==================== design 1
==> design_1/layers.png <==
Drawn at 2 px/um. Two of the layers only.
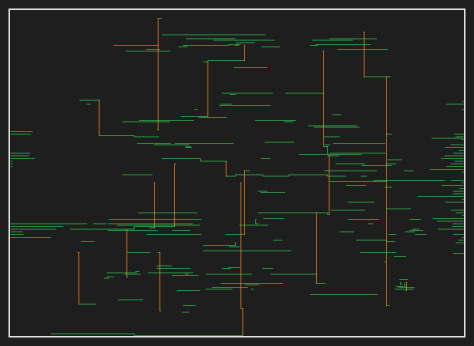
==> design_1/closeup.png <==
Window x 160 to 180, y 112 to 132 um. Cells in gray, sequential cells in the stronger gray; small squares are vias.
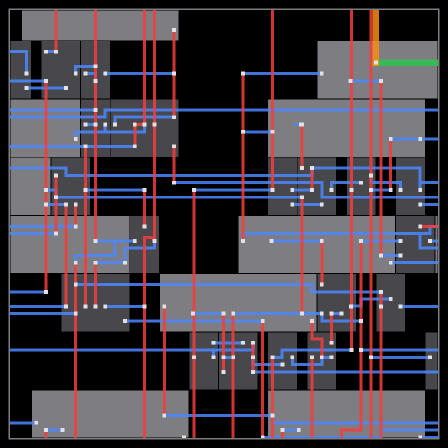
## src/rtl/iir_biquad_mac_sequencer.sv

```systemverilog
// Time-multiplexed Direct Form I biquad sequencer driving one shared multiplier.
// y[n] = b0*x[n] + b1*x[n-1] + b2*x[n-2] - a1*y[n-1] - a2*y[n-2]
// Optional build macro IIR_SAT_EN: saturate out-of-range results (default wraps).
module iir_biquad_mac_sequencer #(
  parameter int unsigned DW = 16,
  parameter int unsigned DF = 12,
  parameter int unsigned CW = 16,
  parameter int unsigned CF = 14,
  parameter int unsigned GW = 3
) (
  input  logic             clk,
  input  logic             reset,
  input  logic             in_valid,
  output logic             in_ready,
  input  logic [DW-1:0]    in_data,
  output logic             out_valid,
  output logic [DW-1:0]    out_data,
  input  logic             coef_wr,
  input  logic [2:0]       coef_addr,
  input  logic [CW-1:0]    coef_data,
  output logic [DW-1:0]    mul_a,
  output logic [CW-1:0]    mul_b,
  input  logic [DW+CW-1:0] mul_p,
  input  logic             mul_ovf,
  output logic             ovf,
  input  logic             ovf_clr
);

  localparam int unsigned PW    = DW + CW;
  localparam int unsigned AW    = PW + GW;
  // Product carries DF+CF fraction bits; the output keeps DF of them.
  localparam int unsigned SHIFT = (DF + CF) - DF;
  localparam int unsigned NC    = 5;

  typedef enum logic [1:0] {S_IDLE, S_MAC, S_OUT} state_e;

  state_e               state_q, state_d;
  logic [2:0]           tap_q, tap_d;
  logic signed [AW-1:0] acc_q, acc_d;
  logic [DW-1:0]        x0_q, x0_d, x1_q, x1_d, x2_q, x2_d;
  logic [DW-1:0]        y1_q, y1_d, y2_q, y2_d;
  logic [CW-1:0]        shadow_q [NC];
  logic [CW-1:0]        shadow_d [NC];
  logic [CW-1:0]        active_q [NC];
  logic [CW-1:0]        active_d [NC];
  logic                 in_ready_q, in_ready_d;
  logic                 out_valid_q, out_valid_d;
  logic [DW-1:0]        out_data_q, out_data_d;
  logic [DW-1:0]        mul_a_q, mul_a_d;
  logic [CW-1:0]        mul_b_q, mul_b_d;
  logic                 ovf_q, ovf_d;
  logic                 ovf_set;

  logic signed [AW-1:0] p_ext;
  logic signed [AW-1:0] acc_sum;
  logic signed [AW-1:0] q_full;
  logic [AW-DW:0]       q_hi;
  logic                 in_range;
  logic [DW-1:0]        q_result;

  // Datapath: accumulate the current product, quantize and range-check the sum.
  always_comb begin
    p_ext    = AW'($signed(mul_p));
    acc_sum  = (tap_q < 3'd3) ? (acc_q + p_ext) : (acc_q - p_ext);
    q_full   = acc_sum >>> SHIFT;
    q_hi     = q_full[AW-1:DW-1];
    in_range = (q_hi == '0) || (q_hi == '1);
`ifdef IIR_SAT_EN
    if (in_range) q_result = q_full[DW-1:0];
    else if (q_full[AW-1]) q_result = {1'b1, {(DW-1){1'b0}}};
    else q_result = {1'b0, {(DW-1){1'b1}}};
`else
    q_result = q_full[DW-1:0];
`endif
  end

  // Next-state, coefficient bank, history and registered-output logic.
  always_comb begin
    state_d     = state_q;
    tap_d       = tap_q;
    acc_d       = acc_q;
    x0_d        = x0_q;
    x1_d        = x1_q;
    x2_d        = x2_q;
    y1_d        = y1_q;
    y2_d        = y2_q;
    shadow_d    = shadow_q;
    active_d    = active_q;
    in_ready_d  = in_ready_q;
    out_valid_d = 1'b0;
    out_data_d  = out_data_q;
    mul_a_d     = '0;
    mul_b_d     = '0;
    ovf_set     = 1'b0;

    for (int i = 0; i < NC; i++) begin
      if (coef_wr && (coef_addr == 3'(i))) shadow_d[i] = coef_data;
    end

    unique case (state_q)
      S_IDLE: begin
        if (in_valid && in_ready_q) begin
          // Snapshot uses the pre-write shadow bank.
          x0_d       = in_data;
          acc_d      = '0;
          active_d   = shadow_q;
          tap_d      = '0;
          mul_a_d    = in_data;
          mul_b_d    = shadow_q[0];
          in_ready_d = 1'b0;
          state_d    = S_MAC;
        end
      end
      S_MAC: begin
        acc_d   = acc_sum;
        ovf_set = mul_ovf;
        if (tap_q == 3'd4) begin
          out_data_d  = q_result;
          out_valid_d = 1'b1;
          x2_d        = x1_q;
          x1_d        = x0_q;
          y2_d        = y1_q;
          y1_d        = q_result;
          if (!in_range) ovf_set = 1'b1;
          state_d     = S_OUT;
        end else begin
          tap_d = tap_q + 3'd1;
          unique case (tap_q)
            3'd0:    begin mul_a_d = x1_q; mul_b_d = active_q[1]; end
            3'd1:    begin mul_a_d = x2_q; mul_b_d = active_q[2]; end
            3'd2:    begin mul_a_d = y1_q; mul_b_d = active_q[3]; end
            default: begin mul_a_d = y2_q; mul_b_d = active_q[4]; end
          endcase
        end
      end
      S_OUT: begin
        in_ready_d = 1'b1;
        state_d    = S_IDLE;
      end
      default: begin
        in_ready_d = 1'b1;
        state_d    = S_IDLE;
      end
    endcase

    // A new overflow in the same cycle as a clear keeps the flag set.
    ovf_d = ovf_set | (ovf_q & ~ovf_clr);
  end

  // State registers with synchronous reset.
  always_ff @(posedge clk) begin
    if (reset) begin
      state_q     <= S_IDLE;
      tap_q       <= '0;
      acc_q       <= '0;
      x0_q        <= '0;
      x1_q        <= '0;
      x2_q        <= '0;
      y1_q        <= '0;
      y2_q        <= '0;
      for (int i = 0; i < NC; i++) begin
        shadow_q[i] <= '0;
        active_q[i] <= '0;
      end
      in_ready_q  <= 1'b1;
      out_valid_q <= 1'b0;
      out_data_q  <= '0;
      mul_a_q     <= '0;
      mul_b_q     <= '0;
      ovf_q       <= 1'b0;
    end else begin
      state_q     <= state_d;
      tap_q       <= tap_d;
      acc_q       <= acc_d;
      x0_q        <= x0_d;
      x1_q        <= x1_d;
      x2_q        <= x2_d;
      y1_q        <= y1_d;
      y2_q        <= y2_d;
      shadow_q    <= shadow_d;
      active_q    <= active_d;
      in_ready_q  <= in_ready_d;
      out_valid_q <= out_valid_d;
      out_data_q  <= out_data_d;
      mul_a_q     <= mul_a_d;
      mul_b_q     <= mul_b_d;
      ovf_q       <= ovf_d;
    end
  end

  assign in_ready  = in_ready_q;
  assign out_valid = out_valid_q;
  assign out_data  = out_data_q;
  assign mul_a     = mul_a_q;
  assign mul_b     = mul_b_q;
  assign ovf       = ovf_q;

endmodule
```

## config.mk

```make
export PLATFORM = sky130hd
export DESIGN_NAME = iir_biquad_mac_sequencer
export DESIGN_NICKNAME = d
export VERILOG_FILES = /design/src/rtl/iir_biquad_mac_sequencer.sv
export SDC_FILE = /design/constraint.sdc
export NUM_CORES = 1
export LEC_CHECK = 0
export CORE_AREA = 2 2 225 161
export CTS_CLUSTER_SIZE = 25
export DETAILED_ROUTE_END_ITERATION = 10
export DIE_AREA = 0 0 227 163
export PLACE_DENSITY = 0.66
export SLEW_MARGIN = 20
export SYNTH_ARGS = -nofsm -noshare
export SYNTH_HDL_FRONTEND = slang
export SYNTH_SLANG_ARGS = --single-unit
```

## constraint.sdc

```tcl
create_clock -name clk -period 7.5 [get_ports clk]
set_clock_uncertainty 0.05 [all_clocks]
set_input_delay 1.5 -clock clk [delete_from_list [all_inputs] [get_ports clk]]
set_output_delay 1.5 -clock clk [all_outputs]
set_load 0.02 [all_outputs]
```

==> GITHUB_STEP_SUMMARY <==
### Metrics collected by this job

| Metric | Value |
|---|---|
| Yosys stat cell total | 1,784 |
| Top cells by count | nand2_1, a21oi_1, dfxtp_1 |
| Syn_nets | 1,897 |
| Pin count of the biggest net entering global routing | 106 |
| Pint | 2730 uW |
| Crit path DAT | 6.75 ns |
| Initial antenna violation count | 0 |
| Psw | 1020 uW |
| Yosys simple share | 23.0% |
| Remaining DRCs | 0 |
| Fill cell count | 3,477 |
| Worst Setup Slack post-DPL | 0.694 ns |
| Vias in the first global route | 11,685 |
| Nets@finish | 1,944 |
| Ys Warns | 0 |
| Synth Area in XOR/XNOR | 3.49% |
| EDFF count, synth | 0 |
| Post-synthesis cell area | 0.0138 mm2 |
| Max reg flops | 80 |
| Cells along the critical path | clkdlybuf4s50_1, or3_1, or4_1, nand2b_1, nor3_1, and2_1, nand2_1, nor2_1, a21oi_1, xnor2_1, ha_1, a21o_1, a211oi_1, o21ai_0, a31o_2, or2_2, o211ai_1, or4b_1, o211a_1 |
| Worst Hold Class | register to register |
| Setup crit end | ovf$_SDFF_PP0_ |
| Seq pwr | 1650 uW |
| # diodes | 0 |
| Reg2Reg Capture Point | ovf$_SDFF_PP0_ |
| Initial detailed-routing violation count | 1,206 |
| CP max FO | 8 |
| Total gr overflow | 0 |
| CP max stage delay | 0.46 ns |
| Worst-Skew Late Latency | 0.59 ns |
| Status | complete, no violations |
| Hold path start | shadow_q[7]$_SDFFE_PP0P_ |
| Max-cap violations | 0 |
| Post-CTS Setup Bufs | 0 |
| Total stage count of the critical path | 19 |
| Biggest regs | shadow_q x80, active_q x64, acc_q x35 |
| Log Warnings | 33 |
| Setup slack, reg-to-reg | 3.10 ns |
| Most frequent cell after synthesis | nand2_1 |
| CP top delay family | simple AND/OR/NAND/NOR gates |
| P_leak | 0.00575 uW |
| Gate power share | 13.8% |
| Final Hold Fails | 0 |
| Multiplexer share | 0.145% |
| Crit path buffers/inverters | 1 |
## Picture notes: design_1/layers.png
[orange] M4 | wire length: 611 um
[green] M3 | wire length: 2,560 um
routed vias: 12,553
Total Routed Length: 40.0 mm
All-Layer GR Usage: 21.5%
DR WL/cell: 17.1 um

## Picture notes: design_1/closeup.png
[red] M2
[green] M3
[orange] M4
[blue] M1
sequential cells in the window: 8
most frequent: nand2_1 (11), dfxtp_1 (8), a21oi_1 (6)
cells with their middle in the window: 27
netlist names of flops here include: active_q (4), shadow_q (4)

-- metal layers --
layer | track usage (%) | vias up | share of wire, %
met5 | 0 | - | 0
met4 | 4.04 | 0 | 1.5
met3 | 3.01 | 44 | 6.4
met2 | 31.9 | 358 | 41
met1 | 33.1 | 5927 | 51
li1 | - | 6224 | -
-- final cells by class --
| type | instances | share of cell area [%] |
|---|---|---|
| flip-flops and latches | 299 | 36.6 |
| repair buffers | 139 | 8.31 |
| clock inverters | 13 | 1.07 |
| well taps | 480 | 3.68 |
| clock buffers | 42 | 5.36 |
| multi-input cells | 1348 | 44.7 |
| inverters | 13 | 0.299 |

==================== design 2
--- config.mk ---
export PLATFORM = sky130hd
export DESIGN_NAME = credit_tx_flat
export DESIGN_NICKNAME = d
export VERILOG_FILES = /design/src/rtl/credit_tx_pkg.sv /design/src/rtl/credit_tx_if.sv /design/src/rtl/credit_ctr.sv /design/src/rtl/credit_tx.sv /design/src/flat_wrapper.sv
export SDC_FILE = /design/constraint.sdc
export NUM_CORES = 1
export LEC_CHECK = 0
export CAP_MARGIN = 20
export CORE_AREA = 4 4 41 43
export DETAILED_ROUTE_END_ITERATION = 10
export DIE_AREA = 0 0 45 47
export GPL_TIMING_DRIVEN = 0
export PLACE_DENSITY = 0.82
export SYNTH_ARGS = -nofsm -noshare
export SYNTH_HDL_FRONTEND = slang
export SYNTH_SLANG_ARGS = --single-unit
--- constraint.sdc ---
create_clock -name clk -period 4.3 [get_ports clk]
set_input_delay 1.075 -clock clk [delete_from_list [all_inputs] [get_ports clk]]
set_output_delay 1.075 -clock clk [all_outputs]
set_load 0.005 [all_outputs]
--- src/rtl/credit_tx_pkg.sv ---
// credit_tx_pkg
// Shared definitions for the credit-based link transmitter:
//   - state_e          : drain sequencer states (RUN, DRAIN, DONE)
//   - DEF_INFLIGHT_IDX : default log2 of receiver slot count
//   - DEF_SIZE         : default payload width
//   - inflight_of()    : slot count for a given log2 index
package credit_tx_pkg;

    typedef enum logic [1:0] {
        ST_RUN   = 2'd0,
        ST_DRAIN = 2'd1,
        ST_DONE  = 2'd2
    } state_e;

    localparam int DEF_INFLIGHT_IDX = 2;
    localparam int DEF_SIZE         = 4;

    function automatic int inflight_of(input int idx);
        return 1 << idx;
    endfunction

endpackage

--- src/rtl/credit_tx_if.sv ---
// credit_tx_if
// Bundles the upstream handshake, the link beat, the credit return and the
// flush/status signals of credit_tx.
//   slave  : transmitter view (credit_tx)
//   master : environment view (upstream source + link receiver + control)
// Signals:
//   in_val/in_rdy/in_data    upstream handshake and payload
//   out_val/out_data         link beat (no back-pressure)
//   credit_ret               one pulse per receiver slot freed
//   flush/flush_done         drain request (level) / completion (pulse)
//   credit_cnt               credits currently available
//   err                      sticky credit-overflow flag
interface credit_tx_if
    import credit_tx_pkg::*;
#(
    parameter int INFLIGHT_IDX = DEF_INFLIGHT_IDX,
    parameter int SIZE         = DEF_SIZE
);
    logic                    in_val;
    logic                    in_rdy;
    logic [SIZE-1:0]         in_data;
    logic                    out_val;
    logic [SIZE-1:0]         out_data;
    logic                    credit_ret;
    logic                    flush;
    logic                    flush_done;
    logic [INFLIGHT_IDX:0]   credit_cnt;
    logic                    err;

    modport slave (
        input  in_val, in_data, credit_ret, flush,
        output in_rdy, out_val, out_data, flush_done, credit_cnt, err
    );

    modport master (
        output in_val, in_data, credit_ret, flush,
        input  in_rdy, out_val, out_data, flush_done, credit_cnt, err
    );
endinterface

--- src/rtl/credit_ctr.sv ---
// credit_ctr
// Saturating credit counter. Starts full after reset; inc returns a credit,
// dec consumes one, both together cancel. A return while already full is
// dropped and latches overflow until reset.
// Ports:
//   clk, rst_n : clock, asynchronous active-low reset
//   inc        : credit returned this cycle
//   dec        : credit consumed this cycle (caller guarantees count != 0)
//   count      : credits available
//   overflow   : sticky overflow flag
module credit_ctr #(
    parameter int INFLIGHT_IDX = 2
) (
    input  logic                  clk,
    input  logic                  rst_n,
    input  logic                  inc,
    input  logic                  dec,
    output logic [INFLIGHT_IDX:0] count,
    output logic                  overflow
);
    localparam logic [INFLIGHT_IDX:0] FULL = (INFLIGHT_IDX+1)'(2**INFLIGHT_IDX);

    logic [INFLIGHT_IDX:0] count_q, count_d;
    logic                  ovf_q, ovf_d;

    always_comb begin
        count_d = count_q;
        ovf_d   = ovf_q;
        if (inc && !dec) begin
            if (count_q == FULL) begin
                ovf_d = 1'b1;
            end else begin
                count_d = count_q + 1'b1;
            end
        end else if (dec && !inc) begin
            count_d = count_q - 1'b1;
        end
    end

    always_ff @(posedge clk or negedge rst_n) begin
        if (!rst_n) begin
            count_q <= FULL;
            ovf_q   <= 1'b0;
        end else begin
            count_q <= count_d;
            ovf_q   <= ovf_d;
        end
    end

    assign count    = count_q;
    assign overflow = ovf_q;
endmodule

--- src/rtl/credit_tx.sv ---
// credit_tx
// Credit-based link transmitter. Upstream beats are accepted while credits
// remain and forwarded one cycle later on a link that has no ready; the
// receiver returns one credit per slot it frees. A flush request stops
// acceptance and waits until every credit is back and the link is idle,
// then pulses flush_done for one cycle.
// Ports:
//   clk   : clock
//   rst_n : asynchronous active-low reset
//   bus   : credit_tx_if.slave (handshake, link, credits, flush, status)
module credit_tx
    import credit_tx_pkg::*;
#(
    parameter int INFLIGHT_IDX = DEF_INFLIGHT_IDX,
    parameter int SIZE         = DEF_SIZE
) (
    input  logic         clk,
    input  logic         rst_n,
    credit_tx_if.slave   bus
);
    localparam logic [INFLIGHT_IDX:0] FULL =
        (INFLIGHT_IDX+1)'(inflight_of(INFLIGHT_IDX));

    state_e                state_q, state_d;
    logic                  out_val_q;
    logic [SIZE-1:0]       out_data_q;
    logic                  flush_done_q;
    logic [INFLIGHT_IDX:0] credit_cnt;
    logic                  overflow;
    logic                  rdy;
    logic                  send;

    // Ready depends only on registered state and flush, never on in_val.
    assign rdy  = (state_q == ST_RUN) && !bus.flush && (credit_cnt != '0);
    assign send = bus.in_val && rdy;

    credit_ctr #(
        .INFLIGHT_IDX(INFLIGHT_IDX)
    ) u_credit_ctr (
        .clk      (clk),
        .rst_n    (rst_n),
        .inc      (bus.credit_ret),
        .dec      (send),
        .count    (credit_cnt),
        .overflow (overflow)
    );

    // The drain is complete once all slots are free and no beat is still
    // on the link (a beat in flight has not yet consumed its slot view).
    always_comb begin
        state_d = state_q;
        case (state_q)
            ST_RUN:   if (bus.flush) state_d = ST_DRAIN;
            ST_DRAIN: if (credit_cnt == FULL && !out_val_q) state_d = ST_DONE;
            ST_DONE:  state_d = bus.flush ? ST_DRAIN : ST_RUN;
            default:  state_d = ST_RUN;
        endcase
    end

    always_ff @(posedge clk or negedge rst_n) begin
        if (!rst_n) begin
            state_q      <= ST_RUN;
            out_val_q    <= 1'b0;
            out_data_q   <= '0;
            flush_done_q <= 1'b0;
        end else begin
            state_q      <= state_d;
            out_val_q    <= send;
            if (send) begin
                out_data_q <= bus.in_data;
            end
            // Registered so that it is high exactly while in DONE.
            flush_done_q <= (state_d == ST_DONE);
        end
    end

    assign bus.in_rdy     = rdy;
    assign bus.out_val    = out_val_q;
    assign bus.out_data   = out_data_q;
    assign bus.flush_done = flush_done_q;
    assign bus.credit_cnt = credit_cnt;
    assign bus.err        = overflow;
endmodule

--- src/flat_wrapper.sv ---
// flat-port wrapper written by rule: the top's interface ports become plain ports
module credit_tx_flat import credit_tx_pkg::*;
#(
    parameter int INFLIGHT_IDX = DEF_INFLIGHT_IDX,
    parameter int SIZE         = DEF_SIZE
)
  (clk, rst_n, bus_in_val, bus_in_data, bus_credit_ret, bus_flush, bus_in_rdy, bus_out_val, bus_out_data, bus_flush_done, bus_credit_cnt, bus_err);
  credit_tx_if #(.INFLIGHT_IDX(INFLIGHT_IDX), .SIZE(SIZE)) bus_i ();
  input  logic clk;
  input  logic rst_n;
  input wire logic [$bits(bus_i.in_val)-1:0] bus_in_val;
  input wire logic [$bits(bus_i.in_data)-1:0] bus_in_data;
  input wire logic [$bits(bus_i.credit_ret)-1:0] bus_credit_ret;
  input wire logic [$bits(bus_i.flush)-1:0] bus_flush;
  output wire logic [$bits(bus_i.in_rdy)-1:0] bus_in_rdy;
  output wire logic [$bits(bus_i.out_val)-1:0] bus_out_val;
  output wire logic [$bits(bus_i.out_data)-1:0] bus_out_data;
  output wire logic [$bits(bus_i.flush_done)-1:0] bus_flush_done;
  output wire logic [$bits(bus_i.credit_cnt)-1:0] bus_credit_cnt;
  output wire logic [$bits(bus_i.err)-1:0] bus_err;
  assign bus_i.in_val = bus_in_val;
  assign bus_i.in_data = bus_in_data;
  assign bus_i.credit_ret = bus_credit_ret;
  assign bus_i.flush = bus_flush;
  assign bus_in_rdy = bus_i.in_rdy;
  assign bus_out_val = bus_i.out_val;
  assign bus_out_data = bus_i.out_data;
  assign bus_flush_done = bus_i.flush_done;
  assign bus_credit_cnt = bus_i.credit_cnt;
  assign bus_err = bus_i.err;
  credit_tx #(.INFLIGHT_IDX(INFLIGHT_IDX), .SIZE(SIZE)) u_core (.clk(clk), .rst_n(rst_n), .bus(bus_i));
endmodule
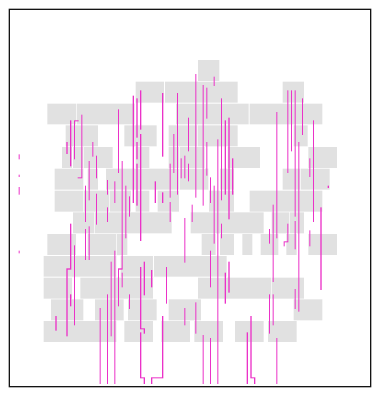
(design_2/m2.png)
Drawn at 8 px/um.
nets with wire on the layer: 71
wire length on this layer: 598 um
longest straight run: 30.4 um
share of all routed wire: 52%
main direction: vertical

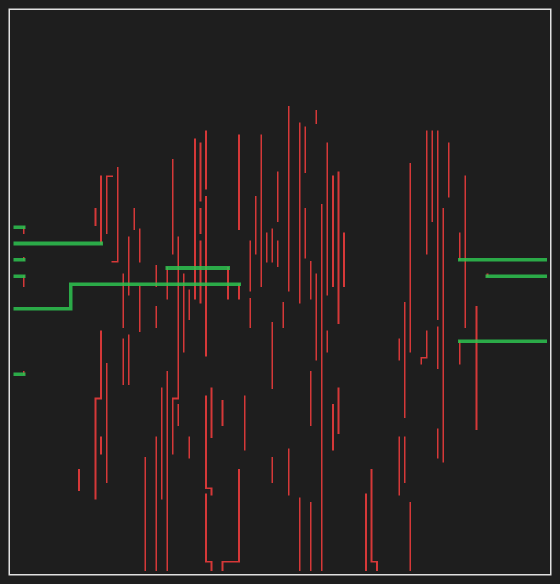
(design_2/layers.png)
Drawn at 12 px/um. Two of the layers only.
[green] M3 | wire length: 54.7 um
[red] M2 | wire length: 598 um
routed vias: 411
Total Routed Length: 1.15 mm
All-Layer GR Usage: 13.9%

==> GITHUB_STEP_SUMMARY <==
### Metrics collected by this job

| Metric | Value |
|---|---|
| Core area | 0.00130 mm2 |
| Area delta synth->final | 42.6% |
| Combinational Area | 223 um2 |
| Setup violators final | 0 |
| Hold-fix buffers, CTS | 0 |
| Placed inst area | 751 um2 |
| Metal3 WL | 54 um |
| Vias per cell | 5.01 |
| WHS Path Cells | 1 |
| CTS tree | yes |
| Psw | 166 uW |
| Final clock skew | 0.00188 ns |
| CTS-repair resized insts | 0 |
| P_leak | 0.000357 uW |
| H-tree levels | 1 |
| Status | complete, no violations |
| Slew headroom | 64.0% |
| Final Hold Fails | 0 |
| PD cells | 683 mW/mm2 |
| Met3 usage | 4.98% |
| Post-synthesis cell type count | 24 |
| Total gr overflow | 0 |
| Worst Hold Class | register to register |
| Dominant class by area | flip-flops and latches |
| Area leader share | 49.9% |
| Most frequent cell after synthesis | dfrtp_1 |
| DR WL/cell | 14.0 um |
| Initial antenna violation count | 0 |
| Setup slack, reg-to-reg | 2.00 ns |
| EDFF count, synth | 0 |
| Hold Slack | 0.494 ns |
| Die Width | 45 um |
| Yosys reg bits | 12 |
| Max Buffers Root-to-Sink | 2 |
| Dpl hpwl | 907 um |
| Ports | 20 |
| Hold Path End | u_core.u_credit_ctr.overflow$_DFFE_PN0P_ |
| Layout cell share with drive strength beyond 1 | 16.4% |
| Nets@finish | 78 |
| DRT Pass-1 Iters | 2 |
| Cell Count, Final, Fillers Out | 82 |
| Reg clk slew, reported paths | 0.07 ns |
| Inverter count | 2 |
| Cell area leaders | dfrtp_1, mux2_2, mux2i_1, dfstp_2, mux2_1 |
| Reg2Reg Capture Point | u_core.u_credit_ctr.count[1]$_DFFE_PN0P_ |
| Commonest Layout Cell | clkdlybuf4s50_1 |
| Hold path start | u_core.u_credit_ctr.overflow$_DFFE_PN0P_ |
| Clock-cell share of area | 4.61% |
| # clk buffers | 4 |
| Multi-input gates | 28 |
| Clock Root Buffer | clkbuf_4 |
| Die height | 47 um |
| Pint | 371 uW |
| Num rows | 13 |
| Setup crit end kind | output port |
| CTS sink cnt | 12 |
| # diodes | 0 |
| Dominant comb cell | multiplexers |
| Fraction of area in multi-input gates | 28.3% |
| Log Warnings | 26 |
| Die area | 0.00212 mm2 |
| Top routing layer in use | met3 |
[sequential cells by signal, summed over array words and instances (netlist names)]
| register | count |
|---|---|
| u_core.bus.flush_done | 1 |
| u_core.bus.out_data | 4 |
| u_core.bus.out_val | 1 |
| u_core.state_q | 2 |
| u_core.u_credit_ctr.count | 3 |
| u_core.u_credit_ctr.overflow | 1 |
[critical path, cell delays in order]
cell	delay (ns)
clkdlybuf4s50_1	0.42
nor3_1	0.21
nor2b_1	0.16
clkdlybuf4s50_1	0.50

==================== design 3
==> design_3/clock_nets.png <==
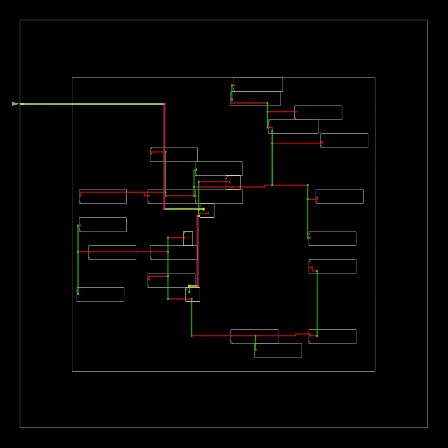
==> design_3/port_trees.png <==
Drawn at 4 px/um.
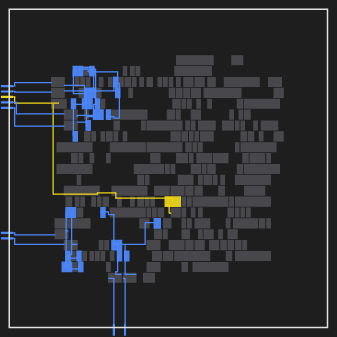
===== config.mk =====
export PLATFORM = sky130hd
export DESIGN_NAME = uart_tx_drain_flat
export DESIGN_NICKNAME = d
export VERILOG_FILES = /design/src/rtl/uart_tx_drain_if.sv /design/src/rtl/uart_tx_drain.sv /design/src/flat_wrapper.sv
export SDC_FILE = /design/constraint.sdc
export NUM_CORES = 1
export LEC_CHECK = 0
export ABC_AREA = 1
export CAP_MARGIN = 20
export CELL_PAD_IN_SITES_DETAIL_PLACEMENT = 0
export CELL_PAD_IN_SITES_GLOBAL_PLACEMENT = 1
export CORE_MARGIN = 10
export CORE_UTILIZATION = 40
export CTS_CLUSTER_DIAMETER = 50
export CTS_CLUSTER_SIZE = 28
export DETAILED_ROUTE_END_ITERATION = 8
export GPL_TIMING_DRIVEN = 0
export PLACE_DENSITY_LB_ADDON = 0.12
export SLEW_MARGIN = 20
export SYNTH_ARGS = -nofsm -noshare
export SYNTH_HDL_FRONTEND = slang
export SYNTH_SLANG_ARGS = --single-unit

===== constraint.sdc =====
create_clock -name clk -period 1.6 [get_ports clk]
set_input_delay 0.24 -clock clk [delete_from_list [all_inputs] [get_ports clk]]
set_output_delay 0.24 -clock clk [all_outputs]
set_load 0.02 [all_outputs]

===== src/rtl/uart_tx_drain_if.sv =====
// Read handshake between the io881 output FIFO (master) and the serial drain (slave).
interface uart_tx_drain_if #(
  parameter int unsigned WIDTH = 8
);
  logic [WIDTH-1:0] d;
  logic             d_ready;
  logic             d_strobe;

  modport master (output d, output d_ready, input d_strobe);
  modport slave  (input d, input d_ready, output d_strobe);
endinterface


===== src/rtl/uart_tx_drain.sv =====
// Drains the io881 output FIFO one word per frame and serialises it as
// start / data LSB-first / optional parity / stop on txd.
module uart_tx_drain #(
  parameter int unsigned WIDTH        = 8,
  parameter int unsigned CLKS_PER_BIT = 16,
  parameter int unsigned PARITY       = 0,
  parameter int unsigned STOP_BITS    = 1
) (
  input  logic           clk,
  input  logic           rst,
  uart_tx_drain_if.slave fifo,
  input  logic           enable,
  output logic           txd,
  output logic           busy
);

  localparam int unsigned DIV_W = $clog2(CLKS_PER_BIT);
  localparam int unsigned BIT_W = $clog2(WIDTH);
  localparam bit          PAR_EN  = (PARITY == 1) || (PARITY == 2);
  localparam bit          PAR_ODD = (PARITY == 1);
  localparam logic [DIV_W-1:0] DIV_LAST  = DIV_W'(CLKS_PER_BIT - 1);
  localparam logic [BIT_W-1:0] BIT_LAST  = BIT_W'(WIDTH - 1);
  localparam logic [BIT_W-1:0] STOP_LAST = BIT_W'(STOP_BITS - 1);

  typedef enum logic [2:0] {IDLE, START, DATA, PAR, STOP} state_t;

  state_t           r_state, w_state_nxt;
  logic [DIV_W-1:0] r_div, w_div_nxt;
  logic [BIT_W-1:0] r_bit, w_bit_nxt;
  logic [WIDTH-1:0] r_shift, w_shift_nxt;
  logic             r_par, w_par_nxt;
  logic             r_txd, w_txd_nxt;
  logic             r_busy, w_busy_nxt;
  logic             w_strobe;
  logic             w_tick;
  logic             w_accept;

  assign w_tick   = (r_div == DIV_LAST);
  assign w_accept = enable && fifo.d_ready && !rst;

  // Next-state, counters, capture and the combinational FIFO read strobe.
  always_comb begin
    w_state_nxt = r_state;
    w_div_nxt   = r_div;
    w_bit_nxt   = r_bit;
    w_shift_nxt = r_shift;
    w_par_nxt   = r_par;
    w_strobe    = 1'b0;

    if (r_state != IDLE) begin
      w_div_nxt = w_tick ? '0 : DIV_W'(r_div + 1'b1);
    end

    case (r_state)
      IDLE: begin
        if (w_accept) begin
          w_strobe    = 1'b1;
          w_state_nxt = START;
          w_shift_nxt = fifo.d;
          w_par_nxt   = PAR_ODD ? ~(^fifo.d) : (^fifo.d);
          w_div_nxt   = '0;
          w_bit_nxt   = '0;
        end
      end
      START: begin
        if (w_tick) begin
          w_state_nxt = DATA;
          w_bit_nxt   = '0;
        end
      end
      DATA: begin
        if (w_tick) begin
          w_shift_nxt = r_shift >> 1;
          if (r_bit == BIT_LAST) begin
            w_bit_nxt = '0;
            if (PAR_EN) w_state_nxt = PAR;
            else        w_state_nxt = STOP;
          end else begin
            w_bit_nxt = BIT_W'(r_bit + 1'b1);
          end
        end
      end
      PAR: begin
        if (w_tick) begin
          w_state_nxt = STOP;
          w_bit_nxt   = '0;
        end
      end
      STOP: begin
        if (w_tick) begin
          if (r_bit == STOP_LAST) begin
            w_bit_nxt = '0;
            // Final stop cycle doubles as an accept slot for gap-free frames.
            if (w_accept) begin
              w_strobe    = 1'b1;
              w_state_nxt = START;
              w_shift_nxt = fifo.d;
              w_par_nxt   = PAR_ODD ? ~(^fifo.d) : (^fifo.d);
            end else begin
              w_state_nxt = IDLE;
            end
          end else begin
            w_bit_nxt = BIT_W'(r_bit + 1'b1);
          end
        end
      end
      default: begin
        w_state_nxt = IDLE;
        w_div_nxt   = '0;
        w_bit_nxt   = '0;
      end
    endcase

    case (w_state_nxt)
      START:   w_txd_nxt = 1'b0;
      DATA:    w_txd_nxt = w_shift_nxt[0];
      PAR:     w_txd_nxt = w_par_nxt;
      default: w_txd_nxt = 1'b1;
    endcase
    w_busy_nxt = (w_state_nxt != IDLE);
  end

  always_ff @(posedge clk or posedge rst) begin
    if (rst) begin
      r_state <= IDLE;
      r_div   <= '0;
      r_bit   <= '0;
      r_shift <= '0;
      r_par   <= 1'b0;
      r_txd   <= 1'b1;
      r_busy  <= 1'b0;
    end else begin
      r_state <= w_state_nxt;
      r_div   <= w_div_nxt;
      r_bit   <= w_bit_nxt;
      r_shift <= w_shift_nxt;
      r_par   <= w_par_nxt;
      r_txd   <= w_txd_nxt;
      r_busy  <= w_busy_nxt;
    end
  end

  assign fifo.d_strobe = w_strobe;
  assign txd           = r_txd;
  assign busy          = r_busy;

endmodule


===== src/flat_wrapper.sv =====
// flat-port wrapper written by rule: the top's interface ports become plain ports
module uart_tx_drain_flat 
#(
  parameter int unsigned WIDTH        = 8,
  parameter int unsigned CLKS_PER_BIT = 16,
  parameter int unsigned PARITY       = 0,
  parameter int unsigned STOP_BITS    = 1
)
  (clk, rst, enable, txd, busy, fifo_d, fifo_d_ready, fifo_d_strobe);
  uart_tx_drain_if #(.WIDTH(WIDTH)) fifo_i ();
  input  logic clk;
  input  logic rst;
  input  logic enable;
  output logic txd;
  output logic busy;
  input wire logic [$bits(fifo_i.d)-1:0] fifo_d;
  input wire logic [$bits(fifo_i.d_ready)-1:0] fifo_d_ready;
  output wire logic [$bits(fifo_i.d_strobe)-1:0] fifo_d_strobe;
  assign fifo_i.d = fifo_d;
  assign fifo_i.d_ready = fifo_d_ready;
  assign fifo_d_strobe = fifo_i.d_strobe;
  uart_tx_drain #(.WIDTH(WIDTH), .CLKS_PER_BIT(CLKS_PER_BIT), .PARITY(PARITY), .STOP_BITS(STOP_BITS)) u_core (.clk(clk), .rst(rst), .fifo(fifo_i), .enable(enable), .txd(txd), .busy(busy));
endmodule

==> GITHUB_STEP_SUMMARY <==
### Metrics collected by this job

| Metric | Value |
|---|---|
| Status | finished, violations left |
| Failing checks | negative setup slack |
| Num rows | 21 |
| DR WL/cell | 11.9 um |
| Critical path type | register to output port |
| Fraction of area in multi-input gates | 45.2% |
| CP max FO | 4 |
| Fill cell count | 364 |
| Slew headroom | 64.2% |
| Die area | 0.00627 mm2 |
| Crit path buffers/inverters | 2 |
| Worst Max-Slew Pin Slew | 0.534 ns |
| Yosys stat cell total | 204 |
| Crit path DAT | 1.41 ns |
| Die Width | 79.2 um |
| Signal buffers | 26 |
| Top cells by count | nand2_1, inv_1, dfrtp_1 |
| Vias in the first global route | 1,263 |
| Synth Area in XOR/XNOR | 0.625% |
| All-Layer GR Usage | 11.1% |
| Final Hold Fails | 0 |
| Layout cell share with drive strength beyond 1 | 21.7% |
| Final clock skew | 0.0123 ns |
| Dominant class by area | combinational gates |
| Syn_nets | 220 |
| First-pass GRT wire length | 5.71 mm |
| Setup slack, reg-to-reg | 0.04 ns |
| Clock Root Buffer | clkbuf_4 |
| Num sequential | 21 |
| Most used flip-flop cell | dfrtp_1 |
| Cells along the critical path | nor2_4, inv_2, nor2_4, nand2_2, nand2_4, buf_6 |
| FP Core Util | 41.7% |
| Total CTS buffers | 3 |
| Vias per cell | 4.73 |
| Avg Cell Area, Syn | 6.87 um2 |
| Final setup margin | -0.0496 ns |
| Final Util | 53.5% |
| Clk. pwr | 271 uW |
| Seq/Total Area, Yosys | 37.6% |
| Final instance area | 0.00180 mm2 |
| Max-cap violations | 0 |
| Pint | 668 uW |
| Multiplexer share | 0% |
| Log Warnings | 29 |
| Worst reg2reg path startpoint | u_core.r_div[0]$_DFF_PP0_ |
| Antenna-violating nets left | 0 |
| Combinational gate power | 100 uW |
| Multi-input gates | 150 |
| Nets@finish | 252 |
| Register share of total power | 58.9% |
| Total Routed Length | 3.34 mm |
| Cell Count, Final, Fillers Out | 281 |
| Tap cell count | 46 |
| Ys Warns | 0 |
| Gate power share | 11.1% |
| Dpl hpwl | 2.45 mm |
| Worst Hold Class | primary input to async pin |
| Setup violators final | 1 |
| CP startpoint | u_core.r_state[1]$_DFF_PP0_ |
| Psw | 234 uW |
| Area leader share | 35.7% |
| Most frequent cell after synthesis | nand2_1 |
| AO/OA Area Share | 8.93% |
| Setup crit end | fifo_d_strobe |
| Routed vias | 1,329 |
| Sequential share of cell area | 29.4% |
| Crit path required time | 1.36 ns |
| Reg clk slew, reported paths | 0.13 ns |
Notes on design_3/clock_nets.png above:
Worst-Skew Late Latency: 0.32 ns
# clk buffers: 3

Notes on design_3/port_trees.png above:
[blue] fifo_d | direction: input | end cells: 28 | buffers: 8 | wire: 311 um
[yellow] fifo_d_strobe | direction: output | end cells: 1 | buffers: 1 | wire: 70.9 um
Ports: 15
Port Buffers: 14

-- metal layers --
metal | GRT usage (%) | vias up | routed length, um
li1 | - | 701 | -
met1 | 12.8 | 602 | 1510
met2 | 19.9 | 20 | 1700
met3 | 2.14 | 6 | 74
met4 | 4.12 | 0 | 53
met5 | 0 | - | 0
-- registers in the layout, summed over array words and instances (netlist names) --
register	count
u_core.txd	1
u_core.r_div	4
u_core.r_bit	3
u_core.busy	1
u_core.r_par	1
u_core.r_shift	8
u_core.r_state	3

==================== design 4
==> design_4/clock_nets.png <==
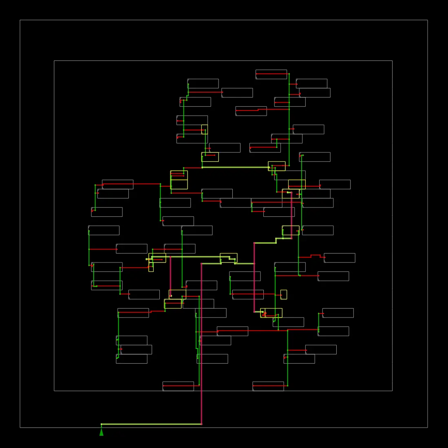
==> design_4/layers.png <==
Drawn at 4 px/um. Two of the layers only.
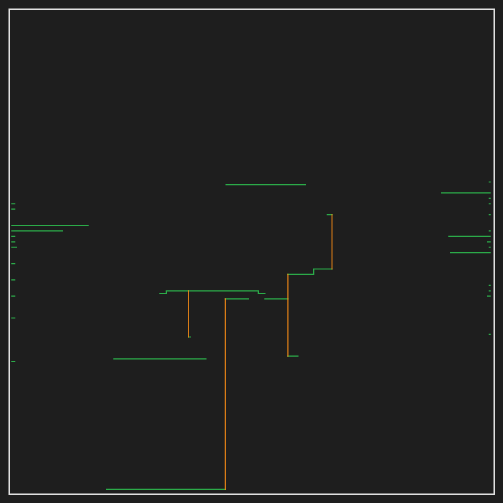
==> design_4/port_trees.png <==
Drawn at 3 px/um.
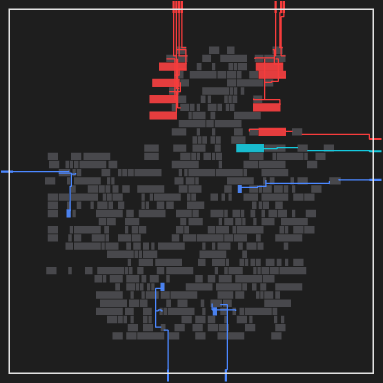
$ cat src/rtl/fork_join_ctrl.sv
`default_nettype none
// ============================================================================
// Module   : fork_join_ctrl
// Purpose  : Fork/join controller. One accepted start launches up to N_CH
//            timed channels; each counts down its own duration and emits a
//            done pulse. A single join_done pulse fires when the selected
//            join condition (all / any / none) is met.
// Revision : 1.0  initial release
// ----------------------------------------------------------------------------
// Ports
//   clk            clock, rising edge
//   rst            asynchronous active-high reset
//   start_i        launch request, honoured only while ready_o=1
//   mode_i[1:0]    00 join-all, 01 join-any, 10 join-none, 11 join-all
//   dur_i          per-channel duration, channel i at [i*CNT_W +: CNT_W],
//                  0 = channel not launched
//   ready_o        controller idle, start will be accepted
//   ch_busy_o      channel i counting
//   ch_done_o      one-cycle pulse when channel i finishes
//   join_done_o    one-cycle pulse when the join condition is met
//   join_cycles_o  cycles from accept to join, held until the next join
//   start_err_o    one-cycle pulse for a start seen while busy
// ============================================================================
module fork_join_ctrl #(
    parameter int N_CH  = 4,
    parameter int CNT_W = 8
) (
    input  logic                    clk,
    input  logic                    rst,
    input  logic                    start_i,
    input  logic [1:0]              mode_i,
    input  logic [N_CH*CNT_W-1:0]   dur_i,
    output logic                    ready_o,
    output logic [N_CH-1:0]         ch_busy_o,
    output logic [N_CH-1:0]         ch_done_o,
    output logic                    join_done_o,
    output logic [CNT_W-1:0]        join_cycles_o,
    output logic                    start_err_o
);

    localparam logic [CNT_W-1:0] C_ONE       = CNT_W'(1);
    localparam logic [1:0]       C_MODE_ANY  = 2'b01;
    localparam logic [1:0]       C_MODE_NONE = 2'b10;

    typedef enum logic [1:0] {
        S_IDLE  = 2'd0,
        S_RUN   = 2'd1,
        S_DRAIN = 2'd2
    } state_t;

    state_t                        state_q, state_d;
    logic [1:0]                    mode_q, mode_d;
    logic [N_CH-1:0][CNT_W-1:0]    cnt_q, cnt_d;
    logic [CNT_W-1:0]              cc_q, cc_d;
    logic [N_CH-1:0]               ch_done_q, ch_done_d;
    logic                          join_done_q, join_done_d;
    logic [CNT_W-1:0]              join_cycles_q, join_cycles_d;
    logic                          start_err_q, start_err_d;

    logic [N_CH-1:0]               w_busy;       // counter nonzero
    logic [N_CH-1:0]               w_finish;     // counter reaches 0 at this edge
    logic [N_CH-1:0]               w_busy_next;  // still counting after this edge
    logic                          w_join;

    always_comb begin
        for (int i = 0; i < N_CH; i++) begin
            w_busy[i]   = (cnt_q[i] != '0);
            w_finish[i] = (cnt_q[i] == C_ONE);
        end
        w_busy_next = w_busy & ~w_finish;
    end

    // Join condition while in RUN. With nothing launched the join is taken on
    // the first RUN edge regardless of mode. Join-all fires on the edge where
    // the last counter expires, join-any on the edge where the first expires.
    always_comb begin
        w_join = 1'b0;
        if ((mode_q == C_MODE_NONE) || !(|w_busy)) begin
            w_join = 1'b1;
        end else if (mode_q == C_MODE_ANY) begin
            w_join = |w_finish;
        end else begin
            w_join = !(|w_busy_next);
        end
    end

    always_comb begin
        state_d       = state_q;
        mode_d        = mode_q;
        cc_d          = cc_q;
        join_done_d   = 1'b0;
        join_cycles_d = join_cycles_q;
        ch_done_d     = w_finish;
        start_err_d   = start_i && (state_q != S_IDLE);
        for (int i = 0; i < N_CH; i++) begin
            cnt_d[i] = w_busy[i] ? (cnt_q[i] - C_ONE) : '0;
        end

        case (state_q)
            S_IDLE: begin
                if (start_i) begin
                    mode_d  = mode_i;
                    cc_d    = '0;
                    state_d = S_RUN;
                    for (int i = 0; i < N_CH; i++) begin
                        cnt_d[i] = dur_i[i*CNT_W +: CNT_W];
                    end
                end
            end
            S_RUN: begin
                cc_d = cc_q + C_ONE;
                if (w_join) begin
                    join_done_d = 1'b1;
                    // cc_q+1 is the edge count since accept at this edge.
                    if ((mode_q == C_MODE_NONE) || !(|w_busy)) begin
                        join_cycles_d = '0;
                    end else begin
                        join_cycles_d = cc_q + C_ONE;
                    end
                    state_d = (|w_busy_next) ? S_DRAIN : S_IDLE;
                end
            end
            S_DRAIN: begin
                cc_d = cc_q + C_ONE;
                if (!(|w_busy_next)) begin
                    state_d = S_IDLE;
                end
            end
            default: begin
                state_d = S_IDLE;
            end
        endcase
    end

    always_ff @(posedge clk or posedge rst) begin
        if (rst) begin
            state_q       <= S_IDLE;
            mode_q        <= 2'b00;
            cnt_q         <= '0;
            cc_q          <= '0;
            ch_done_q     <= '0;
            join_done_q   <= 1'b0;
            join_cycles_q <= '0;
            start_err_q   <= 1'b0;
        end else begin
            state_q       <= state_d;
            mode_q        <= mode_d;
            cnt_q         <= cnt_d;
            cc_q          <= cc_d;
            ch_done_q     <= ch_done_d;
            join_done_q   <= join_done_d;
            join_cycles_q <= join_cycles_d;
            start_err_q   <= start_err_d;
        end
    end

    assign ready_o       = (state_q == S_IDLE);
    assign ch_busy_o     = w_busy;
    assign ch_done_o     = ch_done_q;
    assign join_done_o   = join_done_q;
    assign join_cycles_o = join_cycles_q;
    assign start_err_o   = start_err_q;

endmodule
`default_nettype wire

$ cat config.mk
export PLATFORM = sky130hd
export DESIGN_NAME = fork_join_ctrl
export DESIGN_NICKNAME = d
export VERILOG_FILES = /design/src/rtl/fork_join_ctrl.sv
export SDC_FILE = /design/constraint.sdc
export NUM_CORES = 1
export LEC_CHECK = 0
export CAP_MARGIN = 20
export CORE_MARGIN = 10
export CORE_UTILIZATION = 30
export DETAILED_ROUTE_END_ITERATION = 8
export GPL_TIMING_DRIVEN = 0
export PLACE_DENSITY = 0.62
export SYNTH_ARGS = -nofsm -noshare
export SYNTH_HDL_FRONTEND = slang
export SYNTH_SLANG_ARGS = --single-unit
$ cat constraint.sdc
create_clock -name clk -period 2.5 [get_ports clk]
set_input_delay 0.375 -clock clk [delete_from_list [all_inputs] [get_ports clk]]
set_output_delay 0.375 -clock clk [all_outputs]
set_load 0.1 [all_outputs]
==> GITHUB_STEP_SUMMARY <==
### Metrics collected by this job

| Metric | Value |
|---|---|
| Status | complete, no violations |
| Grt met2 use | 18.0% |
| Dpl cells | 505 |
| Unrepaired setup endpoints after global routing | yes |
| Initial antenna violation count | 0 |
| DRT Pass-1 Iters | 4 |
| Seq pwr | 1710 uW |
| Nets@finish | 437 |
| Remaining DRCs | 0 |
| Most frequent cell after synthesis | nand2_1 |
| GR Layer Usage met1 | 15.0% |
| Fraction of area in multi-input gates | 38.0% |
| Dominant class by area | combinational gates |
| Yosys reg bits | 58 |
| CP max FO | 4 |
| Yosys simple share | 20.9% |
| Register share of total power | 35.9% |
| Final instance area | 0.00400 mm2 |
| Post-synth ARST share | 100% |
| Largest Register | cnt_q |
| Clock-cell share of area | 4.56% |
| Met2 WL | 3.74 mm |
| Top cells by count | nand2_1, dfrtp_1, o21ai_0 |
| Final setup margin | 0.0846 ns |
| Peak VDD IR | 0.465 mV |
| Die Width | 121 um |
| Avg Cell Area, Syn | 9.66 um2 |
| Final Util | 40.8% |
| Reg clk slew, reported paths | 0.07 ns |
| CTS tree | yes |
| Commonest Layout Cell | nand2_1 |
| Pin count of the biggest net entering global routing | 35 |
| Multiplexer share | 1.64% |
| Cell Count, Final, Fillers Out | 523 |
| Die height | 121 um |
| Crit path DAT | 2.04 ns |
| Top logic cells by instance count in the layout | nand2_1, dfrtp_1, clkdlybuf4s50_1 |
| Clock Root Buffer | clkbuf_8 |
| Placed inst area | 0.00379 mm2 |
| Placer Congestion | 0.815 |
| Worst Hold Class | primary input to async pin |
| Combinational gate power | 2260 uW |
| Max-cap violations | 0 |
| Most used flip-flop cell | dfrtp_1 |
| Reg2Reg Depth | 8 |
| CTS-repair resized insts | 17 |
| Fill cell count | 1,007 |
| Minimum clock period | 2.42 ns |
| Post-Route M1 WL | 3.93 mm |
| Adder share | 6.15% |
| Multi-input gates | 233 |
| Post-synthesis cell area | 0.00305 mm2 |
| Yosys stat cell total | 316 |
| Crit path required time | 2.12 ns |
Notes on design_4/clock_nets.png above:
Worst-Skew Late Latency: 0.33 ns
num sequential: 58
Clk. pwr: 797 uW
total CTS buffers: 9
# clk buffers: 14

Notes on design_4/layers.png above:
[green] M3 | wire length: 203 um
[orange] M4 | wire length: 93.2 um
DR WL/cell: 15.2 um
All-Layer GR Usage: 11.5%
routed vias: 2,473
Total Routed Length: 7.96 mm

Notes on design_4/port_trees.png above:
[cyan] start_err_o | direction: output | end cells: 1 | buffers: 1 | wire: 32.9 um
[red] join_cycles_o | direction: output | end cells: 8 | buffers: 8 | wire: 279 um
[blue] ch_busy_o | direction: output | end cells: 4 | buffers: 4 | wire: 152 um
Port Buffers: 55
Ports: 56

-- critical path: stages, from the launching register on --
cell	delay, ns
dfrtp_1	0.43
or4_4	0.59
nor4b_4	0.37
inv_1	0.12
buf_6	0.20
-- path summary, 6_finish.rpt --
kind	to	slack [ns]
max	ch_busy_o[0]	0.08
min	cnt_q[6]$_DFF_PP0_	0.43
max reg2reg	join_cycles_o[3]$_DFFE_PP0P_	0.14
min reg2reg	join_cycles_o[6]$_DFFE_PP0P_	0.49
max in group asynchronous	cc_q[7]$_DFFE_PP0P_	1.48
min in group clk	join_cycles_o[6]$_DFFE_PP0P_	0.49

==================== design 5
==> design_5/port_trees.png <==
Drawn at 4 px/um.
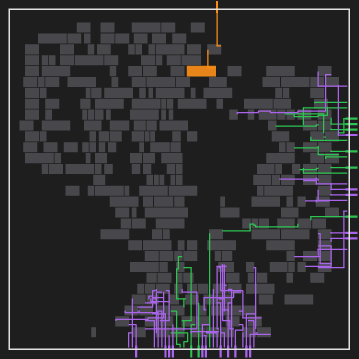
==> design_5/m2.png <==
Drawn at 4 px/um.
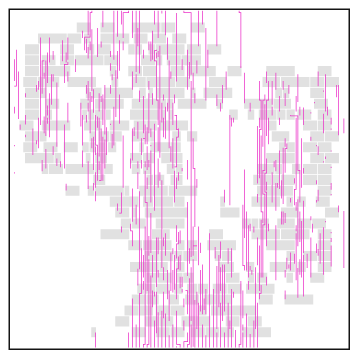
<file path="src/rtl/cpu_bus_responder.sv">
// Target-side bus controller for the cpu65CE02: phase strobes, RAM/I-O access, wait-state stretching.
// Optional I/O timeout with bus_error pulse is enabled by defining BUS_TIMEOUT_EN.
//
// state | meaning
// PH1   | phi1 high; CPU samples data_i
// PH2   | phi2 high; CPU next-cycle outputs decoded, RAM port driven
// PH3   | phi3 high; RAM read data captured, first io_ack sample
// WAIT  | no strobe, ready low; RAM wait clocks or waiting for io_ack
`timescale 1ns/1ps
module cpu_bus_responder #(
    parameter logic [7:0]  IO_PAGE    = 8'hD0,
    parameter int unsigned RAM_WAITS  = 0,
    parameter int unsigned IO_TIMEOUT = 15
) (
    input  logic        clk,
    input  logic        reset,
    output logic        phi1,
    output logic        phi2,
    output logic        phi3,
    output logic        ready,
    input  logic [15:0] address_next,
    input  logic        write_next,
    input  logic [7:0]  data_o_next,
    output logic [7:0]  data_i,
    output logic        mem_en,
    output logic        mem_we,
    output logic [15:0] mem_addr,
    output logic [7:0]  mem_wdata,
    input  logic [7:0]  mem_rdata,
    output logic        io_sel,
    output logic        io_we,
    output logic [7:0]  io_addr,
    output logic [7:0]  io_wdata,
    input  logic [7:0]  io_rdata,
    input  logic        io_ack,
    output logic        bus_error
);

    typedef enum logic [1:0] {PH1, PH2, PH3, WAIT} state_t;

    localparam logic [3:0] RAM_WAITS_M1 = (RAM_WAITS == 0) ? 4'd0 : 4'(RAM_WAITS - 1);

    state_t     state;
    state_t     nxt;
    logic       started;
    logic       cyc_io;
    logic       cyc_we;
    logic [3:0] wait_cnt;
    logic       io_hit;
    logic       io_done;
    logic       io_tmo;
    logic       tmo_hit;

    assign io_hit    = (address_next[15:8] == IO_PAGE);
    assign mem_en    = (state == PH2) && !io_hit;
    assign mem_we    = mem_en && write_next;
    assign mem_addr  = address_next;
    assign mem_wdata = data_o_next;

    always_comb begin
        nxt     = state;
        io_done = 1'b0;
        io_tmo  = 1'b0;
        case (state)
            // the first clock after reset stays in PH1 so phi1 is its first strobe
            PH1: nxt = started ? PH2 : PH1;
            PH2: nxt = PH3;
            PH3: begin
                if (cyc_io) begin
                    if (io_ack) begin
                        nxt     = PH1;
                        io_done = 1'b1;
                    end else begin
                        nxt = WAIT;
                    end
                end else begin
                    nxt = (RAM_WAITS == 0) ? PH1 : WAIT;
                end
            end
            WAIT: begin
                if (cyc_io) begin
                    if (io_ack) begin
                        nxt     = PH1;
                        io_done = 1'b1;
                    end else if (tmo_hit) begin
                        nxt    = PH1;
                        io_tmo = 1'b1;
                    end
                end else if (wait_cnt == 4'd0) begin
                    nxt = PH1;
                end
            end
            default: nxt = PH1;
        endcase
    end

    always_ff @(posedge clk) begin
        if (reset) begin
            state    <= PH1;
            started  <= 1'b0;
            phi1     <= 1'b0;
            phi2     <= 1'b0;
            phi3     <= 1'b0;
            ready    <= 1'b0;
            data_i   <= 8'h00;
            io_sel   <= 1'b0;
            io_we    <= 1'b0;
            io_addr  <= 8'h00;
            io_wdata <= 8'h00;
            cyc_io   <= 1'b0;
            cyc_we   <= 1'b0;
            wait_cnt <= 4'd0;
        end else begin
            started <= 1'b1;
            state   <= nxt;
            phi1    <= (nxt == PH1);
            phi2    <= (nxt == PH2);
            phi3    <= (nxt == PH3);
            ready   <= (nxt != WAIT);

            if (state == PH2) begin
                cyc_io <= io_hit;
                cyc_we <= write_next;
                if (io_hit) begin
                    io_sel   <= 1'b1;
                    io_we    <= write_next;
                    io_addr  <= address_next[7:0];
                    io_wdata <= data_o_next;
                end
            end

            // WAIT length is wait_cnt+1 clocks, so load one less than the wait count
            if (state == PH3 && !cyc_io) begin
                if (!cyc_we) begin
                    data_i <= mem_rdata;
                end
                wait_cnt <= RAM_WAITS_M1;
            end

            if (state == WAIT && !cyc_io && wait_cnt != 4'd0) begin
                wait_cnt <= wait_cnt - 4'd1;
            end

            if (io_done) begin
                if (!cyc_we) begin
                    data_i <= io_rdata;
                end
                io_sel <= 1'b0;
                io_we  <= 1'b0;
            end

            if (io_tmo) begin
                if (!cyc_we) begin
                    data_i <= 8'hFF;
                end
                io_sel <= 1'b0;
                io_we  <= 1'b0;
            end
        end
    end

`ifdef BUS_TIMEOUT_EN
    localparam logic [3:0] TMO_LAST = 4'(IO_TIMEOUT - 1);

    logic [3:0] tmo_cnt;

    // tmo_cnt holds the number of I/O WAIT clocks already completed
    assign tmo_hit = (tmo_cnt == TMO_LAST);

    always_ff @(posedge clk) begin
        if (reset) begin
            tmo_cnt   <= 4'd0;
            bus_error <= 1'b0;
        end else begin
            bus_error <= io_tmo;
            if (state == WAIT && cyc_io && tmo_cnt != 4'hF) begin
                tmo_cnt <= tmo_cnt + 4'd1;
            end else if (state != WAIT) begin
                tmo_cnt <= 4'd0;
            end
        end
    end
`else
    assign tmo_hit   = 1'b0;
    assign bus_error = 1'b0;
`endif

endmodule

</file>
<file path="config.mk">
export PLATFORM = sky130hd
export DESIGN_NAME = cpu_bus_responder
export DESIGN_NICKNAME = d
export VERILOG_FILES = /design/src/rtl/cpu_bus_responder.sv
export SDC_FILE = /design/constraint.sdc
export NUM_CORES = 1
export LEC_CHECK = 0
export ABC_CLOCK_PERIOD_IN_PS = 4000
export CORE_MARGIN = 2
export CORE_UTILIZATION = 30
export DETAILED_ROUTE_END_ITERATION = 10
export HOLD_SLACK_MARGIN = 0.15
export PLACE_DENSITY = 0.74
export SKIP_CTS_REPAIR_TIMING = 1
export SLEW_MARGIN = 40
export SYNTH_ARGS = -nofsm -noshare
export SYNTH_HDL_FRONTEND = slang
export SYNTH_SLANG_ARGS = --single-unit
export TNS_END_PERCENT = 30
</file>
<file path="constraint.sdc">
create_clock -name clk -period 4 [get_ports clk]
set_clock_uncertainty 0.1 [all_clocks]
set_input_delay 1 -clock clk [delete_from_list [all_inputs] [get_ports clk]]
set_output_delay 1 -clock clk [all_outputs]
set_load 0.05 [all_outputs]
</file>
==> GITHUB_STEP_SUMMARY <==
### Metrics collected by this job

| Metric | Value |
|---|---|
| # diodes | 0 |
| Max-cap violations | 0 |
| Num sequential | 39 |
| Post-synth ARST share | 0% |
| Commonest Layout Cell | clkdlybuf4s50_1 |
| Largest power group | registers |
| Port Buffers | 99 |
| GRT Max-Usage Layer | met2 |
| Setup crit end kind | output port |
| Multiplexer share | 4.62% |
| Cell Count, Final, Fillers Out | 360 |
| Die Width | 84.6 um |
| Multi-input gates | 128 |
| Biggest regs | data_i x8, io_addr x8, io_wdata x8 |
| CTS sink cnt | 39 |
| DR WL/cell | 14.2 um |
| Ports | 101 |
| P_leak | 0.000959 uW |
| Slew Viols, Final | 0 |
| Status | complete, no violations |
| Final Hold Fails | 0 |
| Sequential share of cell area | 26.8% |
| Gate power share | 23.2% |
| Top logic cells by instance count in the layout | clkdlybuf4s50_1, dfxtp_1, a21oi_1 |
| FMAX | 0.286 GHz |
| Clock-cell share of area | 3.53% |
| Grt met2 use | 25.8% |
| Placer Congestion | 0.783 |
| Seq pwr | 404 uW |
| Worst reg2reg path startpoint | state[1]$_SDFF_PP0_ |
| TNS Setup | 0 ns |
| Synth Area in XOR/XNOR | 0% |
| Post-synthesis cell area | 0.00195 mm2 |
| Yosys stat chip area | 0.00195 mm2 |
| Yosys simple share | 16.9% |
About design_5/port_trees.png:
[orange] phi3 | direction: output | end cells: 1 | buffers: 1 | wire: 15.9 um
[purple] mem_addr | direction: output | end cells: 0 | buffers: 32 | wire: 577 um
[green] mem_wdata | direction: output | end cells: 0 | buffers: 16 | wire: 263 um

About design_5/m2.png:
main direction: vertical
wire length on this layer: 2,660 um
nets with wire on the layer: 284
longest straight run: 43.9 um

==> through the flow <==
step	power, uW	hold slack, ns	util, %
finish	933	0.357	46.1
global route	975	0.386	46.1
floorplan	551	0.333	-
detailed placement	631	0.352	44.5
global placement	630	0.345	44.5
CTS	948	0.361	46.1
==> how the worst max path moves through the flow <==
stage / startpoint / end / cells after the start
final: address_next[10] / mem_addr[10] / 2
after global routing: address_next[10] / mem_addr[10] / 2
after CTS: address_next[10] / mem_addr[10] / 2
after detailed placement: address_next[9] / mem_addr[9] / 2
after global placement: address_next[10] / mem_addr[10] / 2
after floorplan: address_next[14] / mem_we / 4

==================== design 6
==> design_6/clock_nets.png <==
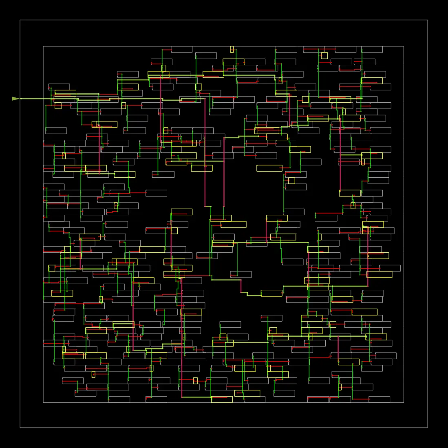
==> design_6/layers.png <==
Drawn at 3 px/um. Two of the layers only.
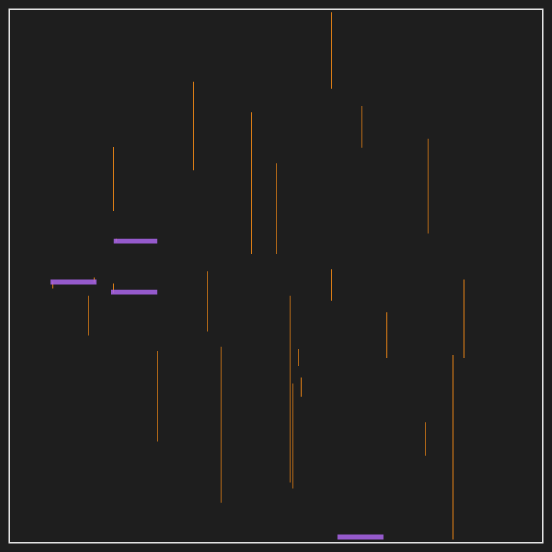
**src/rtl/wb_sdram_mctrl.sv**
```systemverilog
// Wishbone B3 to single-rank 32-bit SDRAM controller with a config register port,
// power-up init sequence, periodic auto-refresh and one closed-page access per beat.
module wb_sdram_mctrl #(
    parameter int unsigned REF_RST = 780
) (
    input  logic        clk,
    input  logic        rst,
    input  logic [31:0] wb_adr_i,
    input  logic [31:0] wb_dat_i,
    input  logic [3:0]  wb_sel_i,
    input  logic        wb_cyc_i,
    input  logic        wb_stb_i,
    input  logic        wb_we_i,
    input  logic [1:0]  wb_bte_i,
    input  logic [2:0]  wb_cti_i,
    output logic [31:0] wb_dat_o,
    output logic        wb_ack_o,
    output logic        wb_err_o,
    output logic        wb_rty_o,
    input  logic [2:0]  cfg_adr_i,
    input  logic [31:0] cfg_dat_i,
    input  logic        cfg_cyc_i,
    input  logic        cfg_stb_i,
    input  logic        cfg_we_i,
    output logic        cfg_ack_o,
    output logic [31:0] cfg_dat_o,
    output logic        cacheable,
    input  logic [31:0] memi_data,
    output logic [31:0] memo_data,
    output logic [31:0] memo_vbdrive,
    output logic [31:0] memo_address,
    output logic [1:0]  sdo_sdcke,
    output logic [1:0]  sdo_sdcsn,
    output logic        sdo_rasn,
    output logic        sdo_casn,
    output logic        sdo_sdwen,
    output logic [7:0]  sdo_dqm
);
    localparam int unsigned CNT_W = 4;
    localparam int unsigned REF_W = 15;
    localparam int unsigned WA_W  = 21;

    localparam logic [2:0] CMD_NOP = 3'b111;
    localparam logic [2:0] CMD_ACT = 3'b011;
    localparam logic [2:0] CMD_RD  = 3'b101;
    localparam logic [2:0] CMD_WR  = 3'b100;
    localparam logic [2:0] CMD_PRE = 3'b010;
    localparam logic [2:0] CMD_REF = 3'b001;
    localparam logic [2:0] CMD_LMR = 3'b000;

    typedef enum logic [3:0] {
        S_OFF, S_INIT, S_IDLE, S_ACT, S_RW, S_CASWAIT, S_ACK, S_PRECH, S_REFRESH
    } state_t;

    state_t              state_q, state_d;
    logic [CNT_W-1:0]    cnt_q, cnt_d;
    logic [2:0]          init_q, init_d;
    logic [WA_W-1:0]     adr_q, adr_d;
    logic [31:0]         wdat_q, wdat_d;
    logic [3:0]          sel_q, sel_d;
    logic                we_q, we_d;

    logic                ack_d, err_d;
    logic [31:0]         dat_d, mdata_d, vb_d, maddr_d;
    logic [2:0]          cmd_d;
    logic [3:0]          dqm_d;
    logic                cmd_clr, ref_clr;

    logic [31:0]         cfg0_q, cfg1_q, cfg_rd;
    logic [REF_W-1:0]    cfg2_q, ref_cnt_q;
    logic                ref_pend_q;

    logic                se, ref_en, in_region, wb_req;
    logic [CNT_W-1:0]    t_rp, t_rcd, t_rfc, t_cas;
    logic [10:0]         lmr_a;

    logic                unused_ok;
    assign unused_ok = ^{wb_bte_i, wb_cti_i, wb_adr_i[28:23], wb_adr_i[1:0]};

    assign wb_rty_o  = 1'b0;
    assign se        = cfg1_q[14];
    assign ref_en    = cfg1_q[31];
    assign in_region = (wb_adr_i[31:29] == 3'b011);
    assign wb_req    = wb_cyc_i & wb_stb_i;
    assign t_rp      = cfg1_q[30] ? CNT_W'(3) : CNT_W'(2);
    assign t_rcd     = t_rp;
    assign t_rfc     = CNT_W'(cfg1_q[29:27]) + CNT_W'(3);
    assign t_cas     = cfg1_q[26] ? CNT_W'(3) : CNT_W'(2);
    // mode register: burst length 1, sequential, CAS latency 2 or 3
    assign lmr_a     = {4'b0000, 2'b01, cfg1_q[26], 4'b0000};

    function automatic logic [31:0] mk_addr(input logic [1:0] ba, input logic [10:0] a);
        return {15'd0, ba, 2'b00, a, 2'b00};
    endfunction

    always_comb begin
        cfg_rd = '0;
        case (cfg_adr_i)
            3'd0:    cfg_rd = cfg0_q;
            3'd1:    cfg_rd = cfg1_q;
            3'd2:    cfg_rd = 32'(cfg2_q);
            default: cfg_rd = '0;
        endcase
    end

    // next-state and registered-output logic
    always_comb begin
        state_d = state_q;
        cnt_d   = cnt_q;
        init_d  = init_q;
        adr_d   = adr_q;
        wdat_d  = wdat_q;
        sel_d   = sel_q;
        we_d    = we_q;
        ack_d   = 1'b0;
        err_d   = wb_req & ~in_region & ~wb_err_o;
        dat_d   = wb_dat_o;
        mdata_d = memo_data;
        vb_d    = '1;
        maddr_d = memo_address;
        cmd_d   = CMD_NOP;
        dqm_d   = 4'hF;
        cmd_clr = 1'b0;
        ref_clr = 1'b0;

        case (state_q)
            S_OFF: begin
                if (se) begin
                    state_d = S_INIT;
                    init_d  = '0;
                    cnt_d   = '0;
                end
            end
            S_INIT: begin
                if (cnt_q != '0) begin
                    cnt_d = cnt_q - CNT_W'(1);
                end else begin
                    case (init_q)
                        3'd0: begin
                            cmd_d   = CMD_PRE;
                            maddr_d = mk_addr(2'b00, 11'h400);
                            cnt_d   = t_rp - CNT_W'(1);
                            init_d  = 3'd1;
                        end
                        3'd1, 3'd2: begin
                            cmd_d  = CMD_REF;
                            cnt_d  = t_rfc - CNT_W'(1);
                            init_d = init_q + 3'd1;
                        end
                        3'd3: begin
                            cmd_d   = CMD_LMR;
                            maddr_d = mk_addr(2'b00, lmr_a);
                            cnt_d   = CNT_W'(1);
                            init_d  = 3'd4;
                        end
                        default: state_d = S_IDLE;
                    endcase
                end
            end
            S_IDLE: begin
                // software commands first, then refresh, then data-port traffic
                if (cfg1_q[20:19] != 2'b00) begin
                    cmd_clr = 1'b1;
                    state_d = S_REFRESH;
                    case (cfg1_q[20:19])
                        2'b01: begin
                            cmd_d   = CMD_PRE;
                            maddr_d = mk_addr(2'b00, 11'h400);
                            cnt_d   = t_rp - CNT_W'(1);
                        end
                        2'b10: begin
                            cmd_d = CMD_REF;
                            cnt_d = t_rfc - CNT_W'(1);
                        end
                        default: begin
                            cmd_d   = CMD_LMR;
                            maddr_d = mk_addr(2'b00, lmr_a);
                            cnt_d   = CNT_W'(1);
                        end
                    endcase
                end else if (ref_pend_q && ref_en) begin
                    cmd_d   = CMD_REF;
                    ref_clr = 1'b1;
                    cnt_d   = t_rfc - CNT_W'(1);
                    state_d = S_REFRESH;
                end else if (wb_req && in_region) begin
                    cmd_d   = CMD_ACT;
                    maddr_d = mk_addr(wb_adr_i[22:21], wb_adr_i[20:10]);
                    adr_d   = wb_adr_i[22:2];
                    wdat_d  = wb_dat_i;
                    sel_d   = wb_sel_i;
                    we_d    = wb_we_i;
                    cnt_d   = t_rcd - CNT_W'(1);
                    state_d = S_ACT;
                end
            end
            S_ACT: begin
                if (cnt_q != '0) begin
                    cnt_d = cnt_q - CNT_W'(1);
                end else begin
                    maddr_d = mk_addr(adr_q[20:19], {3'b100, adr_q[7:0]});
                    state_d = S_RW;
                    if (we_q) begin
                        cmd_d   = CMD_WR;
                        mdata_d = wdat_q;
                        vb_d    = '0;
                        dqm_d   = ~sel_q;
                    end else begin
                        cmd_d = CMD_RD;
                        dqm_d = 4'h0;
                    end
                end
            end
            S_RW: begin
                if (we_q) begin
                    ack_d   = wb_req;
                    state_d = S_ACK;
                end else begin
                    dqm_d   = 4'h0;
                    cnt_d   = t_cas - CNT_W'(1);
                    state_d = S_CASWAIT;
                end
            end
            S_CASWAIT: begin
                dqm_d = 4'h0;
                if (cnt_q != '0) begin
                    cnt_d = cnt_q - CNT_W'(1);
                end else begin
                    dat_d   = memi_data;
                    ack_d   = wb_req;
                    state_d = S_ACK;
                end
            end
            S_ACK: begin
                cnt_d   = t_rp - CNT_W'(1);
                state_d = S_PRECH;
            end
            S_PRECH, S_REFRESH: begin
                if (cnt_q != '0) cnt_d = cnt_q - CNT_W'(1);
                else             state_d = S_IDLE;
            end
            default: state_d = S_OFF;
        endcase

        if (!se) begin
            state_d = S_OFF;
            cmd_d   = CMD_NOP;
            ack_d   = 1'b0;
        end
    end

    always_ff @(posedge clk or posedge rst) begin
        if (rst) begin
            state_q      <= S_OFF;
            cnt_q        <= '0;
            init_q       <= '0;
            adr_q        <= '0;
            wdat_q       <= '0;
            sel_q        <= '0;
            we_q         <= 1'b0;
            wb_ack_o     <= 1'b0;
            wb_err_o     <= 1'b0;
            wb_dat_o     <= '0;
            memo_data    <= '0;
            memo_vbdrive <= '1;
            memo_address <= '0;
            sdo_sdcke    <= 2'b11;
            sdo_sdcsn    <= 2'b11;
            {sdo_rasn, sdo_casn, sdo_sdwen} <= CMD_NOP;
            sdo_dqm      <= '1;
        end else begin
            state_q      <= state_d;
            cnt_q        <= cnt_d;
            init_q       <= init_d;
            adr_q        <= adr_d;
            wdat_q       <= wdat_d;
            sel_q        <= sel_d;
            we_q         <= we_d;
            wb_ack_o     <= ack_d;
            wb_err_o     <= err_d;
            wb_dat_o     <= dat_d;
            memo_data    <= mdata_d;
            memo_vbdrive <= vb_d;
            memo_address <= maddr_d;
            sdo_sdcke    <= 2'b11;
            sdo_sdcsn    <= {1'b1, ~se};
            {sdo_rasn, sdo_casn, sdo_sdwen} <= cmd_d;
            sdo_dqm      <= {4'hF, dqm_d};
        end
    end

    // config registers and refresh interval counter
    always_ff @(posedge clk or posedge rst) begin
        if (rst) begin
            cfg0_q     <= '0;
            cfg1_q     <= '0;
            cfg2_q     <= REF_W'(REF_RST);
            cfg_ack_o  <= 1'b0;
            cfg_dat_o  <= '0;
            cacheable  <= 1'b0;
            ref_cnt_q  <= REF_W'(REF_RST);
            ref_pend_q <= 1'b0;
        end else begin
            cfg_ack_o <= cfg_cyc_i & cfg_stb_i & ~cfg_ack_o;
            cfg_dat_o <= cfg_rd;
            cacheable <= in_region;
            if (cmd_clr) cfg1_q[20:19] <= 2'b00;
            if (cfg_ack_o && cfg_we_i) begin
                case (cfg_adr_i)
                    3'd0:    cfg0_q <= cfg_dat_i;
                    3'd1:    cfg1_q <= cfg_dat_i;
                    3'd2:    cfg2_q <= cfg_dat_i[REF_W-1:0];
                    default: ;
                endcase
            end
            if (ref_clr) ref_pend_q <= 1'b0;
            if (se && ref_en) begin
                if (ref_cnt_q == '0) begin
                    ref_cnt_q  <= cfg2_q;
                    ref_pend_q <= 1'b1;
                end else begin
                    ref_cnt_q <= ref_cnt_q - REF_W'(1);
                end
            end else begin
                ref_cnt_q <= cfg2_q;
            end
        end
    end

endmodule

```
**config.mk**
```make
export PLATFORM = sky130hd
export DESIGN_NAME = wb_sdram_mctrl
export DESIGN_NICKNAME = d
export VERILOG_FILES = /design/src/rtl/wb_sdram_mctrl.sv
export SDC_FILE = /design/constraint.sdc
export NUM_CORES = 1
export LEC_CHECK = 0
export CORE_MARGIN = 10
export CORE_UTILIZATION = 49
export CTS_BUF_LIST = sky130_fd_sc_hd__clkbuf_16
export CTS_CLUSTER_DIAMETER = 30
export DETAILED_ROUTE_END_ITERATION = 8
export PLACE_DENSITY = 0.82
export SLEW_MARGIN = 20
export SYNTH_ARGS = -nofsm -noshare
export SYNTH_HDL_FRONTEND = slang
export SYNTH_SLANG_ARGS = --single-unit
export TNS_END_PERCENT = 10
```
**constraint.sdc**
```tcl
create_clock -name clk -period 10.4 [get_ports clk]
set_input_delay 1.56 -clock clk [delete_from_list [all_inputs] [get_ports clk]]
set_output_delay 1.56 -clock clk [all_outputs]
set_load 0.01 [all_outputs]
```
==> GITHUB_STEP_SUMMARY <==
### Metrics collected by this job

| Metric | Value |
|---|---|
| Routed vias | 8,337 |
| Critical path type | primary input to register |
| Avg Cell Area, Syn | 12.8 um2 |
| Worst Hold Class | register to register |
| Sw Share | 29.5% |
| Port Buffers | 287 |
| Layout cell share with drive strength beyond 1 | 25.9% |
| Crit start category | primary input |
| Nets@finish | 1,379 |
| Combinational Area | 0.00459 mm2 |
| Ports | 328 |
| Top routing layer in use | met5 |
| CTS sink cnt | 275 |
| Dpl cells | 1,487 |
| Worst Setup Slack post-DPL | 5.84 ns |
| Post-synth ARST share | 100% |
| Dominant class by area | flip-flops and latches |
| Die area | 0.0315 mm2 |
| Setup violators final | 0 |
| Register share of total power | 35.2% |
| Commonest Layout Cell | clkdlybuf4s50_1 |
| Tap cell count | 324 |
| CP startpoint | cfg_adr_i[2] |
| Top cells by count | dfrtp_1, mux2_2, buf_4 |
| Ys Warns | 0 |
| CP max stage delay | 0.83 ns |
| Post-CTS Setup Bufs | 0 |
| NonClk Buf Share | 17.8% |
| CP top delay family | buffers and inverters |
| Remaining DRCs | 0 |
| Met2 WL | 16.0 mm |
| Hold-fix buffers, CTS | 0 |
| Unrepaired setup endpoints after global routing | no |
| Final setup margin | 6.40 ns |
| Post-Route M1 WL | 12.2 mm |
| Yosys simple share | 7.63% |
| CTS tree | yes |
| Die height | 177 um |
| Yosys reg bits | 275 |
| Fill cell count | 1,702 |
| Gate power share | 26.3% |
| AO/OA Area Share | 7.23% |
| Status | complete, no violations |
| CTS-repair resized insts | 0 |
| Seq/Total Area, Yosys | 56.9% |
| Final Hold Fails | 0 |
| CP max FO | 19 |
| Worst path slowest cell | clkdlybuf4s50_1 |
| Clock network fraction of design power | 38.6% |
| Crit path DAT | 4.42 ns |
## Picture notes: design_6/clock_nets.png
num sequential: 275
# clk buffers: 55
total CTS buffers: 54

## Picture notes: design_6/layers.png
[purple] M5 | wire length: 54.3 um
[orange] M4 | wire length: 549 um

[final timing paths]
check	end	slack, ns	cells after the start
max	cfg0_q[3]$_DFFE_PP0P_	6.40	6
min reg2reg	wb_err_o$_DFF_PP0_	0.43	1
max reg2reg	wdat_q[17]$_DFFE_PP0P_	7.35	6
max in group asynchronous	cfg_dat_o[2]$_DFF_PP0_	7.38	3
min in group asynchronous	adr_q[6]$_DFFE_PP0P_	1.56	2
min	wb_err_o$_DFF_PP0_	0.43	1

==================== design 7
==> design_7/m2.png <==
Drawn at 1 px/um.
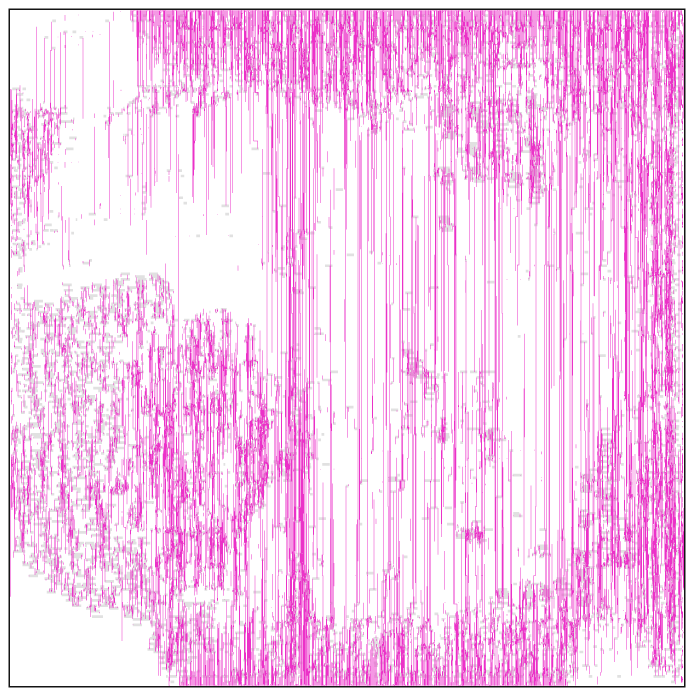
==> design_7/clock_nets.png <==
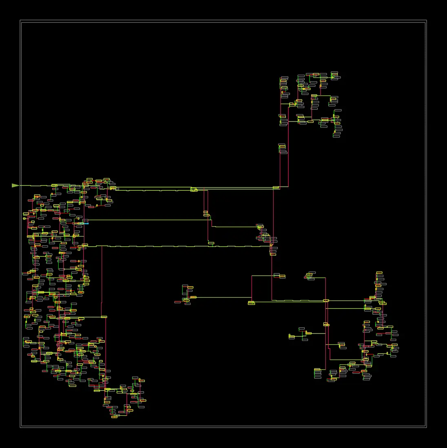
`src/rtl/gon_pkg.sv`:
```
// Shared definitions for the global output network (PE array -> GLB gather).
package gon_pkg;

   // Default array geometry and word widths.
   localparam int unsigned DefRows      = 6;
   localparam int unsigned DefCols      = 8;
   localparam int unsigned DefDataW     = 32;
   localparam int unsigned DefXidW      = 5;
   localparam int unsigned DefYidW      = 4;
   localparam int unsigned DefFifoDepth = 4;

   typedef logic [DefXidW-1:0]  xid_t;
   typedef logic [DefYidW-1:0]  yid_t;
   typedef logic [DefDataW-1:0] data_t;

   // Index/pointer width for a structure with 'depth' entries; never below 1 bit.
   function automatic int unsigned ptr_w(int unsigned depth);
      return (depth > 1) ? $clog2(depth) : 1;
   endfunction

endpackage

```
`src/rtl/gon_rr_arbiter.sv`:
```
// Round-robin arbiter: grants the first requester at or after rr_ptr, wrapping.
module gon_rr_arbiter
   import gon_pkg::*;
#(
   parameter int unsigned N    = 4,
   localparam int unsigned IdxW = ptr_w(N)
) (
   input  logic            clk,
   input  logic            rst,
   input  logic            flush,
   input  logic [N-1:0]    req,
   input  logic            advance,
   output logic [N-1:0]    grant,
   output logic [IdxW-1:0] grant_idx
);

   logic [IdxW-1:0] rr_ptr_q, rr_ptr_d;
   logic [N-1:0]    lo_mask, masked, pick;
   logic [IdxW-1:0] idx_or [N+1];

   // Requests below rr_ptr are only considered when nothing at/after it is pending.
   always_comb begin
      lo_mask = (N'(1) << rr_ptr_q) - N'(1);
      masked  = req & ~lo_mask;
      pick    = (|masked) ? masked : req;
      grant   = pick & (~pick + N'(1));
   end

   // One-hot to binary encoder as an OR chain.
   assign idx_or[0] = '0;
   for (genvar i = 0; i < N; i++) begin : g_enc
      assign idx_or[i+1] = idx_or[i] | (grant[i] ? IdxW'(i) : '0);
   end
   assign grant_idx = idx_or[N];

   // Pointer moves just past the winner on an accepted grant.
   always_comb begin
      rr_ptr_d = rr_ptr_q;
      if (flush) begin
         rr_ptr_d = '0;
      end else if (advance) begin
         rr_ptr_d = (grant_idx == IdxW'(N - 1)) ? '0 : grant_idx + IdxW'(1);
      end
   end

   // Round-robin pointer register.
   always_ff @(posedge clk or negedge rst) begin
      if (!rst) begin
         rr_ptr_q <= '0;
      end else begin
         rr_ptr_q <= rr_ptr_d;
      end
   end

endmodule

```
`src/rtl/gon_rr_buffered.sv`:
```
// Gather network: ID-matched PEs arbitrated round-robin into an output FIFO to the GLB.
module gon_rr_buffered
   import gon_pkg::*;
#(
   parameter int unsigned ROWS       = DefRows,
   parameter int unsigned COLS       = DefCols,
   parameter int unsigned DATA_W     = DefDataW,
   parameter int unsigned XID_W      = DefXidW,
   parameter int unsigned YID_W      = DefYidW,
   parameter int unsigned FIFO_DEPTH = DefFifoDepth
) (
   input  logic                          clk,
   input  logic                          rst,
   input  logic                          flush,
   input  logic [XID_W-1:0]              tag_X,
   input  logic [YID_W-1:0]              tag_Y,
   input  logic                          set_XID,
   input  logic [XID_W-1:0]              XID_scan_in,
   input  logic                          set_YID,
   input  logic [YID_W-1:0]              YID_scan_in,
   input  logic [ROWS*COLS-1:0]          PE_valid,
   output logic [ROWS*COLS-1:0]          PE_ready,
   input  logic [DATA_W*ROWS*COLS-1:0]   PE_data,
   output logic                          GON_valid,
   input  logic                          GON_ready,
   output logic [DATA_W-1:0]             GON_data,
   output logic [15:0]                   beat_cnt
);

   localparam int unsigned N    = ROWS * COLS;
   localparam int unsigned IdxW = ptr_w(N);
   localparam int unsigned PtrW = ptr_w(FIFO_DEPTH);
   localparam int unsigned CntW = $clog2(FIFO_DEPTH) + 1;

   logic [N-1:0][XID_W-1:0]    xid_q;
   logic [ROWS-1:0][YID_W-1:0] yid_q;
   logic [N-1:0][DATA_W-1:0]   pe_word;

   logic [N-1:0]    elig;
   logic [N-1:0]    grant;
   logic [IdxW-1:0] grant_idx;
   logic            full, push, pop;
   logic [DATA_W-1:0] push_data;

   logic [DATA_W-1:0] mem_q [FIFO_DEPTH];
   logic [PtrW-1:0]   wr_ptr_q, wr_ptr_d, rd_ptr_q, rd_ptr_d;
   logic [CntW-1:0]   count_q, count_d;
   logic [15:0]       beat_q, beat_d;

   // ID scan chains: shifting the flat vector up one field moves xid[k-1] into xid[k].
   always_ff @(posedge clk or negedge rst) begin
      if (!rst) begin
         xid_q <= '0;
         yid_q <= '0;
      end else begin
         if (set_XID) xid_q <= (xid_q << XID_W) | (N*XID_W)'(XID_scan_in);
         if (set_YID) yid_q <= (yid_q << YID_W) | (ROWS*YID_W)'(YID_scan_in);
      end
   end

   for (genvar i = 0; i < N; i++) begin : g_match
      assign elig[i] = PE_valid[i] & (xid_q[i] == tag_X) & (yid_q[i/COLS] == tag_Y);
   end

   gon_rr_arbiter #(
      .N (N)
   ) u_arb (
      .clk       (clk),
      .rst       (rst),
      .flush     (flush),
      .req       (elig),
      .advance   (push),
      .grant     (grant),
      .grant_idx (grant_idx)
   );

   assign pe_word   = PE_data;
   assign push_data = pe_word[grant_idx];

   // Ready depends only on registered occupancy, never on GON_ready.
   always_comb begin
      full      = (count_q == CntW'(FIFO_DEPTH));
      PE_ready  = grant & {N{~full & ~flush}};
      push      = (|grant) & ~full & ~flush;
      GON_valid = (count_q != '0);
      pop       = GON_valid & GON_ready & ~flush;
      GON_data  = GON_valid ? mem_q[rd_ptr_q] : '0;
      beat_cnt  = beat_q;
   end

   // FIFO and beat counter next state; flush discards any push or pop in the same cycle.
   always_comb begin
      wr_ptr_d = wr_ptr_q;
      rd_ptr_d = rd_ptr_q;
      count_d  = count_q;
      beat_d   = beat_q;
      if (flush) begin
         wr_ptr_d = '0;
         rd_ptr_d = '0;
         count_d  = '0;
         beat_d   = '0;
      end else begin
         if (push) wr_ptr_d = wr_ptr_q + PtrW'(1);
         if (pop)  rd_ptr_d = rd_ptr_q + PtrW'(1);
         unique case ({push, pop})
            2'b10:   count_d = count_q + CntW'(1);
            2'b01:   count_d = count_q - CntW'(1);
            default: count_d = count_q;
         endcase
         if (pop && beat_q != 16'hFFFF) beat_d = beat_q + 16'd1;
      end
   end

   // FIFO control and beat counter registers.
   always_ff @(posedge clk or negedge rst) begin
      if (!rst) begin
         wr_ptr_q <= '0;
         rd_ptr_q <= '0;
         count_q  <= '0;
         beat_q   <= '0;
      end else begin
         wr_ptr_q <= wr_ptr_d;
         rd_ptr_q <= rd_ptr_d;
         count_q  <= count_d;
         beat_q   <= beat_d;
      end
   end

   // Storage needs no reset: it is only observed while count is non-zero.
   always_ff @(posedge clk) begin
      if (push) mem_q[wr_ptr_q] <= push_data;
   end

endmodule

```
`config.mk`:
```
export PLATFORM = sky130hd
export DESIGN_NAME = gon_rr_buffered
export DESIGN_NICKNAME = d
export VERILOG_FILES = /design/src/rtl/gon_pkg.sv /design/src/rtl/gon_rr_arbiter.sv /design/src/rtl/gon_rr_buffered.sv
export SDC_FILE = /design/constraint.sdc
export NUM_CORES = 2
export LEC_CHECK = 0
export CORE_AREA = 2 2 672 674
export CTS_CLUSTER_DIAMETER = 30
export CTS_CLUSTER_SIZE = 28
export DETAILED_ROUTE_END_ITERATION = 6
export DIE_AREA = 0 0 674 676
export PLACE_DENSITY = 0.3
export SLEW_MARGIN = 0
export SYNTH_ARGS = -nofsm -noshare
export SYNTH_HDL_FRONTEND = slang
export SYNTH_SLANG_ARGS = --single-unit
```
`constraint.sdc`:
```
create_clock -name clk -period 8.4 [get_ports clk]
set_input_delay 0.84 -clock clk [delete_from_list [all_inputs] [get_ports clk]]
set_output_delay 0.84 -clock clk [all_outputs]
set_load 0.1 [all_outputs]
```
==> GITHUB_STEP_SUMMARY <==
### Metrics collected by this job

| Metric | Value |
|---|---|
| Status | complete, no violations |
| Cell Count, Final, Fillers Out | 13,111 |
| Most used cell, CP | buf_4 |
| Initial antenna violation count | 166 |
| TNS Setup | 0 ns |
| Peak VDD IR | 0.225 mV |
| Fraction of area in multi-input gates | 34.8% |
| Total gr overflow | 0 |
| CP top delay family | simple AND/OR/NAND/NOR gates |
| GRT Max-Usage Layer | met2 |
| CTS sink cnt | 421 |
| # diodes | 72 |
| Num rows | 246 |
| Ports | 1,705 |
| Vias in the first global route | 50,295 |
| Nets@finish | 8,605 |
| Remaining DRCs | 0 |
| Crit start category | primary input |
| Area delta synth->final | 93.8% |
| Signal buffers | 2,576 |
| Dominant comb cell | simple AND/OR/NAND/NOR gates |
Notes on design_7/m2.png above:
nets with wire on the layer: 7,604
longest straight run: 587 um
wire length on this layer: 213 mm
Total Routed Length: 436 mm
grt met2 use: 31.8%
routed vias: 48,484

Notes on design_7/clock_nets.png above:
final clock skew: 0.0597 ns
# clk buffers: 196

Yosys cell counts, drive strengths merged, types with 28 or more instances:
library cell  instances  area, um2
a21oi               111        556
a31oi               146        920
a32oi                28        245
and2                 58        363
and3                 60        375
buf                 224       1130
clkbuf              154        578
dfrtp               293       7330
edfxtp              128       3840
mux2                297       3340
mux2i               443       4430
mux4                 32        721
nand2              1075       4040
nand3               262       1320
nand4               106        663
nor2                160        601
nor3                111        572
nor4                 33        234
o211ai               45        343
o21ai                88        440
or3                  36        225
xnor2               273       2390

==================== design 8
==> design_8/closeup.png <==
Window x 94 to 114, y 96 to 116 um. Cells in gray, sequential cells in the stronger gray; small squares are vias.
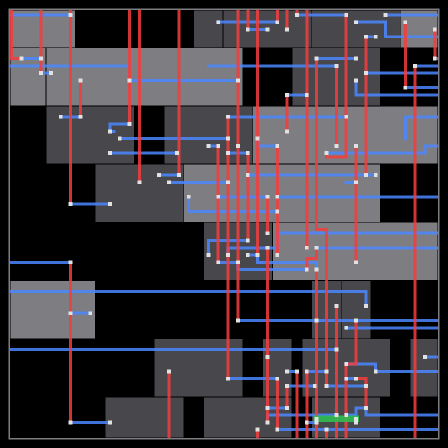
==> design_8/port_trees.png <==
Drawn at 3 px/um.
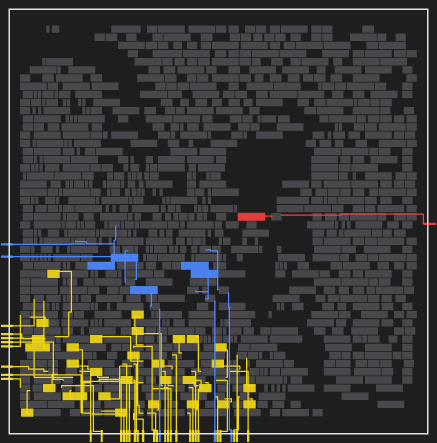
==> design_8/layers.png <==
Drawn at 4 px/um. Two of the layers only.
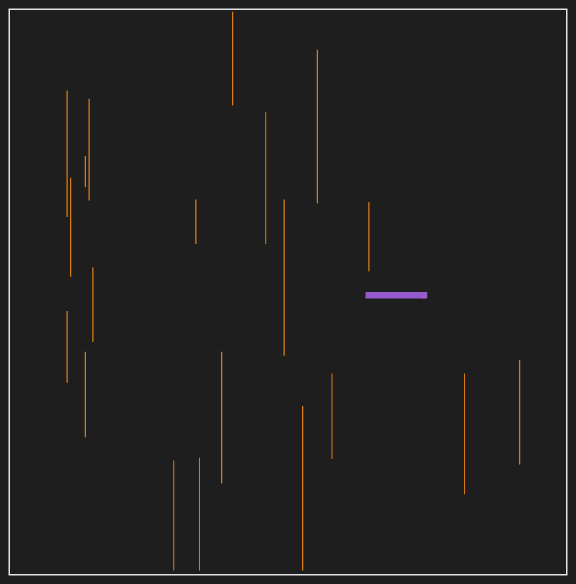
<file path="config.mk">
export PLATFORM = sky130hd
export DESIGN_NAME = polyeval_seq_flat
export DESIGN_NICKNAME = d
export VERILOG_FILES = /design/src/rtl/polyeval_seq_if.sv /design/src/rtl/polyeval_seq.sv /design/src/flat_wrapper.sv
export SDC_FILE = /design/constraint.sdc
export NUM_CORES = 1
export LEC_CHECK = 0
export CAP_MARGIN = 20
export CORE_AREA = 3 3 136 138
export DETAILED_ROUTE_END_ITERATION = 10
export DIE_AREA = 0 0 139 141
export GPL_TIMING_DRIVEN = 0
export PLACE_DENSITY = 0.94
export SLEW_MARGIN = 25
export SYNTH_ARGS = -nofsm -noshare
export SYNTH_HDL_FRONTEND = slang
export SYNTH_SLANG_ARGS = --single-unit
</file>
<file path="constraint.sdc">
create_clock -name clk -period 10 [get_ports clk]
set_clock_uncertainty 0.15 [all_clocks]
set_input_delay 1 -clock clk [delete_from_list [all_inputs] [get_ports clk]]
set_output_delay 1 -clock clk [all_outputs]
set_load 0.03 [all_outputs]
</file>
<file path="src/rtl/polyeval_seq_if.sv">
// Handshake and bus bundle for polyeval_seq: start/parameters, coefficient
// memory read port, external ALU step port and completion status.
interface polyeval_seq_if #(
    parameter int WID_D = 32,
    parameter int WID_F = 32,
    parameter int CNT_W = 5
);
    logic             start;
    logic [WID_F-1:0] x;
    logic [CNT_W-1:0] deg;
    logic             coef_rd;
    logic [CNT_W-1:0] coef_addr;
    logic [WID_D-1:0] coef_rdata;
    logic [WID_D-1:0] alu_a_left;
    logic [WID_D-1:0] alu_a_right;
    logic [WID_F-1:0] alu_factor;
    logic [CNT_W-1:0] alu_order_cnt;
    logic             alu_vld;
    logic [WID_D-1:0] alu_res;
    logic [CNT_W-1:0] alu_order_cnt_o;
    logic             busy;
    logic             done;
    logic [WID_D-1:0] result;
    logic             err;

    modport slave (
        input  start, x, deg, coef_rdata, alu_res, alu_order_cnt_o,
        output coef_rd, coef_addr, alu_a_left, alu_a_right, alu_factor,
               alu_order_cnt, alu_vld, busy, done, result, err
    );

    modport master (
        output start, x, deg, coef_rdata, alu_res, alu_order_cnt_o,
        input  coef_rd, coef_addr, alu_a_left, alu_a_right, alu_factor,
               alu_order_cnt, alu_vld, busy, done, result, err
    );
endinterface

</file>
<file path="src/rtl/polyeval_seq.sv">
// Sequential Horner polynomial evaluator driving an external coefficient memory
// and an external modular multiply-add ALU. Define POLYEVAL_SEQ_CHK_EN to enable
// the sticky ALU order-count check on err.
module polyeval_seq #(
    parameter int WID_D = 32,
    parameter int WID_F = 32,
    parameter int CNT_W = 5
) (
    input  logic           clk,
    input  logic           rst,
    polyeval_seq_if.slave  bus
);

    typedef enum logic [2:0] {
        ST_IDLE = 3'd0,
        ST_RD   = 3'd1,
        ST_EXE  = 3'd2,
        ST_CAP  = 3'd3,
        ST_DONE = 3'd4
    } state_t;

    localparam logic [CNT_W-1:0] ONE_C = CNT_W'(1);
    localparam logic [CNT_W:0]   ONE_J = (CNT_W+1)'(1);

    state_t           state_r;
    logic [WID_F-1:0] x_r;
    logic [CNT_W-1:0] deg_r;
    logic [WID_D-1:0] acc_r;
    logic [CNT_W:0]   j_r;
    logic             coef_rd_r;
    logic [CNT_W-1:0] coef_addr_r;
    logic [WID_D-1:0] a_left_r;
    logic [WID_D-1:0] a_right_r;
    logic [WID_F-1:0] factor_r;
    logic [CNT_W-1:0] order_r;
    logic             alu_vld_r;
    logic             busy_r;
    logic             done_r;
    logic [WID_D-1:0] result_r;

    // Main evaluation FSM; all strobes default low and are raised on entry to their state.
    always_ff @(posedge clk or posedge rst) begin
        if (rst) begin
            state_r     <= ST_IDLE;
            x_r         <= {WID_F{1'b0}};
            deg_r       <= {CNT_W{1'b0}};
            acc_r       <= {WID_D{1'b0}};
            j_r         <= {(CNT_W+1){1'b0}};
            coef_rd_r   <= 1'b0;
            coef_addr_r <= {CNT_W{1'b0}};
            a_left_r    <= {WID_D{1'b0}};
            a_right_r   <= {WID_D{1'b0}};
            factor_r    <= {WID_F{1'b0}};
            order_r     <= {CNT_W{1'b0}};
            alu_vld_r   <= 1'b0;
            busy_r      <= 1'b0;
            done_r      <= 1'b0;
            result_r    <= {WID_D{1'b0}};
        end else begin
            coef_rd_r <= 1'b0;
            alu_vld_r <= 1'b0;
            done_r    <= 1'b0;
            case (state_r)
                ST_IDLE: begin
                    if (bus.start) begin
                        x_r         <= bus.x;
                        deg_r       <= bus.deg;
                        acc_r       <= {WID_D{1'b0}};
                        j_r         <= {(CNT_W+1){1'b0}};
                        coef_rd_r   <= 1'b1;
                        coef_addr_r <= bus.deg;
                        busy_r      <= 1'b1;
                        state_r     <= ST_RD;
                    end else begin
                        state_r <= ST_IDLE;
                    end
                end
                ST_RD: begin
                    alu_vld_r <= 1'b1;
                    a_right_r <= acc_r;
                    factor_r  <= x_r;
                    order_r   <= j_r[CNT_W-1:0];
                    state_r   <= ST_EXE;
                end
                ST_EXE: begin
                    a_left_r <= bus.coef_rdata;
                    state_r  <= ST_CAP;
                end
                ST_CAP: begin
                    acc_r <= bus.alu_res;
                    if (j_r == {1'b0, deg_r}) begin
                        // result is published together with the done pulse
                        done_r   <= 1'b1;
                        result_r <= bus.alu_res;
                        state_r  <= ST_DONE;
                    end else begin
                        j_r         <= j_r + ONE_J;
                        coef_rd_r   <= 1'b1;
                        coef_addr_r <= coef_addr_r - ONE_C;
                        state_r     <= ST_RD;
                    end
                end
                ST_DONE: begin
                    result_r <= acc_r;
                    busy_r   <= 1'b0;
                    state_r  <= ST_IDLE;
                end
                default: begin
                    busy_r  <= 1'b0;
                    state_r <= ST_IDLE;
                end
            endcase
        end
    end

`ifdef POLYEVAL_SEQ_CHK_EN
    logic             err_r;
    logic [CNT_W-1:0] exp_cnt_s;

    assign exp_cnt_s = j_r[CNT_W-1:0] + ONE_C;

    // Sticky order-count mismatch flag, cleared only by an accepted start.
    always_ff @(posedge clk or posedge rst) begin
        if (rst) begin
            err_r <= 1'b0;
        end else if ((state_r == ST_IDLE) && bus.start) begin
            err_r <= 1'b0;
        end else if ((state_r == ST_CAP) && (bus.alu_order_cnt_o != exp_cnt_s)) begin
            err_r <= 1'b1;
        end else begin
            err_r <= err_r;
        end
    end

    assign bus.err = err_r;
`else
    assign bus.err = 1'b0;
`endif

    // Read data arrives during EXE, so the left operand is forwarded then and held after.
    assign bus.alu_a_left    = (state_r == ST_EXE) ? bus.coef_rdata : a_left_r;
    assign bus.alu_a_right   = a_right_r;
    assign bus.alu_factor    = factor_r;
    assign bus.alu_order_cnt = order_r;
    assign bus.alu_vld       = alu_vld_r;
    assign bus.coef_rd       = coef_rd_r;
    assign bus.coef_addr     = coef_addr_r;
    assign bus.busy          = busy_r;
    assign bus.done          = done_r;
    assign bus.result        = result_r;

endmodule

</file>
<file path="src/flat_wrapper.sv">
// flat-port wrapper written by rule: the top's interface ports become plain ports
module polyeval_seq_flat 
#(
    parameter int WID_D = 32,
    parameter int WID_F = 32,
    parameter int CNT_W = 5
)
  (clk, rst, bus_start, bus_x, bus_deg, bus_coef_rdata, bus_alu_res, bus_alu_order_cnt_o, bus_coef_rd, bus_coef_addr, bus_alu_a_left, bus_alu_a_right, bus_alu_factor, bus_alu_order_cnt, bus_alu_vld, bus_busy, bus_done, bus_result, bus_err);
  polyeval_seq_if #(.WID_D(WID_D), .WID_F(WID_F), .CNT_W(CNT_W)) bus_i ();
  input  logic clk;
  input  logic rst;
  input wire logic [$bits(bus_i.start)-1:0] bus_start;
  input wire logic [$bits(bus_i.x)-1:0] bus_x;
  input wire logic [$bits(bus_i.deg)-1:0] bus_deg;
  input wire logic [$bits(bus_i.coef_rdata)-1:0] bus_coef_rdata;
  input wire logic [$bits(bus_i.alu_res)-1:0] bus_alu_res;
  input wire logic [$bits(bus_i.alu_order_cnt_o)-1:0] bus_alu_order_cnt_o;
  output wire logic [$bits(bus_i.coef_rd)-1:0] bus_coef_rd;
  output wire logic [$bits(bus_i.coef_addr)-1:0] bus_coef_addr;
  output wire logic [$bits(bus_i.alu_a_left)-1:0] bus_alu_a_left;
  output wire logic [$bits(bus_i.alu_a_right)-1:0] bus_alu_a_right;
  output wire logic [$bits(bus_i.alu_factor)-1:0] bus_alu_factor;
  output wire logic [$bits(bus_i.alu_order_cnt)-1:0] bus_alu_order_cnt;
  output wire logic [$bits(bus_i.alu_vld)-1:0] bus_alu_vld;
  output wire logic [$bits(bus_i.busy)-1:0] bus_busy;
  output wire logic [$bits(bus_i.done)-1:0] bus_done;
  output wire logic [$bits(bus_i.result)-1:0] bus_result;
  output wire logic [$bits(bus_i.err)-1:0] bus_err;
  assign bus_i.start = bus_start;
  assign bus_i.x = bus_x;
  assign bus_i.deg = bus_deg;
  assign bus_i.coef_rdata = bus_coef_rdata;
  assign bus_i.alu_res = bus_alu_res;
  assign bus_i.alu_order_cnt_o = bus_alu_order_cnt_o;
  assign bus_coef_rd = bus_i.coef_rd;
  assign bus_coef_addr = bus_i.coef_addr;
  assign bus_alu_a_left = bus_i.alu_a_left;
  assign bus_alu_a_right = bus_i.alu_a_right;
  assign bus_alu_factor = bus_i.alu_factor;
  assign bus_alu_order_cnt = bus_i.alu_order_cnt;
  assign bus_alu_vld = bus_i.alu_vld;
  assign bus_busy = bus_i.busy;
  assign bus_done = bus_i.done;
  assign bus_result = bus_i.result;
  assign bus_err = bus_i.err;
  polyeval_seq #(.WID_D(WID_D), .WID_F(WID_F), .CNT_W(CNT_W)) u_core (.clk(clk), .rst(rst), .bus(bus_i));
endmodule
</file>
==> GITHUB_STEP_SUMMARY <==
### Metrics collected by this job

| Metric | Value |
|---|---|
| AO/OA Area Share | 5.16% |
| Initial antenna violation count | 1 |
| Initial detailed-routing violation count | 264 |
| Hold Slack | 0.318 ns |
| Setup crit end kind | output port |
| Cell Count, Final, Fillers Out | 1,161 |
| Sequential share of cell area | 44.3% |
| FP Core Util | 50.7% |
| Post-synth ARST share | 100% |
| GR Layer Usage met1 | 29.0% |
| Hold-fix buffers, CTS | 0 |
| Met2 WL | 11.5 mm |
| Final Hold Fails | 0 |
| Slew headroom | 30.6% |
| # clk buffers | 35 |
| Die Width | 139 um |
| Reg2Reg Capture Point | u_core.x_r[7]$_DFFE_PP0P_ |
| Crit start category | register |
| Inverter count | 11 |
| Cell area leaders | dfrtp_1, mux2_2, nand2_1, a22o_1, clkbuf_1 |
| Tap cell count | 225 |
| GRT Max-Usage Layer | met2 |
| Post-CTS Setup Bufs | 0 |
| Yosys simple share | 7.35% |
| Crit path required time | 8.85 ns |
| Most used flip-flop cell | dfrtp_1 |
| Ports | 252 |
| Core area | 0.0173 mm2 |
| Crit path buffers/inverters | 3 |
| Total Routed Length | 23.0 mm |
| CTS tree | yes |
| Layout cell share with drive strength beyond 1 | 23.4% |
| CP max stage delay | 0.63 ns |
| Hold Path End | u_core.x_r[5]$_DFFE_PP0P_ |
| Vias per cell | 5.42 |
| Setup crit end | bus_alu_a_left[3] |
| Total gr overflow | 0 |
| Worst Setup Slack post-DPL | 6.18 ns |
| Status | complete, no violations |
| Reg clk slew, reported paths | 0.06 ns |
| Cells along the critical path | clkbuf_1, nor3b_2, clkbuf_1, mux2_2, clkdlybuf4s50_1 |
| Dominant comb cell | multiplexers |
| Max Buffers Root-to-Sink | 3 |
| Worst Hold Class | register to register |
| Post-synthesis cell area | 0.00877 mm2 |
| Adder share | 0.285% |
| Register area | 0.00551 mm2 |
| Num rows | 48 |
| Met3 usage | 6.95% |
| Crit path DAT | 3.21 ns |
| Hold path start | u_core.x_r[5]$_DFFE_PP0P_ |
| Dpl hpwl | 15.3 mm |
| Yosys stat cell total | 645 |
| Placed inst area | 0.0116 mm2 |
| EDFF count, synth | 0 |
| NonClk Buf Share | 21.5% |
| # diodes | 0 |
| Antenna-violating nets left | 0 |
| Num sequential | 220 |
| Reg2Reg Depth | 6 |
| Ys Warns | 0 |
| CTS-repair resized insts | 0 |
| Multiplexer share | 21.4% |
| Syn_nets | 756 |
| Minimum clock period | 4.36 ns |
## Picture notes: design_8/closeup.png
[blue] M1
[red] M2
[green] M3
netlist names of flops here include: u_core.bus.alu_a_right (2)
sequential cells in the window: 4
cells with their middle in the window: 20
most frequent: mux2_2 (8), clkbuf_1 (4), dfrtp_1 (4)

## Picture notes: design_8/port_trees.png
[yellow] bus_coef_rdata | direction: input | end cells: 32 | buffers: 32 | wire: 971 um
[red] bus_done | direction: output | end cells: 1 | buffers: 1 | wire: 54.3 um
[blue] bus_alu_order_cnt | direction: output | end cells: 5 | buffers: 5 | wire: 290 um

## Picture notes: design_8/layers.png
[purple] M5 | wire length: 13.8 um
[orange] M4 | wire length: 512 um
DR WL/cell: 19.8 um
routed vias: 6,295
All-Layer GR Usage: 23.4%

[sequential cells by signal (all words and copies together), names as in the netlist]
register / count
u_core.bus.busy: 1
u_core.a_left_r: 32
u_core.bus.alu_a_right: 32
u_core.bus.alu_factor: 32
u_core.bus.result: 32
u_core.j_r: 6
u_core.x_r: 32
u_core.bus.coef_addr: 5
u_core.bus.coef_rd: 1
u_core.state_r: 3
u_core.deg_r: 5
u_core.bus.alu_vld: 1
u_core.bus.done: 1
u_core.bus.alu_order_cnt: 5
u_core.acc_r: 32
[power by group]
group          internal [uW]  switching [uW]
clock network            587             356
registers               1290             232
logic                    973            1210
total                   2850            1800

==================== design 9
===== src/rtl/stopwatch_pkg.sv =====
// Shared types and seven-segment constants for the stopwatch display path.
// Segment vectors are ordered {g,f,e,d,c,b,a} and are active-low.
package stopwatch_pkg;

  typedef logic [1:0] digit_idx_t;
  typedef logic [6:0] seg_t;

  localparam seg_t SEG_BLANK = 7'b1111111;
  localparam seg_t SEG_E     = 7'b0000110;

  localparam seg_t SEG_DIGIT [0:9] = '{
    7'b1000000, 7'b1111001, 7'b0100100, 7'b0110000, 7'b0011001,
    7'b0010010, 7'b0000010, 7'b1111000, 7'b0000000, 7'b0010000
  };

  localparam logic [3:0] AN_OFF = 4'b1111;

endpackage


===== src/rtl/bcd_to_seg.sv =====
// Combinational BCD digit to active-low seven-segment pattern.
// Non-decimal codes 10..15 display "E".
module bcd_to_seg
  import stopwatch_pkg::*;
(
  input  logic [3:0] bcd_i,
  output seg_t       seg_o
);

  always_comb begin
    seg_o = SEG_E;
    case (bcd_i)
      4'd0: seg_o = SEG_DIGIT[0];
      4'd1: seg_o = SEG_DIGIT[1];
      4'd2: seg_o = SEG_DIGIT[2];
      4'd3: seg_o = SEG_DIGIT[3];
      4'd4: seg_o = SEG_DIGIT[4];
      4'd5: seg_o = SEG_DIGIT[5];
      4'd6: seg_o = SEG_DIGIT[6];
      4'd7: seg_o = SEG_DIGIT[7];
      4'd8: seg_o = SEG_DIGIT[8];
      4'd9: seg_o = SEG_DIGIT[9];
      default: seg_o = SEG_E;
    endcase
  end

endmodule


===== src/rtl/bcd_display_scanner.sv =====
// Four-digit multiplexed common-anode display scanner with per-frame snapshot of the MM:SS value.
// Optional build macro LEADING_ZERO_BLANK_EN blanks a zero in the leftmost digit.
module bcd_display_scanner
  import stopwatch_pkg::*;
#(
  parameter int unsigned REFRESH_DIV = 50000,
  parameter int unsigned DP_DIGIT    = 2
) (
  input  logic        clk,
  input  logic        RESET_N,
  input  logic [16:1] Q,
  input  logic        HOLD,
  output logic [7:1]  SEG,
  output logic        DP,
  output logic [4:1]  AN,
  output logic        FRAME
);

  localparam logic [19:0] PRESC_LAST = 20'(REFRESH_DIV - 1);
  localparam digit_idx_t  DP_IDX     = digit_idx_t'(DP_DIGIT);

  logic [19:0] presc_q;
  digit_idx_t  idx_q, idx_d;
  logic [15:0] snap_q, snap_d;
  seg_t        seg_q, seg_d, dec_seg;
  logic [3:0]  an_q, an_d;
  logic        dp_q, dp_d;
  logic        frame_q;
  logic        tick, wrap, load;
  logic [3:0]  nibble;

  assign tick = (presc_q == PRESC_LAST);
  assign wrap = tick && (idx_q == 2'd3);
  assign load = wrap && !HOLD;

  assign idx_d  = idx_q + 2'd1;
  assign snap_d = load ? Q : snap_q;
  // Decode from the snapshot as it will be after this edge, so digit 0 of a new frame is fresh.
  assign nibble = snap_d[{idx_d, 2'b00} +: 4];

  bcd_to_seg u_dec (
    .bcd_i (nibble),
    .seg_o (dec_seg)
  );

  always_comb begin
    seg_d = dec_seg;
`ifdef LEADING_ZERO_BLANK_EN
    // Anode still enabled so every slot has the same on-time.
    if (idx_d == 2'd3 && nibble == 4'd0)
      seg_d = SEG_BLANK;
`else
`endif
    an_d = ~(4'b0001 << idx_d);
    dp_d = (idx_d != DP_IDX);
  end

  always_ff @(posedge clk or negedge RESET_N) begin
    if (!RESET_N) begin
      presc_q <= '0;
      idx_q   <= 2'd3;
      snap_q  <= '0;
      seg_q   <= SEG_BLANK;
      dp_q    <= 1'b1;
      an_q    <= AN_OFF;
      frame_q <= 1'b0;
    end else begin
      presc_q <= tick ? '0 : presc_q + 20'd1;
      frame_q <= load;
      snap_q  <= snap_d;
      if (tick) begin
        idx_q <= idx_d;
        seg_q <= seg_d;
        dp_q  <= dp_d;
        an_q  <= an_d;
      end
    end
  end

  assign SEG   = seg_q;
  assign DP    = dp_q;
  assign AN    = an_q;
  assign FRAME = frame_q;

endmodule


===== config.mk =====
export PLATFORM = sky130hd
export DESIGN_NAME = bcd_display_scanner
export DESIGN_NICKNAME = d
export VERILOG_FILES = /design/src/rtl/stopwatch_pkg.sv /design/src/rtl/bcd_to_seg.sv /design/src/rtl/bcd_display_scanner.sv
export SDC_FILE = /design/constraint.sdc
export NUM_CORES = 1
export LEC_CHECK = 0
export ABC_AREA = 1
export CAP_MARGIN = 20
export CORE_MARGIN = 1
export CORE_UTILIZATION = 55
export CTS_CLUSTER_SIZE = 28
export DETAILED_ROUTE_END_ITERATION = 10
export PLACE_DENSITY = 0.91
export SKIP_CTS_REPAIR_TIMING = 1
export SLEW_MARGIN = 5
export SYNTH_ARGS = -nofsm -noshare
export SYNTH_HDL_FRONTEND = slang
export SYNTH_HIERARCHICAL = 1
export SYNTH_SLANG_ARGS = --single-unit

===== constraint.sdc =====
create_clock -name clk -period 2.66 [get_ports clk]
set_input_delay 0.532 -clock clk [delete_from_list [all_inputs] [get_ports clk]]
set_output_delay 0.532 -clock clk [all_outputs]
set_load 0.1 [all_outputs]

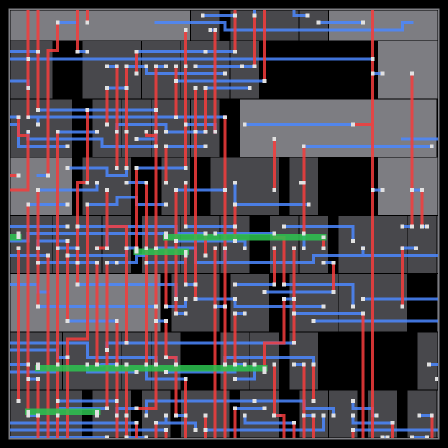
(design_9/closeup.png)
Window x 44 to 64, y 44 to 64 um. Cells in gray, sequential cells in the stronger gray; small squares are vias.
[blue] M1
[green] M3
[red] M2
most frequent: nand2_1 (10), inv_1 (8), nor2_1 (6)
cells with their middle in the window: 51
netlist names of flops here include: presc_q (4)
sequential cells in the window: 4

==> GITHUB_STEP_SUMMARY <==
### Metrics collected by this job

| Metric | Value |
|---|---|
| Worst path slowest cell | dfrtp_1 |
| Area delta synth->final | 21.2% |
| Antenna-violating nets left | 0 |
| CP startpoint | presc_q[0]$_DFF_PN0_ |
| Status | complete, no violations |
| Top logic cells by instance count in the layout | nand2_1, dfrtp_1, nand3_1 |
| Reg clk slew, reported paths | 0.09 ns |
| Vias in the first global route | 2,176 |
| Area leader, netlist | dfrtp_1 |
| Yosys reg bits | 50 |
| Final Util | 71.5% |
| Setup slack, reg-to-reg | 0.08 ns |
| Register area | 0.00127 mm2 |
| PD cells | 449 mW/mm2 |
| Dominant class by area | flip-flops and latches |
| Remaining DRCs | 0 |
| Clock Root Buffer | clkbuf_8 |
| Tcrit/Tclk final | 97.0% |
| Worst-Skew Late Latency | 0.31 ns |
-- registers in the layout, indices dropped and copies added, names as in the netlist --
signal / count
FRAME: 1
presc_q: 20
SEG: 7
AN: 4
idx_q: 2
snap_q: 16
-- routing by layer --
metal | up-vias | global-route usage, % | wire length, um
li1 | 1117 | - | -
met4 | 0 | 9.59 | 117
met2 | 80 | 41.3 | 3040
met1 | 1095 | 30.0 | 2520
met3 | 17 | 5.63 | 286
met5 | - | 0 | 0

==================== design 10
==> design_10/closeup.png <==
Window x 82 to 102, y 82 to 102 um. Cells in gray, sequential cells in the stronger gray; small squares are vias.
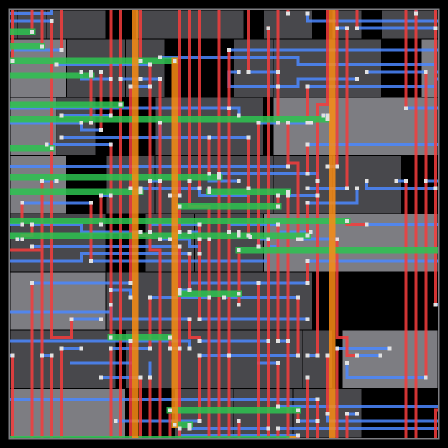
==> design_10/port_trees.png <==
Drawn at 3 px/um.
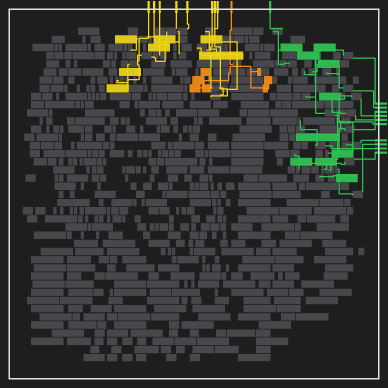
## src/rtl/vdp_cpu_port.sv

```systemverilog
// rtl/vdp_cpu_port.sv - CPU-side access port to the VDP character RAM
//
// Ports:
//   clk, reset          system clock, synchronous active-high reset
//   cpu_wr, cpu_rd      one-cycle CPU strobes (write wins when both are high)
//   cpu_mode            0 = data port, 1 = control/status port
//   cpu_din, cpu_dout   CPU data in / registered CPU data out
//   vram_grant          1 = display has released the RAM this cycle
//   vram_addr, vram_din registered VRAM address / write data
//   vram_we             VRAM write strobe, never high without grant
//   vram_dout           asynchronous VRAM read data
module vdp_cpu_port #(
    parameter int ADDR_W     = 11,
    parameter int CELLS      = 1200,
    parameter int FIFO_DEPTH = 4
) (
    input  logic              clk,
    input  logic              reset,
    input  logic              cpu_wr,
    input  logic              cpu_rd,
    input  logic              cpu_mode,
    input  logic [7:0]        cpu_din,
    output logic [7:0]        cpu_dout,
    input  logic              vram_grant,
    output logic [ADDR_W-1:0] vram_addr,
    output logic [7:0]        vram_din,
    output logic              vram_we,
    input  logic [7:0]        vram_dout
);
    localparam int PTR_W = $clog2(FIFO_DEPTH);

    typedef enum logic {IDLE, RD_WAIT} state_t;

    state_t            state;
    logic [ADDR_W-1:0] addr;
    logic [ADDR_W-1:0] pf_addr;
    logic [7:0]        lo;
    logic [7:0]        rd_buf;
    logic              toggle;
    logic              overflow;
    logic              pf_pending;
    logic              we_r;

    logic [ADDR_W-1:0] fifo_addr [FIFO_DEPTH];
    logic [7:0]        fifo_data [FIFO_DEPTH];
    logic [PTR_W-1:0]  wr_ptr;
    logic [PTR_W-1:0]  rd_ptr;
    logic [PTR_W-1:0]  head_next;
    logic [PTR_W:0]    count;

    logic              fifo_full;
    logic              fifo_empty;
    logic              busy;
    logic              ctrl_wr;
    logic              data_wr;
    logic              stat_rd;
    logic              data_rd;
    logic              push;
    logic              pop;
    logic              pf_set;
    logic [10:0]       composed;
    logic [ADDR_W-1:0] load_addr;
    logic [ADDR_W-1:0] addr_next;
    logic [ADDR_W-1:0] pf_new;

    assign fifo_full  = (count == (PTR_W+1)'(FIFO_DEPTH));
    assign fifo_empty = (count == '0);
    assign busy       = !fifo_empty || pf_pending;

    assign ctrl_wr = cpu_wr && cpu_mode;
    assign data_wr = cpu_wr && !cpu_mode;
    assign stat_rd = cpu_rd && !cpu_wr && cpu_mode;
    assign data_rd = cpu_rd && !cpu_wr && !cpu_mode;

    assign push      = data_wr && !fifo_full;
    // The write strobe is gated by grant, so an entry leaves the FIFO only
    // on a cycle where the RAM actually accepted it.
    assign pop       = we_r && vram_grant;
    assign vram_we   = we_r && vram_grant;
    assign head_next = rd_ptr + PTR_W'(1);

    assign composed  = {cpu_din[2:0], lo};
    assign load_addr = (32'(composed) >= CELLS) ? '0 : ADDR_W'(composed);
    assign addr_next = (32'(addr) == CELLS - 1) ? '0 : addr + ADDR_W'(1);

    assign pf_set = data_rd || (ctrl_wr && toggle && !cpu_din[6]);
    assign pf_new = data_rd ? addr_next : load_addr;

    // FIFO storage needs no reset; validity is tracked by count.
    always_ff @(posedge clk) begin
        if (push) begin
            fifo_addr[wr_ptr] <= addr;
            fifo_data[wr_ptr] <= cpu_din;
        end
    end

    always_ff @(posedge clk) begin
        if (reset) begin
            state      <= IDLE;
            cpu_dout   <= '0;
            vram_addr  <= '0;
            vram_din   <= '0;
            we_r       <= 1'b0;
            addr       <= '0;
            pf_addr    <= '0;
            lo         <= '0;
            rd_buf     <= '0;
            toggle     <= 1'b0;
            overflow   <= 1'b0;
            pf_pending <= 1'b0;
            wr_ptr     <= '0;
            rd_ptr     <= '0;
            count      <= '0;
        end else begin
            if (ctrl_wr) begin
                if (!toggle) begin
                    lo     <= cpu_din;
                    toggle <= 1'b1;
                end else begin
                    addr   <= load_addr;
                    toggle <= 1'b0;
                end
            end else if (data_wr) begin
                if (fifo_full)
                    overflow <= 1'b1;
                addr   <= addr_next;
                toggle <= 1'b0;
            end else if (stat_rd) begin
                cpu_dout <= {busy, overflow, fifo_full, 5'b0};
                overflow <= 1'b0;
                toggle   <= 1'b0;
            end else if (data_rd) begin
                cpu_dout <= rd_buf;
                addr     <= addr_next;
                toggle   <= 1'b0;
            end

            if (pf_set)
                pf_addr <= pf_new;

            if (push)
                wr_ptr <= wr_ptr + PTR_W'(1);
            if (pop)
                rd_ptr <= head_next;
            case ({push, pop})
                2'b10:   count <= count + (PTR_W+1)'(1);
                2'b01:   count <= count - (PTR_W+1)'(1);
                default: count <= count;
            endcase

            case (state)
                IDLE: begin
                    if (we_r) begin
                        // Stream the following entry while grant holds;
                        // a lost grant aborts and the head is retried.
                        if (vram_grant && count > (PTR_W+1)'(1)) begin
                            vram_addr <= fifo_addr[head_next];
                            vram_din  <= fifo_data[head_next];
                        end else begin
                            we_r <= 1'b0;
                        end
                    end else if (vram_grant && !fifo_empty) begin
                        vram_addr <= fifo_addr[rd_ptr];
                        vram_din  <= fifo_data[rd_ptr];
                        we_r      <= 1'b1;
                    end else if (vram_grant && pf_pending) begin
                        vram_addr <= pf_addr;
                        state     <= RD_WAIT;
                    end
                end
                RD_WAIT: begin
                    state <= IDLE;
                    // Capture only if the request is still the current one.
                    if (vram_grant && vram_addr == pf_addr && !pf_set) begin
                        rd_buf     <= vram_dout;
                        pf_pending <= 1'b0;
                    end
                end
                default: state <= IDLE;
            endcase

            // A fresh prefetch request always wins over a completing one.
            if (pf_set)
                pf_pending <= 1'b1;
        end
    end
endmodule

```

## config.mk

```make
export PLATFORM = sky130hd
export DESIGN_NAME = vdp_cpu_port
export DESIGN_NICKNAME = d
export VERILOG_FILES = /design/src/rtl/vdp_cpu_port.sv
export SDC_FILE = /design/constraint.sdc
export NUM_CORES = 1
export LEC_CHECK = 0
export CAP_MARGIN = 20
export CORE_MARGIN = 4
export CORE_UTILIZATION = 55
export CTS_BUF_LIST = sky130_fd_sc_hd__clkbuf_4 sky130_fd_sc_hd__clkbuf_8
export CTS_CLUSTER_DIAMETER = 150
export DETAILED_ROUTE_END_ITERATION = 16
export GPL_TIMING_DRIVEN = 0
export PLACE_DENSITY = 0.77
export SYNTH_ARGS = -nofsm -noshare
export SYNTH_HDL_FRONTEND = slang
export SYNTH_SLANG_ARGS = --single-unit
```

## constraint.sdc

```tcl
create_clock -name clk -period 2.7 [get_ports clk]
set_input_delay 0.675 -clock clk [delete_from_list [all_inputs] [get_ports clk]]
set_output_delay 0.675 -clock clk [all_outputs]
set_load 0.01 [all_outputs]
```

==> GITHUB_STEP_SUMMARY <==
### Metrics collected by this job

| Metric | Value |
|---|---|
| Status | complete, no violations |
| Clk. pwr | 1800 uW |
| Avg Cell Area, Syn | 13.0 um2 |
| Reg2Reg Capture Point | fifo_addr[3][3]$_DFFE_PP_ |
| Total gr overflow | 0 |
| EDFF count, synth | 76 |
| Commonest Layout Cell | dfxtp_1 |
| First-pass GRT wire length | 28.2 mm |
| # diodes | 0 |
| Crit path required time | 2.87 ns |
| Tcrit/Tclk final | 96.3% |
| CP top delay family | buffers and inverters |
| CP startpoint | cpu_mode |
| Adder share | 1.73% |
| Yosys stat cell total | 555 |
| Crit path DAT | 2.77 ns |
| Cell area leaders | edfxtp_1, dfxtp_1, mux4_1, mux4_2, nor2_1 |
| Core area | 0.0127 mm2 |
| P_leak | 0.00295 uW |
| Max Buffers Root-to-Sink | 2 |
Notes on design_10/closeup.png above:
[blue] M1
[red] M2
[green] M3
[orange] M4
netlist names of flops here include: fifo_addr (2), rd_buf (1)
cells with their middle in the window: 22
sequential cells in the window: 3

Notes on design_10/port_trees.png above:
[green] vram_addr | direction: output | end cells: 11 | buffers: 11 | wire: 383 um
[orange] vram_grant | direction: input | end cells: 7 | buffers: 1 | wire: 67.7 um
[yellow] cpu_dout | direction: output | end cells: 8 | buffers: 8 | wire: 256 um
Port Buffers: 48
Ports: 50

## stage by stage
| stage | utilization, % | cells | TNS (ns) | hold WS, ns |
|---|---|---|---|---|
| after floorplan | - | 555 | 0 | 0.445 |
| after global placement | 62.3 | 775 | -45.86 | 0.447 |
| after detailed placement | 63.1 | 779 | -23.97 | 0.455 |
| after CTS | 66.3 | 811 | 0 | 0.478 |
| after global routing | 66.3 | 811 | 0 | 0.496 |
| final | 66.3 | 811 | 0 | 0.475 |
## per-layer routing
metal | share of wire (%) | routed length, um
met5 | 0 | 0
met4 | 1.9 | 352
met3 | 6.6 | 1210
met2 | 50 | 9030
met1 | 42 | 7590

==================== design 11
==> design_11/port_trees.png <==
Drawn at 2 px/um.
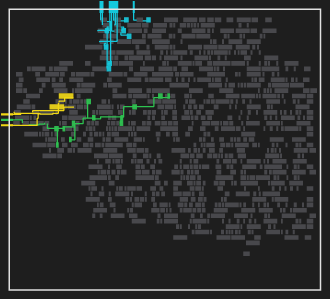
==> design_11/closeup.png <==
Window x 106 to 126, y 95 to 115 um. Cells in gray, sequential cells in the stronger gray; small squares are vias.
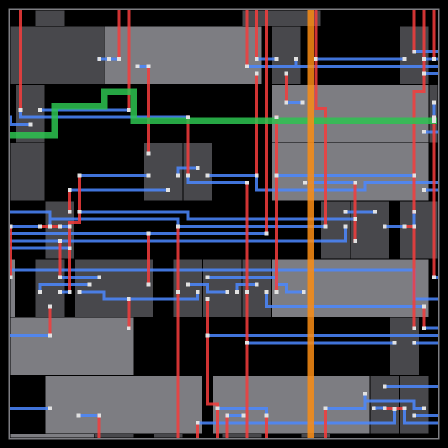
===== src/rtl/cam_pixel_capture_if.sv =====
// Camera parallel bus plus pixel write bus, shared between the capture block
// and its environment (sensor model / frame buffer).
interface cam_pixel_capture_if #(
   parameter int ADDR_W = 19
);
   logic              cmos_pclk;
   logic              cmos_vsync;
   logic              cmos_href;
   logic [7:0]        cmos_data;
   logic              pix_valid;
   logic [11:0]       pix_data;
   logic [ADDR_W-1:0] pix_addr;

   modport master (
      output cmos_pclk, cmos_vsync, cmos_href, cmos_data,
      input  pix_valid, pix_data, pix_addr
   );

   modport slave (
      input  cmos_pclk, cmos_vsync, cmos_href, cmos_data,
      output pix_valid, pix_data, pix_addr
   );
endinterface


===== src/rtl/cam_pixel_capture.sv =====
// OV7670 RGB444 capture: synchronizes the camera bus into clk, pairs bytes into
// 12-bit pixels and emits linear frame-buffer writes with frame status.
module cam_pixel_capture #(
   parameter int H_ACTIVE    = 640,
   parameter int V_ACTIVE    = 480,
   parameter int ADDR_W      = 19,
   parameter int SYNC_STAGES = 2
) (
   input  logic                clk,
   input  logic                rst,
   input  logic                cfg_done,
   cam_pixel_capture_if.slave  bus,
   output logic                frame_done,
   output logic                frame_short,
   output logic [1:0]          state
);
   localparam int XW = $clog2(H_ACTIVE + 1);
   localparam int YW = $clog2(V_ACTIVE + 1);

   typedef enum logic [1:0] {IDLE = 2'd0, WAIT_FRAME = 2'd1, CAPTURE = 2'd2} state_t;

   logic [SYNC_STAGES-1:0][10:0] sync_q;
   logic [10:0]  s_bus;
   logic [2:0]   dly_q;
   logic         rise_p1, hfall_p1, vrise_p1, vfall_p1, href_p1;
   logic [7:0]   data_p1;

   state_t            state_q, state_d;
   logic [XW-1:0]     x_q, x_d;
   logic [YW-1:0]     y_q, y_d;
   logic [ADDR_W-1:0] addr_q, addr_d, padr_q, padr_d, pix_addr_q;
   logic              phase_q, phase_d, pend_q, pend_d, fd_q, fd_d, shrt_q, shrt_d;
   logic [7:0]        byte_q, byte_d;
   logic [11:0]       pdat_q, pdat_d, pix_data_q;
   logic              pix_valid_q, frame_done_q, frame_short_q;

   // All four camera signals share one chain so byte, href and pclk stay aligned.
   assign s_bus = sync_q[SYNC_STAGES-1];

   always_ff @(posedge clk) begin
      if (rst) begin
         sync_q   <= '0;
         dly_q    <= '0;
         rise_p1  <= 1'b0;
         hfall_p1 <= 1'b0;
         vrise_p1 <= 1'b0;
         vfall_p1 <= 1'b0;
         href_p1  <= 1'b0;
         data_p1  <= '0;
      end else begin
         sync_q[0] <= {bus.cmos_pclk, bus.cmos_vsync, bus.cmos_href, bus.cmos_data};
         for (int i = 1; i < SYNC_STAGES; i++) sync_q[i] <= sync_q[i-1];
         dly_q    <= s_bus[10:8];
         rise_p1  <= s_bus[10] & ~dly_q[2];
         vrise_p1 <= s_bus[9]  & ~dly_q[1];
         vfall_p1 <= ~s_bus[9] &  dly_q[1];
         hfall_p1 <= ~s_bus[8] &  dly_q[0];
         href_p1  <= s_bus[8];
         data_p1  <= s_bus[7:0];
      end
   end

   always_ff @(posedge clk) begin
      if (rst) begin
         state_q       <= IDLE;
         x_q           <= '0;
         y_q           <= '0;
         addr_q        <= '0;
         phase_q       <= 1'b0;
         byte_q        <= '0;
         pend_q        <= 1'b0;
         pdat_q        <= '0;
         padr_q        <= '0;
         fd_q          <= 1'b0;
         shrt_q        <= 1'b0;
         pix_valid_q   <= 1'b0;
         pix_data_q    <= '0;
         pix_addr_q    <= '0;
         frame_done_q  <= 1'b0;
         frame_short_q <= 1'b0;
      end else begin
         state_q       <= state_d;
         x_q           <= x_d;
         y_q           <= y_d;
         addr_q        <= addr_d;
         phase_q       <= phase_d;
         byte_q        <= byte_d;
         pend_q        <= pend_d;
         pdat_q        <= pdat_d;
         padr_q        <= padr_d;
         fd_q          <= fd_d;
         shrt_q        <= shrt_d;
         pix_valid_q   <= pend_q & cfg_done;
         if (pend_q && cfg_done) begin
            pix_data_q <= pdat_q;
            pix_addr_q <= padr_q;
         end
         frame_done_q  <= fd_q;
         frame_short_q <= frame_short_q | (fd_q & shrt_q);
      end
   end

   always_comb begin
      state_d = state_q;
      x_d     = x_q;
      y_d     = y_q;
      addr_d  = addr_q;
      phase_d = phase_q;
      byte_d  = byte_q;
      pend_d  = 1'b0;
      pdat_d  = pdat_q;
      padr_d  = padr_q;
      fd_d    = 1'b0;
      shrt_d  = 1'b0;
      if (!cfg_done) begin
         state_d = IDLE;
         phase_d = 1'b0;
      end else begin
         case (state_q)
            IDLE: state_d = WAIT_FRAME;
            WAIT_FRAME: begin
               x_d     = '0;
               y_d     = '0;
               addr_d  = '0;
               phase_d = 1'b0;
               if (vfall_p1) state_d = CAPTURE;
            end
            CAPTURE: begin
               // Line end wins over a coincident byte; addr jumps to the next line start.
               if (hfall_p1) begin
                  if (x_q != '0) begin
                     y_d    = (y_q == YW'(V_ACTIVE)) ? y_q : y_q + 1'b1;
                     addr_d = addr_q + (ADDR_W'(H_ACTIVE) - ADDR_W'(x_q));
                  end
                  x_d     = '0;
                  phase_d = 1'b0;
               end else if (rise_p1 && href_p1) begin
                  if (!phase_q) begin
                     byte_d  = data_p1;
                     phase_d = 1'b1;
                  end else begin
                     if (x_q < XW'(H_ACTIVE) && y_q < YW'(V_ACTIVE)) begin
                        pend_d = 1'b1;
                        pdat_d = {byte_q, data_p1[7:4]};
                        padr_d = addr_q;
                        addr_d = addr_q + 1'b1;
                     end
                     if (x_q != XW'(H_ACTIVE)) x_d = x_q + 1'b1;
                     phase_d = 1'b0;
                  end
               end
               if (vrise_p1) begin
                  fd_d    = 1'b1;
                  shrt_d  = (y_d < YW'(V_ACTIVE));
                  state_d = WAIT_FRAME;
               end
            end
            default: state_d = IDLE;
         endcase
      end
   end

   assign bus.pix_valid = pix_valid_q;
   assign bus.pix_data  = pix_data_q;
   assign bus.pix_addr  = pix_addr_q;
   assign frame_done    = frame_done_q;
   assign frame_short   = frame_short_q;
   assign state         = state_q;
endmodule

===== src/flat_wrapper.sv =====
// flat-port wrapper written by rule: the top's interface ports become plain ports
module cam_pixel_capture_flat 
#(
   parameter int H_ACTIVE    = 640,
   parameter int V_ACTIVE    = 480,
   parameter int ADDR_W      = 19,
   parameter int SYNC_STAGES = 2
)
  (clk, rst, cfg_done, frame_done, frame_short, state, bus_cmos_pclk, bus_cmos_vsync, bus_cmos_href, bus_cmos_data, bus_pix_valid, bus_pix_data, bus_pix_addr);
  cam_pixel_capture_if #(.ADDR_W(ADDR_W)) bus_i ();
  input  logic clk;
  input  logic rst;
  input  logic cfg_done;
  output logic frame_done;
  output logic frame_short;
  output logic [1:0] state;
  input wire logic [$bits(bus_i.cmos_pclk)-1:0] bus_cmos_pclk;
  input wire logic [$bits(bus_i.cmos_vsync)-1:0] bus_cmos_vsync;
  input wire logic [$bits(bus_i.cmos_href)-1:0] bus_cmos_href;
  input wire logic [$bits(bus_i.cmos_data)-1:0] bus_cmos_data;
  output wire logic [$bits(bus_i.pix_valid)-1:0] bus_pix_valid;
  output wire logic [$bits(bus_i.pix_data)-1:0] bus_pix_data;
  output wire logic [$bits(bus_i.pix_addr)-1:0] bus_pix_addr;
  assign bus_i.cmos_pclk = bus_cmos_pclk;
  assign bus_i.cmos_vsync = bus_cmos_vsync;
  assign bus_i.cmos_href = bus_cmos_href;
  assign bus_i.cmos_data = bus_cmos_data;
  assign bus_pix_valid = bus_i.pix_valid;
  assign bus_pix_data = bus_i.pix_data;
  assign bus_pix_addr = bus_i.pix_addr;
  cam_pixel_capture #(.H_ACTIVE(H_ACTIVE), .V_ACTIVE(V_ACTIVE), .ADDR_W(ADDR_W), .SYNC_STAGES(SYNC_STAGES)) u_core (.clk(clk), .rst(rst), .cfg_done(cfg_done), .bus(bus_i), .frame_done(frame_done), .frame_short(frame_short), .state(state));
endmodule

===== config.mk =====
export PLATFORM = sky130hd
export DESIGN_NAME = cam_pixel_capture_flat
export DESIGN_NICKNAME = d
export VERILOG_FILES = /design/src/rtl/cam_pixel_capture_if.sv /design/src/rtl/cam_pixel_capture.sv /design/src/flat_wrapper.sv
export SDC_FILE = /design/constraint.sdc
export NUM_CORES = 1
export LEC_CHECK = 0
export CAP_MARGIN = 15
export CORE_ASPECT_RATIO = 0.9
export CORE_UTILIZATION = 32
export DETAILED_ROUTE_END_ITERATION = 16
export MAX_ROUTING_LAYER = met4
export PLACE_DENSITY = 0.61
export SYNTH_ARGS = -nofsm -noshare
export SYNTH_HDL_FRONTEND = slang
export SYNTH_SLANG_ARGS = --single-unit

===== constraint.sdc =====
create_clock -name clk -period 4.3 [get_ports clk]
set_input_delay 0.86 -clock clk [delete_from_list [all_inputs] [get_ports clk]]
set_output_delay 0.86 -clock clk [all_outputs]
set_load 0.02 [all_outputs]

==> GITHUB_STEP_SUMMARY <==
### Metrics collected by this job

| Metric | Value |
|---|---|
| Clock Root Buffer | clkbuf_16 |
| Minimum clock period | 3.55 ns |
| Nets@finish | 872 |
| Core area | 0.0203 mm2 |
| Hold Slack | 0.382 ns |
| Status | complete, no violations |
| Gate power share | 2.3% |
| Multiplexer share | 2.08% |
| Final clock skew | 0.00914 ns |
| Tcrit/Tclk final | 82.5% |
| H-tree levels | 4 |
| FP Core Util | 33.2% |
| Setup crit end kind | register |
| Final instance area | 0.00804 mm2 |
| Die area | 0.0216 mm2 |
## Picture notes: design_11/port_trees.png
[green] cfg_done | direction: input | end cells: 12 | buffers: 2 | wire: 127 um
[yellow] state | direction: output | end cells: 2 | buffers: 2 | wire: 85.8 um
[cyan] bus_cmos_data | direction: input | end cells: 8 | buffers: 8 | wire: 145 um

## Picture notes: design_11/closeup.png
[red] M2
[blue] M1
[green] M3
[orange] M4
cells with their middle in the window: 24
sequential cells in the window: 7
most frequent: nand2_1 (10), dfxtp_1 (7), a21oi_1 (3)
netlist names of flops here include: u_core.pdat_q (3), u_core.byte_q (2), u_core.padr_q (2)

[cell type report]
| cell class | instances | area (um2) | area share (%) |
|---|---|---|---|
| repair buffers | 63 | 613 | 7.62 |
| multi-input cells | 581 | 3380 | 42.0 |
| inverters | 15 | 56.3 | 0.700 |
| flip-flops and latches | 154 | 3080 | 38.3 |
| clock buffers | 17 | 425 | 5.29 |
| clock inverters | 15 | 139 | 1.73 |
| well taps | 280 | 350 | 4.36 |

==================== design 12
==> design_12/layers.png <==
Drawn at 6 px/um. Two of the layers only.
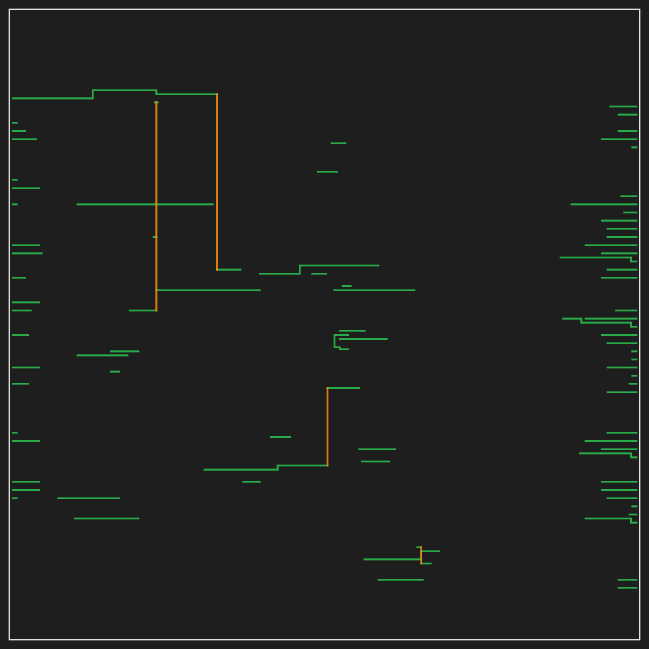
==> design_12/m2.png <==
Drawn at 4 px/um.
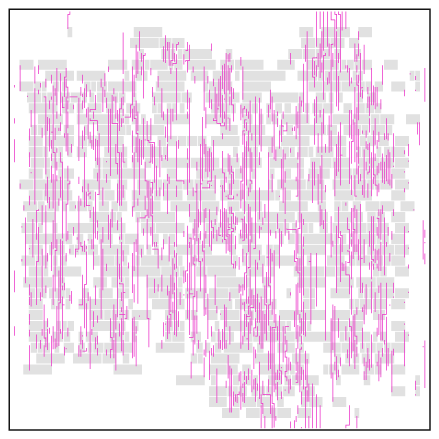
**config.mk**
```make
export PLATFORM = sky130hd
export DESIGN_NAME = saida_display
export DESIGN_NICKNAME = d
export VERILOG_FILES = /design/src/rtl/saida_display_pkg.sv /design/src/rtl/decodificador_7seg.sv /design/src/rtl/saida_display.sv
export SDC_FILE = /design/constraint.sdc
export NUM_CORES = 1
export LEC_CHECK = 0
export CORE_MARGIN = 2
export CORE_UTILIZATION = 50
export CTS_CLUSTER_DIAMETER = 200
export DETAILED_ROUTE_END_ITERATION = 8
export PLACE_DENSITY = 0.75
export SLEW_MARGIN = 30
export SYNTH_ARGS = -nofsm -noshare
export SYNTH_HDL_FRONTEND = slang
export SYNTH_HIERARCHICAL = 1
export SYNTH_SLANG_ARGS = --single-unit
export TNS_END_PERCENT = 100
```
**constraint.sdc**
```tcl
create_clock -name clk -period 3.15 [get_ports clk]
set_input_delay 0.7875 -clock clk [delete_from_list [all_inputs] [get_ports clk]]
set_output_delay 0.7875 -clock clk [all_outputs]
set_load 0.01 [all_outputs]
```
**src/rtl/saida_display_pkg.sv**
```systemverilog
// Shared definitions for the saida_display output stage: FSM state
// encoding, active-low 7-segment codes (bit order g..a) and the helper
// that sizes the shift counter.
package saida_display_pkg;

    typedef enum logic [1:0] {
        OCIOSO   = 2'd0,
        CONVERTE = 2'd1,
        ATUALIZA = 2'd2
    } estado_t;

    localparam logic [6:0] SEG_0       = 7'b1000000;
    localparam logic [6:0] SEG_1       = 7'b1111001;
    localparam logic [6:0] SEG_2       = 7'b0100100;
    localparam logic [6:0] SEG_3       = 7'b0110000;
    localparam logic [6:0] SEG_4       = 7'b0011001;
    localparam logic [6:0] SEG_5       = 7'b0010010;
    localparam logic [6:0] SEG_6       = 7'b0000010;
    localparam logic [6:0] SEG_7       = 7'b1111000;
    localparam logic [6:0] SEG_8       = 7'b0000000;
    localparam logic [6:0] SEG_9       = 7'b0010000;
    localparam logic [6:0] SEG_APAGADO = 7'b1111111;
    localparam logic [6:0] SEG_MENOS   = 7'b0111111;

    // Bits needed to count 0..largura shifts.
    function automatic int larguraContador(input int largura);
        return $clog2(largura + 1);
    endfunction

endpackage

```
**src/rtl/decodificador_7seg.sv**
```systemverilog
// One BCD digit to active-low 7-segment code (g..a), with blank enable.
// Non-decimal codes are shown blank.
module decodificador_7seg
    import saida_display_pkg::*;
(
    input  logic [3:0] digito,
    input  logic       apagar,
    output logic [6:0] segmentos
);

    // Digit lookup; blank overrides everything.
    // NOTE: every always_comb output gets a default first so no path leaves it unassigned (no latch).
    always_comb begin
        segmentos = SEG_APAGADO;
        if (!apagar) begin
            case (digito)
                4'd0:    segmentos = SEG_0;
                4'd1:    segmentos = SEG_1;
                4'd2:    segmentos = SEG_2;
                4'd3:    segmentos = SEG_3;
                4'd4:    segmentos = SEG_4;
                4'd5:    segmentos = SEG_5;
                4'd6:    segmentos = SEG_6;
                4'd7:    segmentos = SEG_7;
                4'd8:    segmentos = SEG_8;
                4'd9:    segmentos = SEG_9;
                default: segmentos = SEG_APAGADO;
            endcase
        end
    end

endmodule

```
**src/rtl/saida_display.sv**
```systemverilog
// Output stage after the processor OUT register: sequential double-dabble
// binary-to-BCD conversion (one shift per clock) feeding active-low
// 7-segment displays with leading-zero blanking.
// Optional macro SAIDA_SINAL_EN: treat the input as two's complement and
// drive a minus sign on sinal_seg; otherwise sinal_seg stays blank.
module saida_display
    import saida_display_pkg::*;
#(
    parameter int LARGURA = 16,
    parameter int DIGITOS = 5
) (
    input  logic                   clk,
    input  logic                   rst,
    input  logic [31:0]            valor,
    input  logic                   carrega,
    output logic                   ocupado,
    output logic [4*DIGITOS-1:0]   bcd,
    output logic [7*DIGITOS-1:0]   segmentos,
    output logic [6:0]             sinal_seg
);

    localparam int LC = larguraContador(LARGURA);
    localparam logic [LC-1:0] ULTIMO_DESLOC = LC'(LARGURA - 1);

    estado_t              estado, proximoEstado;
    logic [LARGURA-1:0]   regDeslocamento, valorPendente, fonte, magnitude;
    logic [4*DIGITOS-1:0] rascunho, ajustado;
    logic [LC-1:0]        contador;
    logic                 pendente, iniciaConversao;
    logic [DIGITOS-1:0]   apagar;
    logic                 acimaZero;

    // Upper bits of valor are deliberately ignored.
    if (LARGURA < 32) begin : gIgnorados
        logic unusedAltos;
        assign unusedAltos = ^valor[31:LARGURA];
    end

    // State register.
    // NOTE: sequential state is written with non-blocking <= so every flop samples pre-edge values.
    always_ff @(posedge clk) begin
        if (rst) estado <= OCIOSO;
        else     estado <= proximoEstado;
    end

    // Next state, busy flag and selection of the value that starts a conversion;
    // a strobe on the update edge beats an older pending value.
    always_comb begin
        proximoEstado   = estado;
        iniciaConversao = 1'b0;
        ocupado         = 1'b1;
        fonte           = valor[LARGURA-1:0];
        case (estado)
            OCIOSO: begin
                ocupado = 1'b0;
                if (carrega) begin
                    iniciaConversao = 1'b1;
                    proximoEstado   = CONVERTE;
                end
            end
            CONVERTE: begin
                if (contador == ULTIMO_DESLOC) proximoEstado = ATUALIZA;
            end
            ATUALIZA: begin
                if (carrega) begin
                    iniciaConversao = 1'b1;
                    proximoEstado   = CONVERTE;
                end else if (pendente) begin
                    iniciaConversao = 1'b1;
                    fonte           = valorPendente;
                    proximoEstado   = CONVERTE;
                end else begin
                    proximoEstado = OCIOSO;
                end
            end
            default: proximoEstado = OCIOSO;
        endcase
    end

`ifdef SAIDA_SINAL_EN
    logic negativoNovo, negativoRascunho, negativoExibido;

    assign negativoNovo = fonte[LARGURA-1];
    // Most negative value negates to itself, which read unsigned is 2^(LARGURA-1).
    assign magnitude    = negativoNovo ? (~fonte + LARGURA'(1)) : fonte;
    assign sinal_seg    = negativoExibido ? SEG_MENOS : SEG_APAGADO;

    // Sign follows its value: captured at start, shown at the update edge.
    always_ff @(posedge clk) begin
        if (rst) begin
            negativoRascunho <= 1'b0;
            negativoExibido  <= 1'b0;
        end else begin
            if (iniciaConversao)    negativoRascunho <= negativoNovo;
            if (estado == ATUALIZA) negativoExibido  <= negativoRascunho;
        end
    end
`else
    assign magnitude = fonte;
    assign sinal_seg = SEG_APAGADO;
`endif

    // Add-3 correction on every scratch digit of 5 or more before the shift.
    always_comb begin
        ajustado = rascunho;
        for (int d = 0; d < DIGITOS; d++) begin
            if (rascunho[4*d +: 4] >= 4'd5) ajustado[4*d +: 4] = rascunho[4*d +: 4] + 4'd3;
        end
    end

    // Conversion datapath, latest-strobe-wins pending slot and the visible BCD register.
    always_ff @(posedge clk) begin
        if (rst) begin
            regDeslocamento <= '0;
            rascunho        <= '0;
            contador        <= '0;
            pendente        <= 1'b0;
            valorPendente   <= '0;
            bcd             <= '0;
        end else begin
            if (estado == CONVERTE && carrega) begin
                pendente      <= 1'b1;
                valorPendente <= valor[LARGURA-1:0];
            end else if (estado == ATUALIZA) begin
                pendente <= 1'b0;
            end

            if (estado == CONVERTE) begin
                rascunho        <= (ajustado << 1) | {{(4*DIGITOS-1){1'b0}}, regDeslocamento[LARGURA-1]};
                regDeslocamento <= regDeslocamento << 1;
                contador        <= contador + LC'(1);
            end

            if (estado == ATUALIZA) bcd <= rascunho;

            if (iniciaConversao) begin
                regDeslocamento <= magnitude;
                rascunho        <= '0;
                contador        <= '0;
            end
        end
    end

    // Blank every digit above the most significant nonzero one; digit 0 always shows.
    always_comb begin
        apagar    = '0;
        acimaZero = 1'b1;
        for (int d = DIGITOS - 1; d > 0; d--) begin
            acimaZero = acimaZero && (bcd[4*d +: 4] == 4'd0);
            apagar[d] = acimaZero;
        end
    end

    for (genvar d = 0; d < DIGITOS; d++) begin : gDisplay
        decodificador_7seg uDecodificador (
            .digito    (bcd[4*d +: 4]),
            .apagar    (apagar[d]),
            .segmentos (segmentos[7*d +: 7])
        );
    end

endmodule
```
==> GITHUB_STEP_SUMMARY <==
### Metrics collected by this job

| Metric | Value |
|---|---|
| Setup violators final | 0 |
| Layout cell share with drive strength beyond 1 | 11.8% |
| WHS Path Cells | 2 |
| Post-Route M1 WL | 5.03 mm |
| All-Layer GR Usage | 19.7% |
| Clock Root Buffer | clkbuf_8 |
| Final instance area | 0.00612 mm2 |
| Reg2Reg Depth | 6 |
| GRT Max-Usage Layer | met2 |
| Dominant class by area | combinational gates |
| Area delta synth->final | 20.5% |
| Placer Congestion | 0.827 |
| Dpl cells | 847 |
| Sw Share | 24.6% |
| Die Width | 105 um |
| Top logic cells by instance count in the layout | nand2_1, a21oi_1, dfxtp_1 |
| Crit path buffers/inverters | 2 |
| Metal3 WL | 500 um |
| Ys Warns | 6 |
| Die area | 0.0110 mm2 |
| Commonest Layout Cell | nand2_1 |
| FMAX | 0.332 GHz |
| Log Warnings | 67 |
| Final Hold Fails | 0 |
| TNS Setup | 0 ns |
| CTS tree | yes |
| Post-synthesis cell type count | 48 |
| Status | complete, no violations |
| Pint | 1630 uW |
| Slew Viols, Final | 0 |
| Avg Cell Area, Syn | 7.65 um2 |
| CP max FO | 8 |
| Max-cap violations | 0 |
| Tap cell count | 133 |
| Tcrit/Tclk final | 95.5% |
| Peak VDD IR | 0.241 mV |
| DR WL/cell | 12.4 um |
| Inverter count | 26 |
| Seq pwr | 1070 uW |
| Top cells by count | nand2_1, a21oi_1, dfxtp_1 |
| Combinational Area | 0.00315 mm2 |
About design_12/layers.png:
[green] M3 | wire length: 501 um
[orange] M4 | wire length: 79.6 um

About design_12/m2.png:
wire length on this layer: 5,050 um
share of all routed wire: 47%
main direction: vertical
nets with wire on the layer: 592
routed vias: 4,614
grt met2 use: 34.6%
Total Routed Length: 10.7 mm

==> registers in the layout (all words and copies together) (netlist names) <==
name / flops
regDeslocamento: 16
pendente: 1
contador: 5
bcd: 20
estado: 2
rascunho: 20
valorPendente: 16
==> logic make-up after synthesis <==
family	Yosys count	share of synthesized area (%)
other	2	0.148
AND/OR/NAND/NOR	252	24.9
flip-flops	80	31.5
XOR/XNOR	7	1.21
buffers and inverters	78	7.80
multiplexers	5	1.08
AND-OR/OR-AND	203	24.2
adder cells (fa/ha/maj)	37	9.11

==================== design 13
--- config.mk ---
export PLATFORM = sky130hd
export DESIGN_NAME = pc_ras_flat
export DESIGN_NICKNAME = d
export VERILOG_FILES = /design/src/rtl/pc_ras_if.sv /design/src/rtl/pc_ras.sv /design/src/flat_wrapper.sv
export SDC_FILE = /design/constraint.sdc
export NUM_CORES = 1
export LEC_CHECK = 0
export ABC_AREA = 1
export CAP_MARGIN = 20
export CORE_ASPECT_RATIO = 2
export CORE_MARGIN = 3
export CORE_UTILIZATION = 45
export CTS_CLUSTER_SIZE = 40
export DETAILED_ROUTE_END_ITERATION = 10
export PLACE_DENSITY = 0.72
export SETUP_SLACK_MARGIN = 0.2
export SYNTH_ARGS = -nofsm -noshare
export SYNTH_HDL_FRONTEND = slang
export SYNTH_SLANG_ARGS = --single-unit
export TNS_END_PERCENT = 5
--- constraint.sdc ---
create_clock -name clk -period 5 [get_ports clk]
set_input_delay 1.5 -clock clk [delete_from_list [all_inputs] [get_ports clk]]
set_output_delay 1.5 -clock clk [all_outputs]
set_load 0.005 [all_outputs]
--- src/rtl/pc_ras_if.sv ---
// Control/status bundle between the picoMIPS controller/decoder and pc_ras.
// The controller drives the strobes and targets; pc_ras returns PC and stack status.
interface pc_ras_if #(
   parameter int Psize = 6,
   parameter int Osize = 4
);
   logic             Stall;
   logic             PCincr;
   logic             PCabsbranch;
   logic             PCrelbranch;
   logic             PCcall;
   logic             PCret;
   logic [Psize-1:0] Branchaddr;
   logic [Osize-1:0] Reloffset;
   logic [Psize-1:0] PCout;
   logic [Psize-1:0] RetAddr;
   logic             Full;
   logic             Empty;
   logic             StackErr;

   modport master (
      output Stall, PCincr, PCabsbranch, PCrelbranch, PCcall, PCret,
      output Branchaddr, Reloffset,
      input  PCout, RetAddr, Full, Empty, StackErr
   );

   modport slave (
      input  Stall, PCincr, PCabsbranch, PCrelbranch, PCcall, PCret,
      input  Branchaddr, Reloffset,
      output PCout, RetAddr, Full, Empty, StackErr
   );
endinterface

--- src/rtl/pc_ras.sv ---
// picoMIPS program counter with call/return stack and sticky stack-error flag.
// Relative branch exists only when PICOMIPS_PC_RELBRANCH_EN is defined.
module pc_ras #(
   parameter int Psize = 6,
   parameter int Osize = 4,
   parameter int Depth = 4
) (
   input logic   clk,
   input logic   reset,
   pc_ras_if.slave bus
);
   localparam int CW = $clog2(Depth + 1);
   localparam int AW = (Depth > 1) ? $clog2(Depth) : 1;

   logic [Psize-1:0] pc, pc_n, pc_inc;
   logic [CW-1:0]    cnt, cnt_n;
   logic             err, err_n;
   logic             push, full, empty;
   logic [AW-1:0]    top_idx, push_idx;
   logic [Psize-1:0] stk [Depth];
   logic [Psize-1:0] top;

   assign full     = (cnt == CW'(Depth));
   assign empty    = (cnt == '0);
   assign top_idx  = AW'(cnt - CW'(1));
   assign push_idx = AW'(cnt);
   assign top      = stk[top_idx];
   assign pc_inc   = pc + Psize'(1);

`ifdef PICOMIPS_PC_RELBRANCH_EN
   logic [Psize-1:0] rel_tgt;
   // Offset is applied to the current PC, sign-extended to PC width.
   assign rel_tgt = pc + Psize'($signed(bus.Reloffset));
`else
   logic unused_rel;
   assign unused_rel = &{1'b0, bus.PCrelbranch, bus.Reloffset};
`endif

   always_comb begin
      pc_n  = pc;
      cnt_n = cnt;
      err_n = err;
      push  = 1'b0;
      if (!bus.Stall) begin
         if (bus.PCcall) begin
            pc_n = bus.Branchaddr;
            if (full) begin
               err_n = 1'b1;
            end else begin
               push  = 1'b1;
               cnt_n = cnt + CW'(1);
            end
         end else if (bus.PCret) begin
            if (empty) begin
               err_n = 1'b1;
            end else begin
               pc_n  = top;
               cnt_n = cnt - CW'(1);
            end
         end else if (bus.PCabsbranch) begin
            pc_n = bus.Branchaddr;
`ifdef PICOMIPS_PC_RELBRANCH_EN
         end else if (bus.PCrelbranch) begin
            pc_n = rel_tgt;
`endif
         end else if (bus.PCincr) begin
            pc_n = pc_inc;
         end
      end
   end

   always_ff @(posedge clk or posedge reset) begin
      if (reset) begin
         pc  <= '0;
         cnt <= '0;
         err <= 1'b0;
      end else begin
         pc  <= pc_n;
         cnt <= cnt_n;
         err <= err_n;
      end
   end

   // Entries need no reset; RetAddr is masked while the stack is empty.
   always_ff @(posedge clk) begin
      if (push) stk[push_idx] <= pc_inc;
   end

   assign bus.PCout    = pc;
   assign bus.RetAddr  = empty ? '0 : top;
   assign bus.Full     = full;
   assign bus.Empty    = empty;
   assign bus.StackErr = err;
endmodule
--- src/flat_wrapper.sv ---
// flat-port wrapper written by rule: the top's interface ports become plain ports
module pc_ras_flat 
#(
   parameter int Psize = 6,
   parameter int Osize = 4,
   parameter int Depth = 4
)
  (clk, reset, bus_Stall, bus_PCincr, bus_PCabsbranch, bus_PCrelbranch, bus_PCcall, bus_PCret, bus_Branchaddr, bus_Reloffset, bus_PCout, bus_RetAddr, bus_Full, bus_Empty, bus_StackErr);
  pc_ras_if #(.Psize(Psize), .Osize(Osize)) bus_i ();
  input logic clk;
  input logic reset;
  input wire logic [$bits(bus_i.Stall)-1:0] bus_Stall;
  input wire logic [$bits(bus_i.PCincr)-1:0] bus_PCincr;
  input wire logic [$bits(bus_i.PCabsbranch)-1:0] bus_PCabsbranch;
  input wire logic [$bits(bus_i.PCrelbranch)-1:0] bus_PCrelbranch;
  input wire logic [$bits(bus_i.PCcall)-1:0] bus_PCcall;
  input wire logic [$bits(bus_i.PCret)-1:0] bus_PCret;
  input wire logic [$bits(bus_i.Branchaddr)-1:0] bus_Branchaddr;
  input wire logic [$bits(bus_i.Reloffset)-1:0] bus_Reloffset;
  output wire logic [$bits(bus_i.PCout)-1:0] bus_PCout;
  output wire logic [$bits(bus_i.RetAddr)-1:0] bus_RetAddr;
  output wire logic [$bits(bus_i.Full)-1:0] bus_Full;
  output wire logic [$bits(bus_i.Empty)-1:0] bus_Empty;
  output wire logic [$bits(bus_i.StackErr)-1:0] bus_StackErr;
  assign bus_i.Stall = bus_Stall;
  assign bus_i.PCincr = bus_PCincr;
  assign bus_i.PCabsbranch = bus_PCabsbranch;
  assign bus_i.PCrelbranch = bus_PCrelbranch;
  assign bus_i.PCcall = bus_PCcall;
  assign bus_i.PCret = bus_PCret;
  assign bus_i.Branchaddr = bus_Branchaddr;
  assign bus_i.Reloffset = bus_Reloffset;
  assign bus_PCout = bus_i.PCout;
  assign bus_RetAddr = bus_i.RetAddr;
  assign bus_Full = bus_i.Full;
  assign bus_Empty = bus_i.Empty;
  assign bus_StackErr = bus_i.StackErr;
  pc_ras #(.Psize(Psize), .Osize(Osize), .Depth(Depth)) u_core (.clk(clk), .reset(reset), .bus(bus_i));
endmodule
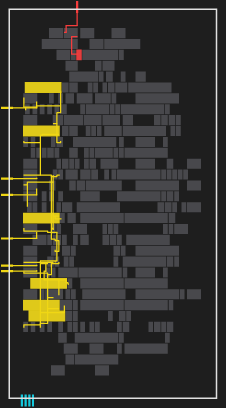
(design_13/port_trees.png)
Drawn at 4 px/um.
[red] bus_Stall | direction: input | end cells: 1 | buffers: 1 | wire: 15.9 um
[cyan] bus_Reloffset | direction: input | end cells: 0 | buffers: 0
[yellow] bus_PCout | direction: output | end cells: 6 | buffers: 6 | wire: 259 um

[final cells by class]
type	instances	area, um2
Clock buffer	7	86.3
Clock inverter	1	30.0
Sequential cell	34	971
Inverter	24	90.1
Timing Repair Buffer	30	293
Fill cell	355	1630
Multi-Input combinational cell	148	758
Tap cell	51	63.8
[routing by layer]
layer | vias to the layer above | GRT usage, % | wire (um) | part of all wire [%]
met3 | 5 | 4.62 | 165 | 4.1
met4 | 0 | 8.69 | 69 | 1.7
met5 | - | 0 | 0 | 0
met2 | 33 | 31.4 | 2240 | 56
li1 | 742 | - | - | -
met1 | 672 | 20.1 | 1530 | 38
==> GITHUB_STEP_SUMMARY <==
### Metrics collected by this job

| Metric | Value |
|---|---|
| Sw Share | 37.3% |
| Final clock skew | 0.00969 ns |
| Psw | 499 uW |
| CP startpoint | u_core.cnt[1]$_DFFE_PP0P_ |
| # diodes | 0 |
| Max reg flops | 24 |
| Slew Viols, Final | 0 |
| AO/OA Area Share | 4.04% |
| DRT Pass-1 Iters | 6 |
| Total gr overflow | 0 |
| Max-cap violations | 0 |
| Routed vias | 1,452 |
| Critical path type | register to output port |
| Top logic cells by instance count in the layout | nand2_1, clkdlybuf4s50_1, nand3_1 |
| Tcrit/Tclk final | 70.9% |
| Worst-Skew Late Latency | 0.29 ns |
| CP max stage delay | 0.43 ns |
| Setup slack, reg-to-reg | 3.04 ns |
| Ys Warns | 0 |
| Multiplexer share | 0% |
| Top cells by count | nand2_1, nand3_1, edfxtp_1 |
| Yosys stat chip area | 0.00186 mm2 |
| Most used flip-flop cell | edfxtp_1 |
| Final setup margin | 1.46 ns |
| Most used cell, CP | inv_1 |
| Seq pwr | 420 uW |
| Setup crit end | bus_RetAddr[4] |
| Nets@finish | 267 |
| Seq/Total Area, Yosys | 52.2% |
| Ports | 33 |
| Yosys simple share | 30.8% |
| Cell Count, Final, Fillers Out | 295 |
| Final Util | 58.4% |
| Post-CTS Setup Bufs | 0 |
| Post-Synthesis Cells | 211 |
| Post-synthesis cell area | 0.00186 mm2 |
| Minimum clock period | 3.54 ns |
| Most frequent cell after synthesis | nand2_1 |
| Num rows | 32 |
| TNS Setup | 0 ns |
| Crit path required time | 3.50 ns |
| Setup crit end kind | output port |
| Crit path buffers/inverters | 3 |
| Status | complete, no violations |
| CTS tree | yes |
| Combinational gate power | 659 uW |
| Total Routed Length | 4.01 mm |
| Final instance area | 0.00229 mm2 |
| Clk. pwr | 261 uW |
| Reg2Reg Depth | 7 |
| P_leak | 0.00101 uW |
| PD cells | 584 mW/mm2 |
| Placed inst area | 0.00218 mm2 |

==================== design 14
==> design_14/m2.png <==
Drawn at 6 px/um.
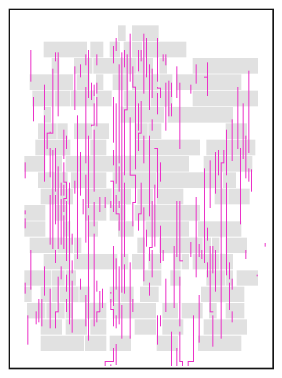
==> design_14/layers.png <==
Drawn at 10 px/um. Two of the layers only.
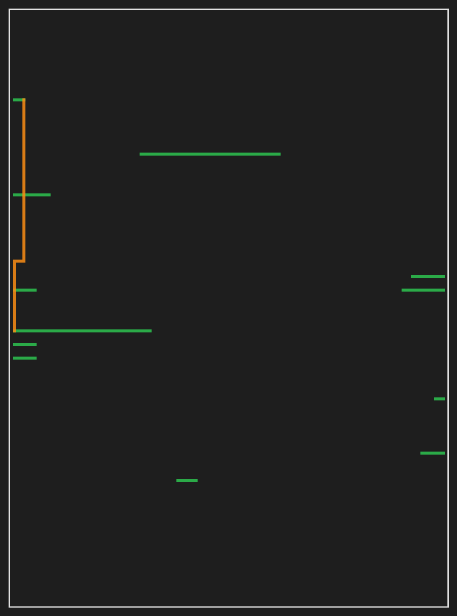
==> design_14/port_trees.png <==
Drawn at 6 px/um.
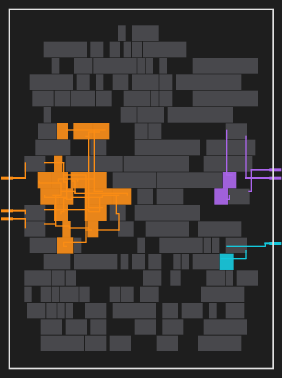
--- src/rtl/arbiter_rr_tracked.sv ---
// Round-robin arbiter with an in-order tracking FIFO. Grants are issued one per
// cycle while slots are free; the FIFO steers responses back to the granted manager.
module arbiter_rr_tracked #(
    parameter int NUM_M           = 3,
    parameter int MAX_OUTSTANDING = 4,
    parameter int G_BITS          = $clog2(NUM_M + 1),
    parameter int C_BITS          = $clog2(MAX_OUTSTANDING + 1)
) (
    input  logic              clk,
    input  logic              rst,
    input  logic [NUM_M-1:0]  g_want,
    input  logic              req_accepted,
    input  logic              resp_accepted,
    output logic [G_BITS-1:0] g_req,
    output logic [G_BITS-1:0] g_resp,
    output logic [C_BITS-1:0] outstanding,
    output logic              full
);

    localparam int A_BITS = $clog2(MAX_OUTSTANDING);
    localparam logic [G_BITS-1:0] NONE    = G_BITS'(NUM_M);
    localparam logic [G_BITS-1:0] LAST    = G_BITS'(NUM_M - 1);
    localparam logic [G_BITS:0]   NUM_M_W = (G_BITS + 1)'(NUM_M);
    localparam logic [C_BITS-1:0] MAX_C   = C_BITS'(MAX_OUTSTANDING);

    logic [G_BITS-1:0] r_g_req;
    logic [G_BITS-1:0] r_rr_ptr;
    logic [G_BITS-1:0] r_fifo [MAX_OUTSTANDING];
    logic [A_BITS-1:0] r_wr_ptr;
    logic [A_BITS-1:0] r_rd_ptr;
    logic [C_BITS-1:0] r_count;

    logic              w_push;
    logic              w_pop;
    logic [C_BITS-1:0] w_count_next;
    logic [G_BITS-1:0] w_rr_next;
    logic              w_select;
    logic [2*NUM_M-1:0] w_want2;
    logic              w_found;
    logic [G_BITS-1:0] w_offset;
    logic [G_BITS:0]   w_sum;
    logic [G_BITS-1:0] w_winner;
    logic [G_BITS-1:0] w_g_req_next;

    assign w_push       = req_accepted && (r_g_req != NONE);
    assign w_pop        = resp_accepted && (r_count != '0);
    assign w_count_next = r_count + C_BITS'(w_push) - C_BITS'(w_pop);
    assign w_rr_next    = w_push ? ((r_g_req == LAST) ? '0 : r_g_req + G_BITS'(1)) : r_rr_ptr;
    assign w_select     = (r_g_req == NONE) || w_push;

    // Rotate requests so the updated RR pointer lands at bit 0, then take the first set bit.
    assign w_want2 = {g_want, g_want} >> w_rr_next;

    always_comb begin
        w_found  = 1'b0;
        w_offset = '0;
        for (int unsigned k = 0; k < NUM_M; k++) begin
            if (!w_found && w_want2[k]) begin
                w_found  = 1'b1;
                w_offset = G_BITS'(k);
            end
        end
    end

    assign w_sum    = {1'b0, w_rr_next} + {1'b0, w_offset};
    assign w_winner = (w_sum >= NUM_M_W) ? G_BITS'(w_sum - NUM_M_W) : G_BITS'(w_sum);

    always_comb begin
        w_g_req_next = r_g_req;
        if (w_select) begin
            w_g_req_next = (w_found && (w_count_next != MAX_C)) ? w_winner : NONE;
        end
    end

    always_ff @(posedge clk) begin
        if (rst) begin
            r_g_req  <= NONE;
            r_rr_ptr <= '0;
            r_wr_ptr <= '0;
            r_rd_ptr <= '0;
            r_count  <= '0;
        end else begin
            r_g_req  <= w_g_req_next;
            r_rr_ptr <= w_rr_next;
            r_count  <= w_count_next;
            if (w_push) r_wr_ptr <= r_wr_ptr + A_BITS'(1);
            if (w_pop)  r_rd_ptr <= r_rd_ptr + A_BITS'(1);
        end
    end

    // Storage needs no reset: pointers and count define which entries are live.
    always_ff @(posedge clk) begin
        if (w_push) r_fifo[r_wr_ptr] <= r_g_req;
    end

    assign g_req       = r_g_req;
    assign g_resp      = (r_count != '0) ? r_fifo[r_rd_ptr] : NONE;
    assign outstanding = r_count;
    assign full        = (r_count == MAX_C);

endmodule

--- config.mk ---
export PLATFORM = sky130hd
export DESIGN_NAME = arbiter_rr_tracked
export DESIGN_NICKNAME = d
export VERILOG_FILES = /design/src/rtl/arbiter_rr_tracked.sv
export SDC_FILE = /design/constraint.sdc
export NUM_CORES = 1
export LEC_CHECK = 0
export ABC_CLOCK_PERIOD_IN_PS = 4000
export CORE_ASPECT_RATIO = 1.4
export CORE_MARGIN = 2
export CORE_UTILIZATION = 54
export CTS_CLUSTER_SIZE = 8
export DETAILED_ROUTE_END_ITERATION = 10
export PLACE_DENSITY = 0.75
export SETUP_SLACK_MARGIN = 0.4
export SLEW_MARGIN = 20
export SYNTH_ARGS = -nofsm -noshare
export SYNTH_HDL_FRONTEND = slang
export SYNTH_SLANG_ARGS = --single-unit
--- constraint.sdc ---
create_clock -name clk -period 4 [get_ports clk]
set_input_delay 0.8 -clock clk [delete_from_list [all_inputs] [get_ports clk]]
set_output_delay 0.8 -clock clk [all_outputs]
set_load 0.01 [all_outputs]
==> GITHUB_STEP_SUMMARY <==
### Metrics collected by this job

| Metric | Value |
|---|---|
| Crit path required time | 4.23 ns |
| Reg2Reg Capture Point | g_req[1]$_SDFFE_PP1P_ |
| Hold-fix buffers, CTS | 0 |
| Cells along the critical path | clkdlybuf4s50_1, buf_4, nor2b_1, o21ai_2, xnor2_1, nand3_1, o311ai_2, ha_1, ha_1, ha_1, or2_2, o311a_1, nor3_1 |
| Total stage count of the critical path | 13 |
| FP Core Util | 56.1% |
| EDFF count, synth | 8 |
| Cell area leaders | dfxtp_1, edfxtp_1, ha_1, mux4_2, nor2_1 |
| Top cells by count | dfxtp_1, nor2_1, ha_1 |
| Psw | 324 uW |
| Setup violators final | 0 |
| CTS tree | yes |
| Placed inst area | 0.00136 mm2 |
| Clock network fraction of design power | 11.3% |
| Final setup margin | 0.562 ns |
| Post-synthesis cell type count | 42 |
| TNS Setup | 0 ns |
| Gate power share | 49.5% |
| Status | complete, no violations |
| Final Hold Fails | 0 |
| Worst Setup Slack post-DPL | 0.176 ns |
| Seq/Total Area, Yosys | 41.9% |
| First-pass GRT wire length | 3.51 mm |
| Final instance area | 0.00140 mm2 |
| Log Warnings | 29 |
| Setup crit end kind | register |
| Synth Area in XOR/XNOR | 3.67% |
| Area leader share | 21.8% |
| Ys Warns | 0 |
| Nets@finish | 149 |
| Worst Hold Class | register to register |
| Hold Path End | r_wr_ptr[0]$_SDFFE_PP0N_ |
| CP top delay family | AND-OR/OR-AND gates |
| CP startpoint | req_accepted |
| Unrepaired setup endpoints after global routing | no |
| Placer Congestion | 0.724 |
| CTS sink cnt | 21 |
| Crit path buffers/inverters | 2 |
| Layout cell share with drive strength beyond 1 | 12.2% |
| Core area | 0.00213 mm2 |
| Worst-Skew Late Latency | 0.29 ns |
| # diodes | 0 |
| Fill cell count | 182 |
| Clk. pwr | 99.6 uW |
| Total gr overflow | 0 |
| Top logic cells by instance count in the layout | clkdlybuf4s50_1, dfxtp_1, nor2_1 |
| Initial antenna violation count | 0 |
| Post-Synthesis Cells | 114 |
| Post-synthesis cell area | 0.00119 mm2 |
| Critical path type | primary input to register |
| Pint | 554 uW |
| Dominant comb cell | simple AND/OR/NAND/NOR gates |
| Sw Share | 36.9% |
| Vias in the first global route | 819 |
| Worst reg2reg path startpoint | g_req[0]$_SDFFE_PP1P_ |
| Die height | 59.6 um |
| CP max stage delay | 0.41 ns |
| Cell Count, Final, Fillers Out | 153 |
| Minimum clock period | 3.44 ns |
| Avg Cell Area, Syn | 10.5 um2 |
Notes on design_14/m2.png above:
wire length on this layer: 1,160 um
share of all routed wire: 55%
longest straight run: 40.0 um
Total Routed Length: 2.11 mm
routed vias: 868
grt met2 use: 34.7%

Notes on design_14/layers.png above:
[green] M3 | wire length: 49.8 um
[orange] M4 | wire length: 24.0 um
DR WL/cell: 13.8 um
All-Layer GR Usage: 18.8%

Notes on design_14/port_trees.png above:
[purple] g_resp | direction: output | end cells: 2 | buffers: 2 | wire: 27.6 um
[orange] g_want | direction: input | end cells: 17 | buffers: 3 | wire: 157 um
[cyan] resp_accepted | direction: input | end cells: 1 | buffers: 1 | wire: 13.2 um

metal layers:
metal / wire length, um / share of wire (%) / track usage, %
met1: 874 / 42 / 20.1
met4: 24 / 1.1 / 9.96
met2: 1160 / 55 / 34.7
met3: 49 / 2.3 / 2.74
met5: 0 / 0 / 0
sequential cells by signal, indices dropped and copies added, names as in the netlist, named ones only:
register,count
r_rd_ptr,2
r_rr_ptr,2
r_fifo,8
r_wr_ptr,2
outstanding,3
g_req,2
final cells by class:
cell class	count	share of cell area (%)
repair buffers	16	11.1
inverters	9	2.41
multi-input cells	81	47.0
clock buffers	4	1.87
flip-flops and latches	21	35.7
well taps	22	1.96

==================== design 15
[config.mk]
export PLATFORM = sky130hd
export DESIGN_NAME = rx_pixel_sequencer
export DESIGN_NICKNAME = d
export VERILOG_FILES = /design/src/rtl/rx_pixel_sequencer.sv
export SDC_FILE = /design/constraint.sdc
export NUM_CORES = 1
export LEC_CHECK = 0
export CORE_UTILIZATION = 56
export DETAILED_ROUTE_END_ITERATION = 8
export PLACE_DENSITY = 0.85
export SETUP_SLACK_MARGIN = 0.5
export SLEW_MARGIN = 20
export SYNTH_ARGS = -nofsm -noshare
export SYNTH_HDL_FRONTEND = slang
export SYNTH_SLANG_ARGS = --single-unit
[constraint.sdc]
create_clock -name clk -period 3.2 [get_ports clk]
set_input_delay 0.48 -clock clk [delete_from_list [all_inputs] [get_ports clk]]
set_output_delay 0.48 -clock clk [all_outputs]
set_load 0.01 [all_outputs]
[src/rtl/rx_pixel_sequencer.sv]
// Assembles UART bytes into 24-bit RGB pixels framed by a sync byte, with a
// valid/ready pixel handshake, a per-frame pixel counter and a sticky error flag.
module rx_pixel_sequencer #(
    parameter int unsigned FRAME_PIXELS = 64,
    parameter logic [7:0]  SYNC_BYTE    = 8'hA5
) (
    input  logic        clk,
    input  logic        n_rst,
    input  logic        data_ready,
    input  logic [7:0]  rx_data,
    input  logic        framing_error,
    input  logic        overrun_error,
    output logic        data_read,
    output logic        pix_valid,
    input  logic        pix_ready,
    output logic [23:0] pix_data,
    output logic        frame_done,
    output logic        err_flag,
    input  logic        clear_err,
    output logic [15:0] pix_count
);

    typedef enum logic [1:0] {
        ST_SYNC    = 2'd0,
        ST_COLLECT = 2'd1,
        ST_PRESENT = 2'd2,
        ST_DONE    = 2'd3
    } state_t;

    localparam logic [15:0] FRAME_LAST = FRAME_PIXELS[15:0];

    state_t      state_r, state_s;
    logic [1:0]  byte_idx_r, byte_idx_s;
    logic [7:0]  red_r, green_r;
    logic [23:0] pix_data_r, pix_data_s;
    logic [7:0]  red_s, green_s;
    logic [15:0] pix_count_r, pix_count_s;
    logic        data_read_r, pix_valid_r, frame_done_r, err_flag_r, err_flag_s;
    logic        accept_s, fe_drop_s;

    // Next-state, byte capture, pixel counter and error flag decode
    always_comb begin
        state_s     = state_r;
        byte_idx_s  = byte_idx_r;
        red_s       = red_r;
        green_s     = green_r;
        pix_data_s  = pix_data_r;
        pix_count_s = pix_count_r;
        fe_drop_s   = 1'b0;
        // A byte is taken only when the previous consume pulse has finished
        accept_s    = data_ready && !data_read_r &&
                      ((state_r == ST_SYNC) || (state_r == ST_COLLECT));
        case (state_r)
            ST_SYNC: begin
                if (accept_s && (rx_data == SYNC_BYTE)) begin
                    state_s     = ST_COLLECT;
                    byte_idx_s  = 2'd0;
                    pix_count_s = 16'd0;
                end else begin
                    state_s = ST_SYNC;
                end
            end
            ST_COLLECT: begin
                if (accept_s && framing_error) begin
                    fe_drop_s  = 1'b1;
                    state_s    = ST_SYNC;
                    byte_idx_s = 2'd0;
                end else if (accept_s) begin
                    case (byte_idx_r)
                        2'd0: begin
                            red_s      = rx_data;
                            byte_idx_s = 2'd1;
                        end
                        2'd1: begin
                            green_s    = rx_data;
                            byte_idx_s = 2'd2;
                        end
                        default: begin
                            pix_data_s = {red_r, green_r, rx_data};
                            byte_idx_s = 2'd0;
                            state_s    = ST_PRESENT;
                        end
                    endcase
                end else begin
                    state_s = ST_COLLECT;
                end
            end
            ST_PRESENT: begin
                if (pix_ready) begin
                    pix_count_s = pix_count_r + 16'd1;
                    byte_idx_s  = 2'd0;
                    if ((pix_count_r + 16'd1) == FRAME_LAST) begin
                        state_s = ST_DONE;
                    end else begin
                        state_s = ST_COLLECT;
                    end
                end else begin
                    state_s = ST_PRESENT;
                end
            end
            ST_DONE: begin
                state_s = ST_SYNC;
            end
            default: begin
                state_s    = ST_SYNC;
                byte_idx_s = 2'd0;
            end
        endcase

        // Set conditions take priority over the clear request
        if (overrun_error || fe_drop_s) begin
            err_flag_s = 1'b1;
        end else if (clear_err) begin
            err_flag_s = 1'b0;
        end else begin
            err_flag_s = err_flag_r;
        end
    end

    // State and registered outputs
    always_ff @(posedge clk or negedge n_rst) begin
        if (!n_rst) begin
            state_r      <= ST_SYNC;
            byte_idx_r   <= 2'd0;
            red_r        <= 8'd0;
            green_r      <= 8'd0;
            pix_data_r   <= 24'd0;
            pix_count_r  <= 16'd0;
            data_read_r  <= 1'b0;
            pix_valid_r  <= 1'b0;
            frame_done_r <= 1'b0;
            err_flag_r   <= 1'b0;
        end else begin
            state_r      <= state_s;
            byte_idx_r   <= byte_idx_s;
            red_r        <= red_s;
            green_r      <= green_s;
            pix_data_r   <= pix_data_s;
            pix_count_r  <= pix_count_s;
            data_read_r  <= accept_s;
            pix_valid_r  <= (state_s == ST_PRESENT);
            frame_done_r <= (state_s == ST_DONE);
            err_flag_r   <= err_flag_s;
        end
    end

    assign data_read  = data_read_r;
    assign pix_valid  = pix_valid_r;
    assign pix_data   = pix_data_r;
    assign frame_done = frame_done_r;
    assign err_flag   = err_flag_r;
    assign pix_count  = pix_count_r;

endmodule
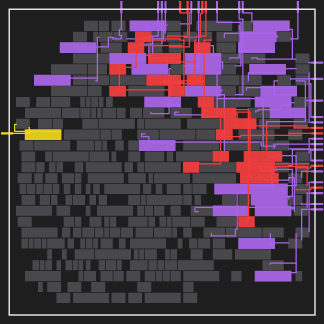
(design_15/port_trees.png)
Drawn at 4 px/um.
[yellow] pix_valid | direction: output | end cells: 1 | buffers: 1 | wire: 19.6 um
[red] rx_data | direction: input | end cells: 26 | buffers: 8 | wire: 365 um
[purple] pix_data | direction: output | end cells: 24 | buffers: 24 | wire: 665 um

==> GITHUB_STEP_SUMMARY <==
### Metrics collected by this job

| Metric | Value |
|---|---|
| FMAX | 0.439 GHz |
| Post-synthesis cell area | 0.00307 mm2 |
| All-Layer GR Usage | 23.9% |
| Cell Count, Final, Fillers Out | 386 |
| Worst Hold Class | primary input to async pin |
| Area leader, netlist | dfrtp_1 |
| Clk. pwr | 707 uW |
| Remaining DRCs | 0 |
| Area delta synth->final | 26.0% |
| Reg2Reg Depth | 6 |
| Ys Warns | 0 |
| Initial antenna violation count | 0 |
| NonClk Buf Share | 15.3% |
| Reg2Reg Capture Point | frame_done$_DFF_PN0_ |
| Top logic cells by instance count in the layout | dfrtp_1, clkdlybuf4s50_1, o21ai_0 |
| Status | complete, no violations |
| AO/OA Area Share | 11.0% |
| Clock network fraction of design power | 36.2% |
| Fill cell count | 348 |
| Worst reg2reg path startpoint | pix_count[0]$_DFFE_PN0P_ |
| Minimum clock period | 2.28 ns |
| GRT Max-Usage Layer | met2 |
| CTS-repair resized insts | 0 |
| Psw | 518 uW |
| Signal buffers | 60 |
| Commonest Layout Cell | dfrtp_1 |
| Tap cell count | 70 |
| Dpl cells | 370 |
| Setup crit end kind | register |
| # clk buffers | 9 |
| Worst Setup Slack post-DPL | 0.689 ns |
| Avg Cell Area, Syn | 12.1 um2 |
| EDFF count, synth | 0 |
| Reg clk slew, reported paths | 0.07 ns |
| CP top delay family | simple AND/OR/NAND/NOR gates |
| Yosys stat chip area | 0.00307 mm2 |
| DRT Pass-1 Iters | 4 |
| Total gr overflow | 0 |
| Cells along the critical path | ha_1, nand3_1, nor3_1, xnor2_1, o2111ai_1, nor3b_2 |
| Top routing layer in use | met4 |
| Placer Congestion | 0.820 |
| DR WL/cell | 16.7 um |
| Final Hold Fails | 0 |
| Crit path buffers/inverters | 0 |
-- cell families after synthesis --
logic type | after synthesis
buffers and inverters | 16
adders and majority gates | 2
AOI/OAI and AO/OA | 52
and+or+nand+nor | 75
muxes | 41
DFF | 64
xor gates and xnor gates | 3
-- flip-flops by register name (all words and copies together) (netlist names) --
name        flops
pix_data       24
pix_count      16
green_r         8
red_r           8
byte_idx_r      2
state_r         2
data_read       1
err_flag        1
frame_done      1
pix_valid       1

==================== design 16
==> design_16/layers.png <==
Drawn at 8 px/um. Two of the layers only.
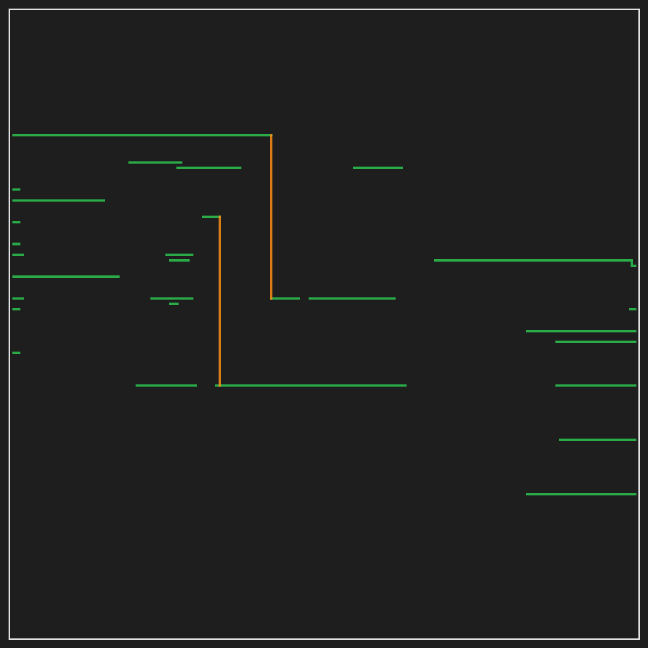
==> design_16/clock_nets.png <==
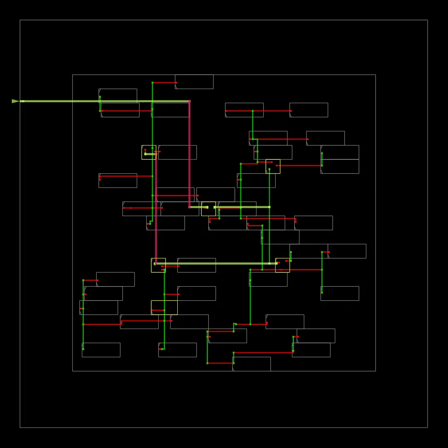
<file path="config.mk">
export PLATFORM = sky130hd
export DESIGN_NAME = serial_adder
export DESIGN_NICKNAME = d
export VERILOG_FILES = /design/src/rtl/serial_adder.sv
export SDC_FILE = /design/constraint.sdc
export NUM_CORES = 1
export LEC_CHECK = 0
export CORE_MARGIN = 10
export CORE_UTILIZATION = 50
export CTS_BUF_LIST = sky130_fd_sc_hd__clkbuf_4 sky130_fd_sc_hd__clkbuf_8 sky130_fd_sc_hd__clkbuf_16
export CTS_CLUSTER_SIZE = 20
export DETAILED_ROUTE_END_ITERATION = 8
export PLACE_DENSITY = 0.77
export SLEW_MARGIN = 20
export SYNTH_ARGS = -nofsm -noshare
export SYNTH_HDL_FRONTEND = slang
export SYNTH_SLANG_ARGS = --single-unit
</file>
<file path="constraint.sdc">
create_clock -name clk -period 3.13 [get_ports clk]
set_clock_uncertainty 0.1 [all_clocks]
set_input_delay 0.626 -clock clk [delete_from_list [all_inputs] [get_ports clk]]
set_output_delay 0.626 -clock clk [all_outputs]
set_load 0.02 [all_outputs]
</file>
<file path="src/rtl/serial_adder.sv">
// Bit-serial adder: one full-adder cell and a carry flop consume one operand
// bit per clock, LSB first, under a start/done handshake.
module serial_adder #(
  parameter int WIDTH = 8
) (
  input  logic             clk,
  input  logic             rst_n,
  input  logic             start,
  input  logic [WIDTH-1:0] a,
  input  logic [WIDTH-1:0] b,
  input  logic             cin,
  output logic             busy,
  output logic             done,
  output logic [WIDTH-1:0] sum,
  output logic             cout,
  output logic             ovf
);

  localparam int CW = $clog2(WIDTH);
  localparam logic [CW-1:0] LAST_BIT = CW'(WIDTH - 1);
  localparam logic [CW-1:0] MSB_BIT  = CW'(WIDTH - 2);

  typedef enum logic [1:0] {
    IDLE,
    RUN,
    DONE
  } state_e;

  state_e           state_q;
  logic [WIDTH-1:0] a_sr_q, b_sr_q, sum_sr_q;
  logic [WIDTH-1:0] sum_sr_d;
  logic [CW-1:0]    cnt_q;
  logic             carry_q, carry_d;
  logic             bit_d;
  logic             msb_cin_q;
  logic             busy_q, done_q, cout_q, ovf_q;
  logic [WIDTH-1:0] sum_q;

  // Full-adder cell on the current LSBs.
  assign bit_d    = a_sr_q[0] ^ b_sr_q[0] ^ carry_q;
  assign carry_d  = (a_sr_q[0] & b_sr_q[0]) | (a_sr_q[0] & carry_q) | (b_sr_q[0] & carry_q);
  assign sum_sr_d = {bit_d, sum_sr_q[WIDTH-1:1]};

  // NOTE: all state is assigned with <= so every flop samples pre-edge values;
  // reset is synchronous, so it lives inside the clocked branch.
  always_ff @(posedge clk) begin
    if (!rst_n) begin
      state_q   <= IDLE;
      a_sr_q    <= '0;
      b_sr_q    <= '0;
      sum_sr_q  <= '0;
      cnt_q     <= '0;
      carry_q   <= 1'b0;
      msb_cin_q <= 1'b0;
      busy_q    <= 1'b0;
      done_q    <= 1'b0;
      sum_q     <= '0;
      cout_q    <= 1'b0;
      ovf_q     <= 1'b0;
    end else begin
      case (state_q)
        IDLE, DONE: begin
          done_q <= 1'b0;
          if (start) begin
            state_q  <= RUN;
            busy_q   <= 1'b1;
            a_sr_q   <= a;
            b_sr_q   <= b;
            carry_q  <= cin;
            cnt_q    <= '0;
          end else begin
            state_q  <= IDLE;
          end
        end
        RUN: begin
          a_sr_q   <= a_sr_q >> 1;
          b_sr_q   <= b_sr_q >> 1;
          sum_sr_q <= sum_sr_d;
          carry_q  <= carry_d;
          cnt_q    <= cnt_q + CW'(1);
          // Carry out of bit WIDTH-2 is the carry into the MSB.
          if (cnt_q == MSB_BIT) msb_cin_q <= carry_d;
          if (cnt_q == LAST_BIT) begin
            state_q <= DONE;
            busy_q  <= 1'b0;
            done_q  <= 1'b1;
            sum_q   <= sum_sr_d;
            cout_q  <= carry_d;
            ovf_q   <= msb_cin_q ^ carry_d;
          end
        end
        default: state_q <= IDLE;
      endcase
    end
  end

  assign busy = busy_q;
  assign done = done_q;
  assign sum  = sum_q;
  assign cout = cout_q;
  assign ovf  = ovf_q;

endmodule

</file>
==> GITHUB_STEP_SUMMARY <==
### Metrics collected by this job

| Metric | Value |
|---|---|
| Register area | 841 um2 |
| Worst reg2reg path startpoint | state_q[0]$_SDFFE_PN0P_ |
| Psw | 221 uW |
| CTS tree | yes |
| Log Warnings | 27 |
| P_leak | 0.000777 uW |
| FMAX | 0.495 GHz |
| Port Buffers | 31 |
| Post-synthesis cell area | 0.00171 mm2 |
| Hold-fix buffers, CTS | 0 |
| All-Layer GR Usage | 11.4% |
| Ys Warns | 0 |
| Worst Setup Slack post-DPL | 0.996 ns |
| Worst path slowest cell | clkdlybuf4s50_1 |
| Gate power share | 11.4% |
| Final setup margin | 1.11 ns |
| Dominant class by area | flip-flops and latches |
| Max-cap violations | 0 |
| Final Hold Fails | 0 |
| Post-synth ARST share | 0% |
| Area delta synth->final | 21.5% |
| Most used flip-flop cell | dfxtp_1 |
| Pint | 706 uW |
| DR WL/cell | 13.4 um |
| Most frequent cell after synthesis | dfxtp_1 |
| Tcrit/Tclk final | 64.6% |
| Hold Path End | sum[3]$_SDFFE_PN0P_ |
| Hold path start | sum[3]$_SDFFE_PN0P_ |
| CP top delay family | buffers and inverters |
| CP startpoint | sum[5]$_SDFFE_PN0P_ |
| Reg clk slew, reported paths | 0.11 ns |
| Slew Viols, Final | 0 |
| Die height | 78.6 um |
| Antenna-violating nets left | 0 |
| Remaining DRCs | 0 |
| Crit start category | register |
| CTS-repair resized insts | 0 |
| Combinational gate power | 106 uW |
| WHS Path Cells | 2 |
| Unrepaired setup endpoints after global routing | no |
| Core area | 0.00334 mm2 |
| Vias in the first global route | 1,303 |
| Post-Synthesis Cells | 192 |
| Dominant comb cell | simple AND/OR/NAND/NOR gates |
| Setup slack, reg-to-reg | 1.28 ns |
| FP Core Util | 51.4% |
| Setup crit end | sum[5] |
| Clk. pwr | 254 uW |
| Worst Hold Class | register to register |
| Total gr overflow | 0 |
| Yosys simple share | 22.3% |
| Cell area leaders | dfxtp_1, nand3_1, a21boi_0, a22oi_1, nand2_1 |
| Adder share | 3.36% |
| Status | complete, no violations |
| Commonest Layout Cell | dfxtp_1 |
| Die Width | 78.6 um |
| Peak VDD IR | 0.265 mV |
| Setup crit end kind | output port |
| Critical path type | register to output port |
| Yosys stat chip area | 0.00171 mm2 |
| Synth Area in XOR/XNOR | 0.511% |
| Final instance area | 0.00208 mm2 |
| Cells along the critical path | clkdlybuf4s50_1 |
| Crit path buffers/inverters | 1 |
| DRT Pass-1 Iters | 4 |
| Reg2Reg Capture Point | cnt_q[0]$_SDFFE_PN0P_ |
Notes on design_16/layers.png above:
[green] M3 | wire length: 223 um
[orange] M4 | wire length: 41.5 um

Notes on design_16/clock_nets.png above:
num sequential: 42
CTS sink cnt: 42

routing by layer:
| layer | up-vias | track usage (%) | wire [um] |
|---|---|---|---|
| li1 | 723 | - | - |
| met1 | 647 | 13.1 | 1570 |
| met2 | 39 | 18.8 | 1660 |
| met3 | 4 | 4.90 | 223 |
| met4 | 0 | 3.23 | 41 |
| met5 | - | 0 | 0 |
worst register-to-register path: cells and delay by family, from the launching register on:
kind / cells / cell delay, ns
simple gates: 2 / 0.94
flops: 1 / 0.46
compound gates: 1 / 0.25

==================== design 17
===== src/rtl/io_port_responder.sv =====
`default_nettype none
// ============================================================================
// Module   : io_port_responder
// Brief    : Bus-mapped switch/LED/button responder for the single-cycle CPU.
//            Define IO_DEBOUNCE_EN to build the counting button debouncer.
// Revision : 1.0
// ============================================================================
module io_port_responder #(
  parameter int DEBOUNCE_CYCLES = 16,
  parameter int CNT_W           = $clog2(DEBOUNCE_CYCLES + 1)
) (
  input  logic        clk,
  input  logic        reset,
  input  logic        cs,
  input  logic        we,
  input  logic [1:0]  addr,
  input  logic [31:0] wdata,
  output logic [31:0] rdata,
  input  logic        bntL,
  input  logic        bntR,
  input  logic [15:0] switch,
  output logic [15:0] switchl,
  output logic [11:0] led
);

  localparam logic [1:0] ADDR_STATUS = 2'd0;
  localparam logic [1:0] ADDR_SWITCH = 2'd1;
  localparam logic [1:0] ADDR_LED    = 2'd2;
  localparam int         BTN_L       = 0;
  localparam int         BTN_R       = 1;

  logic [1:0]  btn_raw;
  logic [1:0]  sync1_q, sync1_d;
  logic [1:0]  sync2_q, sync2_d;
  logic [1:0]  edge_q, edge_d;
  logic [1:0]  level;
  logic [1:0]  press;
  logic [15:0] switchl_q, switchl_d;
  logic [11:0] led_q, led_d;
  logic        sw_ready_q, sw_ready_d;
  logic        led_ready_q, led_ready_d;
  logic        sw_read;
  logic        led_wr;
  logic        unused_bits;

  assign btn_raw = {bntR, bntL};

`ifdef IO_DEBOUNCE_EN
  localparam logic [CNT_W-1:0] DEB_LIMIT = CNT_W'(DEBOUNCE_CYCLES);

  logic [1:0]            deb_q, deb_d;
  logic [1:0][CNT_W-1:0] cnt_q, cnt_d;

  // Counter runs only while the synchronised level disagrees with the accepted one.
  always_comb begin
    deb_d = deb_q;
    cnt_d = '0;
    for (int i = 0; i < 2; i++) begin
      if (sync2_q[i] != deb_q[i]) begin
        if (cnt_q[i] + 1'b1 == DEB_LIMIT) begin
          deb_d[i] = ~deb_q[i];
        end else begin
          cnt_d[i] = cnt_q[i] + 1'b1;
        end
      end
    end
  end

  always_ff @(posedge clk or negedge reset) begin
    if (!reset) begin
      deb_q <= '0;
      cnt_q <= '0;
    end else begin
      deb_q <= deb_d;
      cnt_q <= cnt_d;
    end
  end

  assign level       = deb_q;
  assign unused_bits = ^wdata[31:12];
`else
  // Without the debouncer the edge register is the single registered copy of the level.
  assign level       = sync2_q;
  assign unused_bits = ^{wdata[31:12], 32'(DEBOUNCE_CYCLES), 32'(CNT_W)};
`endif

  assign press   = level & ~edge_q;
  assign sw_read = cs & ~we & (addr == ADDR_SWITCH);
  assign led_wr  = cs &  we & (addr == ADDR_LED);

  always_comb begin
    sync1_d     = btn_raw;
    sync2_d     = sync1_q;
    edge_d      = level;
    switchl_d   = switchl_q;
    sw_ready_d  = sw_ready_q;
    led_d       = led_q;
    led_ready_d = led_ready_q;
    // A fresh capture outranks a concurrent read; an LED write outranks an acknowledge.
    if (press[BTN_R]) begin
      switchl_d  = switch;
      sw_ready_d = 1'b1;
    end else if (sw_read) begin
      sw_ready_d = 1'b0;
    end
    if (led_wr) begin
      led_d       = wdata[11:0];
      led_ready_d = 1'b0;
    end else if (press[BTN_L]) begin
      led_ready_d = 1'b1;
    end
  end

  always_ff @(posedge clk or negedge reset) begin
    if (!reset) begin
      sync1_q     <= '0;
      sync2_q     <= '0;
      edge_q      <= '0;
      switchl_q   <= '0;
      sw_ready_q  <= 1'b0;
      led_q       <= '0;
      led_ready_q <= 1'b0;
    end else begin
      sync1_q     <= sync1_d;
      sync2_q     <= sync2_d;
      edge_q      <= edge_d;
      switchl_q   <= switchl_d;
      sw_ready_q  <= sw_ready_d;
      led_q       <= led_d;
      led_ready_q <= led_ready_d;
    end
  end

  always_comb begin
    rdata = '0;
    if (cs) begin
      case (addr)
        ADDR_STATUS: rdata = {30'b0, led_ready_q, sw_ready_q};
        ADDR_SWITCH: rdata = {16'b0, switchl_q};
        ADDR_LED:    rdata = {20'b0, led_q};
        default:     rdata = '0;
      endcase
    end
  end

  assign switchl = switchl_q;
  assign led     = led_q;

endmodule
`default_nettype wire

===== config.mk =====
export PLATFORM = sky130hd
export DESIGN_NAME = io_port_responder
export DESIGN_NICKNAME = d
export VERILOG_FILES = /design/src/rtl/io_port_responder.sv
export SDC_FILE = /design/constraint.sdc
export NUM_CORES = 1
export LEC_CHECK = 0
export ABC_AREA = 0
export CORE_ASPECT_RATIO = 0.6
export CORE_MARGIN = 2
export CORE_UTILIZATION = 36
export CTS_BUF_LIST = sky130_fd_sc_hd__clkbuf_2
export DETAILED_ROUTE_END_ITERATION = 6
export GPL_ROUTABILITY_DRIVEN = 0
export PLACE_DENSITY_LB_ADDON = 0.2
export SYNTH_ARGS = -nofsm -noshare
export SYNTH_HDL_FRONTEND = slang
export SYNTH_SLANG_ARGS = --single-unit

===== constraint.sdc =====
create_clock -name clk -period 1.46 [get_ports clk]
set_input_delay 0.219 -clock clk [delete_from_list [all_inputs] [get_ports clk]]
set_output_delay 0.219 -clock clk [all_outputs]
set_load 0.01 [all_outputs]

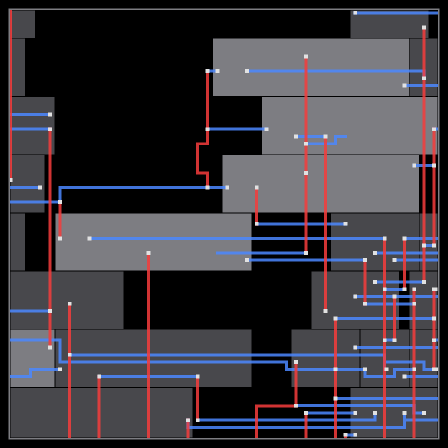
(design_17/closeup.png)
Window x 60 to 80, y 33 to 53 um. Cells in gray, sequential cells in the stronger gray; small squares are vias.
[blue] M1
[red] M2
sequential cells in the window: 4
cells with their middle in the window: 15
most frequent: dfrtp_1 (4), and3_1 (3)
netlist names of flops here include: switchl (4)

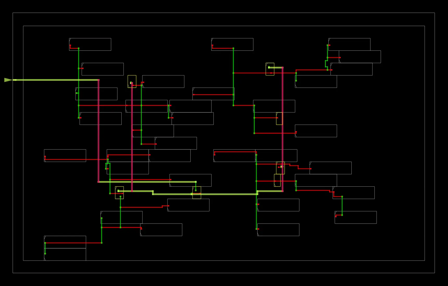
(design_17/clock_nets.png)
num sequential: 36
final clock skew: 0.0218 ns
Worst-Skew Late Latency: 0.39 ns
# clk buffers: 5
total CTS buffers: 5

==> GITHUB_STEP_SUMMARY <==
### Metrics collected by this job

| Metric | Value |
|---|---|
| GRT Max-Usage Layer | met2 |
| FP Core Util | 37.3% |
| Total stage count of the critical path | 4 |
| Combinational Area | 756 um2 |
| Met2 WL | 1.98 mm |
| Ys Warns | 0 |
| Num rows | 19 |
| Final Hold Fails | 0 |
| Crit start category | register |
| Pin count of the biggest net entering global routing | 20 |
| Setup violators final | 7 |
| GR Layer Usage met1 | 25.1% |
| # diodes | 0 |
| Status | finished, violations left |
| First-pass GRT wire length | 7.23 mm |
| Yosys simple share | 10.2% |
| Final setup margin | -0.0323 ns |
| FMAX | 0.670 GHz |
| P_leak | 0.00135 uW |
| Area delta synth->final | 66.4% |
| Area leader, netlist | dfrtp_1 |
| Critical path type | register to output port |
| Yosys stat cell total | 128 |
| Max Buffers Root-to-Sink | 2 |
| Seq/Total Area, Yosys | 52.9% |
| Remaining DRCs | 0 |
| Worst reg2reg path startpoint | edge_d[1]$_DFF_PN0_ |
| CP top delay family | flip-flops |
| Failing checks | negative setup slack |
| Die height | 57.3 um |
| Cells along the critical path | mux2i_1, o21ai_1, and2_1, buf_2 |
| Fraction of area in multi-input gates | 26.6% |
| Dominant class by area | non-clock buffers |
| All-Layer GR Usage | 18.4% |
| Total Power | 2690 uW |
[registers in the layout, indices dropped and copies added, names as in the netlist]
register / flops
sync1_q: 2
led: 12
edge_d: 2
edge_q: 2
sw_ready_q: 1
switchl: 16
led_ready_q: 1
[synthesized netlist by cell type (all sizes together)]
cell type   n
a22oi      10
a31oi       1
and2        2
and2b       1
and3        4
buf        21
clkbuf      1
conb        1
dfrtp      36
mux2       28
mux2i       2
nand3       1
nand3b      2
nor2        2
nor2b      13
o21a        1
o21ai       2

==================== design 18
==> design_18/closeup.png <==
Window x 49 to 69, y 49 to 69 um. Cells in gray, sequential cells in the stronger gray; small squares are vias.
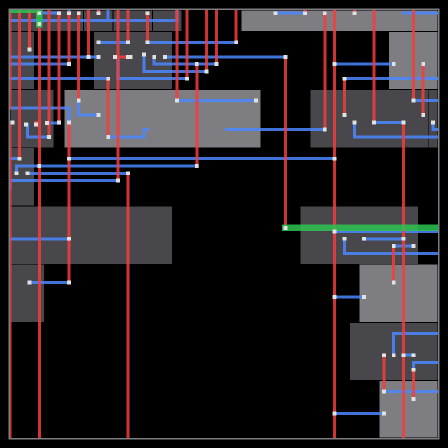
==> design_18/clock_nets.png <==
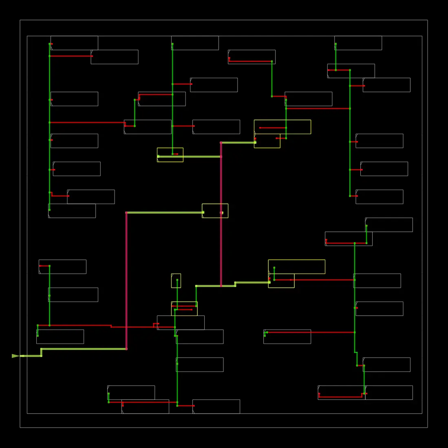
## src/rtl/mux4_rr_arbiter_pkg.sv

```systemverilog
// Shared constants for the 4-way round-robin capture arbiter.
package mux4_rr_arbiter_pkg;

    localparam int unsigned NUM_REQ = 4;
    localparam int unsigned IDX_W   = 2;

    // Output register occupancy states
    localparam logic [0:0] ST_EMPTY = 1'b0;
    localparam logic [0:0] ST_FULL  = 1'b1;

    // Next requester index, wrapping 3 -> 0 through 2-bit arithmetic
    function automatic logic [IDX_W-1:0] idx_inc(input logic [IDX_W-1:0] idx);
        return idx + IDX_W'(1);
    endfunction

endpackage

```

## src/rtl/mux4_rr_arbiter_mux.sv

```systemverilog
// Plain 4:1 data multiplexer shared by the arbiter data path.
module mux_4 #(
    parameter int unsigned WIDTH = 32
) (
    input  logic [1:0]       sel,
    input  logic [WIDTH-1:0] d0,
    input  logic [WIDTH-1:0] d1,
    input  logic [WIDTH-1:0] d2,
    input  logic [WIDTH-1:0] d3,
    output logic [WIDTH-1:0] y
);

    // Select one of four words by index
    always_comb begin
        y = d0;
        case (sel)
            2'd0:    y = d0;
            2'd1:    y = d1;
            2'd2:    y = d2;
            2'd3:    y = d3;
            default: y = d0;
        endcase
    end

endmodule

```

## src/rtl/mux4_rr_arbiter.sv

```systemverilog
// Four requesters, round-robin winner captured into a single output register.
module mux4_rr_arbiter
    import mux4_rr_arbiter_pkg::*;
#(
    parameter int unsigned DATA_WIDTH = 32
) (
    input  logic                  clk,
    input  logic                  rst_n,
    input  logic [3:0]            req,
    input  logic [DATA_WIDTH-1:0] din_0,
    input  logic [DATA_WIDTH-1:0] din_1,
    input  logic [DATA_WIDTH-1:0] din_2,
    input  logic [DATA_WIDTH-1:0] din_3,
    output logic [3:0]            gnt,
    output logic                  out_valid,
    input  logic                  out_ready,
    output logic [DATA_WIDTH-1:0] out_data,
    output logic [1:0]            out_src
);

    logic [0:0]            state;
    logic [0:0]            state_nxt;
    logic [IDX_W-1:0]      rr_ptr;
    logic [IDX_W-1:0]      rr_ptr_nxt;
    logic [IDX_W-1:0]      winner;
    logic [IDX_W-1:0]      out_src_nxt;
    logic [DATA_WIDTH-1:0] out_data_nxt;
    logic [DATA_WIDTH-1:0] mux_y;
    logic                  found;
    logic                  capture;

    // A slot opens whenever the output register is empty or being drained
    assign capture   = (state == ST_EMPTY) || out_ready;
    assign out_valid = (state == ST_FULL);

    // Rotating priority: first set req bit at or above rr_ptr, wrapping
    always_comb begin
        winner = rr_ptr;
        found  = 1'b0;
        for (int unsigned k = 0; k < NUM_REQ; k++) begin
            if (!found && req[rr_ptr + IDX_W'(k)]) begin
                winner = rr_ptr + IDX_W'(k);
                found  = 1'b1;
            end
        end
    end

    // Acceptance strobe, suppressed while reset is held
    always_comb begin
        gnt = '0;
        if (rst_n && capture && found) begin
            gnt[winner] = 1'b1;
        end
    end

    // Winning word steered by the winner index
    mux_4 #(
        .WIDTH(DATA_WIDTH)
    ) u_mux (
        .sel(winner),
        .d0 (din_0),
        .d1 (din_1),
        .d2 (din_2),
        .d3 (din_3),
        .y  (mux_y)
    );

    // Next-state and capture decisions
    always_comb begin
        state_nxt    = state;
        rr_ptr_nxt   = rr_ptr;
        out_data_nxt = out_data;
        out_src_nxt  = out_src;
        case (state)
            ST_EMPTY, ST_FULL: begin
                if (capture) begin
                    if (found) begin
                        state_nxt    = ST_FULL;
                        out_data_nxt = mux_y;
                        out_src_nxt  = winner;
                        rr_ptr_nxt   = idx_inc(winner);
                    end else begin
                        state_nxt = ST_EMPTY;
                    end
                end
            end
            default: state_nxt = ST_EMPTY;
        endcase
    end

    // State, output word and pointer registers
    always_ff @(posedge clk or negedge rst_n) begin
        if (!rst_n) begin
            state    <= ST_EMPTY;
            rr_ptr   <= '0;
            out_data <= '0;
            out_src  <= '0;
        end else begin
            state    <= state_nxt;
            rr_ptr   <= rr_ptr_nxt;
            out_data <= out_data_nxt;
            out_src  <= out_src_nxt;
        end
    end

endmodule

```

## config.mk

```make
export PLATFORM = sky130hd
export DESIGN_NAME = mux4_rr_arbiter
export DESIGN_NICKNAME = d
export VERILOG_FILES = /design/src/rtl/mux4_rr_arbiter_pkg.sv /design/src/rtl/mux4_rr_arbiter_mux.sv /design/src/rtl/mux4_rr_arbiter.sv
export SDC_FILE = /design/constraint.sdc
export NUM_CORES = 1
export LEC_CHECK = 0
export CAP_MARGIN = 0
export CORE_UTILIZATION = 40
export DETAILED_ROUTE_END_ITERATION = 10
export DONT_BUFFER_PORTS = 1
export PLACE_DENSITY = 0.55
export SLEW_MARGIN = 20
export SYNTH_ARGS = -nofsm -noshare
export SYNTH_HDL_FRONTEND = slang
export SYNTH_SLANG_ARGS = --single-unit
```

## constraint.sdc

```tcl
create_clock -name clk -period 2.6 [get_ports clk]
set_input_delay 0.26 -clock clk [delete_from_list [all_inputs] [get_ports clk]]
set_output_delay 0.26 -clock clk [all_outputs]
set_load 0.05 [all_outputs]
```

==> GITHUB_STEP_SUMMARY <==
### Metrics collected by this job

| Metric | Value |
|---|---|
| CP startpoint | rr_ptr[1]$_DFFE_PN0P_ |
| Total stage count of the critical path | 9 |
| Placer Congestion | 0.696 |
| Ports | 174 |
| Dominant comb cell | AND-OR/OR-AND gates |
| Commonest Layout Cell | dfrtp_1 |
| Yosys reg bits | 37 |
| Cell Count, Final, Fillers Out | 301 |
| Total Power | 3890 uW |
| Dpl cells | 290 |
| Worst reg2reg path startpoint | rr_ptr[1]$_DFFE_PN0P_ |
| Hold Path End | out_valid$_DFFE_PN0N_ |
| Status | complete, no violations |
| Setup slack, reg-to-reg | 0.12 ns |
| Biggest regs | out_data x32, out_src x2, rr_ptr x2 |
| Worst path slowest cell | dfrtp_2 |
| Area delta synth->final | 15.2% |
| Post-Synthesis Cells | 225 |
| Antenna-violating nets left | 0 |
| Most used cell, CP | buf_4 |
| Final Hold Fails | 0 |
| Reg2Reg Capture Point | out_data[5]$_DFFE_PN0P_ |
| DR WL/cell | 21.8 um |
| Slew headroom | 66.8% |
| Met2 WL | 3.47 mm |
| Die area | 0.00628 mm2 |
| Hold Slack | 0.174 ns |
| Clock Root Buffer | clkbuf_8 |
| Max-cap violations | 0 |
| Ys Warns | 0 |
| Met3 usage | 5.98% |
| Post-synthesis cell area | 0.00239 mm2 |
| Seq/Total Area, Yosys | 38.8% |
| WHS Path Cells | 2 |
| Die Width | 79.3 um |
| Yosys stat cell total | 225 |
| Total Routed Length | 6.58 mm |
| Crit start category | register |
| Area leader share | 38.8% |
| Post-synthesis cell type count | 27 |
| Log Warnings | 30 |
| Yosys stat chip area | 0.00239 mm2 |
| DRT Pass-1 Iters | 6 |
| CP max FO | 16 |
| Worst Hold Class | primary input to register |
| Cell area leaders | dfrtp_1, mux2_4, a222oi_1, o21ai_0, nand2_1 |
| Reg clk slew, reported paths | 0.08 ns |
| Top routing layer in use | met4 |
| Crit path DAT | 2.66 ns |
| Port Buffers | 0 |
| Vias per cell | 6.60 |
| Pin count of the biggest net entering global routing | 38 |
| GRT Max-Usage Layer | met2 |
| P_leak | 0.00116 uW |
| CTS-repair resized insts | 1 |
| Max Buffers Root-to-Sink | 2 |
| Top cells by count | dfrtp_1, o21ai_0, nand2_1 |
About design_18/closeup.png:
[green] M3
[blue] M1
[red] M2
sequential cells in the window: 1
most frequent: mux2_4 (3), a222oi_1 (2)
cells with their middle in the window: 7
netlist names of flops here include: out_data (1)

About design_18/clock_nets.png:
total CTS buffers: 5
final clock skew: 0.00416 ns
Worst-Skew Late Latency: 0.29 ns

where the power goes:
| group | total, uW | leakage (uW) | switching, uW | internal (uW) |
|---|---|---|---|---|
| Combinational | 1420 | 0.000642 | 666 | 751 |
| Sequential | 1870 | 0.000454 | 1060 | 817 |
| Clock | 598 | 0.0000681 | 216 | 381 |
layout make-up:
class	count	area [um2]
Fill cell	513	2890
Multi-Input combinational cell	165	1390
Sequential cell	37	927
Timing Repair Buffer	18	205
Tap cell	72	90.1
Clock buffer	5	68.8
Clock inverter	3	65.1
Inverter	1	3.75

==================== design 19
## src/rtl/distribution_op_scheduler.sv

```systemverilog
// Sequences the multi-cycle distribution unit and arbitrates its result
// write into the D register file against the MEM-stage write.
//
// Ports:
//   clk, rst        : clock, async active-high reset
//   ID_dOpValid     : ID holds a multi-cycle distribution op
//   ID_dOpDest      : destination D register of that op
//   ID_dSrcAddr     : D register read by the ID instruction
//   ID_dSrcUsed     : ID instruction reads ID_dSrcAddr
//   ID_dWrite       : ID instruction writes a D register normally
//   ID_dWriteAddr   : that destination
//   MEM_DRegWrite   : MEM owns the D write port (has priority)
//   DU_start        : one-cycle start pulse to the distribution unit
//   DU_destAddr     : registered destination of the in-flight op
//   WB_DRegWrite    : scheduler writes the DU result this cycle
//   WB_destAddr     : address of that write
//   ID_dStall       : freeze IF/ID, bubble EX
//   busy            : an op is in flight
module distribution_op_scheduler #(
  parameter int unsigned LATENCY = 4
) (
  input  logic       clk,
  input  logic       rst,
  input  logic       ID_dOpValid,
  input  logic [4:0] ID_dOpDest,
  input  logic [4:0] ID_dSrcAddr,
  input  logic       ID_dSrcUsed,
  input  logic       ID_dWrite,
  input  logic [4:0] ID_dWriteAddr,
  input  logic       MEM_DRegWrite,
  output logic       DU_start,
  output logic [4:0] DU_destAddr,
  output logic       WB_DRegWrite,
  output logic [4:0] WB_destAddr,
  output logic       ID_dStall,
  output logic       busy
);

  typedef enum logic [1:0] {
    S_IDLE,
    S_BUSY,
    S_WRITE
  } state_t;

  localparam logic [3:0] LAT_M1 = 4'(LATENCY - 1);

  state_t     r_state;
  state_t     w_state_nxt;
  logic [3:0] r_cnt;
  logic [3:0] w_cnt_nxt;
  logic [4:0] r_dest;
  logic [4:0] w_dest_nxt;

  logic w_active;
  logic w_dest_live;
  logic w_struct;
  logic w_raw;
  logic w_waw;
  logic w_start;
  logic w_wb;

  assign w_active    = (r_state != S_IDLE);
  assign w_dest_live = (r_dest != 5'd0);

  // x0 is never written, so it can never be a RAW/WAW hazard.
  assign w_struct = w_active & ID_dOpValid;
  assign w_raw    = w_active & w_dest_live & ID_dSrcUsed
                  & (ID_dSrcAddr == r_dest);
  assign w_waw    = w_active & w_dest_live & ID_dWrite
                  & (ID_dWriteAddr == r_dest);

  always_ff @(posedge clk or posedge rst) begin
    if (rst) begin
      r_state <= S_IDLE;
      r_cnt   <= 4'd0;
      r_dest  <= 5'd0;
    end else begin
      r_state <= w_state_nxt;
      r_cnt   <= w_cnt_nxt;
      r_dest  <= w_dest_nxt;
    end
  end

  always_comb begin
    w_state_nxt = r_state;
    w_cnt_nxt   = r_cnt;
    w_dest_nxt  = r_dest;
    w_start     = 1'b0;
    w_wb        = 1'b0;
    unique case (r_state)
      S_IDLE: begin
        if (ID_dOpValid) begin
          w_start     = 1'b1;
          w_dest_nxt  = ID_dOpDest;
          w_cnt_nxt   = LAT_M1;
          w_state_nxt = S_BUSY;
        end
      end
      S_BUSY: begin
        if (r_cnt == 4'd0) begin
          w_state_nxt = S_WRITE;
        end else begin
          w_cnt_nxt = r_cnt - 4'd1;
        end
      end
      S_WRITE: begin
        // MEM owns the port: hold and retry next cycle.
        if (!MEM_DRegWrite) begin
          w_wb        = w_dest_live;
          w_state_nxt = S_IDLE;
        end
      end
      default: begin
        w_state_nxt = S_IDLE;
      end
    endcase
  end

  // Gate the combinational start so reset silences it immediately.
  assign DU_start     = w_start & ~rst;
  assign DU_destAddr  = r_dest;
  assign WB_DRegWrite = w_wb;
  assign WB_destAddr  = r_dest;
  assign ID_dStall    = w_struct | w_raw | w_waw;
  assign busy         = w_active;

endmodule

```

## config.mk

```make
export PLATFORM = sky130hd
export DESIGN_NAME = distribution_op_scheduler
export DESIGN_NICKNAME = d
export VERILOG_FILES = /design/src/rtl/distribution_op_scheduler.sv
export SDC_FILE = /design/constraint.sdc
export NUM_CORES = 1
export LEC_CHECK = 0
export ABC_CLOCK_PERIOD_IN_PS = 2650
export CAP_MARGIN = 10
export CORE_UTILIZATION = 25
export CTS_BUF_LIST = sky130_fd_sc_hd__clkbuf_2 sky130_fd_sc_hd__clkbuf_4 sky130_fd_sc_hd__clkbuf_8
export CTS_CLUSTER_SIZE = 16
export DETAILED_ROUTE_END_ITERATION = 8
export SYNTH_ARGS = -nofsm -noshare
export SYNTH_HDL_FRONTEND = slang
export SYNTH_SLANG_ARGS = --single-unit
```

## constraint.sdc

```tcl
create_clock -name clk -period 2.65 [get_ports clk]
set_input_delay 0.6625 -clock clk [delete_from_list [all_inputs] [get_ports clk]]
set_output_delay 0.6625 -clock clk [all_outputs]
set_load 0.1 [all_outputs]
```

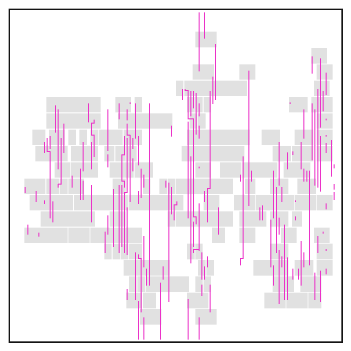
(design_19/m2.png)
Drawn at 6 px/um.
longest straight run: 30.3 um
wire length on this layer: 752 um
main direction: vertical
nets with wire on the layer: 115
share of all routed wire: 46%
grt met2 use: 18.9%
routed vias: 627
Total Routed Length: 1.63 mm

==> GITHUB_STEP_SUMMARY <==
### Metrics collected by this job

| Metric | Value |
|---|---|
| Status | complete, no violations |
| Crit path DAT | 1.92 ns |
| Yosys simple share | 27.0% |
| WHS Path Cells | 2 |
| Setup crit end kind | output port |
| Adder share | 3.53% |
| Area delta synth->final | 62.4% |
| Top routing layer in use | met4 |
| Crit start category | primary input |
| Most frequent cell after synthesis | nand2_1 |
| Final Util | 44.8% |
| EDFF count, synth | 0 |
| Worst Hold Class | register to register |
| Setup crit end | ID_dStall |
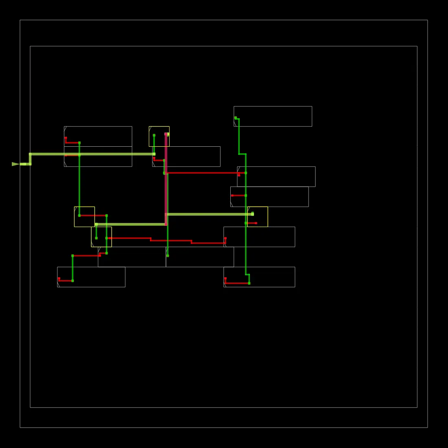
(design_19/clock_nets.png)
final clock skew: 0.00335 ns
# clk buffers: 4
num sequential: 11

metal layers:
metal | up-vias | GRT usage [%]
li1 | 314 | -
met1 | 280 | 13.7
met2 | 31 | 18.9
met3 | 2 | 5.15
met4 | 0 | 2.14
met5 | - | 0
layout make-up:
class | count | area (um2) | area share, %
Clock buffer | 4 | 30.0 | 2.61
Inverter | 5 | 18.8 | 1.63
Multi-Input combinational cell | 56 | 422 | 36.7
Sequential cell | 11 | 289 | 25.1
Tap cell | 30 | 37.5 | 3.26
Timing Repair Buffer | 37 | 353 | 30.7

==================== design 20
==> design_20/port_trees.png <==
Drawn at 4 px/um.
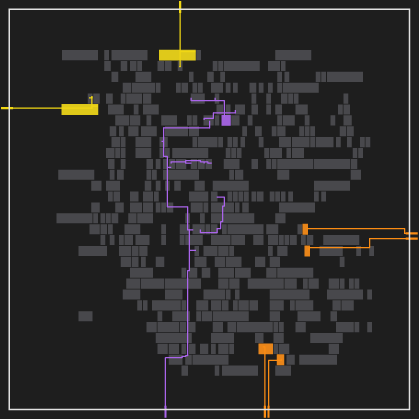
==> design_20/clock_nets.png <==
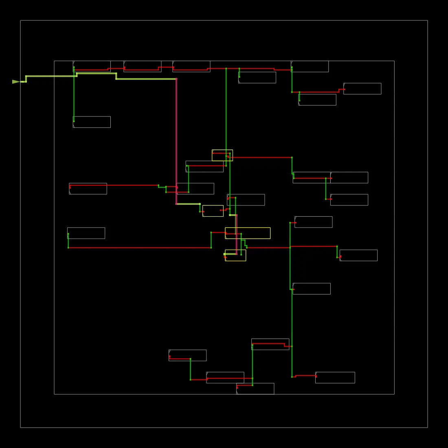
==> design_20/m2.png <==
Drawn at 4 px/um.
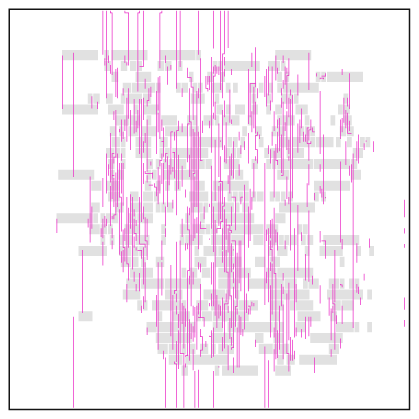
## src/rtl/aq_vlsu_pkg.sv

```systemverilog
// Shared VLSU definitions: sequencer FSM encodings, memory size codes and
// the forward-path datapath width in bytes.
package aq_vlsu_pkg;

  localparam int LSU_BYTEW = 8;  // bytes per 64-bit forward beat

  typedef enum logic [1:0] {
    ST_IDLE  = 2'b00,
    ST_WARM  = 2'b01,
    ST_FWD   = 2'b10,
    ST_DRAIN = 2'b11
  } st_fwd_state_t;

  typedef enum logic [1:0] {
    SZ_BYTE  = 2'b00,
    SZ_HALF  = 2'b01,
    SZ_WORD  = 2'b10,
    SZ_DWORD = 2'b11
  } mem_size_t;

endpackage

```

## src/rtl/aq_vlsu_st_beat_calc.sv

```systemverilog
// Combinational beat arithmetic for one committed destination beat.
//   addr_q     in   current destination address [3:0]
//   dst_left   in   bytes still to commit
//   dst_next   out  dst_left after this beat
//   addr_next  out  addr_q after this beat (mod 16)
// A beat carries bytes up to the next 8-byte boundary, clipped to what is left.
module aq_vlsu_st_beat_calc
  import aq_vlsu_pkg::*;
#(
  parameter int LEN_W = 8
) (
  input  logic [3:0]       addr_q,
  input  logic [LEN_W-1:0] dst_left,
  output logic [LEN_W-1:0] dst_next,
  output logic [3:0]       addr_next
);

  logic [3:0] room;
  logic [3:0] beat_bytes;

  // room is 1..8: bytes until the next doubleword boundary
  assign room       = 4'(LSU_BYTEW) - {1'b0, addr_q[2:0]};
  assign beat_bytes = (dst_left < {{(LEN_W-4){1'b0}}, room}) ? dst_left[3:0] : room;
  assign dst_next   = dst_left - {{(LEN_W-4){1'b0}}, beat_bytes};
  assign addr_next  = addr_q + beat_bytes;

endmodule

```

## src/rtl/aq_vlsu_st_fwd_ctrl.sv

```systemverilog
// Vector store align-buffer sequencer. Accepts one unit-stride store, emits a
// warm-up pulse, then drives per-beat source-valid / seq-last / rotate controls
// while counting source beats consumed (fwd_next) and destination bytes
// committed (lsu_fwd_done). st_done pulses with the final committing beat.
//   align_clk, cpurst_b          clock, async active-low reset
//   rtu_yy_xx_flush              sync abort
//   req_*                        store request (rdy only in IDLE)
//   fwd_next, lsu_fwd_done       source consumed / destination beat accepted
//   vlsu_fwd_vld, vlsu_reg_seq_last, vlsu_warm_up   align buffer controls
//   lsu_fwd_rot, lsu_fwd_inst_size, lsu_fwd_sew     LSU forward controls
//   st_done                      last byte committed
module aq_vlsu_st_fwd_ctrl
  import aq_vlsu_pkg::*;
#(
  parameter int LEN_W = 8
) (
  input  logic             align_clk,
  input  logic             cpurst_b,
  input  logic             rtu_yy_xx_flush,
  input  logic             req_vld,
  output logic             req_rdy,
  input  logic [3:0]       req_addr,
  input  logic [LEN_W-1:0] req_len,
  input  logic [1:0]       req_inst_size,
  input  logic [1:0]       req_sew,
  input  logic             fwd_next,
  input  logic             lsu_fwd_done,
  output logic             vlsu_fwd_vld,
  output logic             vlsu_reg_seq_last,
  output logic             vlsu_warm_up,
  output logic [3:0]       lsu_fwd_rot,
  output logic [1:0]       lsu_fwd_inst_size,
  output logic [1:0]       lsu_fwd_sew,
  output logic             st_done
);

  localparam int SRC_W = LEN_W - 2;

  st_fwd_state_t    state;
  logic [3:0]       addr_q;
  logic [LEN_W-1:0] dst_left;
  logic [SRC_W-1:0] src_left;
  logic [1:0]       inst_size_q;
  logic [1:0]       sew_q;

  logic [LEN_W:0]   len_p7;
  logic [SRC_W-1:0] src_init;
  logic [SRC_W-1:0] src_nxt;
  logic [LEN_W-1:0] dst_next;
  logic [3:0]       addr_next;
  logic             busy;
  logic             src_dec;
  logic             dst_dec;
  logic             last_done;

  // ceil(len/8) with one guard bit so len near 2^LEN_W-1 cannot overflow
  assign len_p7   = {1'b0, req_len} + (LEN_W+1)'(7);
  assign src_init = len_p7[LEN_W:3];

  assign busy      = (state == ST_FWD) || (state == ST_DRAIN);
  assign src_dec   = busy && fwd_next && (src_left != '0);
  assign dst_dec   = busy && lsu_fwd_done;
  assign src_nxt   = src_left - {{(SRC_W-1){1'b0}}, src_dec};
  assign last_done = dst_dec && (dst_next == '0) && !rtu_yy_xx_flush;

  aq_vlsu_st_beat_calc #(.LEN_W(LEN_W)) u_beat_calc (
    .addr_q    (addr_q),
    .dst_left  (dst_left),
    .dst_next  (dst_next),
    .addr_next (addr_next)
  );

  always_ff @(posedge align_clk or negedge cpurst_b) begin
    if (!cpurst_b) begin
      state       <= ST_IDLE;
      addr_q      <= '0;
      dst_left    <= '0;
      src_left    <= '0;
      inst_size_q <= '0;
      sew_q       <= '0;
    end else if (rtu_yy_xx_flush) begin
      state       <= ST_IDLE;
      addr_q      <= '0;
      dst_left    <= '0;
      src_left    <= '0;
      inst_size_q <= '0;
      sew_q       <= '0;
    end else begin
      case (state)
        ST_IDLE: if (req_vld) begin
          addr_q      <= req_addr;
          dst_left    <= req_len;
          src_left    <= src_init;
          inst_size_q <= req_inst_size;
          sew_q       <= req_sew;
          state       <= ST_WARM;
        end
        ST_WARM: state <= ST_FWD;
        default: begin  // FWD / DRAIN: both counters move independently
          src_left <= src_nxt;
          if (dst_dec) begin
            dst_left <= dst_next;
            addr_q   <= addr_next;
          end
          // finishing the destination wins over entering DRAIN
          if (dst_dec && (dst_next == '0)) begin
            state    <= ST_IDLE;
            src_left <= '0;
          end else if ((state == ST_FWD) && (src_nxt == '0)) begin
            state <= ST_DRAIN;
          end
        end
      endcase
    end
  end

  assign req_rdy           = (state == ST_IDLE);
  assign vlsu_warm_up      = (state == ST_WARM);
  assign vlsu_fwd_vld      = busy && (src_left != '0);
  assign vlsu_reg_seq_last = busy && (src_left == SRC_W'(1));
  assign lsu_fwd_rot       = busy ? addr_q : 4'd0;
  assign lsu_fwd_inst_size = inst_size_q;
  assign lsu_fwd_sew       = sew_q;
  assign st_done           = last_done;

endmodule

```

## config.mk

```make
export PLATFORM = sky130hd
export DESIGN_NAME = aq_vlsu_st_fwd_ctrl
export DESIGN_NICKNAME = d
export VERILOG_FILES = /design/src/rtl/aq_vlsu_pkg.sv /design/src/rtl/aq_vlsu_st_beat_calc.sv /design/src/rtl/aq_vlsu_st_fwd_ctrl.sv
export SDC_FILE = /design/constraint.sdc
export NUM_CORES = 1
export LEC_CHECK = 0
export ABC_AREA = 1
export CORE_MARGIN = 8
export CORE_UTILIZATION = 30
export CTS_BUF_LIST = sky130_fd_sc_hd__clkbuf_4 sky130_fd_sc_hd__clkbuf_8
export DETAILED_ROUTE_END_ITERATION = 12
export DONT_BUFFER_PORTS = 1
export MAX_ROUTING_LAYER = met4
export PLACE_DENSITY_LB_ADDON = 0.15
export SETUP_SLACK_MARGIN = 0.15
export SYNTH_ARGS = -nofsm -noshare
export SYNTH_HDL_FRONTEND = slang
export SYNTH_SLANG_ARGS = --single-unit
export TNS_END_PERCENT = 100
```

## constraint.sdc

```tcl
create_clock -name align_clk -period 3 [get_ports align_clk]
set_clock_uncertainty 0.05 [all_clocks]
set_input_delay 0.45 -clock align_clk [delete_from_list [all_inputs] [get_ports align_clk]]
set_output_delay 0.45 -clock align_clk [all_outputs]
set_load 0.02 [all_outputs]
```

==> GITHUB_STEP_SUMMARY <==
### Metrics collected by this job

| Metric | Value |
|---|---|
| Setup violators final | 14 |
| Worst path slowest cell | fa_1 |
| CTS tree | yes |
| Total Power | 4350 uW |
| Clock Root Buffer | clkbuf_8 |
| DRT Pass-1 Iters | 4 |
| Die height | 99.7 um |
| # diodes | 0 |
| Status | finished, violations left |
| Setup crit end | st_done |
| Reg clk slew, reported paths | 0.11 ns |
| Tap cell count | 96 |
| Crit path buffers/inverters | 1 |
| Top routing layer in use | met4 |
| DR WL/cell | 14.2 um |
| Failing checks | negative setup slack |
| Die area | 0.00994 mm2 |
| Most used cell, CP | nand2_2 |
| Most frequent cell after synthesis | nand2_1 |
| Hold Path End | lsu_fwd_inst_size[1]$_DFFE_PN0P_ |
| Final setup margin | -0.849 ns |
| Commonest Layout Cell | nand2_1 |
| FP Core Util | 30.9% |
Notes on design_20/port_trees.png above:
[purple] req_rdy | direction: output | end cells: 1 | buffers: 1 | wire: 154 um
[yellow] lsu_fwd_sew | direction: output | end cells: 2 | buffers: 0 | wire: 43.0 um
[orange] req_addr | direction: input | end cells: 4 | buffers: 0 | wire: 83.7 um

Notes on design_20/clock_nets.png above:
total CTS buffers: 3
num sequential: 24
Worst-Skew Late Latency: 0.29 ns
Clk. pwr: 319 uW
CTS sink cnt: 24

Notes on design_20/m2.png above:
wire length on this layer: 3,270 um
main direction: vertical
longest straight run: 46.1 um
share of all routed wire: 50%
routed vias: 2,143
Total Routed Length: 6.53 mm
grt met2 use: 22.5%

==> cell families after synthesis <==
group | synth area share, %
fa+ha+maj | 10.2
xor+xnor | 2.92
simple gates | 33.2
flops | 28.6
compound gates | 13.3
mux | 0.953
buf+inv | 10.8
==> sequential cells by signal (all words and copies together) (netlist names) <==
signal / flops
dst_left: 8
src_left: 6
addr_q: 4
lsu_fwd_inst_size: 2
lsu_fwd_sew: 2
state: 2
==> power by group <==
group,internal [uW],switching [uW]
Clock,179,140
Sequential,435,107
Combinational,1620,1860
Total,2240,2110

==================== design 21
==> design_21/layers.png <==
Drawn at 3 px/um. Two of the layers only.
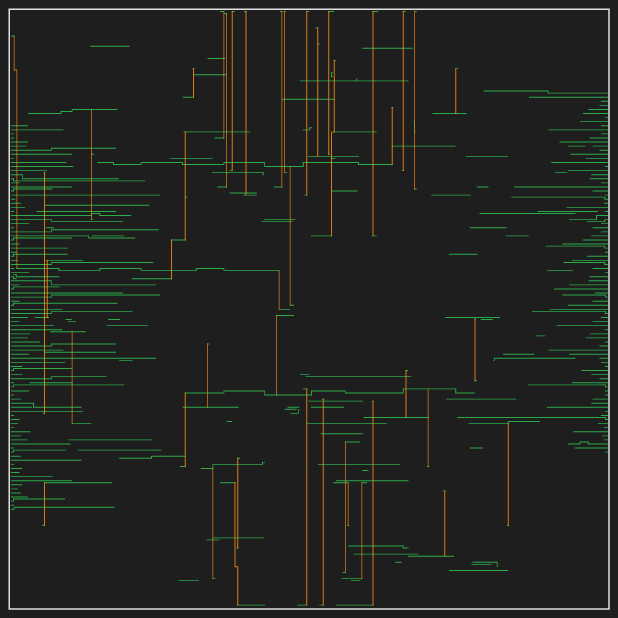
==> design_21/port_trees.png <==
Drawn at 2 px/um.
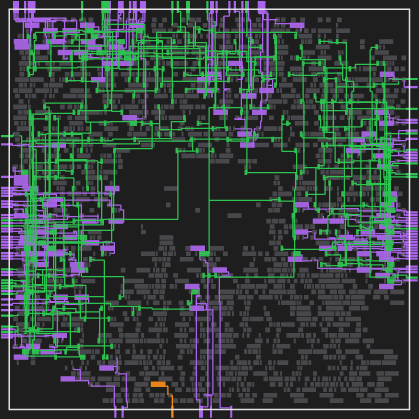
==> design_21/closeup.png <==
Window x 140 to 160, y 140 to 160 um. Cells in gray, sequential cells in the stronger gray; small squares are vias.
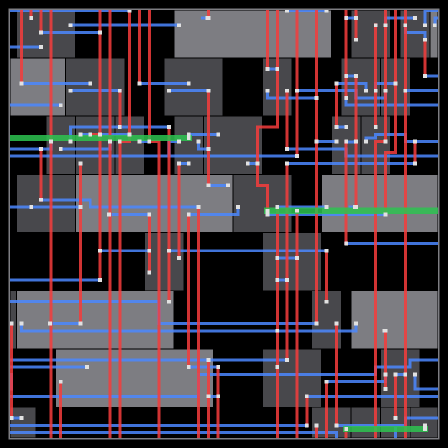
**config.mk**
```make
export PLATFORM = sky130hd
export DESIGN_NAME = triangle_dispatcher
export DESIGN_NICKNAME = d
export VERILOG_FILES = /design/src/rtl/gp_dispatch_pkg.sv /design/src/rtl/vertex_gather.sv /design/src/rtl/triangle_dispatcher.sv
export SDC_FILE = /design/constraint.sdc
export NUM_CORES = 1
export LEC_CHECK = 0
export CORE_UTILIZATION = 35
export CTS_BUF_LIST = sky130_fd_sc_hd__clkbuf_4
export DETAILED_ROUTE_END_ITERATION = 8
export PLACE_DENSITY_LB_ADDON = 0.15
export SLEW_MARGIN = 20
export SYNTH_ARGS = -nofsm -noshare
export SYNTH_HDL_FRONTEND = slang
export SYNTH_SLANG_ARGS = --single-unit
```
**constraint.sdc**
```tcl
create_clock -name clk -period 3 [get_ports clk]
set_input_delay 0.9 -clock clk [delete_from_list [all_inputs] [get_ports clk]]
set_output_delay 0.9 -clock clk [all_outputs]
set_load 0.1 [all_outputs]
```
**src/rtl/gp_dispatch_pkg.sv**
```systemverilog
// Shared types and constants for the triangle dispatcher and its vertex gather unit.
package gp_dispatch_pkg;

   typedef enum logic [2:0] {
      IDLE,
      FETCH,
      LAUNCH,
      WAIT_DONE,
      WRITE,
      FINISH
   } state_t;

   localparam int         VERTS_PER_TRI = 9;
   localparam logic [3:0] COLOR_FAULT   = 4'hF;

endpackage

```
**src/rtl/vertex_gather.sv**
```systemverilog
// Streams the nine vertex words of one triangle out of vertex memory into
// capture slots; o_done_fetch marks the cycle the last word lands.
module vertex_gather
   import gp_dispatch_pkg::*;
#(
   parameter int ADDR_W = 12
)(
   input  logic                           clk,
   input  logic                           sreset,
   input  logic                           i_fetch,
   input  logic [ADDR_W-1:0]              i_base,
   input  logic [31:0]                    i_vmem_data,
   output logic                           o_vmem_rd,
   output logic [ADDR_W-1:0]              o_vmem_addr,
   output logic                           o_done_fetch,
   output logic [VERTS_PER_TRI-1:0][31:0] o_verts
);

   logic [3:0]                     r_k;
   logic [VERTS_PER_TRI-1:0][31:0] r_verts;
   logic                           w_rd;
   logic                           w_done;

   // r_k issues read k on slot cycles 0..8 and retires word k-1 on cycles 1..9.
   assign w_rd         = i_fetch && (r_k < 4'(VERTS_PER_TRI));
   assign w_done       = i_fetch && (r_k == 4'(VERTS_PER_TRI));
   assign o_vmem_rd    = w_rd;
   assign o_vmem_addr  = w_rd ? (i_base + ADDR_W'(r_k)) : '0;
   assign o_done_fetch = w_done;
   assign o_verts      = r_verts;

   always_ff @(posedge clk) begin
      if (sreset) begin
         r_k     <= '0;
         r_verts <= '0;
      end else begin
         if (!i_fetch || w_done) begin
            r_k <= '0;
         end else begin
            r_k <= r_k + 4'd1;
         end
         if (i_fetch && (r_k != 4'd0)) begin
            r_verts[r_k - 4'd1] <= i_vmem_data;
         end
      end
   end

endmodule

```
**src/rtl/triangle_dispatcher.sv**
```systemverilog
// Shader-side initiator: fetches each triangle's vertices, launches the shader,
// waits for its color (with a watchdog) and writes it to the color buffer.
module triangle_dispatcher
   import gp_dispatch_pkg::*;
#(
   parameter int NUM_TRI_MAX = 256,
   parameter int TRI_W       = 8,
   parameter int ADDR_W      = 12,
   parameter int TIMEOUT     = 255
)(
   input  logic               clk,
   input  logic               sreset,
   input  logic               go,
   input  logic [TRI_W:0]     tri_count,
   output logic               busy,
   output logic               run_done,
   output logic               err,
   output logic               vmem_rd,
   output logic [ADDR_W-1:0]  vmem_addr,
   input  logic [31:0]        vmem_data,
   output logic               shd_start,
   output logic [2:0][31:0]   shd_p1,
   output logic [2:0][31:0]   shd_p2,
   output logic [2:0][31:0]   shd_p3,
   input  logic               shd_done,
   input  logic [3:0]         shd_color,
   output logic               cbuf_we,
   output logic [TRI_W-1:0]   cbuf_addr,
   output logic [3:0]         cbuf_data,
   output state_t             o_dbg_state
);

   localparam int              WD_W    = $clog2(TIMEOUT + 1);
   localparam logic [TRI_W:0]  MAX_CNT = (TRI_W+1)'(NUM_TRI_MAX);
   localparam logic [WD_W-1:0] WD_LAST = WD_W'(TIMEOUT - 1);

   state_t            r_state;
   logic [TRI_W:0]    r_count;
   logic [TRI_W-1:0]  r_idx;
   logic [ADDR_W-1:0] r_base;
   logic [WD_W-1:0]   r_wd;
   logic              r_err;
   logic              r_shd_start;
   logic              r_cbuf_we;
   logic [TRI_W-1:0]  r_cbuf_addr;
   logic [3:0]        r_color;
   logic              r_run_done;

   logic [TRI_W:0]                 w_clamped;
   logic                           w_last;
   logic                           w_done_fetch;
   logic [VERTS_PER_TRI-1:0][31:0] w_verts;

   assign w_clamped = (tri_count > MAX_CNT) ? MAX_CNT : tri_count;
   assign w_last    = (({1'b0, r_idx} + (TRI_W+1)'(1)) == r_count);

   vertex_gather #(
      .ADDR_W (ADDR_W)
   ) u_gather (
      .clk          (clk),
      .sreset       (sreset),
      .i_fetch      (r_state == FETCH),
      .i_base       (r_base),
      .i_vmem_data  (vmem_data),
      .o_vmem_rd    (vmem_rd),
      .o_vmem_addr  (vmem_addr),
      .o_done_fetch (w_done_fetch),
      .o_verts      (w_verts)
   );

   // Shader handshake: shd_start is a single-cycle request with p1..p3 held
   // stable; shd_done is a single-cycle reply, honoured only in WAIT_DONE.
   always_ff @(posedge clk) begin
      if (sreset) begin
         r_state     <= IDLE;
         r_count     <= '0;
         r_idx       <= '0;
         r_base      <= '0;
         r_wd        <= '0;
         r_err       <= 1'b0;
         r_shd_start <= 1'b0;
         r_cbuf_we   <= 1'b0;
         r_cbuf_addr <= '0;
         r_color     <= '0;
         r_run_done  <= 1'b0;
      end else begin
         r_shd_start <= 1'b0;
         r_cbuf_we   <= 1'b0;
         r_run_done  <= 1'b0;
         case (r_state)
            IDLE: begin
               if (go) begin
                  r_count <= w_clamped;
                  r_err   <= 1'b0;
                  r_idx   <= '0;
                  r_base  <= '0;
                  if (w_clamped == '0) begin
                     r_state    <= FINISH;
                     r_run_done <= 1'b1;
                  end else begin
                     r_state <= FETCH;
                  end
               end
            end
            FETCH: begin
               if (w_done_fetch) begin
                  r_state     <= LAUNCH;
                  r_shd_start <= 1'b1;
               end
            end
            LAUNCH: begin
               r_state <= WAIT_DONE;
               r_wd    <= '0;
            end
            WAIT_DONE: begin
               // A done arriving on the final watchdog cycle still wins.
               if (shd_done) begin
                  r_color     <= shd_color;
                  r_cbuf_we   <= 1'b1;
                  r_cbuf_addr <= r_idx;
                  r_state     <= WRITE;
               end else if (r_wd == WD_LAST) begin
                  r_color     <= COLOR_FAULT;
                  r_err       <= 1'b1;
                  r_cbuf_we   <= 1'b1;
                  r_cbuf_addr <= r_idx;
                  r_state     <= WRITE;
               end else begin
                  r_wd <= r_wd + WD_W'(1);
               end
            end
            WRITE: begin
               if (w_last) begin
                  r_state    <= FINISH;
                  r_run_done <= 1'b1;
               end else begin
                  r_idx   <= r_idx + TRI_W'(1);
                  r_base  <= r_base + ADDR_W'(VERTS_PER_TRI);
                  r_state <= FETCH;
               end
            end
            FINISH: begin
               r_state <= IDLE;
            end
            default: begin
               r_state <= IDLE;
            end
         endcase
      end
   end

   assign busy        = (r_state != IDLE);
   assign run_done    = r_run_done;
   assign err         = r_err;
   assign shd_start   = r_shd_start;
   assign shd_p1      = w_verts[2:0];
   assign shd_p2      = w_verts[5:3];
   assign shd_p3      = w_verts[8:6];
   assign cbuf_we     = r_cbuf_we;
   assign cbuf_addr   = r_cbuf_addr;
   assign cbuf_data   = r_color;
   assign o_dbg_state = r_state;

endmodule

```
==> GITHUB_STEP_SUMMARY <==
### Metrics collected by this job

| Metric | Value |
|---|---|
| Peak VDD IR | 0.361 mV |
| Vias in the first global route | 12,470 |
| Log Warnings | 41 |
| Metal3 WL | 3.82 mm |
| Fraction of area in multi-input gates | 33.1% |
| Post-Route M1 WL | 20.7 mm |
| Num sequential | 348 |
| CP startpoint | u_gather.r_k[0]$_SDFF_PP0_ |
| Area leader share | 51.1% |
| CTS sink cnt | 348 |
| Status | finished, violations left |
| Tcrit/Tclk final | 118% |
| Clock network fraction of design power | 47.2% |
| Hold Path End | run_done$_SDFF_PP0_ |
| Post-CTS Setup Bufs | 10 |
| Slew Viols, Final | 0 |
| Worst Max-Slew Pin Slew | 0.977 ns |
| First-pass GRT wire length | 72.9 mm |
| Inverter count | 10 |
| Largest power group | registers |
| Pint | 7350 uW |
| Failing checks | negative setup slack |
| Final setup margin | -0.538 ns |
| Combinational Area | 0.00625 mm2 |
| Sw Share | 24.3% |
| Dpl hpwl | 32.3 mm |
| H-tree levels | 3 |
| Area leader, netlist | dfxtp_1 |
| Post-synthesis cell area | 0.0136 mm2 |
| Crit path required time | 2.10 ns |
| Minimum clock period | 3.54 ns |
| Setup violators final | 12 |
| Yosys reg bits | 348 |
| Register area | 0.00699 mm2 |
| Final Hold Fails | 0 |
| Fill cell count | 3,778 |
| Die Width | 199 um |
| Top routing layer in use | met4 |
| Pin count of the biggest net entering global routing | 191 |
| Worst-Skew Late Latency | 0.79 ns |
Notes on design_21/layers.png above:
[green] M3 | wire length: 3,820 um
[orange] M4 | wire length: 1,730 um
DR WL/cell: 18.3 um
routed vias: 13,117
All-Layer GR Usage: 24.1%
Total Routed Length: 48.8 mm

Notes on design_21/port_trees.png above:
[green] vmem_data | direction: input | end cells: 288 | buffers: 32 | wire: 6,970 um
[purple] shd_p3 | direction: output | end cells: 96 | buffers: 96 | wire: 3,470 um
[orange] cbuf_we | direction: output | end cells: 1 | buffers: 1 | wire: 13.0 um
Ports: 370
Port Buffers: 369

Notes on design_21/closeup.png above:
[red] M2
[blue] M1
[green] M3
netlist names of flops here include: u_gather.o_verts (6)
sequential cells in the window: 6
most frequent: nand2_1 (13), a21oi_1 (6), dfxtp_1 (6)
cells with their middle in the window: 33

## stage by stage
stage	setup TNS [ns]	hold slack (ns)	total power (uW)	instance area, um2	setup WS, ns
3_3_place_gp	0	0.442	5200	17200	0.125
6_report	-4.68	0.333	9710	18900	-0.538
3_5_place_dp	0	0.447	5200	17200	0.0777
4_1_cts	-5.56	0.259	9860	18800	-0.656
2_1_floorplan	-0.00898	0.435	5010	13700	-0.00898
5_1_grt	-6.55	0.270	10100	18900	-0.674

==================== design 22
==> design_22/m2.png <==
Drawn at 2 px/um.
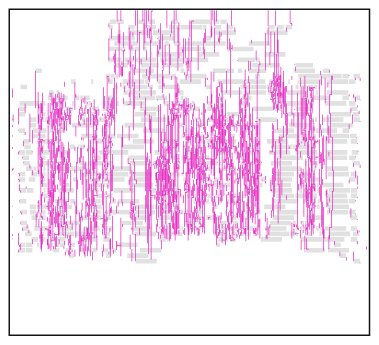
$ cat config.mk
export PLATFORM = sky130hd
export DESIGN_NAME = shift_pipe
export DESIGN_NICKNAME = d
export VERILOG_FILES = /design/src/rtl/shift_pipe.sv
export SDC_FILE = /design/constraint.sdc
export NUM_CORES = 1
export LEC_CHECK = 0
export ABC_CLOCK_PERIOD_IN_PS = 7150
export CAP_MARGIN = 20
export CORE_ASPECT_RATIO = 0.9
export CORE_MARGIN = 4
export CORE_UTILIZATION = 32
export CTS_CLUSTER_DIAMETER = 80
export DETAILED_ROUTE_END_ITERATION = 10
export SYNTH_ARGS = -nofsm -noshare
export SYNTH_HDL_FRONTEND = slang
export SYNTH_SLANG_ARGS = --single-unit
$ cat constraint.sdc
create_clock -name clk -period 7.15 [get_ports clk]
set_clock_uncertainty 0.2 [all_clocks]
set_input_delay 2.145 -clock clk [delete_from_list [all_inputs] [get_ports clk]]
set_output_delay 2.145 -clock clk [all_outputs]
set_load 0.01 [all_outputs]
$ cat src/rtl/shift_pipe.sv
// ---------------------------------------------------------------------------
// shift_pipe
//   Pipelined barrel shifter for the execute stage. It is a log2(N)-level
//   shifter supporting SLL, SRL, SRA and ROL. The levels are grouped into
//   register slices of LEVELS_PER_STAGE levels each. Operations move under a
//   valid/ready handshake with backpressure and flush. An opaque tag travels
//   with each result.
//
// Ports
//   clk       : clock, rising edge
//   reset     : synchronous active-high reset
//   flush     : synchronous squash of every in-flight operation
//   in_valid  : operation offered          in_ready : block can accept
//   in_data   : operand (N bits)           in_sa    : shift amount
//   in_op     : 00 SLL, 01 SRL, 10 SRA, 11 ROL
//   in_tag    : opaque tag (TW bits)
//   out_valid : result valid               out_ready: consumer accepts
//   out_data  : result (N bits)            out_tag  : tag of the result
// ---------------------------------------------------------------------------
module shift_pipe #(
  parameter int N                = 32,
  parameter int LOG2N            = $clog2(N),
  parameter int LEVELS_PER_STAGE = 2,
  parameter int TW               = 5
) (
  input  logic             clk,
  input  logic             reset,
  input  logic             flush,
  input  logic             in_valid,
  output logic             in_ready,
  input  logic [N-1:0]     in_data,
  input  logic [LOG2N-1:0] in_sa,
  input  logic [1:0]       in_op,
  input  logic [TW-1:0]    in_tag,
  output logic             out_valid,
  input  logic             out_ready,
  output logic [N-1:0]     out_data,
  output logic [TW-1:0]    out_tag
);

  localparam int L = (LOG2N + LEVELS_PER_STAGE - 1) / LEVELS_PER_STAGE;

  localparam logic [1:0] OP_SLL = 2'b00;
  localparam logic [1:0] OP_SRL = 2'b01;
  localparam logic [1:0] OP_SRA = 2'b10;

  // One shift level by s positions with the fill rule of the selected mode.
  function automatic logic [N-1:0] level_shift(input logic [N-1:0] a,
                                               input int         s,
                                               input logic [1:0] op,
                                               input logic       sign);
    logic [N-1:0] r;
    case (op)
      OP_SLL:  r = a << s;
      OP_SRL:  r = a >> s;
      // Vacated MSBs take the original operand's sign, not a[N-1] of the
      // partially shifted value.
      OP_SRA:  r = (a >> s) | ({N{sign}} & ~({N{1'b1}} >> s));
      default: r = (a << s) | (a >> (N - s));
    endcase
    return r;
  endfunction

  // Levels lo..hi-1 of the shifter, applied in ascending order.
  function automatic logic [N-1:0] slice_shift(input logic [N-1:0]     a,
                                               input logic [LOG2N-1:0] sa,
                                               input logic [1:0]       op,
                                               input logic             sign,
                                               input int               lo,
                                               input int               hi);
    logic [N-1:0]     r;
    logic [LOG2N-1:0] sa_k;
    r = a;
    for (int k = 0; k < LOG2N; k++) begin
      sa_k = sa >> k;
      if (k >= lo && k < hi && sa_k[0]) begin
        r = level_shift(r, 1 << k, op, sign);
      end
    end
    return r;
  endfunction

  // Slice registers. The full shift amount is carried; each slice only
  // looks at its own bits, so the consumed bits are simply ignored.
  logic             valid_q [L];
  logic [N-1:0]     data_q  [L];
  logic [LOG2N-1:0] sa_q    [L];
  logic [1:0]       op_q    [L];
  logic             sign_q  [L];
  logic [TW-1:0]    tag_q   [L];

  // Inputs of each slice (predecessor register, or the ports for slice 0).
  logic             src_valid [L];
  logic [N-1:0]     src_data  [L];
  logic [LOG2N-1:0] src_sa    [L];
  logic [1:0]       src_op    [L];
  logic             src_sign  [L];
  logic [TW-1:0]    src_tag   [L];
  logic [N-1:0]     data_d    [L];

  logic en;

  // Global stall: the whole pipe advances only when the output slot is free
  // or being consumed, so bubbles are never squeezed out under a stall.
  assign en       = !out_valid || out_ready;
  assign in_ready = en && !reset;

  for (genvar gi = 0; gi < L; gi++) begin : g_slice
    localparam int LO = gi * LEVELS_PER_STAGE;
    localparam int HI = (LO + LEVELS_PER_STAGE > LOG2N) ? LOG2N : LO + LEVELS_PER_STAGE;

    if (gi == 0) begin : g_head
      assign src_valid[gi] = in_valid;
      assign src_data[gi]  = in_data;
      assign src_sa[gi]    = in_sa;
      assign src_op[gi]    = in_op;
      assign src_sign[gi]  = in_data[N-1];
      assign src_tag[gi]   = in_tag;
    end else begin : g_body
      assign src_valid[gi] = valid_q[gi-1];
      assign src_data[gi]  = data_q[gi-1];
      assign src_sa[gi]    = sa_q[gi-1];
      assign src_op[gi]    = op_q[gi-1];
      assign src_sign[gi]  = sign_q[gi-1];
      assign src_tag[gi]   = tag_q[gi-1];
    end

    assign data_d[gi] = slice_shift(src_data[gi], src_sa[gi], src_op[gi],
                                    src_sign[gi], LO, HI);
  end

  always_ff @(posedge clk) begin
    if (reset) begin
      for (int j = 0; j < L; j++) begin
        valid_q[j] <= 1'b0;
        data_q[j]  <= '0;
        sa_q[j]    <= '0;
        op_q[j]    <= '0;
        sign_q[j]  <= 1'b0;
        tag_q[j]   <= '0;
      end
    end else begin
      if (en) begin
        for (int j = 0; j < L; j++) begin
          valid_q[j] <= src_valid[j];
          data_q[j]  <= data_d[j];
          sa_q[j]    <= src_sa[j];
          op_q[j]    <= src_op[j];
          sign_q[j]  <= src_sign[j];
          tag_q[j]   <= src_tag[j];
        end
      end
      // Flush overrides the load, so an op offered in a flush cycle dies too.
      if (flush) begin
        for (int j = 0; j < L; j++) begin
          valid_q[j] <= 1'b0;
        end
      end
    end
  end

  assign out_valid = valid_q[L-1];
  assign out_data  = data_q[L-1];
  assign out_tag   = tag_q[L-1];

endmodule

==> GITHUB_STEP_SUMMARY <==
### Metrics collected by this job

| Metric | Value |
|---|---|
| Clk. pwr | 811 uW |
| Gate power share | 18.2% |
| Initial antenna violation count | 0 |
| Status | complete, no violations |
| First-pass GRT wire length | 34.2 mm |
| Crit path buffers/inverters | 4 |
| Combinational Area | 0.00421 mm2 |
| Peak VDD IR | 0.134 mV |
| Crit path required time | 4.81 ns |
| Fill cell count | 2,572 |
| Top cells by count | edfxtp_1, nand2_1, nor2_1 |
| Antenna-violating nets left | 0 |
| Worst Max-Slew Pin Slew | 1.10 ns |
| Seq pwr | 912 uW |
| CTS sink cnt | 124 |
| Psw | 561 uW |
| Post-synthesis cell type count | 54 |
| Max-cap violations | 0 |
| Die Width | 179 um |
| Num rows | 56 |
| Setup violators final | 0 |
| CTS-repair resized insts | 0 |
| Cell area leaders | edfxtp_1, mux4_2, mux2i_1, a211oi_1, nand2_1 |
| Most used flip-flop cell | edfxtp_1 |
| TNS Setup | 0 ns |
| Multiplexer share | 15.6% |
| Clock Root Buffer | clkbuf_16 |
| Dpl cells | 1,158 |
| Die height | 162 um |
| Yosys stat cell total | 809 |
| Register area | 0.00369 mm2 |
| # clk buffers | 18 |
| Setup crit end kind | output port |
| Minimum clock period | 6.05 ns |
| Dominant class by area | combinational gates |
| Unrepaired setup endpoints after global routing | no |
| CP max FO | 7 |
| Seq/Total Area, Yosys | 43.6% |
| Avg Cell Area, Syn | 10.5 um2 |
| DRT Pass-1 Iters | 5 |
| Sw Share | 26.7% |
| NonClk Buf Share | 9.88% |
| AO/OA Area Share | 19.9% |
| Clock-cell share of area | 5.62% |
| Grt met2 use | 21.5% |
| Commonest Layout Cell | edfxtp_1 |
| Fraction of area in multi-input gates | 42.5% |
## Picture notes: design_22/m2.png
share of all routed wire: 44%
nets with wire on the layer: 655
longest straight run: 68.2 um
wire length on this layer: 9,640 um

==> worst max-delay path by stage <==
| stage | cells after the start | endpoint | startpoint |
|---|---|---|---|
| after floorplan | 3 | data_q[0][0]$_SDFFCE_PN0P_ | out_ready |
| after global placement | 6 | in_ready | out_ready |
| after detailed placement | 6 | in_ready | out_ready |
| after CTS | 6 | in_ready | out_ready |
| after global routing | 6 | in_ready | out_ready |
| final | 6 | in_ready | out_ready |
==> sequential cells by signal, indices dropped and copies added (netlist names) <==
| signal | cells |
|---|---|
| valid_q | 3 |
| sa_q | 4 |
| op_q | 4 |
| tag_q | 15 |
| data_q | 96 |
| sign_q | 2 |

==================== design 23
==> design_23/clock_nets.png <==
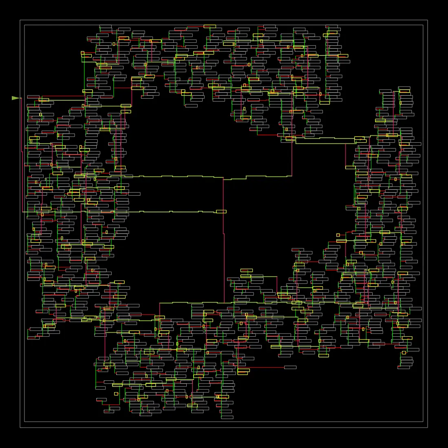
==> design_23/port_trees.png <==
Drawn at 1 px/um.
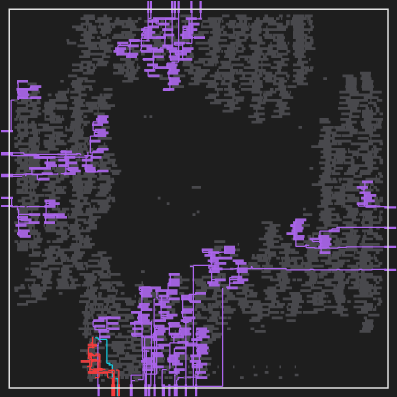
### config.mk
export PLATFORM = sky130hd
export DESIGN_NAME = output_result_fifo
export DESIGN_NICKNAME = d
export VERILOG_FILES = /design/src/rtl/output_result_fifo.sv
export SDC_FILE = /design/constraint.sdc
export NUM_CORES = 1
export LEC_CHECK = 0
export CAP_MARGIN = 20
export CORE_MARGIN = 4
export CORE_UTILIZATION = 29
export DETAILED_ROUTE_END_ITERATION = 10
export SYNTH_ARGS = -nofsm -noshare
export SYNTH_HDL_FRONTEND = slang
export SYNTH_SLANG_ARGS = --single-unit
### constraint.sdc
create_clock -name clk -period 28.2 [get_ports clk]
set_input_delay 4.23 -clock clk [delete_from_list [all_inputs] [get_ports clk]]
set_output_delay 4.23 -clock clk [all_outputs]
set_load 0.02 [all_outputs]
### src/rtl/output_result_fifo.sv
// Result buffer between the convolution controller/ODS and the host: captures
// {data, x, y, ch} words that cannot be stalled and re-presents them in order.
module output_result_fifo #(
  parameter int DATA_WIDTH        = 32,
  parameter int COORD_WIDTH       = 32,
  parameter int DEPTH             = 8,
  parameter int ALMOST_FULL_LEVEL = 5
) (
  input  logic                       clk,
  input  logic                       arst_n_in,
  input  logic                       clear,
  input  logic                       in_valid,
  input  logic [DATA_WIDTH-1:0]      in_data,
  input  logic [COORD_WIDTH-1:0]     in_x,
  input  logic [COORD_WIDTH-1:0]     in_y,
  input  logic [COORD_WIDTH-1:0]     in_ch,
  output logic                       out_valid,
  input  logic                       out_ready,
  output logic [DATA_WIDTH-1:0]      out_data,
  output logic [COORD_WIDTH-1:0]     out_x,
  output logic [COORD_WIDTH-1:0]     out_y,
  output logic [COORD_WIDTH-1:0]     out_ch,
  output logic [$clog2(DEPTH):0]     count,
  output logic                       almost_full,
  output logic                       overflow
);

  localparam int PW = $clog2(DEPTH);
  localparam int CW = PW + 1;
  localparam int EW = DATA_WIDTH + 3 * COORD_WIDTH;

  // Output handshake: a word transfers on a rising edge where out_valid and
  // out_ready are both high; while out_valid is high and no transfer happens,
  // out_data/x/y/ch hold their value. The input side has no ready at all.

  logic [EW-1:0] mem_q [DEPTH];
  logic [PW-1:0] wr_ptr_q, wr_ptr_d;
  logic [PW-1:0] rd_ptr_q, rd_ptr_d;
  logic [CW-1:0] count_q, count_d;
  logic          overflow_q, overflow_d;

  logic          full;
  logic          push;
  logic          pop;
  logic          drop;
  logic [EW-1:0] head;

  assign full = (count_q == CW'(DEPTH));
  assign pop  = out_valid && out_ready && !clear;
  // A full FIFO still accepts a word when the head leaves in the same cycle.
  assign push = in_valid && !clear && (!full || pop);
  assign drop = in_valid && !clear && !push;

  always_comb begin
    wr_ptr_d   = wr_ptr_q;
    rd_ptr_d   = rd_ptr_q;
    count_d    = count_q;
    overflow_d = overflow_q;
    if (clear) begin
      wr_ptr_d   = '0;
      rd_ptr_d   = '0;
      count_d    = '0;
      overflow_d = 1'b0;
    end else begin
      if (push) wr_ptr_d = wr_ptr_q + PW'(1);
      if (pop)  rd_ptr_d = rd_ptr_q + PW'(1);
      if (push && !pop)      count_d = count_q + CW'(1);
      else if (pop && !push) count_d = count_q - CW'(1);
      if (drop) overflow_d = 1'b1;
    end
  end

  always_ff @(posedge clk or negedge arst_n_in) begin
    if (!arst_n_in) begin
      wr_ptr_q   <= '0;
      rd_ptr_q   <= '0;
      count_q    <= '0;
      overflow_q <= 1'b0;
    end else begin
      wr_ptr_q   <= wr_ptr_d;
      rd_ptr_q   <= rd_ptr_d;
      count_q    <= count_d;
      overflow_q <= overflow_d;
    end
  end

  // Storage is not reset; every read is gated by out_valid.
  always_ff @(posedge clk) begin
    if (push) mem_q[wr_ptr_q] <= {in_data, in_x, in_y, in_ch};
  end

  assign out_valid = (count_q != '0);
  assign head      = out_valid ? mem_q[rd_ptr_q] : '0;

  assign out_data    = head[EW-1 -: DATA_WIDTH];
  assign out_x       = head[3*COORD_WIDTH-1 -: COORD_WIDTH];
  assign out_y       = head[2*COORD_WIDTH-1 -: COORD_WIDTH];
  assign out_ch      = head[COORD_WIDTH-1:0];
  assign count       = count_q;
  assign almost_full = (count_q >= CW'(ALMOST_FULL_LEVEL));
  assign overflow    = overflow_q;

endmodule

==> GITHUB_STEP_SUMMARY <==
### Metrics collected by this job

| Metric | Value |
|---|---|
| Worst Setup Slack post-DPL | 19.67 ns |
| Signal buffers | 308 |
| Status | complete, no violations |
| Multiplexer share | 17.9% |
| Sw Share | 27.2% |
| Post-Route M1 WL | 36.0 mm |
| Vias in the first global route | 19,751 |
| Post-synthesis cell type count | 38 |
| Synth Area in XOR/XNOR | 0.133% |
| Max Buffers Root-to-Sink | 3 |
| CP startpoint | rd_ptr_q[1]$_DFFE_PN0P_ |
| Psw | 1130 uW |
| Yosys stat chip area | 0.0395 mm2 |
| Crit start category | register |
| Multi-input gates | 579 |
| Hold Slack | 0.545 ns |
| Worst reg2reg path startpoint | count[2]$_DFFE_PN0P_ |
| Minimum clock period | 9.15 ns |
| Adder share | 0.177% |
| Pint | 3020 uW |
| Post-Synthesis Cells | 1,713 |
| Worst Hold Class | register to register |
| Setup crit end | out_x[27] |
| Combinational Area | 0.00804 mm2 |
| P_leak | 0.0144 uW |
| Clock-cell share of area | 7.48% |
| Tcrit/Tclk final | 32.4% |
| Met2 WL | 44.4 mm |
| DRT Pass-1 Iters | 5 |
| Area leader, netlist | edfxtp_1 |
| Final setup margin | 19.05 ns |
| Combinational gate power | 965 uW |
| Die height | 377 um |
| Routed vias | 18,139 |
| NonClk Buf Share | 6.25% |
| # diodes | 3 |
| Reg2Reg Capture Point | count[3]$_DFFE_PN0P_ |
| Post-synthesis cell area | 0.0395 mm2 |
| Max-cap violations | 0 |
| Fill cell count | 12,449 |
| Worst Max-Slew Pin Slew | 1.12 ns |
## Picture notes: design_23/clock_nets.png
CTS sink cnt: 1,035
Clk. pwr: 1410 uW
final clock skew: 0.0330 ns
Worst-Skew Late Latency: 0.72 ns

## Picture notes: design_23/port_trees.png
[cyan] out_valid | direction: output | end cells: 1 | buffers: 1 | wire: 65.6 um
[purple] in_data | direction: input | end cells: 256 | buffers: 32 | wire: 3,730 um
[red] count | direction: output | end cells: 4 | buffers: 4 | wire: 306 um
Port Buffers: 267
Ports: 268

-- metal layers --
metal | up-vias | track usage [%]
li1 | 7828 | -
met1 | 9707 | 15.3
met2 | 448 | 20.9
met3 | 142 | 3.74
met4 | 14 | 3.21
met5 | - | 0
-- registers in the layout, summed over array words and instances (netlist names) --
signal and cells:
mem_q 1024, count 4, rd_ptr_q 3, wr_ptr_q 3, overflow 1
-- worst max-delay path, cell delays in order (launching register included) --
cell and delay [ns]:
dfrtp_4 0.96, buf_4 0.82, buf_4 0.86, mux4_2 0.37, mux2i_1 0.07, nor2_1 0.24, clkdlybuf4s50_1 0.66

==================== design 24
## src/rtl/spi_pkg.sv

```systemverilog
// spi_pkg: shared state encoding, opcodes and default widths for the SPI slave front end.
package spi_pkg;
   localparam int FRAME_W_DEF = 10;
   localparam int DATA_W_DEF  = 8;
   localparam logic [1:0] WR_ADDR = 2'b00;
   localparam logic [1:0] WR_DATA = 2'b01;
   localparam logic [1:0] RD_ADDR = 2'b10;
   localparam logic [1:0] RD_DATA = 2'b11;
   typedef enum logic [2:0] {IDLE, CHK_CMD, WRITE, READ_ADD, READ_DATA} state_t;
   function automatic logic is_shift_state(input state_t s);
      return s inside {WRITE, READ_ADD, READ_DATA};
   endfunction
endpackage

```

## src/rtl/spi_miso_serializer.sv

```systemverilog
// spi_miso_serializer: captures RAM read data on load and shifts it out MSB first;
// done is high during the clock in which the last bit is on the wire.
module spi_miso_serializer
   import spi_pkg::*;
#(
   parameter int DATA_W = DATA_W_DEF
) (
   input  logic              clk,
   input  logic              arst_n,
   input  logic              clear,
   input  logic              load,
   input  logic [DATA_W-1:0] data,
   output logic              miso,
   output logic              busy,
   output logic              done
);
   localparam int CW = $clog2(DATA_W);
   logic [DATA_W-1:0] sh;
   logic [CW-1:0] cnt;
   assign done = busy && cnt == '0;
   always_ff @(posedge clk or negedge arst_n) begin
      if (!arst_n) begin
         miso <= 1'b0;
         busy <= 1'b0;
         sh   <= '0;
         cnt  <= '0;
      end else if (clear) begin
         miso <= 1'b0;
         busy <= 1'b0;
         cnt  <= '0;
      end else if (load) begin
         miso <= data[DATA_W-1];
         sh   <= data << 1;
         cnt  <= CW'(DATA_W - 1);
         busy <= 1'b1;
      end else if (busy) begin
         miso <= done ? 1'b0 : sh[DATA_W-1];
         sh   <= sh << 1;
         cnt  <= done ? '0 : cnt - CW'(1);
         busy <= !done;
      end
   end
endmodule

```

## src/rtl/spi_slave.sv

```systemverilog
// spi_slave: deserialises MOSI frames into RAM command words and serialises RAM read data onto MISO.
// Define SPI_SLAVE_FRAME_ERR_EN to add the frame_err abort pulse output.
module spi_slave
   import spi_pkg::*;
#(
   parameter int FRAME_W = FRAME_W_DEF,
   parameter int DATA_W  = DATA_W_DEF
) (
   input  logic               clk,
   input  logic               arst_n,
   input  logic               SS_n,
   input  logic               MOSI,
   output logic               MISO,
   output logic [FRAME_W-1:0] rx_data,
   output logic               rx_valid,
   input  logic [DATA_W-1:0]  tx_data,
   input  logic               tx_valid
`ifdef SPI_SLAVE_FRAME_ERR_EN
   ,output logic              frame_err
`endif
);
   localparam int CW = $clog2(FRAME_W);
   state_t state, next;
   logic [CW-1:0] cnt;
   logic rd_addr_seen, rcv_done, tx_done, ser_busy, ser_done, shift_in, last_bit, load;
   assign shift_in = !SS_n && (state == CHK_CMD || (is_shift_state(state) && !rcv_done));
   assign last_bit = shift_in && state != CHK_CMD && cnt == CW'(FRAME_W - 2);
   assign load     = !SS_n && state == READ_DATA && rcv_done && !ser_busy && !tx_done && tx_valid;
   always_ff @(posedge clk or negedge arst_n) begin
      if (!arst_n) state <= IDLE;
      else state <= next;
   end
   always_comb begin
      next = state;
      next = SS_n ? IDLE :
             state == IDLE ? CHK_CMD :
             state == CHK_CMD ? (!MOSI ? WRITE : rd_addr_seen ? READ_DATA : READ_ADD) :
             state;
   end
   always_ff @(posedge clk or negedge arst_n) begin
      if (!arst_n) begin
         cnt          <= '0;
         rx_data      <= '0;
         rx_valid     <= 1'b0;
         rd_addr_seen <= 1'b0;
         rcv_done     <= 1'b0;
         tx_done      <= 1'b0;
      end else begin
         rx_valid <= last_bit;
         if (shift_in) rx_data <= {rx_data[FRAME_W-2:0], MOSI};
         cnt      <= (SS_n || last_bit) ? '0 : (shift_in && state != CHK_CMD) ? cnt + CW'(1) : cnt;
         rcv_done <= !SS_n && (rcv_done || last_bit);
         tx_done  <= !SS_n && (tx_done || ser_done);
         // a completed MISO shift consumes the pending read address
         if (ser_done) rd_addr_seen <= 1'b0;
         else if (last_bit && state == READ_ADD) rd_addr_seen <= 1'b1;
      end
   end
   spi_miso_serializer #(.DATA_W(DATA_W)) u_ser (
      .clk    (clk),
      .arst_n (arst_n),
      .clear  (SS_n),
      .load   (load),
      .data   (tx_data),
      .miso   (MISO),
      .busy   (ser_busy),
      .done   (ser_done)
   );
`ifdef SPI_SLAVE_FRAME_ERR_EN
   always_ff @(posedge clk or negedge arst_n) begin
      if (!arst_n) frame_err <= 1'b0;
      else frame_err <= SS_n && state != IDLE &&
                        !(rcv_done && (state != READ_DATA || tx_done || ser_done));
   end
`endif
endmodule

```

## config.mk

```make
export PLATFORM = sky130hd
export DESIGN_NAME = spi_slave
export DESIGN_NICKNAME = d
export VERILOG_FILES = /design/src/rtl/spi_pkg.sv /design/src/rtl/spi_miso_serializer.sv /design/src/rtl/spi_slave.sv
export SDC_FILE = /design/constraint.sdc
export NUM_CORES = 1
export LEC_CHECK = 0
export CORE_UTILIZATION = 30
export DETAILED_ROUTE_END_ITERATION = 16
export DONT_BUFFER_PORTS = 1
export GPL_TIMING_DRIVEN = 1
export PLACE_DENSITY = 0.54
export SLEW_MARGIN = 20
export SYNTH_ARGS = -nofsm -noshare
export SYNTH_HDL_FRONTEND = slang
export SYNTH_SLANG_ARGS = --single-unit
```

## constraint.sdc

```tcl
create_clock -name clk -period 1.82 [get_ports clk]
set_input_delay 0.273 -clock clk [delete_from_list [all_inputs] [get_ports clk]]
set_output_delay 0.273 -clock clk [all_outputs]
set_load 0.01 [all_outputs]
```

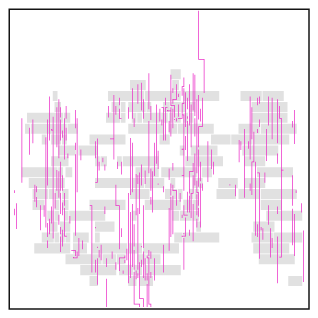
(design_24/m2.png)
Drawn at 4 px/um.
wire length on this layer: 1,440 um
longest straight run: 34.7 um
main direction: vertical
nets with wire on the layer: 137
share of all routed wire: 46%
routed vias: 1,070
Total Routed Length: 3.17 mm
grt met2 use: 19.6%

==> GITHUB_STEP_SUMMARY <==
### Metrics collected by this job

| Metric | Value |
|---|---|
| CTS-repair resized insts | 0 |
| Commonest Layout Cell | dfrtp_1 |
| Sw Share | 27.6% |
| Sequential share of cell area | 46.7% |
| Seq/Total Area, Yosys | 52.3% |
| Hold path start | SS_n |
| CTS sink cnt | 33 |
| Crit path DAT | 1.90 ns |
| Setup slack, reg-to-reg | 0.08 ns |
| Top cells by count | dfrtp_1, nor2_1, inv_1, mux2_4, nand2_1 |
| All-Layer GR Usage | 12.7% |
| Minimum clock period | 1.74 ns |
| Tap cell count | 70 |
| Total stage count of the critical path | 4 |
| Crit start category | register |
| NonClk Buf Share | 2.55% |
| Register share of total power | 54.7% |
| # clk buffers | 7 |
| Yosys simple share | 14.7% |
| Dominant comb cell | simple AND/OR/NAND/NOR gates |
| Port Buffers | 0 |
| AO/OA Area Share | 13.9% |
| Status | complete, no violations |
| Total gr overflow | 0 |
| Ports | 25 |
| Post-synth ARST share | 100% |
| Most used flip-flop cell | dfrtp_1 |
| DR WL/cell | 14.9 um |
| Most frequent cell after synthesis | dfrtp_1 |
| Combinational Area | 686 um2 |
| CP max FO | 10 |
| Reg clk slew, reported paths | 0.06 ns |
| Initial antenna violation count | 0 |
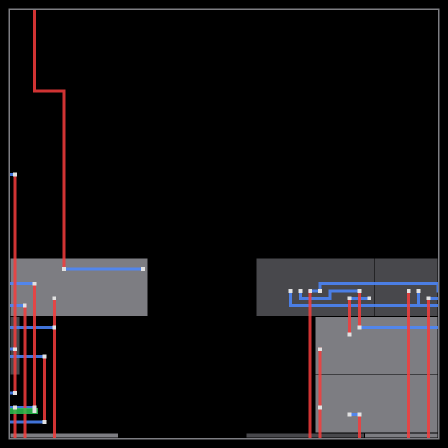
(design_24/closeup.png)
Window x 46 to 66, y 46 to 66 um. Cells in gray, sequential cells in the stronger gray; small squares are vias.
[green] M3
[blue] M1
[red] M2
cells with their middle in the window: 5
most frequent: dfrtp_1 (3), mux2_4 (2)
sequential cells in the window: 3
netlist names of flops here include: rx_data (2), rx_valid (1)

## sequential cells by signal (all words and copies together), names as in the netlist, 3 cells and up
| name | cells |
|---|---|
| u_ser.sh | 7 |
| u_ser.cnt | 3 |
| rx_data | 10 |
| cnt | 4 |
| state | 3 |
## layer usage
| layer | GRT usage [%] | vias up | wire [um] |
|---|---|---|---|
| met5 | 0 | - | 0 |
| met4 | 7.13 | 0 | 55 |
| met3 | 5.15 | 7 | 214 |
| met2 | 19.6 | 33 | 1440 |
| met1 | 14.9 | 534 | 1450 |
| li1 | - | 496 | - |


==> notes/layouts.md <==
Pictures saved along the way, in no particular order.

Port wiring.
(a)
Drawn at 6 px/um.
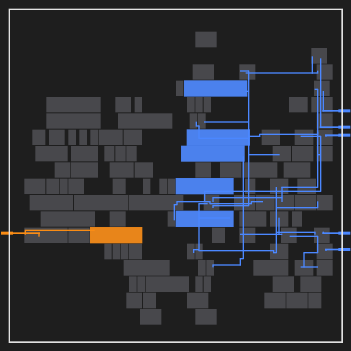
(b)
Drawn at 4 px/um.
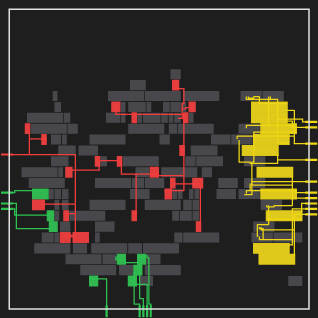
(c)
Drawn at 8 px/um.
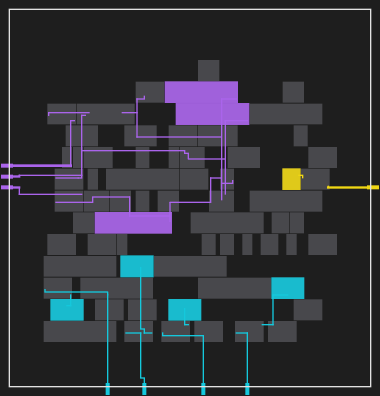
(d)
Drawn at 1.5 px/um.
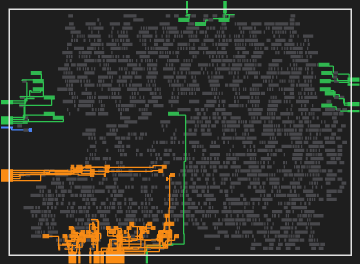
(e)
Drawn at 4 px/um.
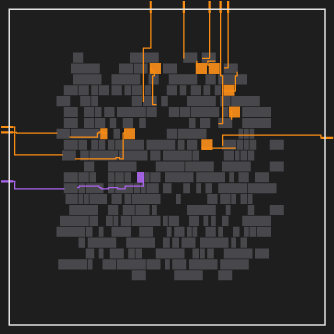
(f)
Drawn at 4 px/um.
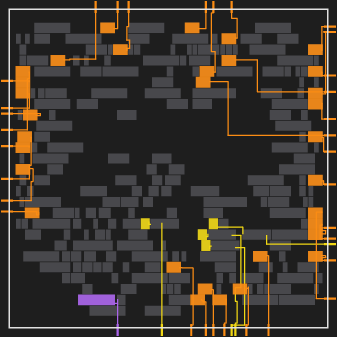
| picture | from |
|---|---|
| (c) | design 2 |
| (b) | design 24 |
| (d) | design 1 |
| (f) | design 18 |
| (e) | design 16 |
| (a) | design 19 |
Of these, smallest die: (c)
Of these, fewest cells: (c)


==> notes/layouts.md <==
Pictures saved along the way, in no particular order.

Clock nets.
Plate I
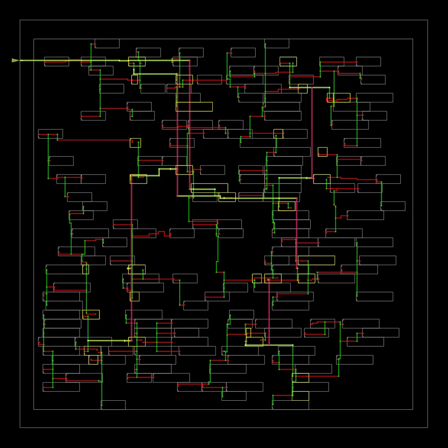
Plate II
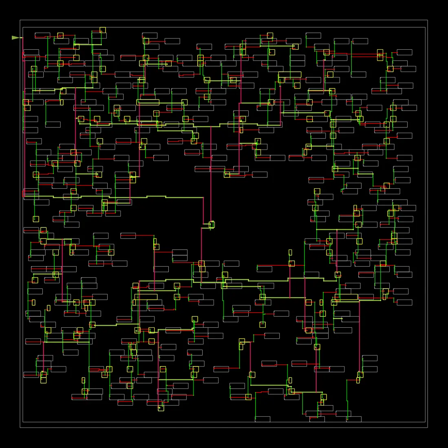
Plate III
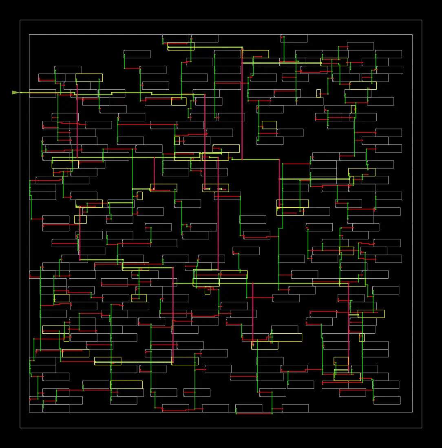
Plate IV
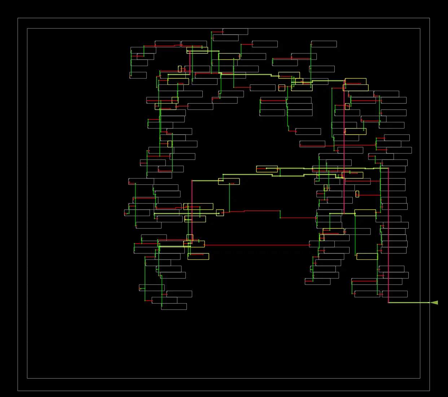
Plate V
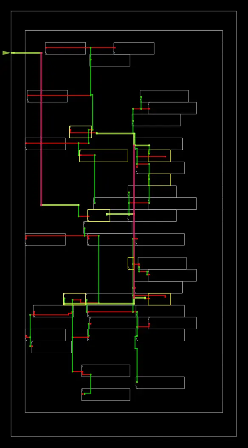
Plate VI
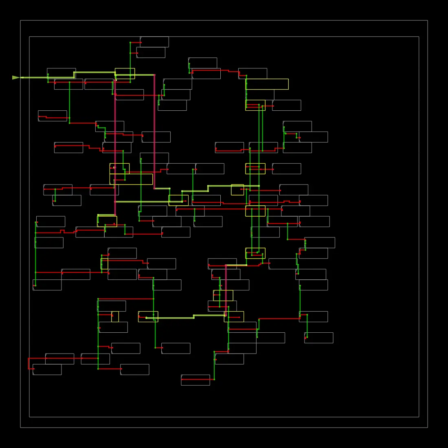
Plate V: design 13
Plate VI: design 12
Plate IV: design 22
Plate II: design 21
Plate I: design 10
Plate III: design 8
- fewest sequential cells: Plate V

No activity file was given, so power comes from the tool's default toggle rates.
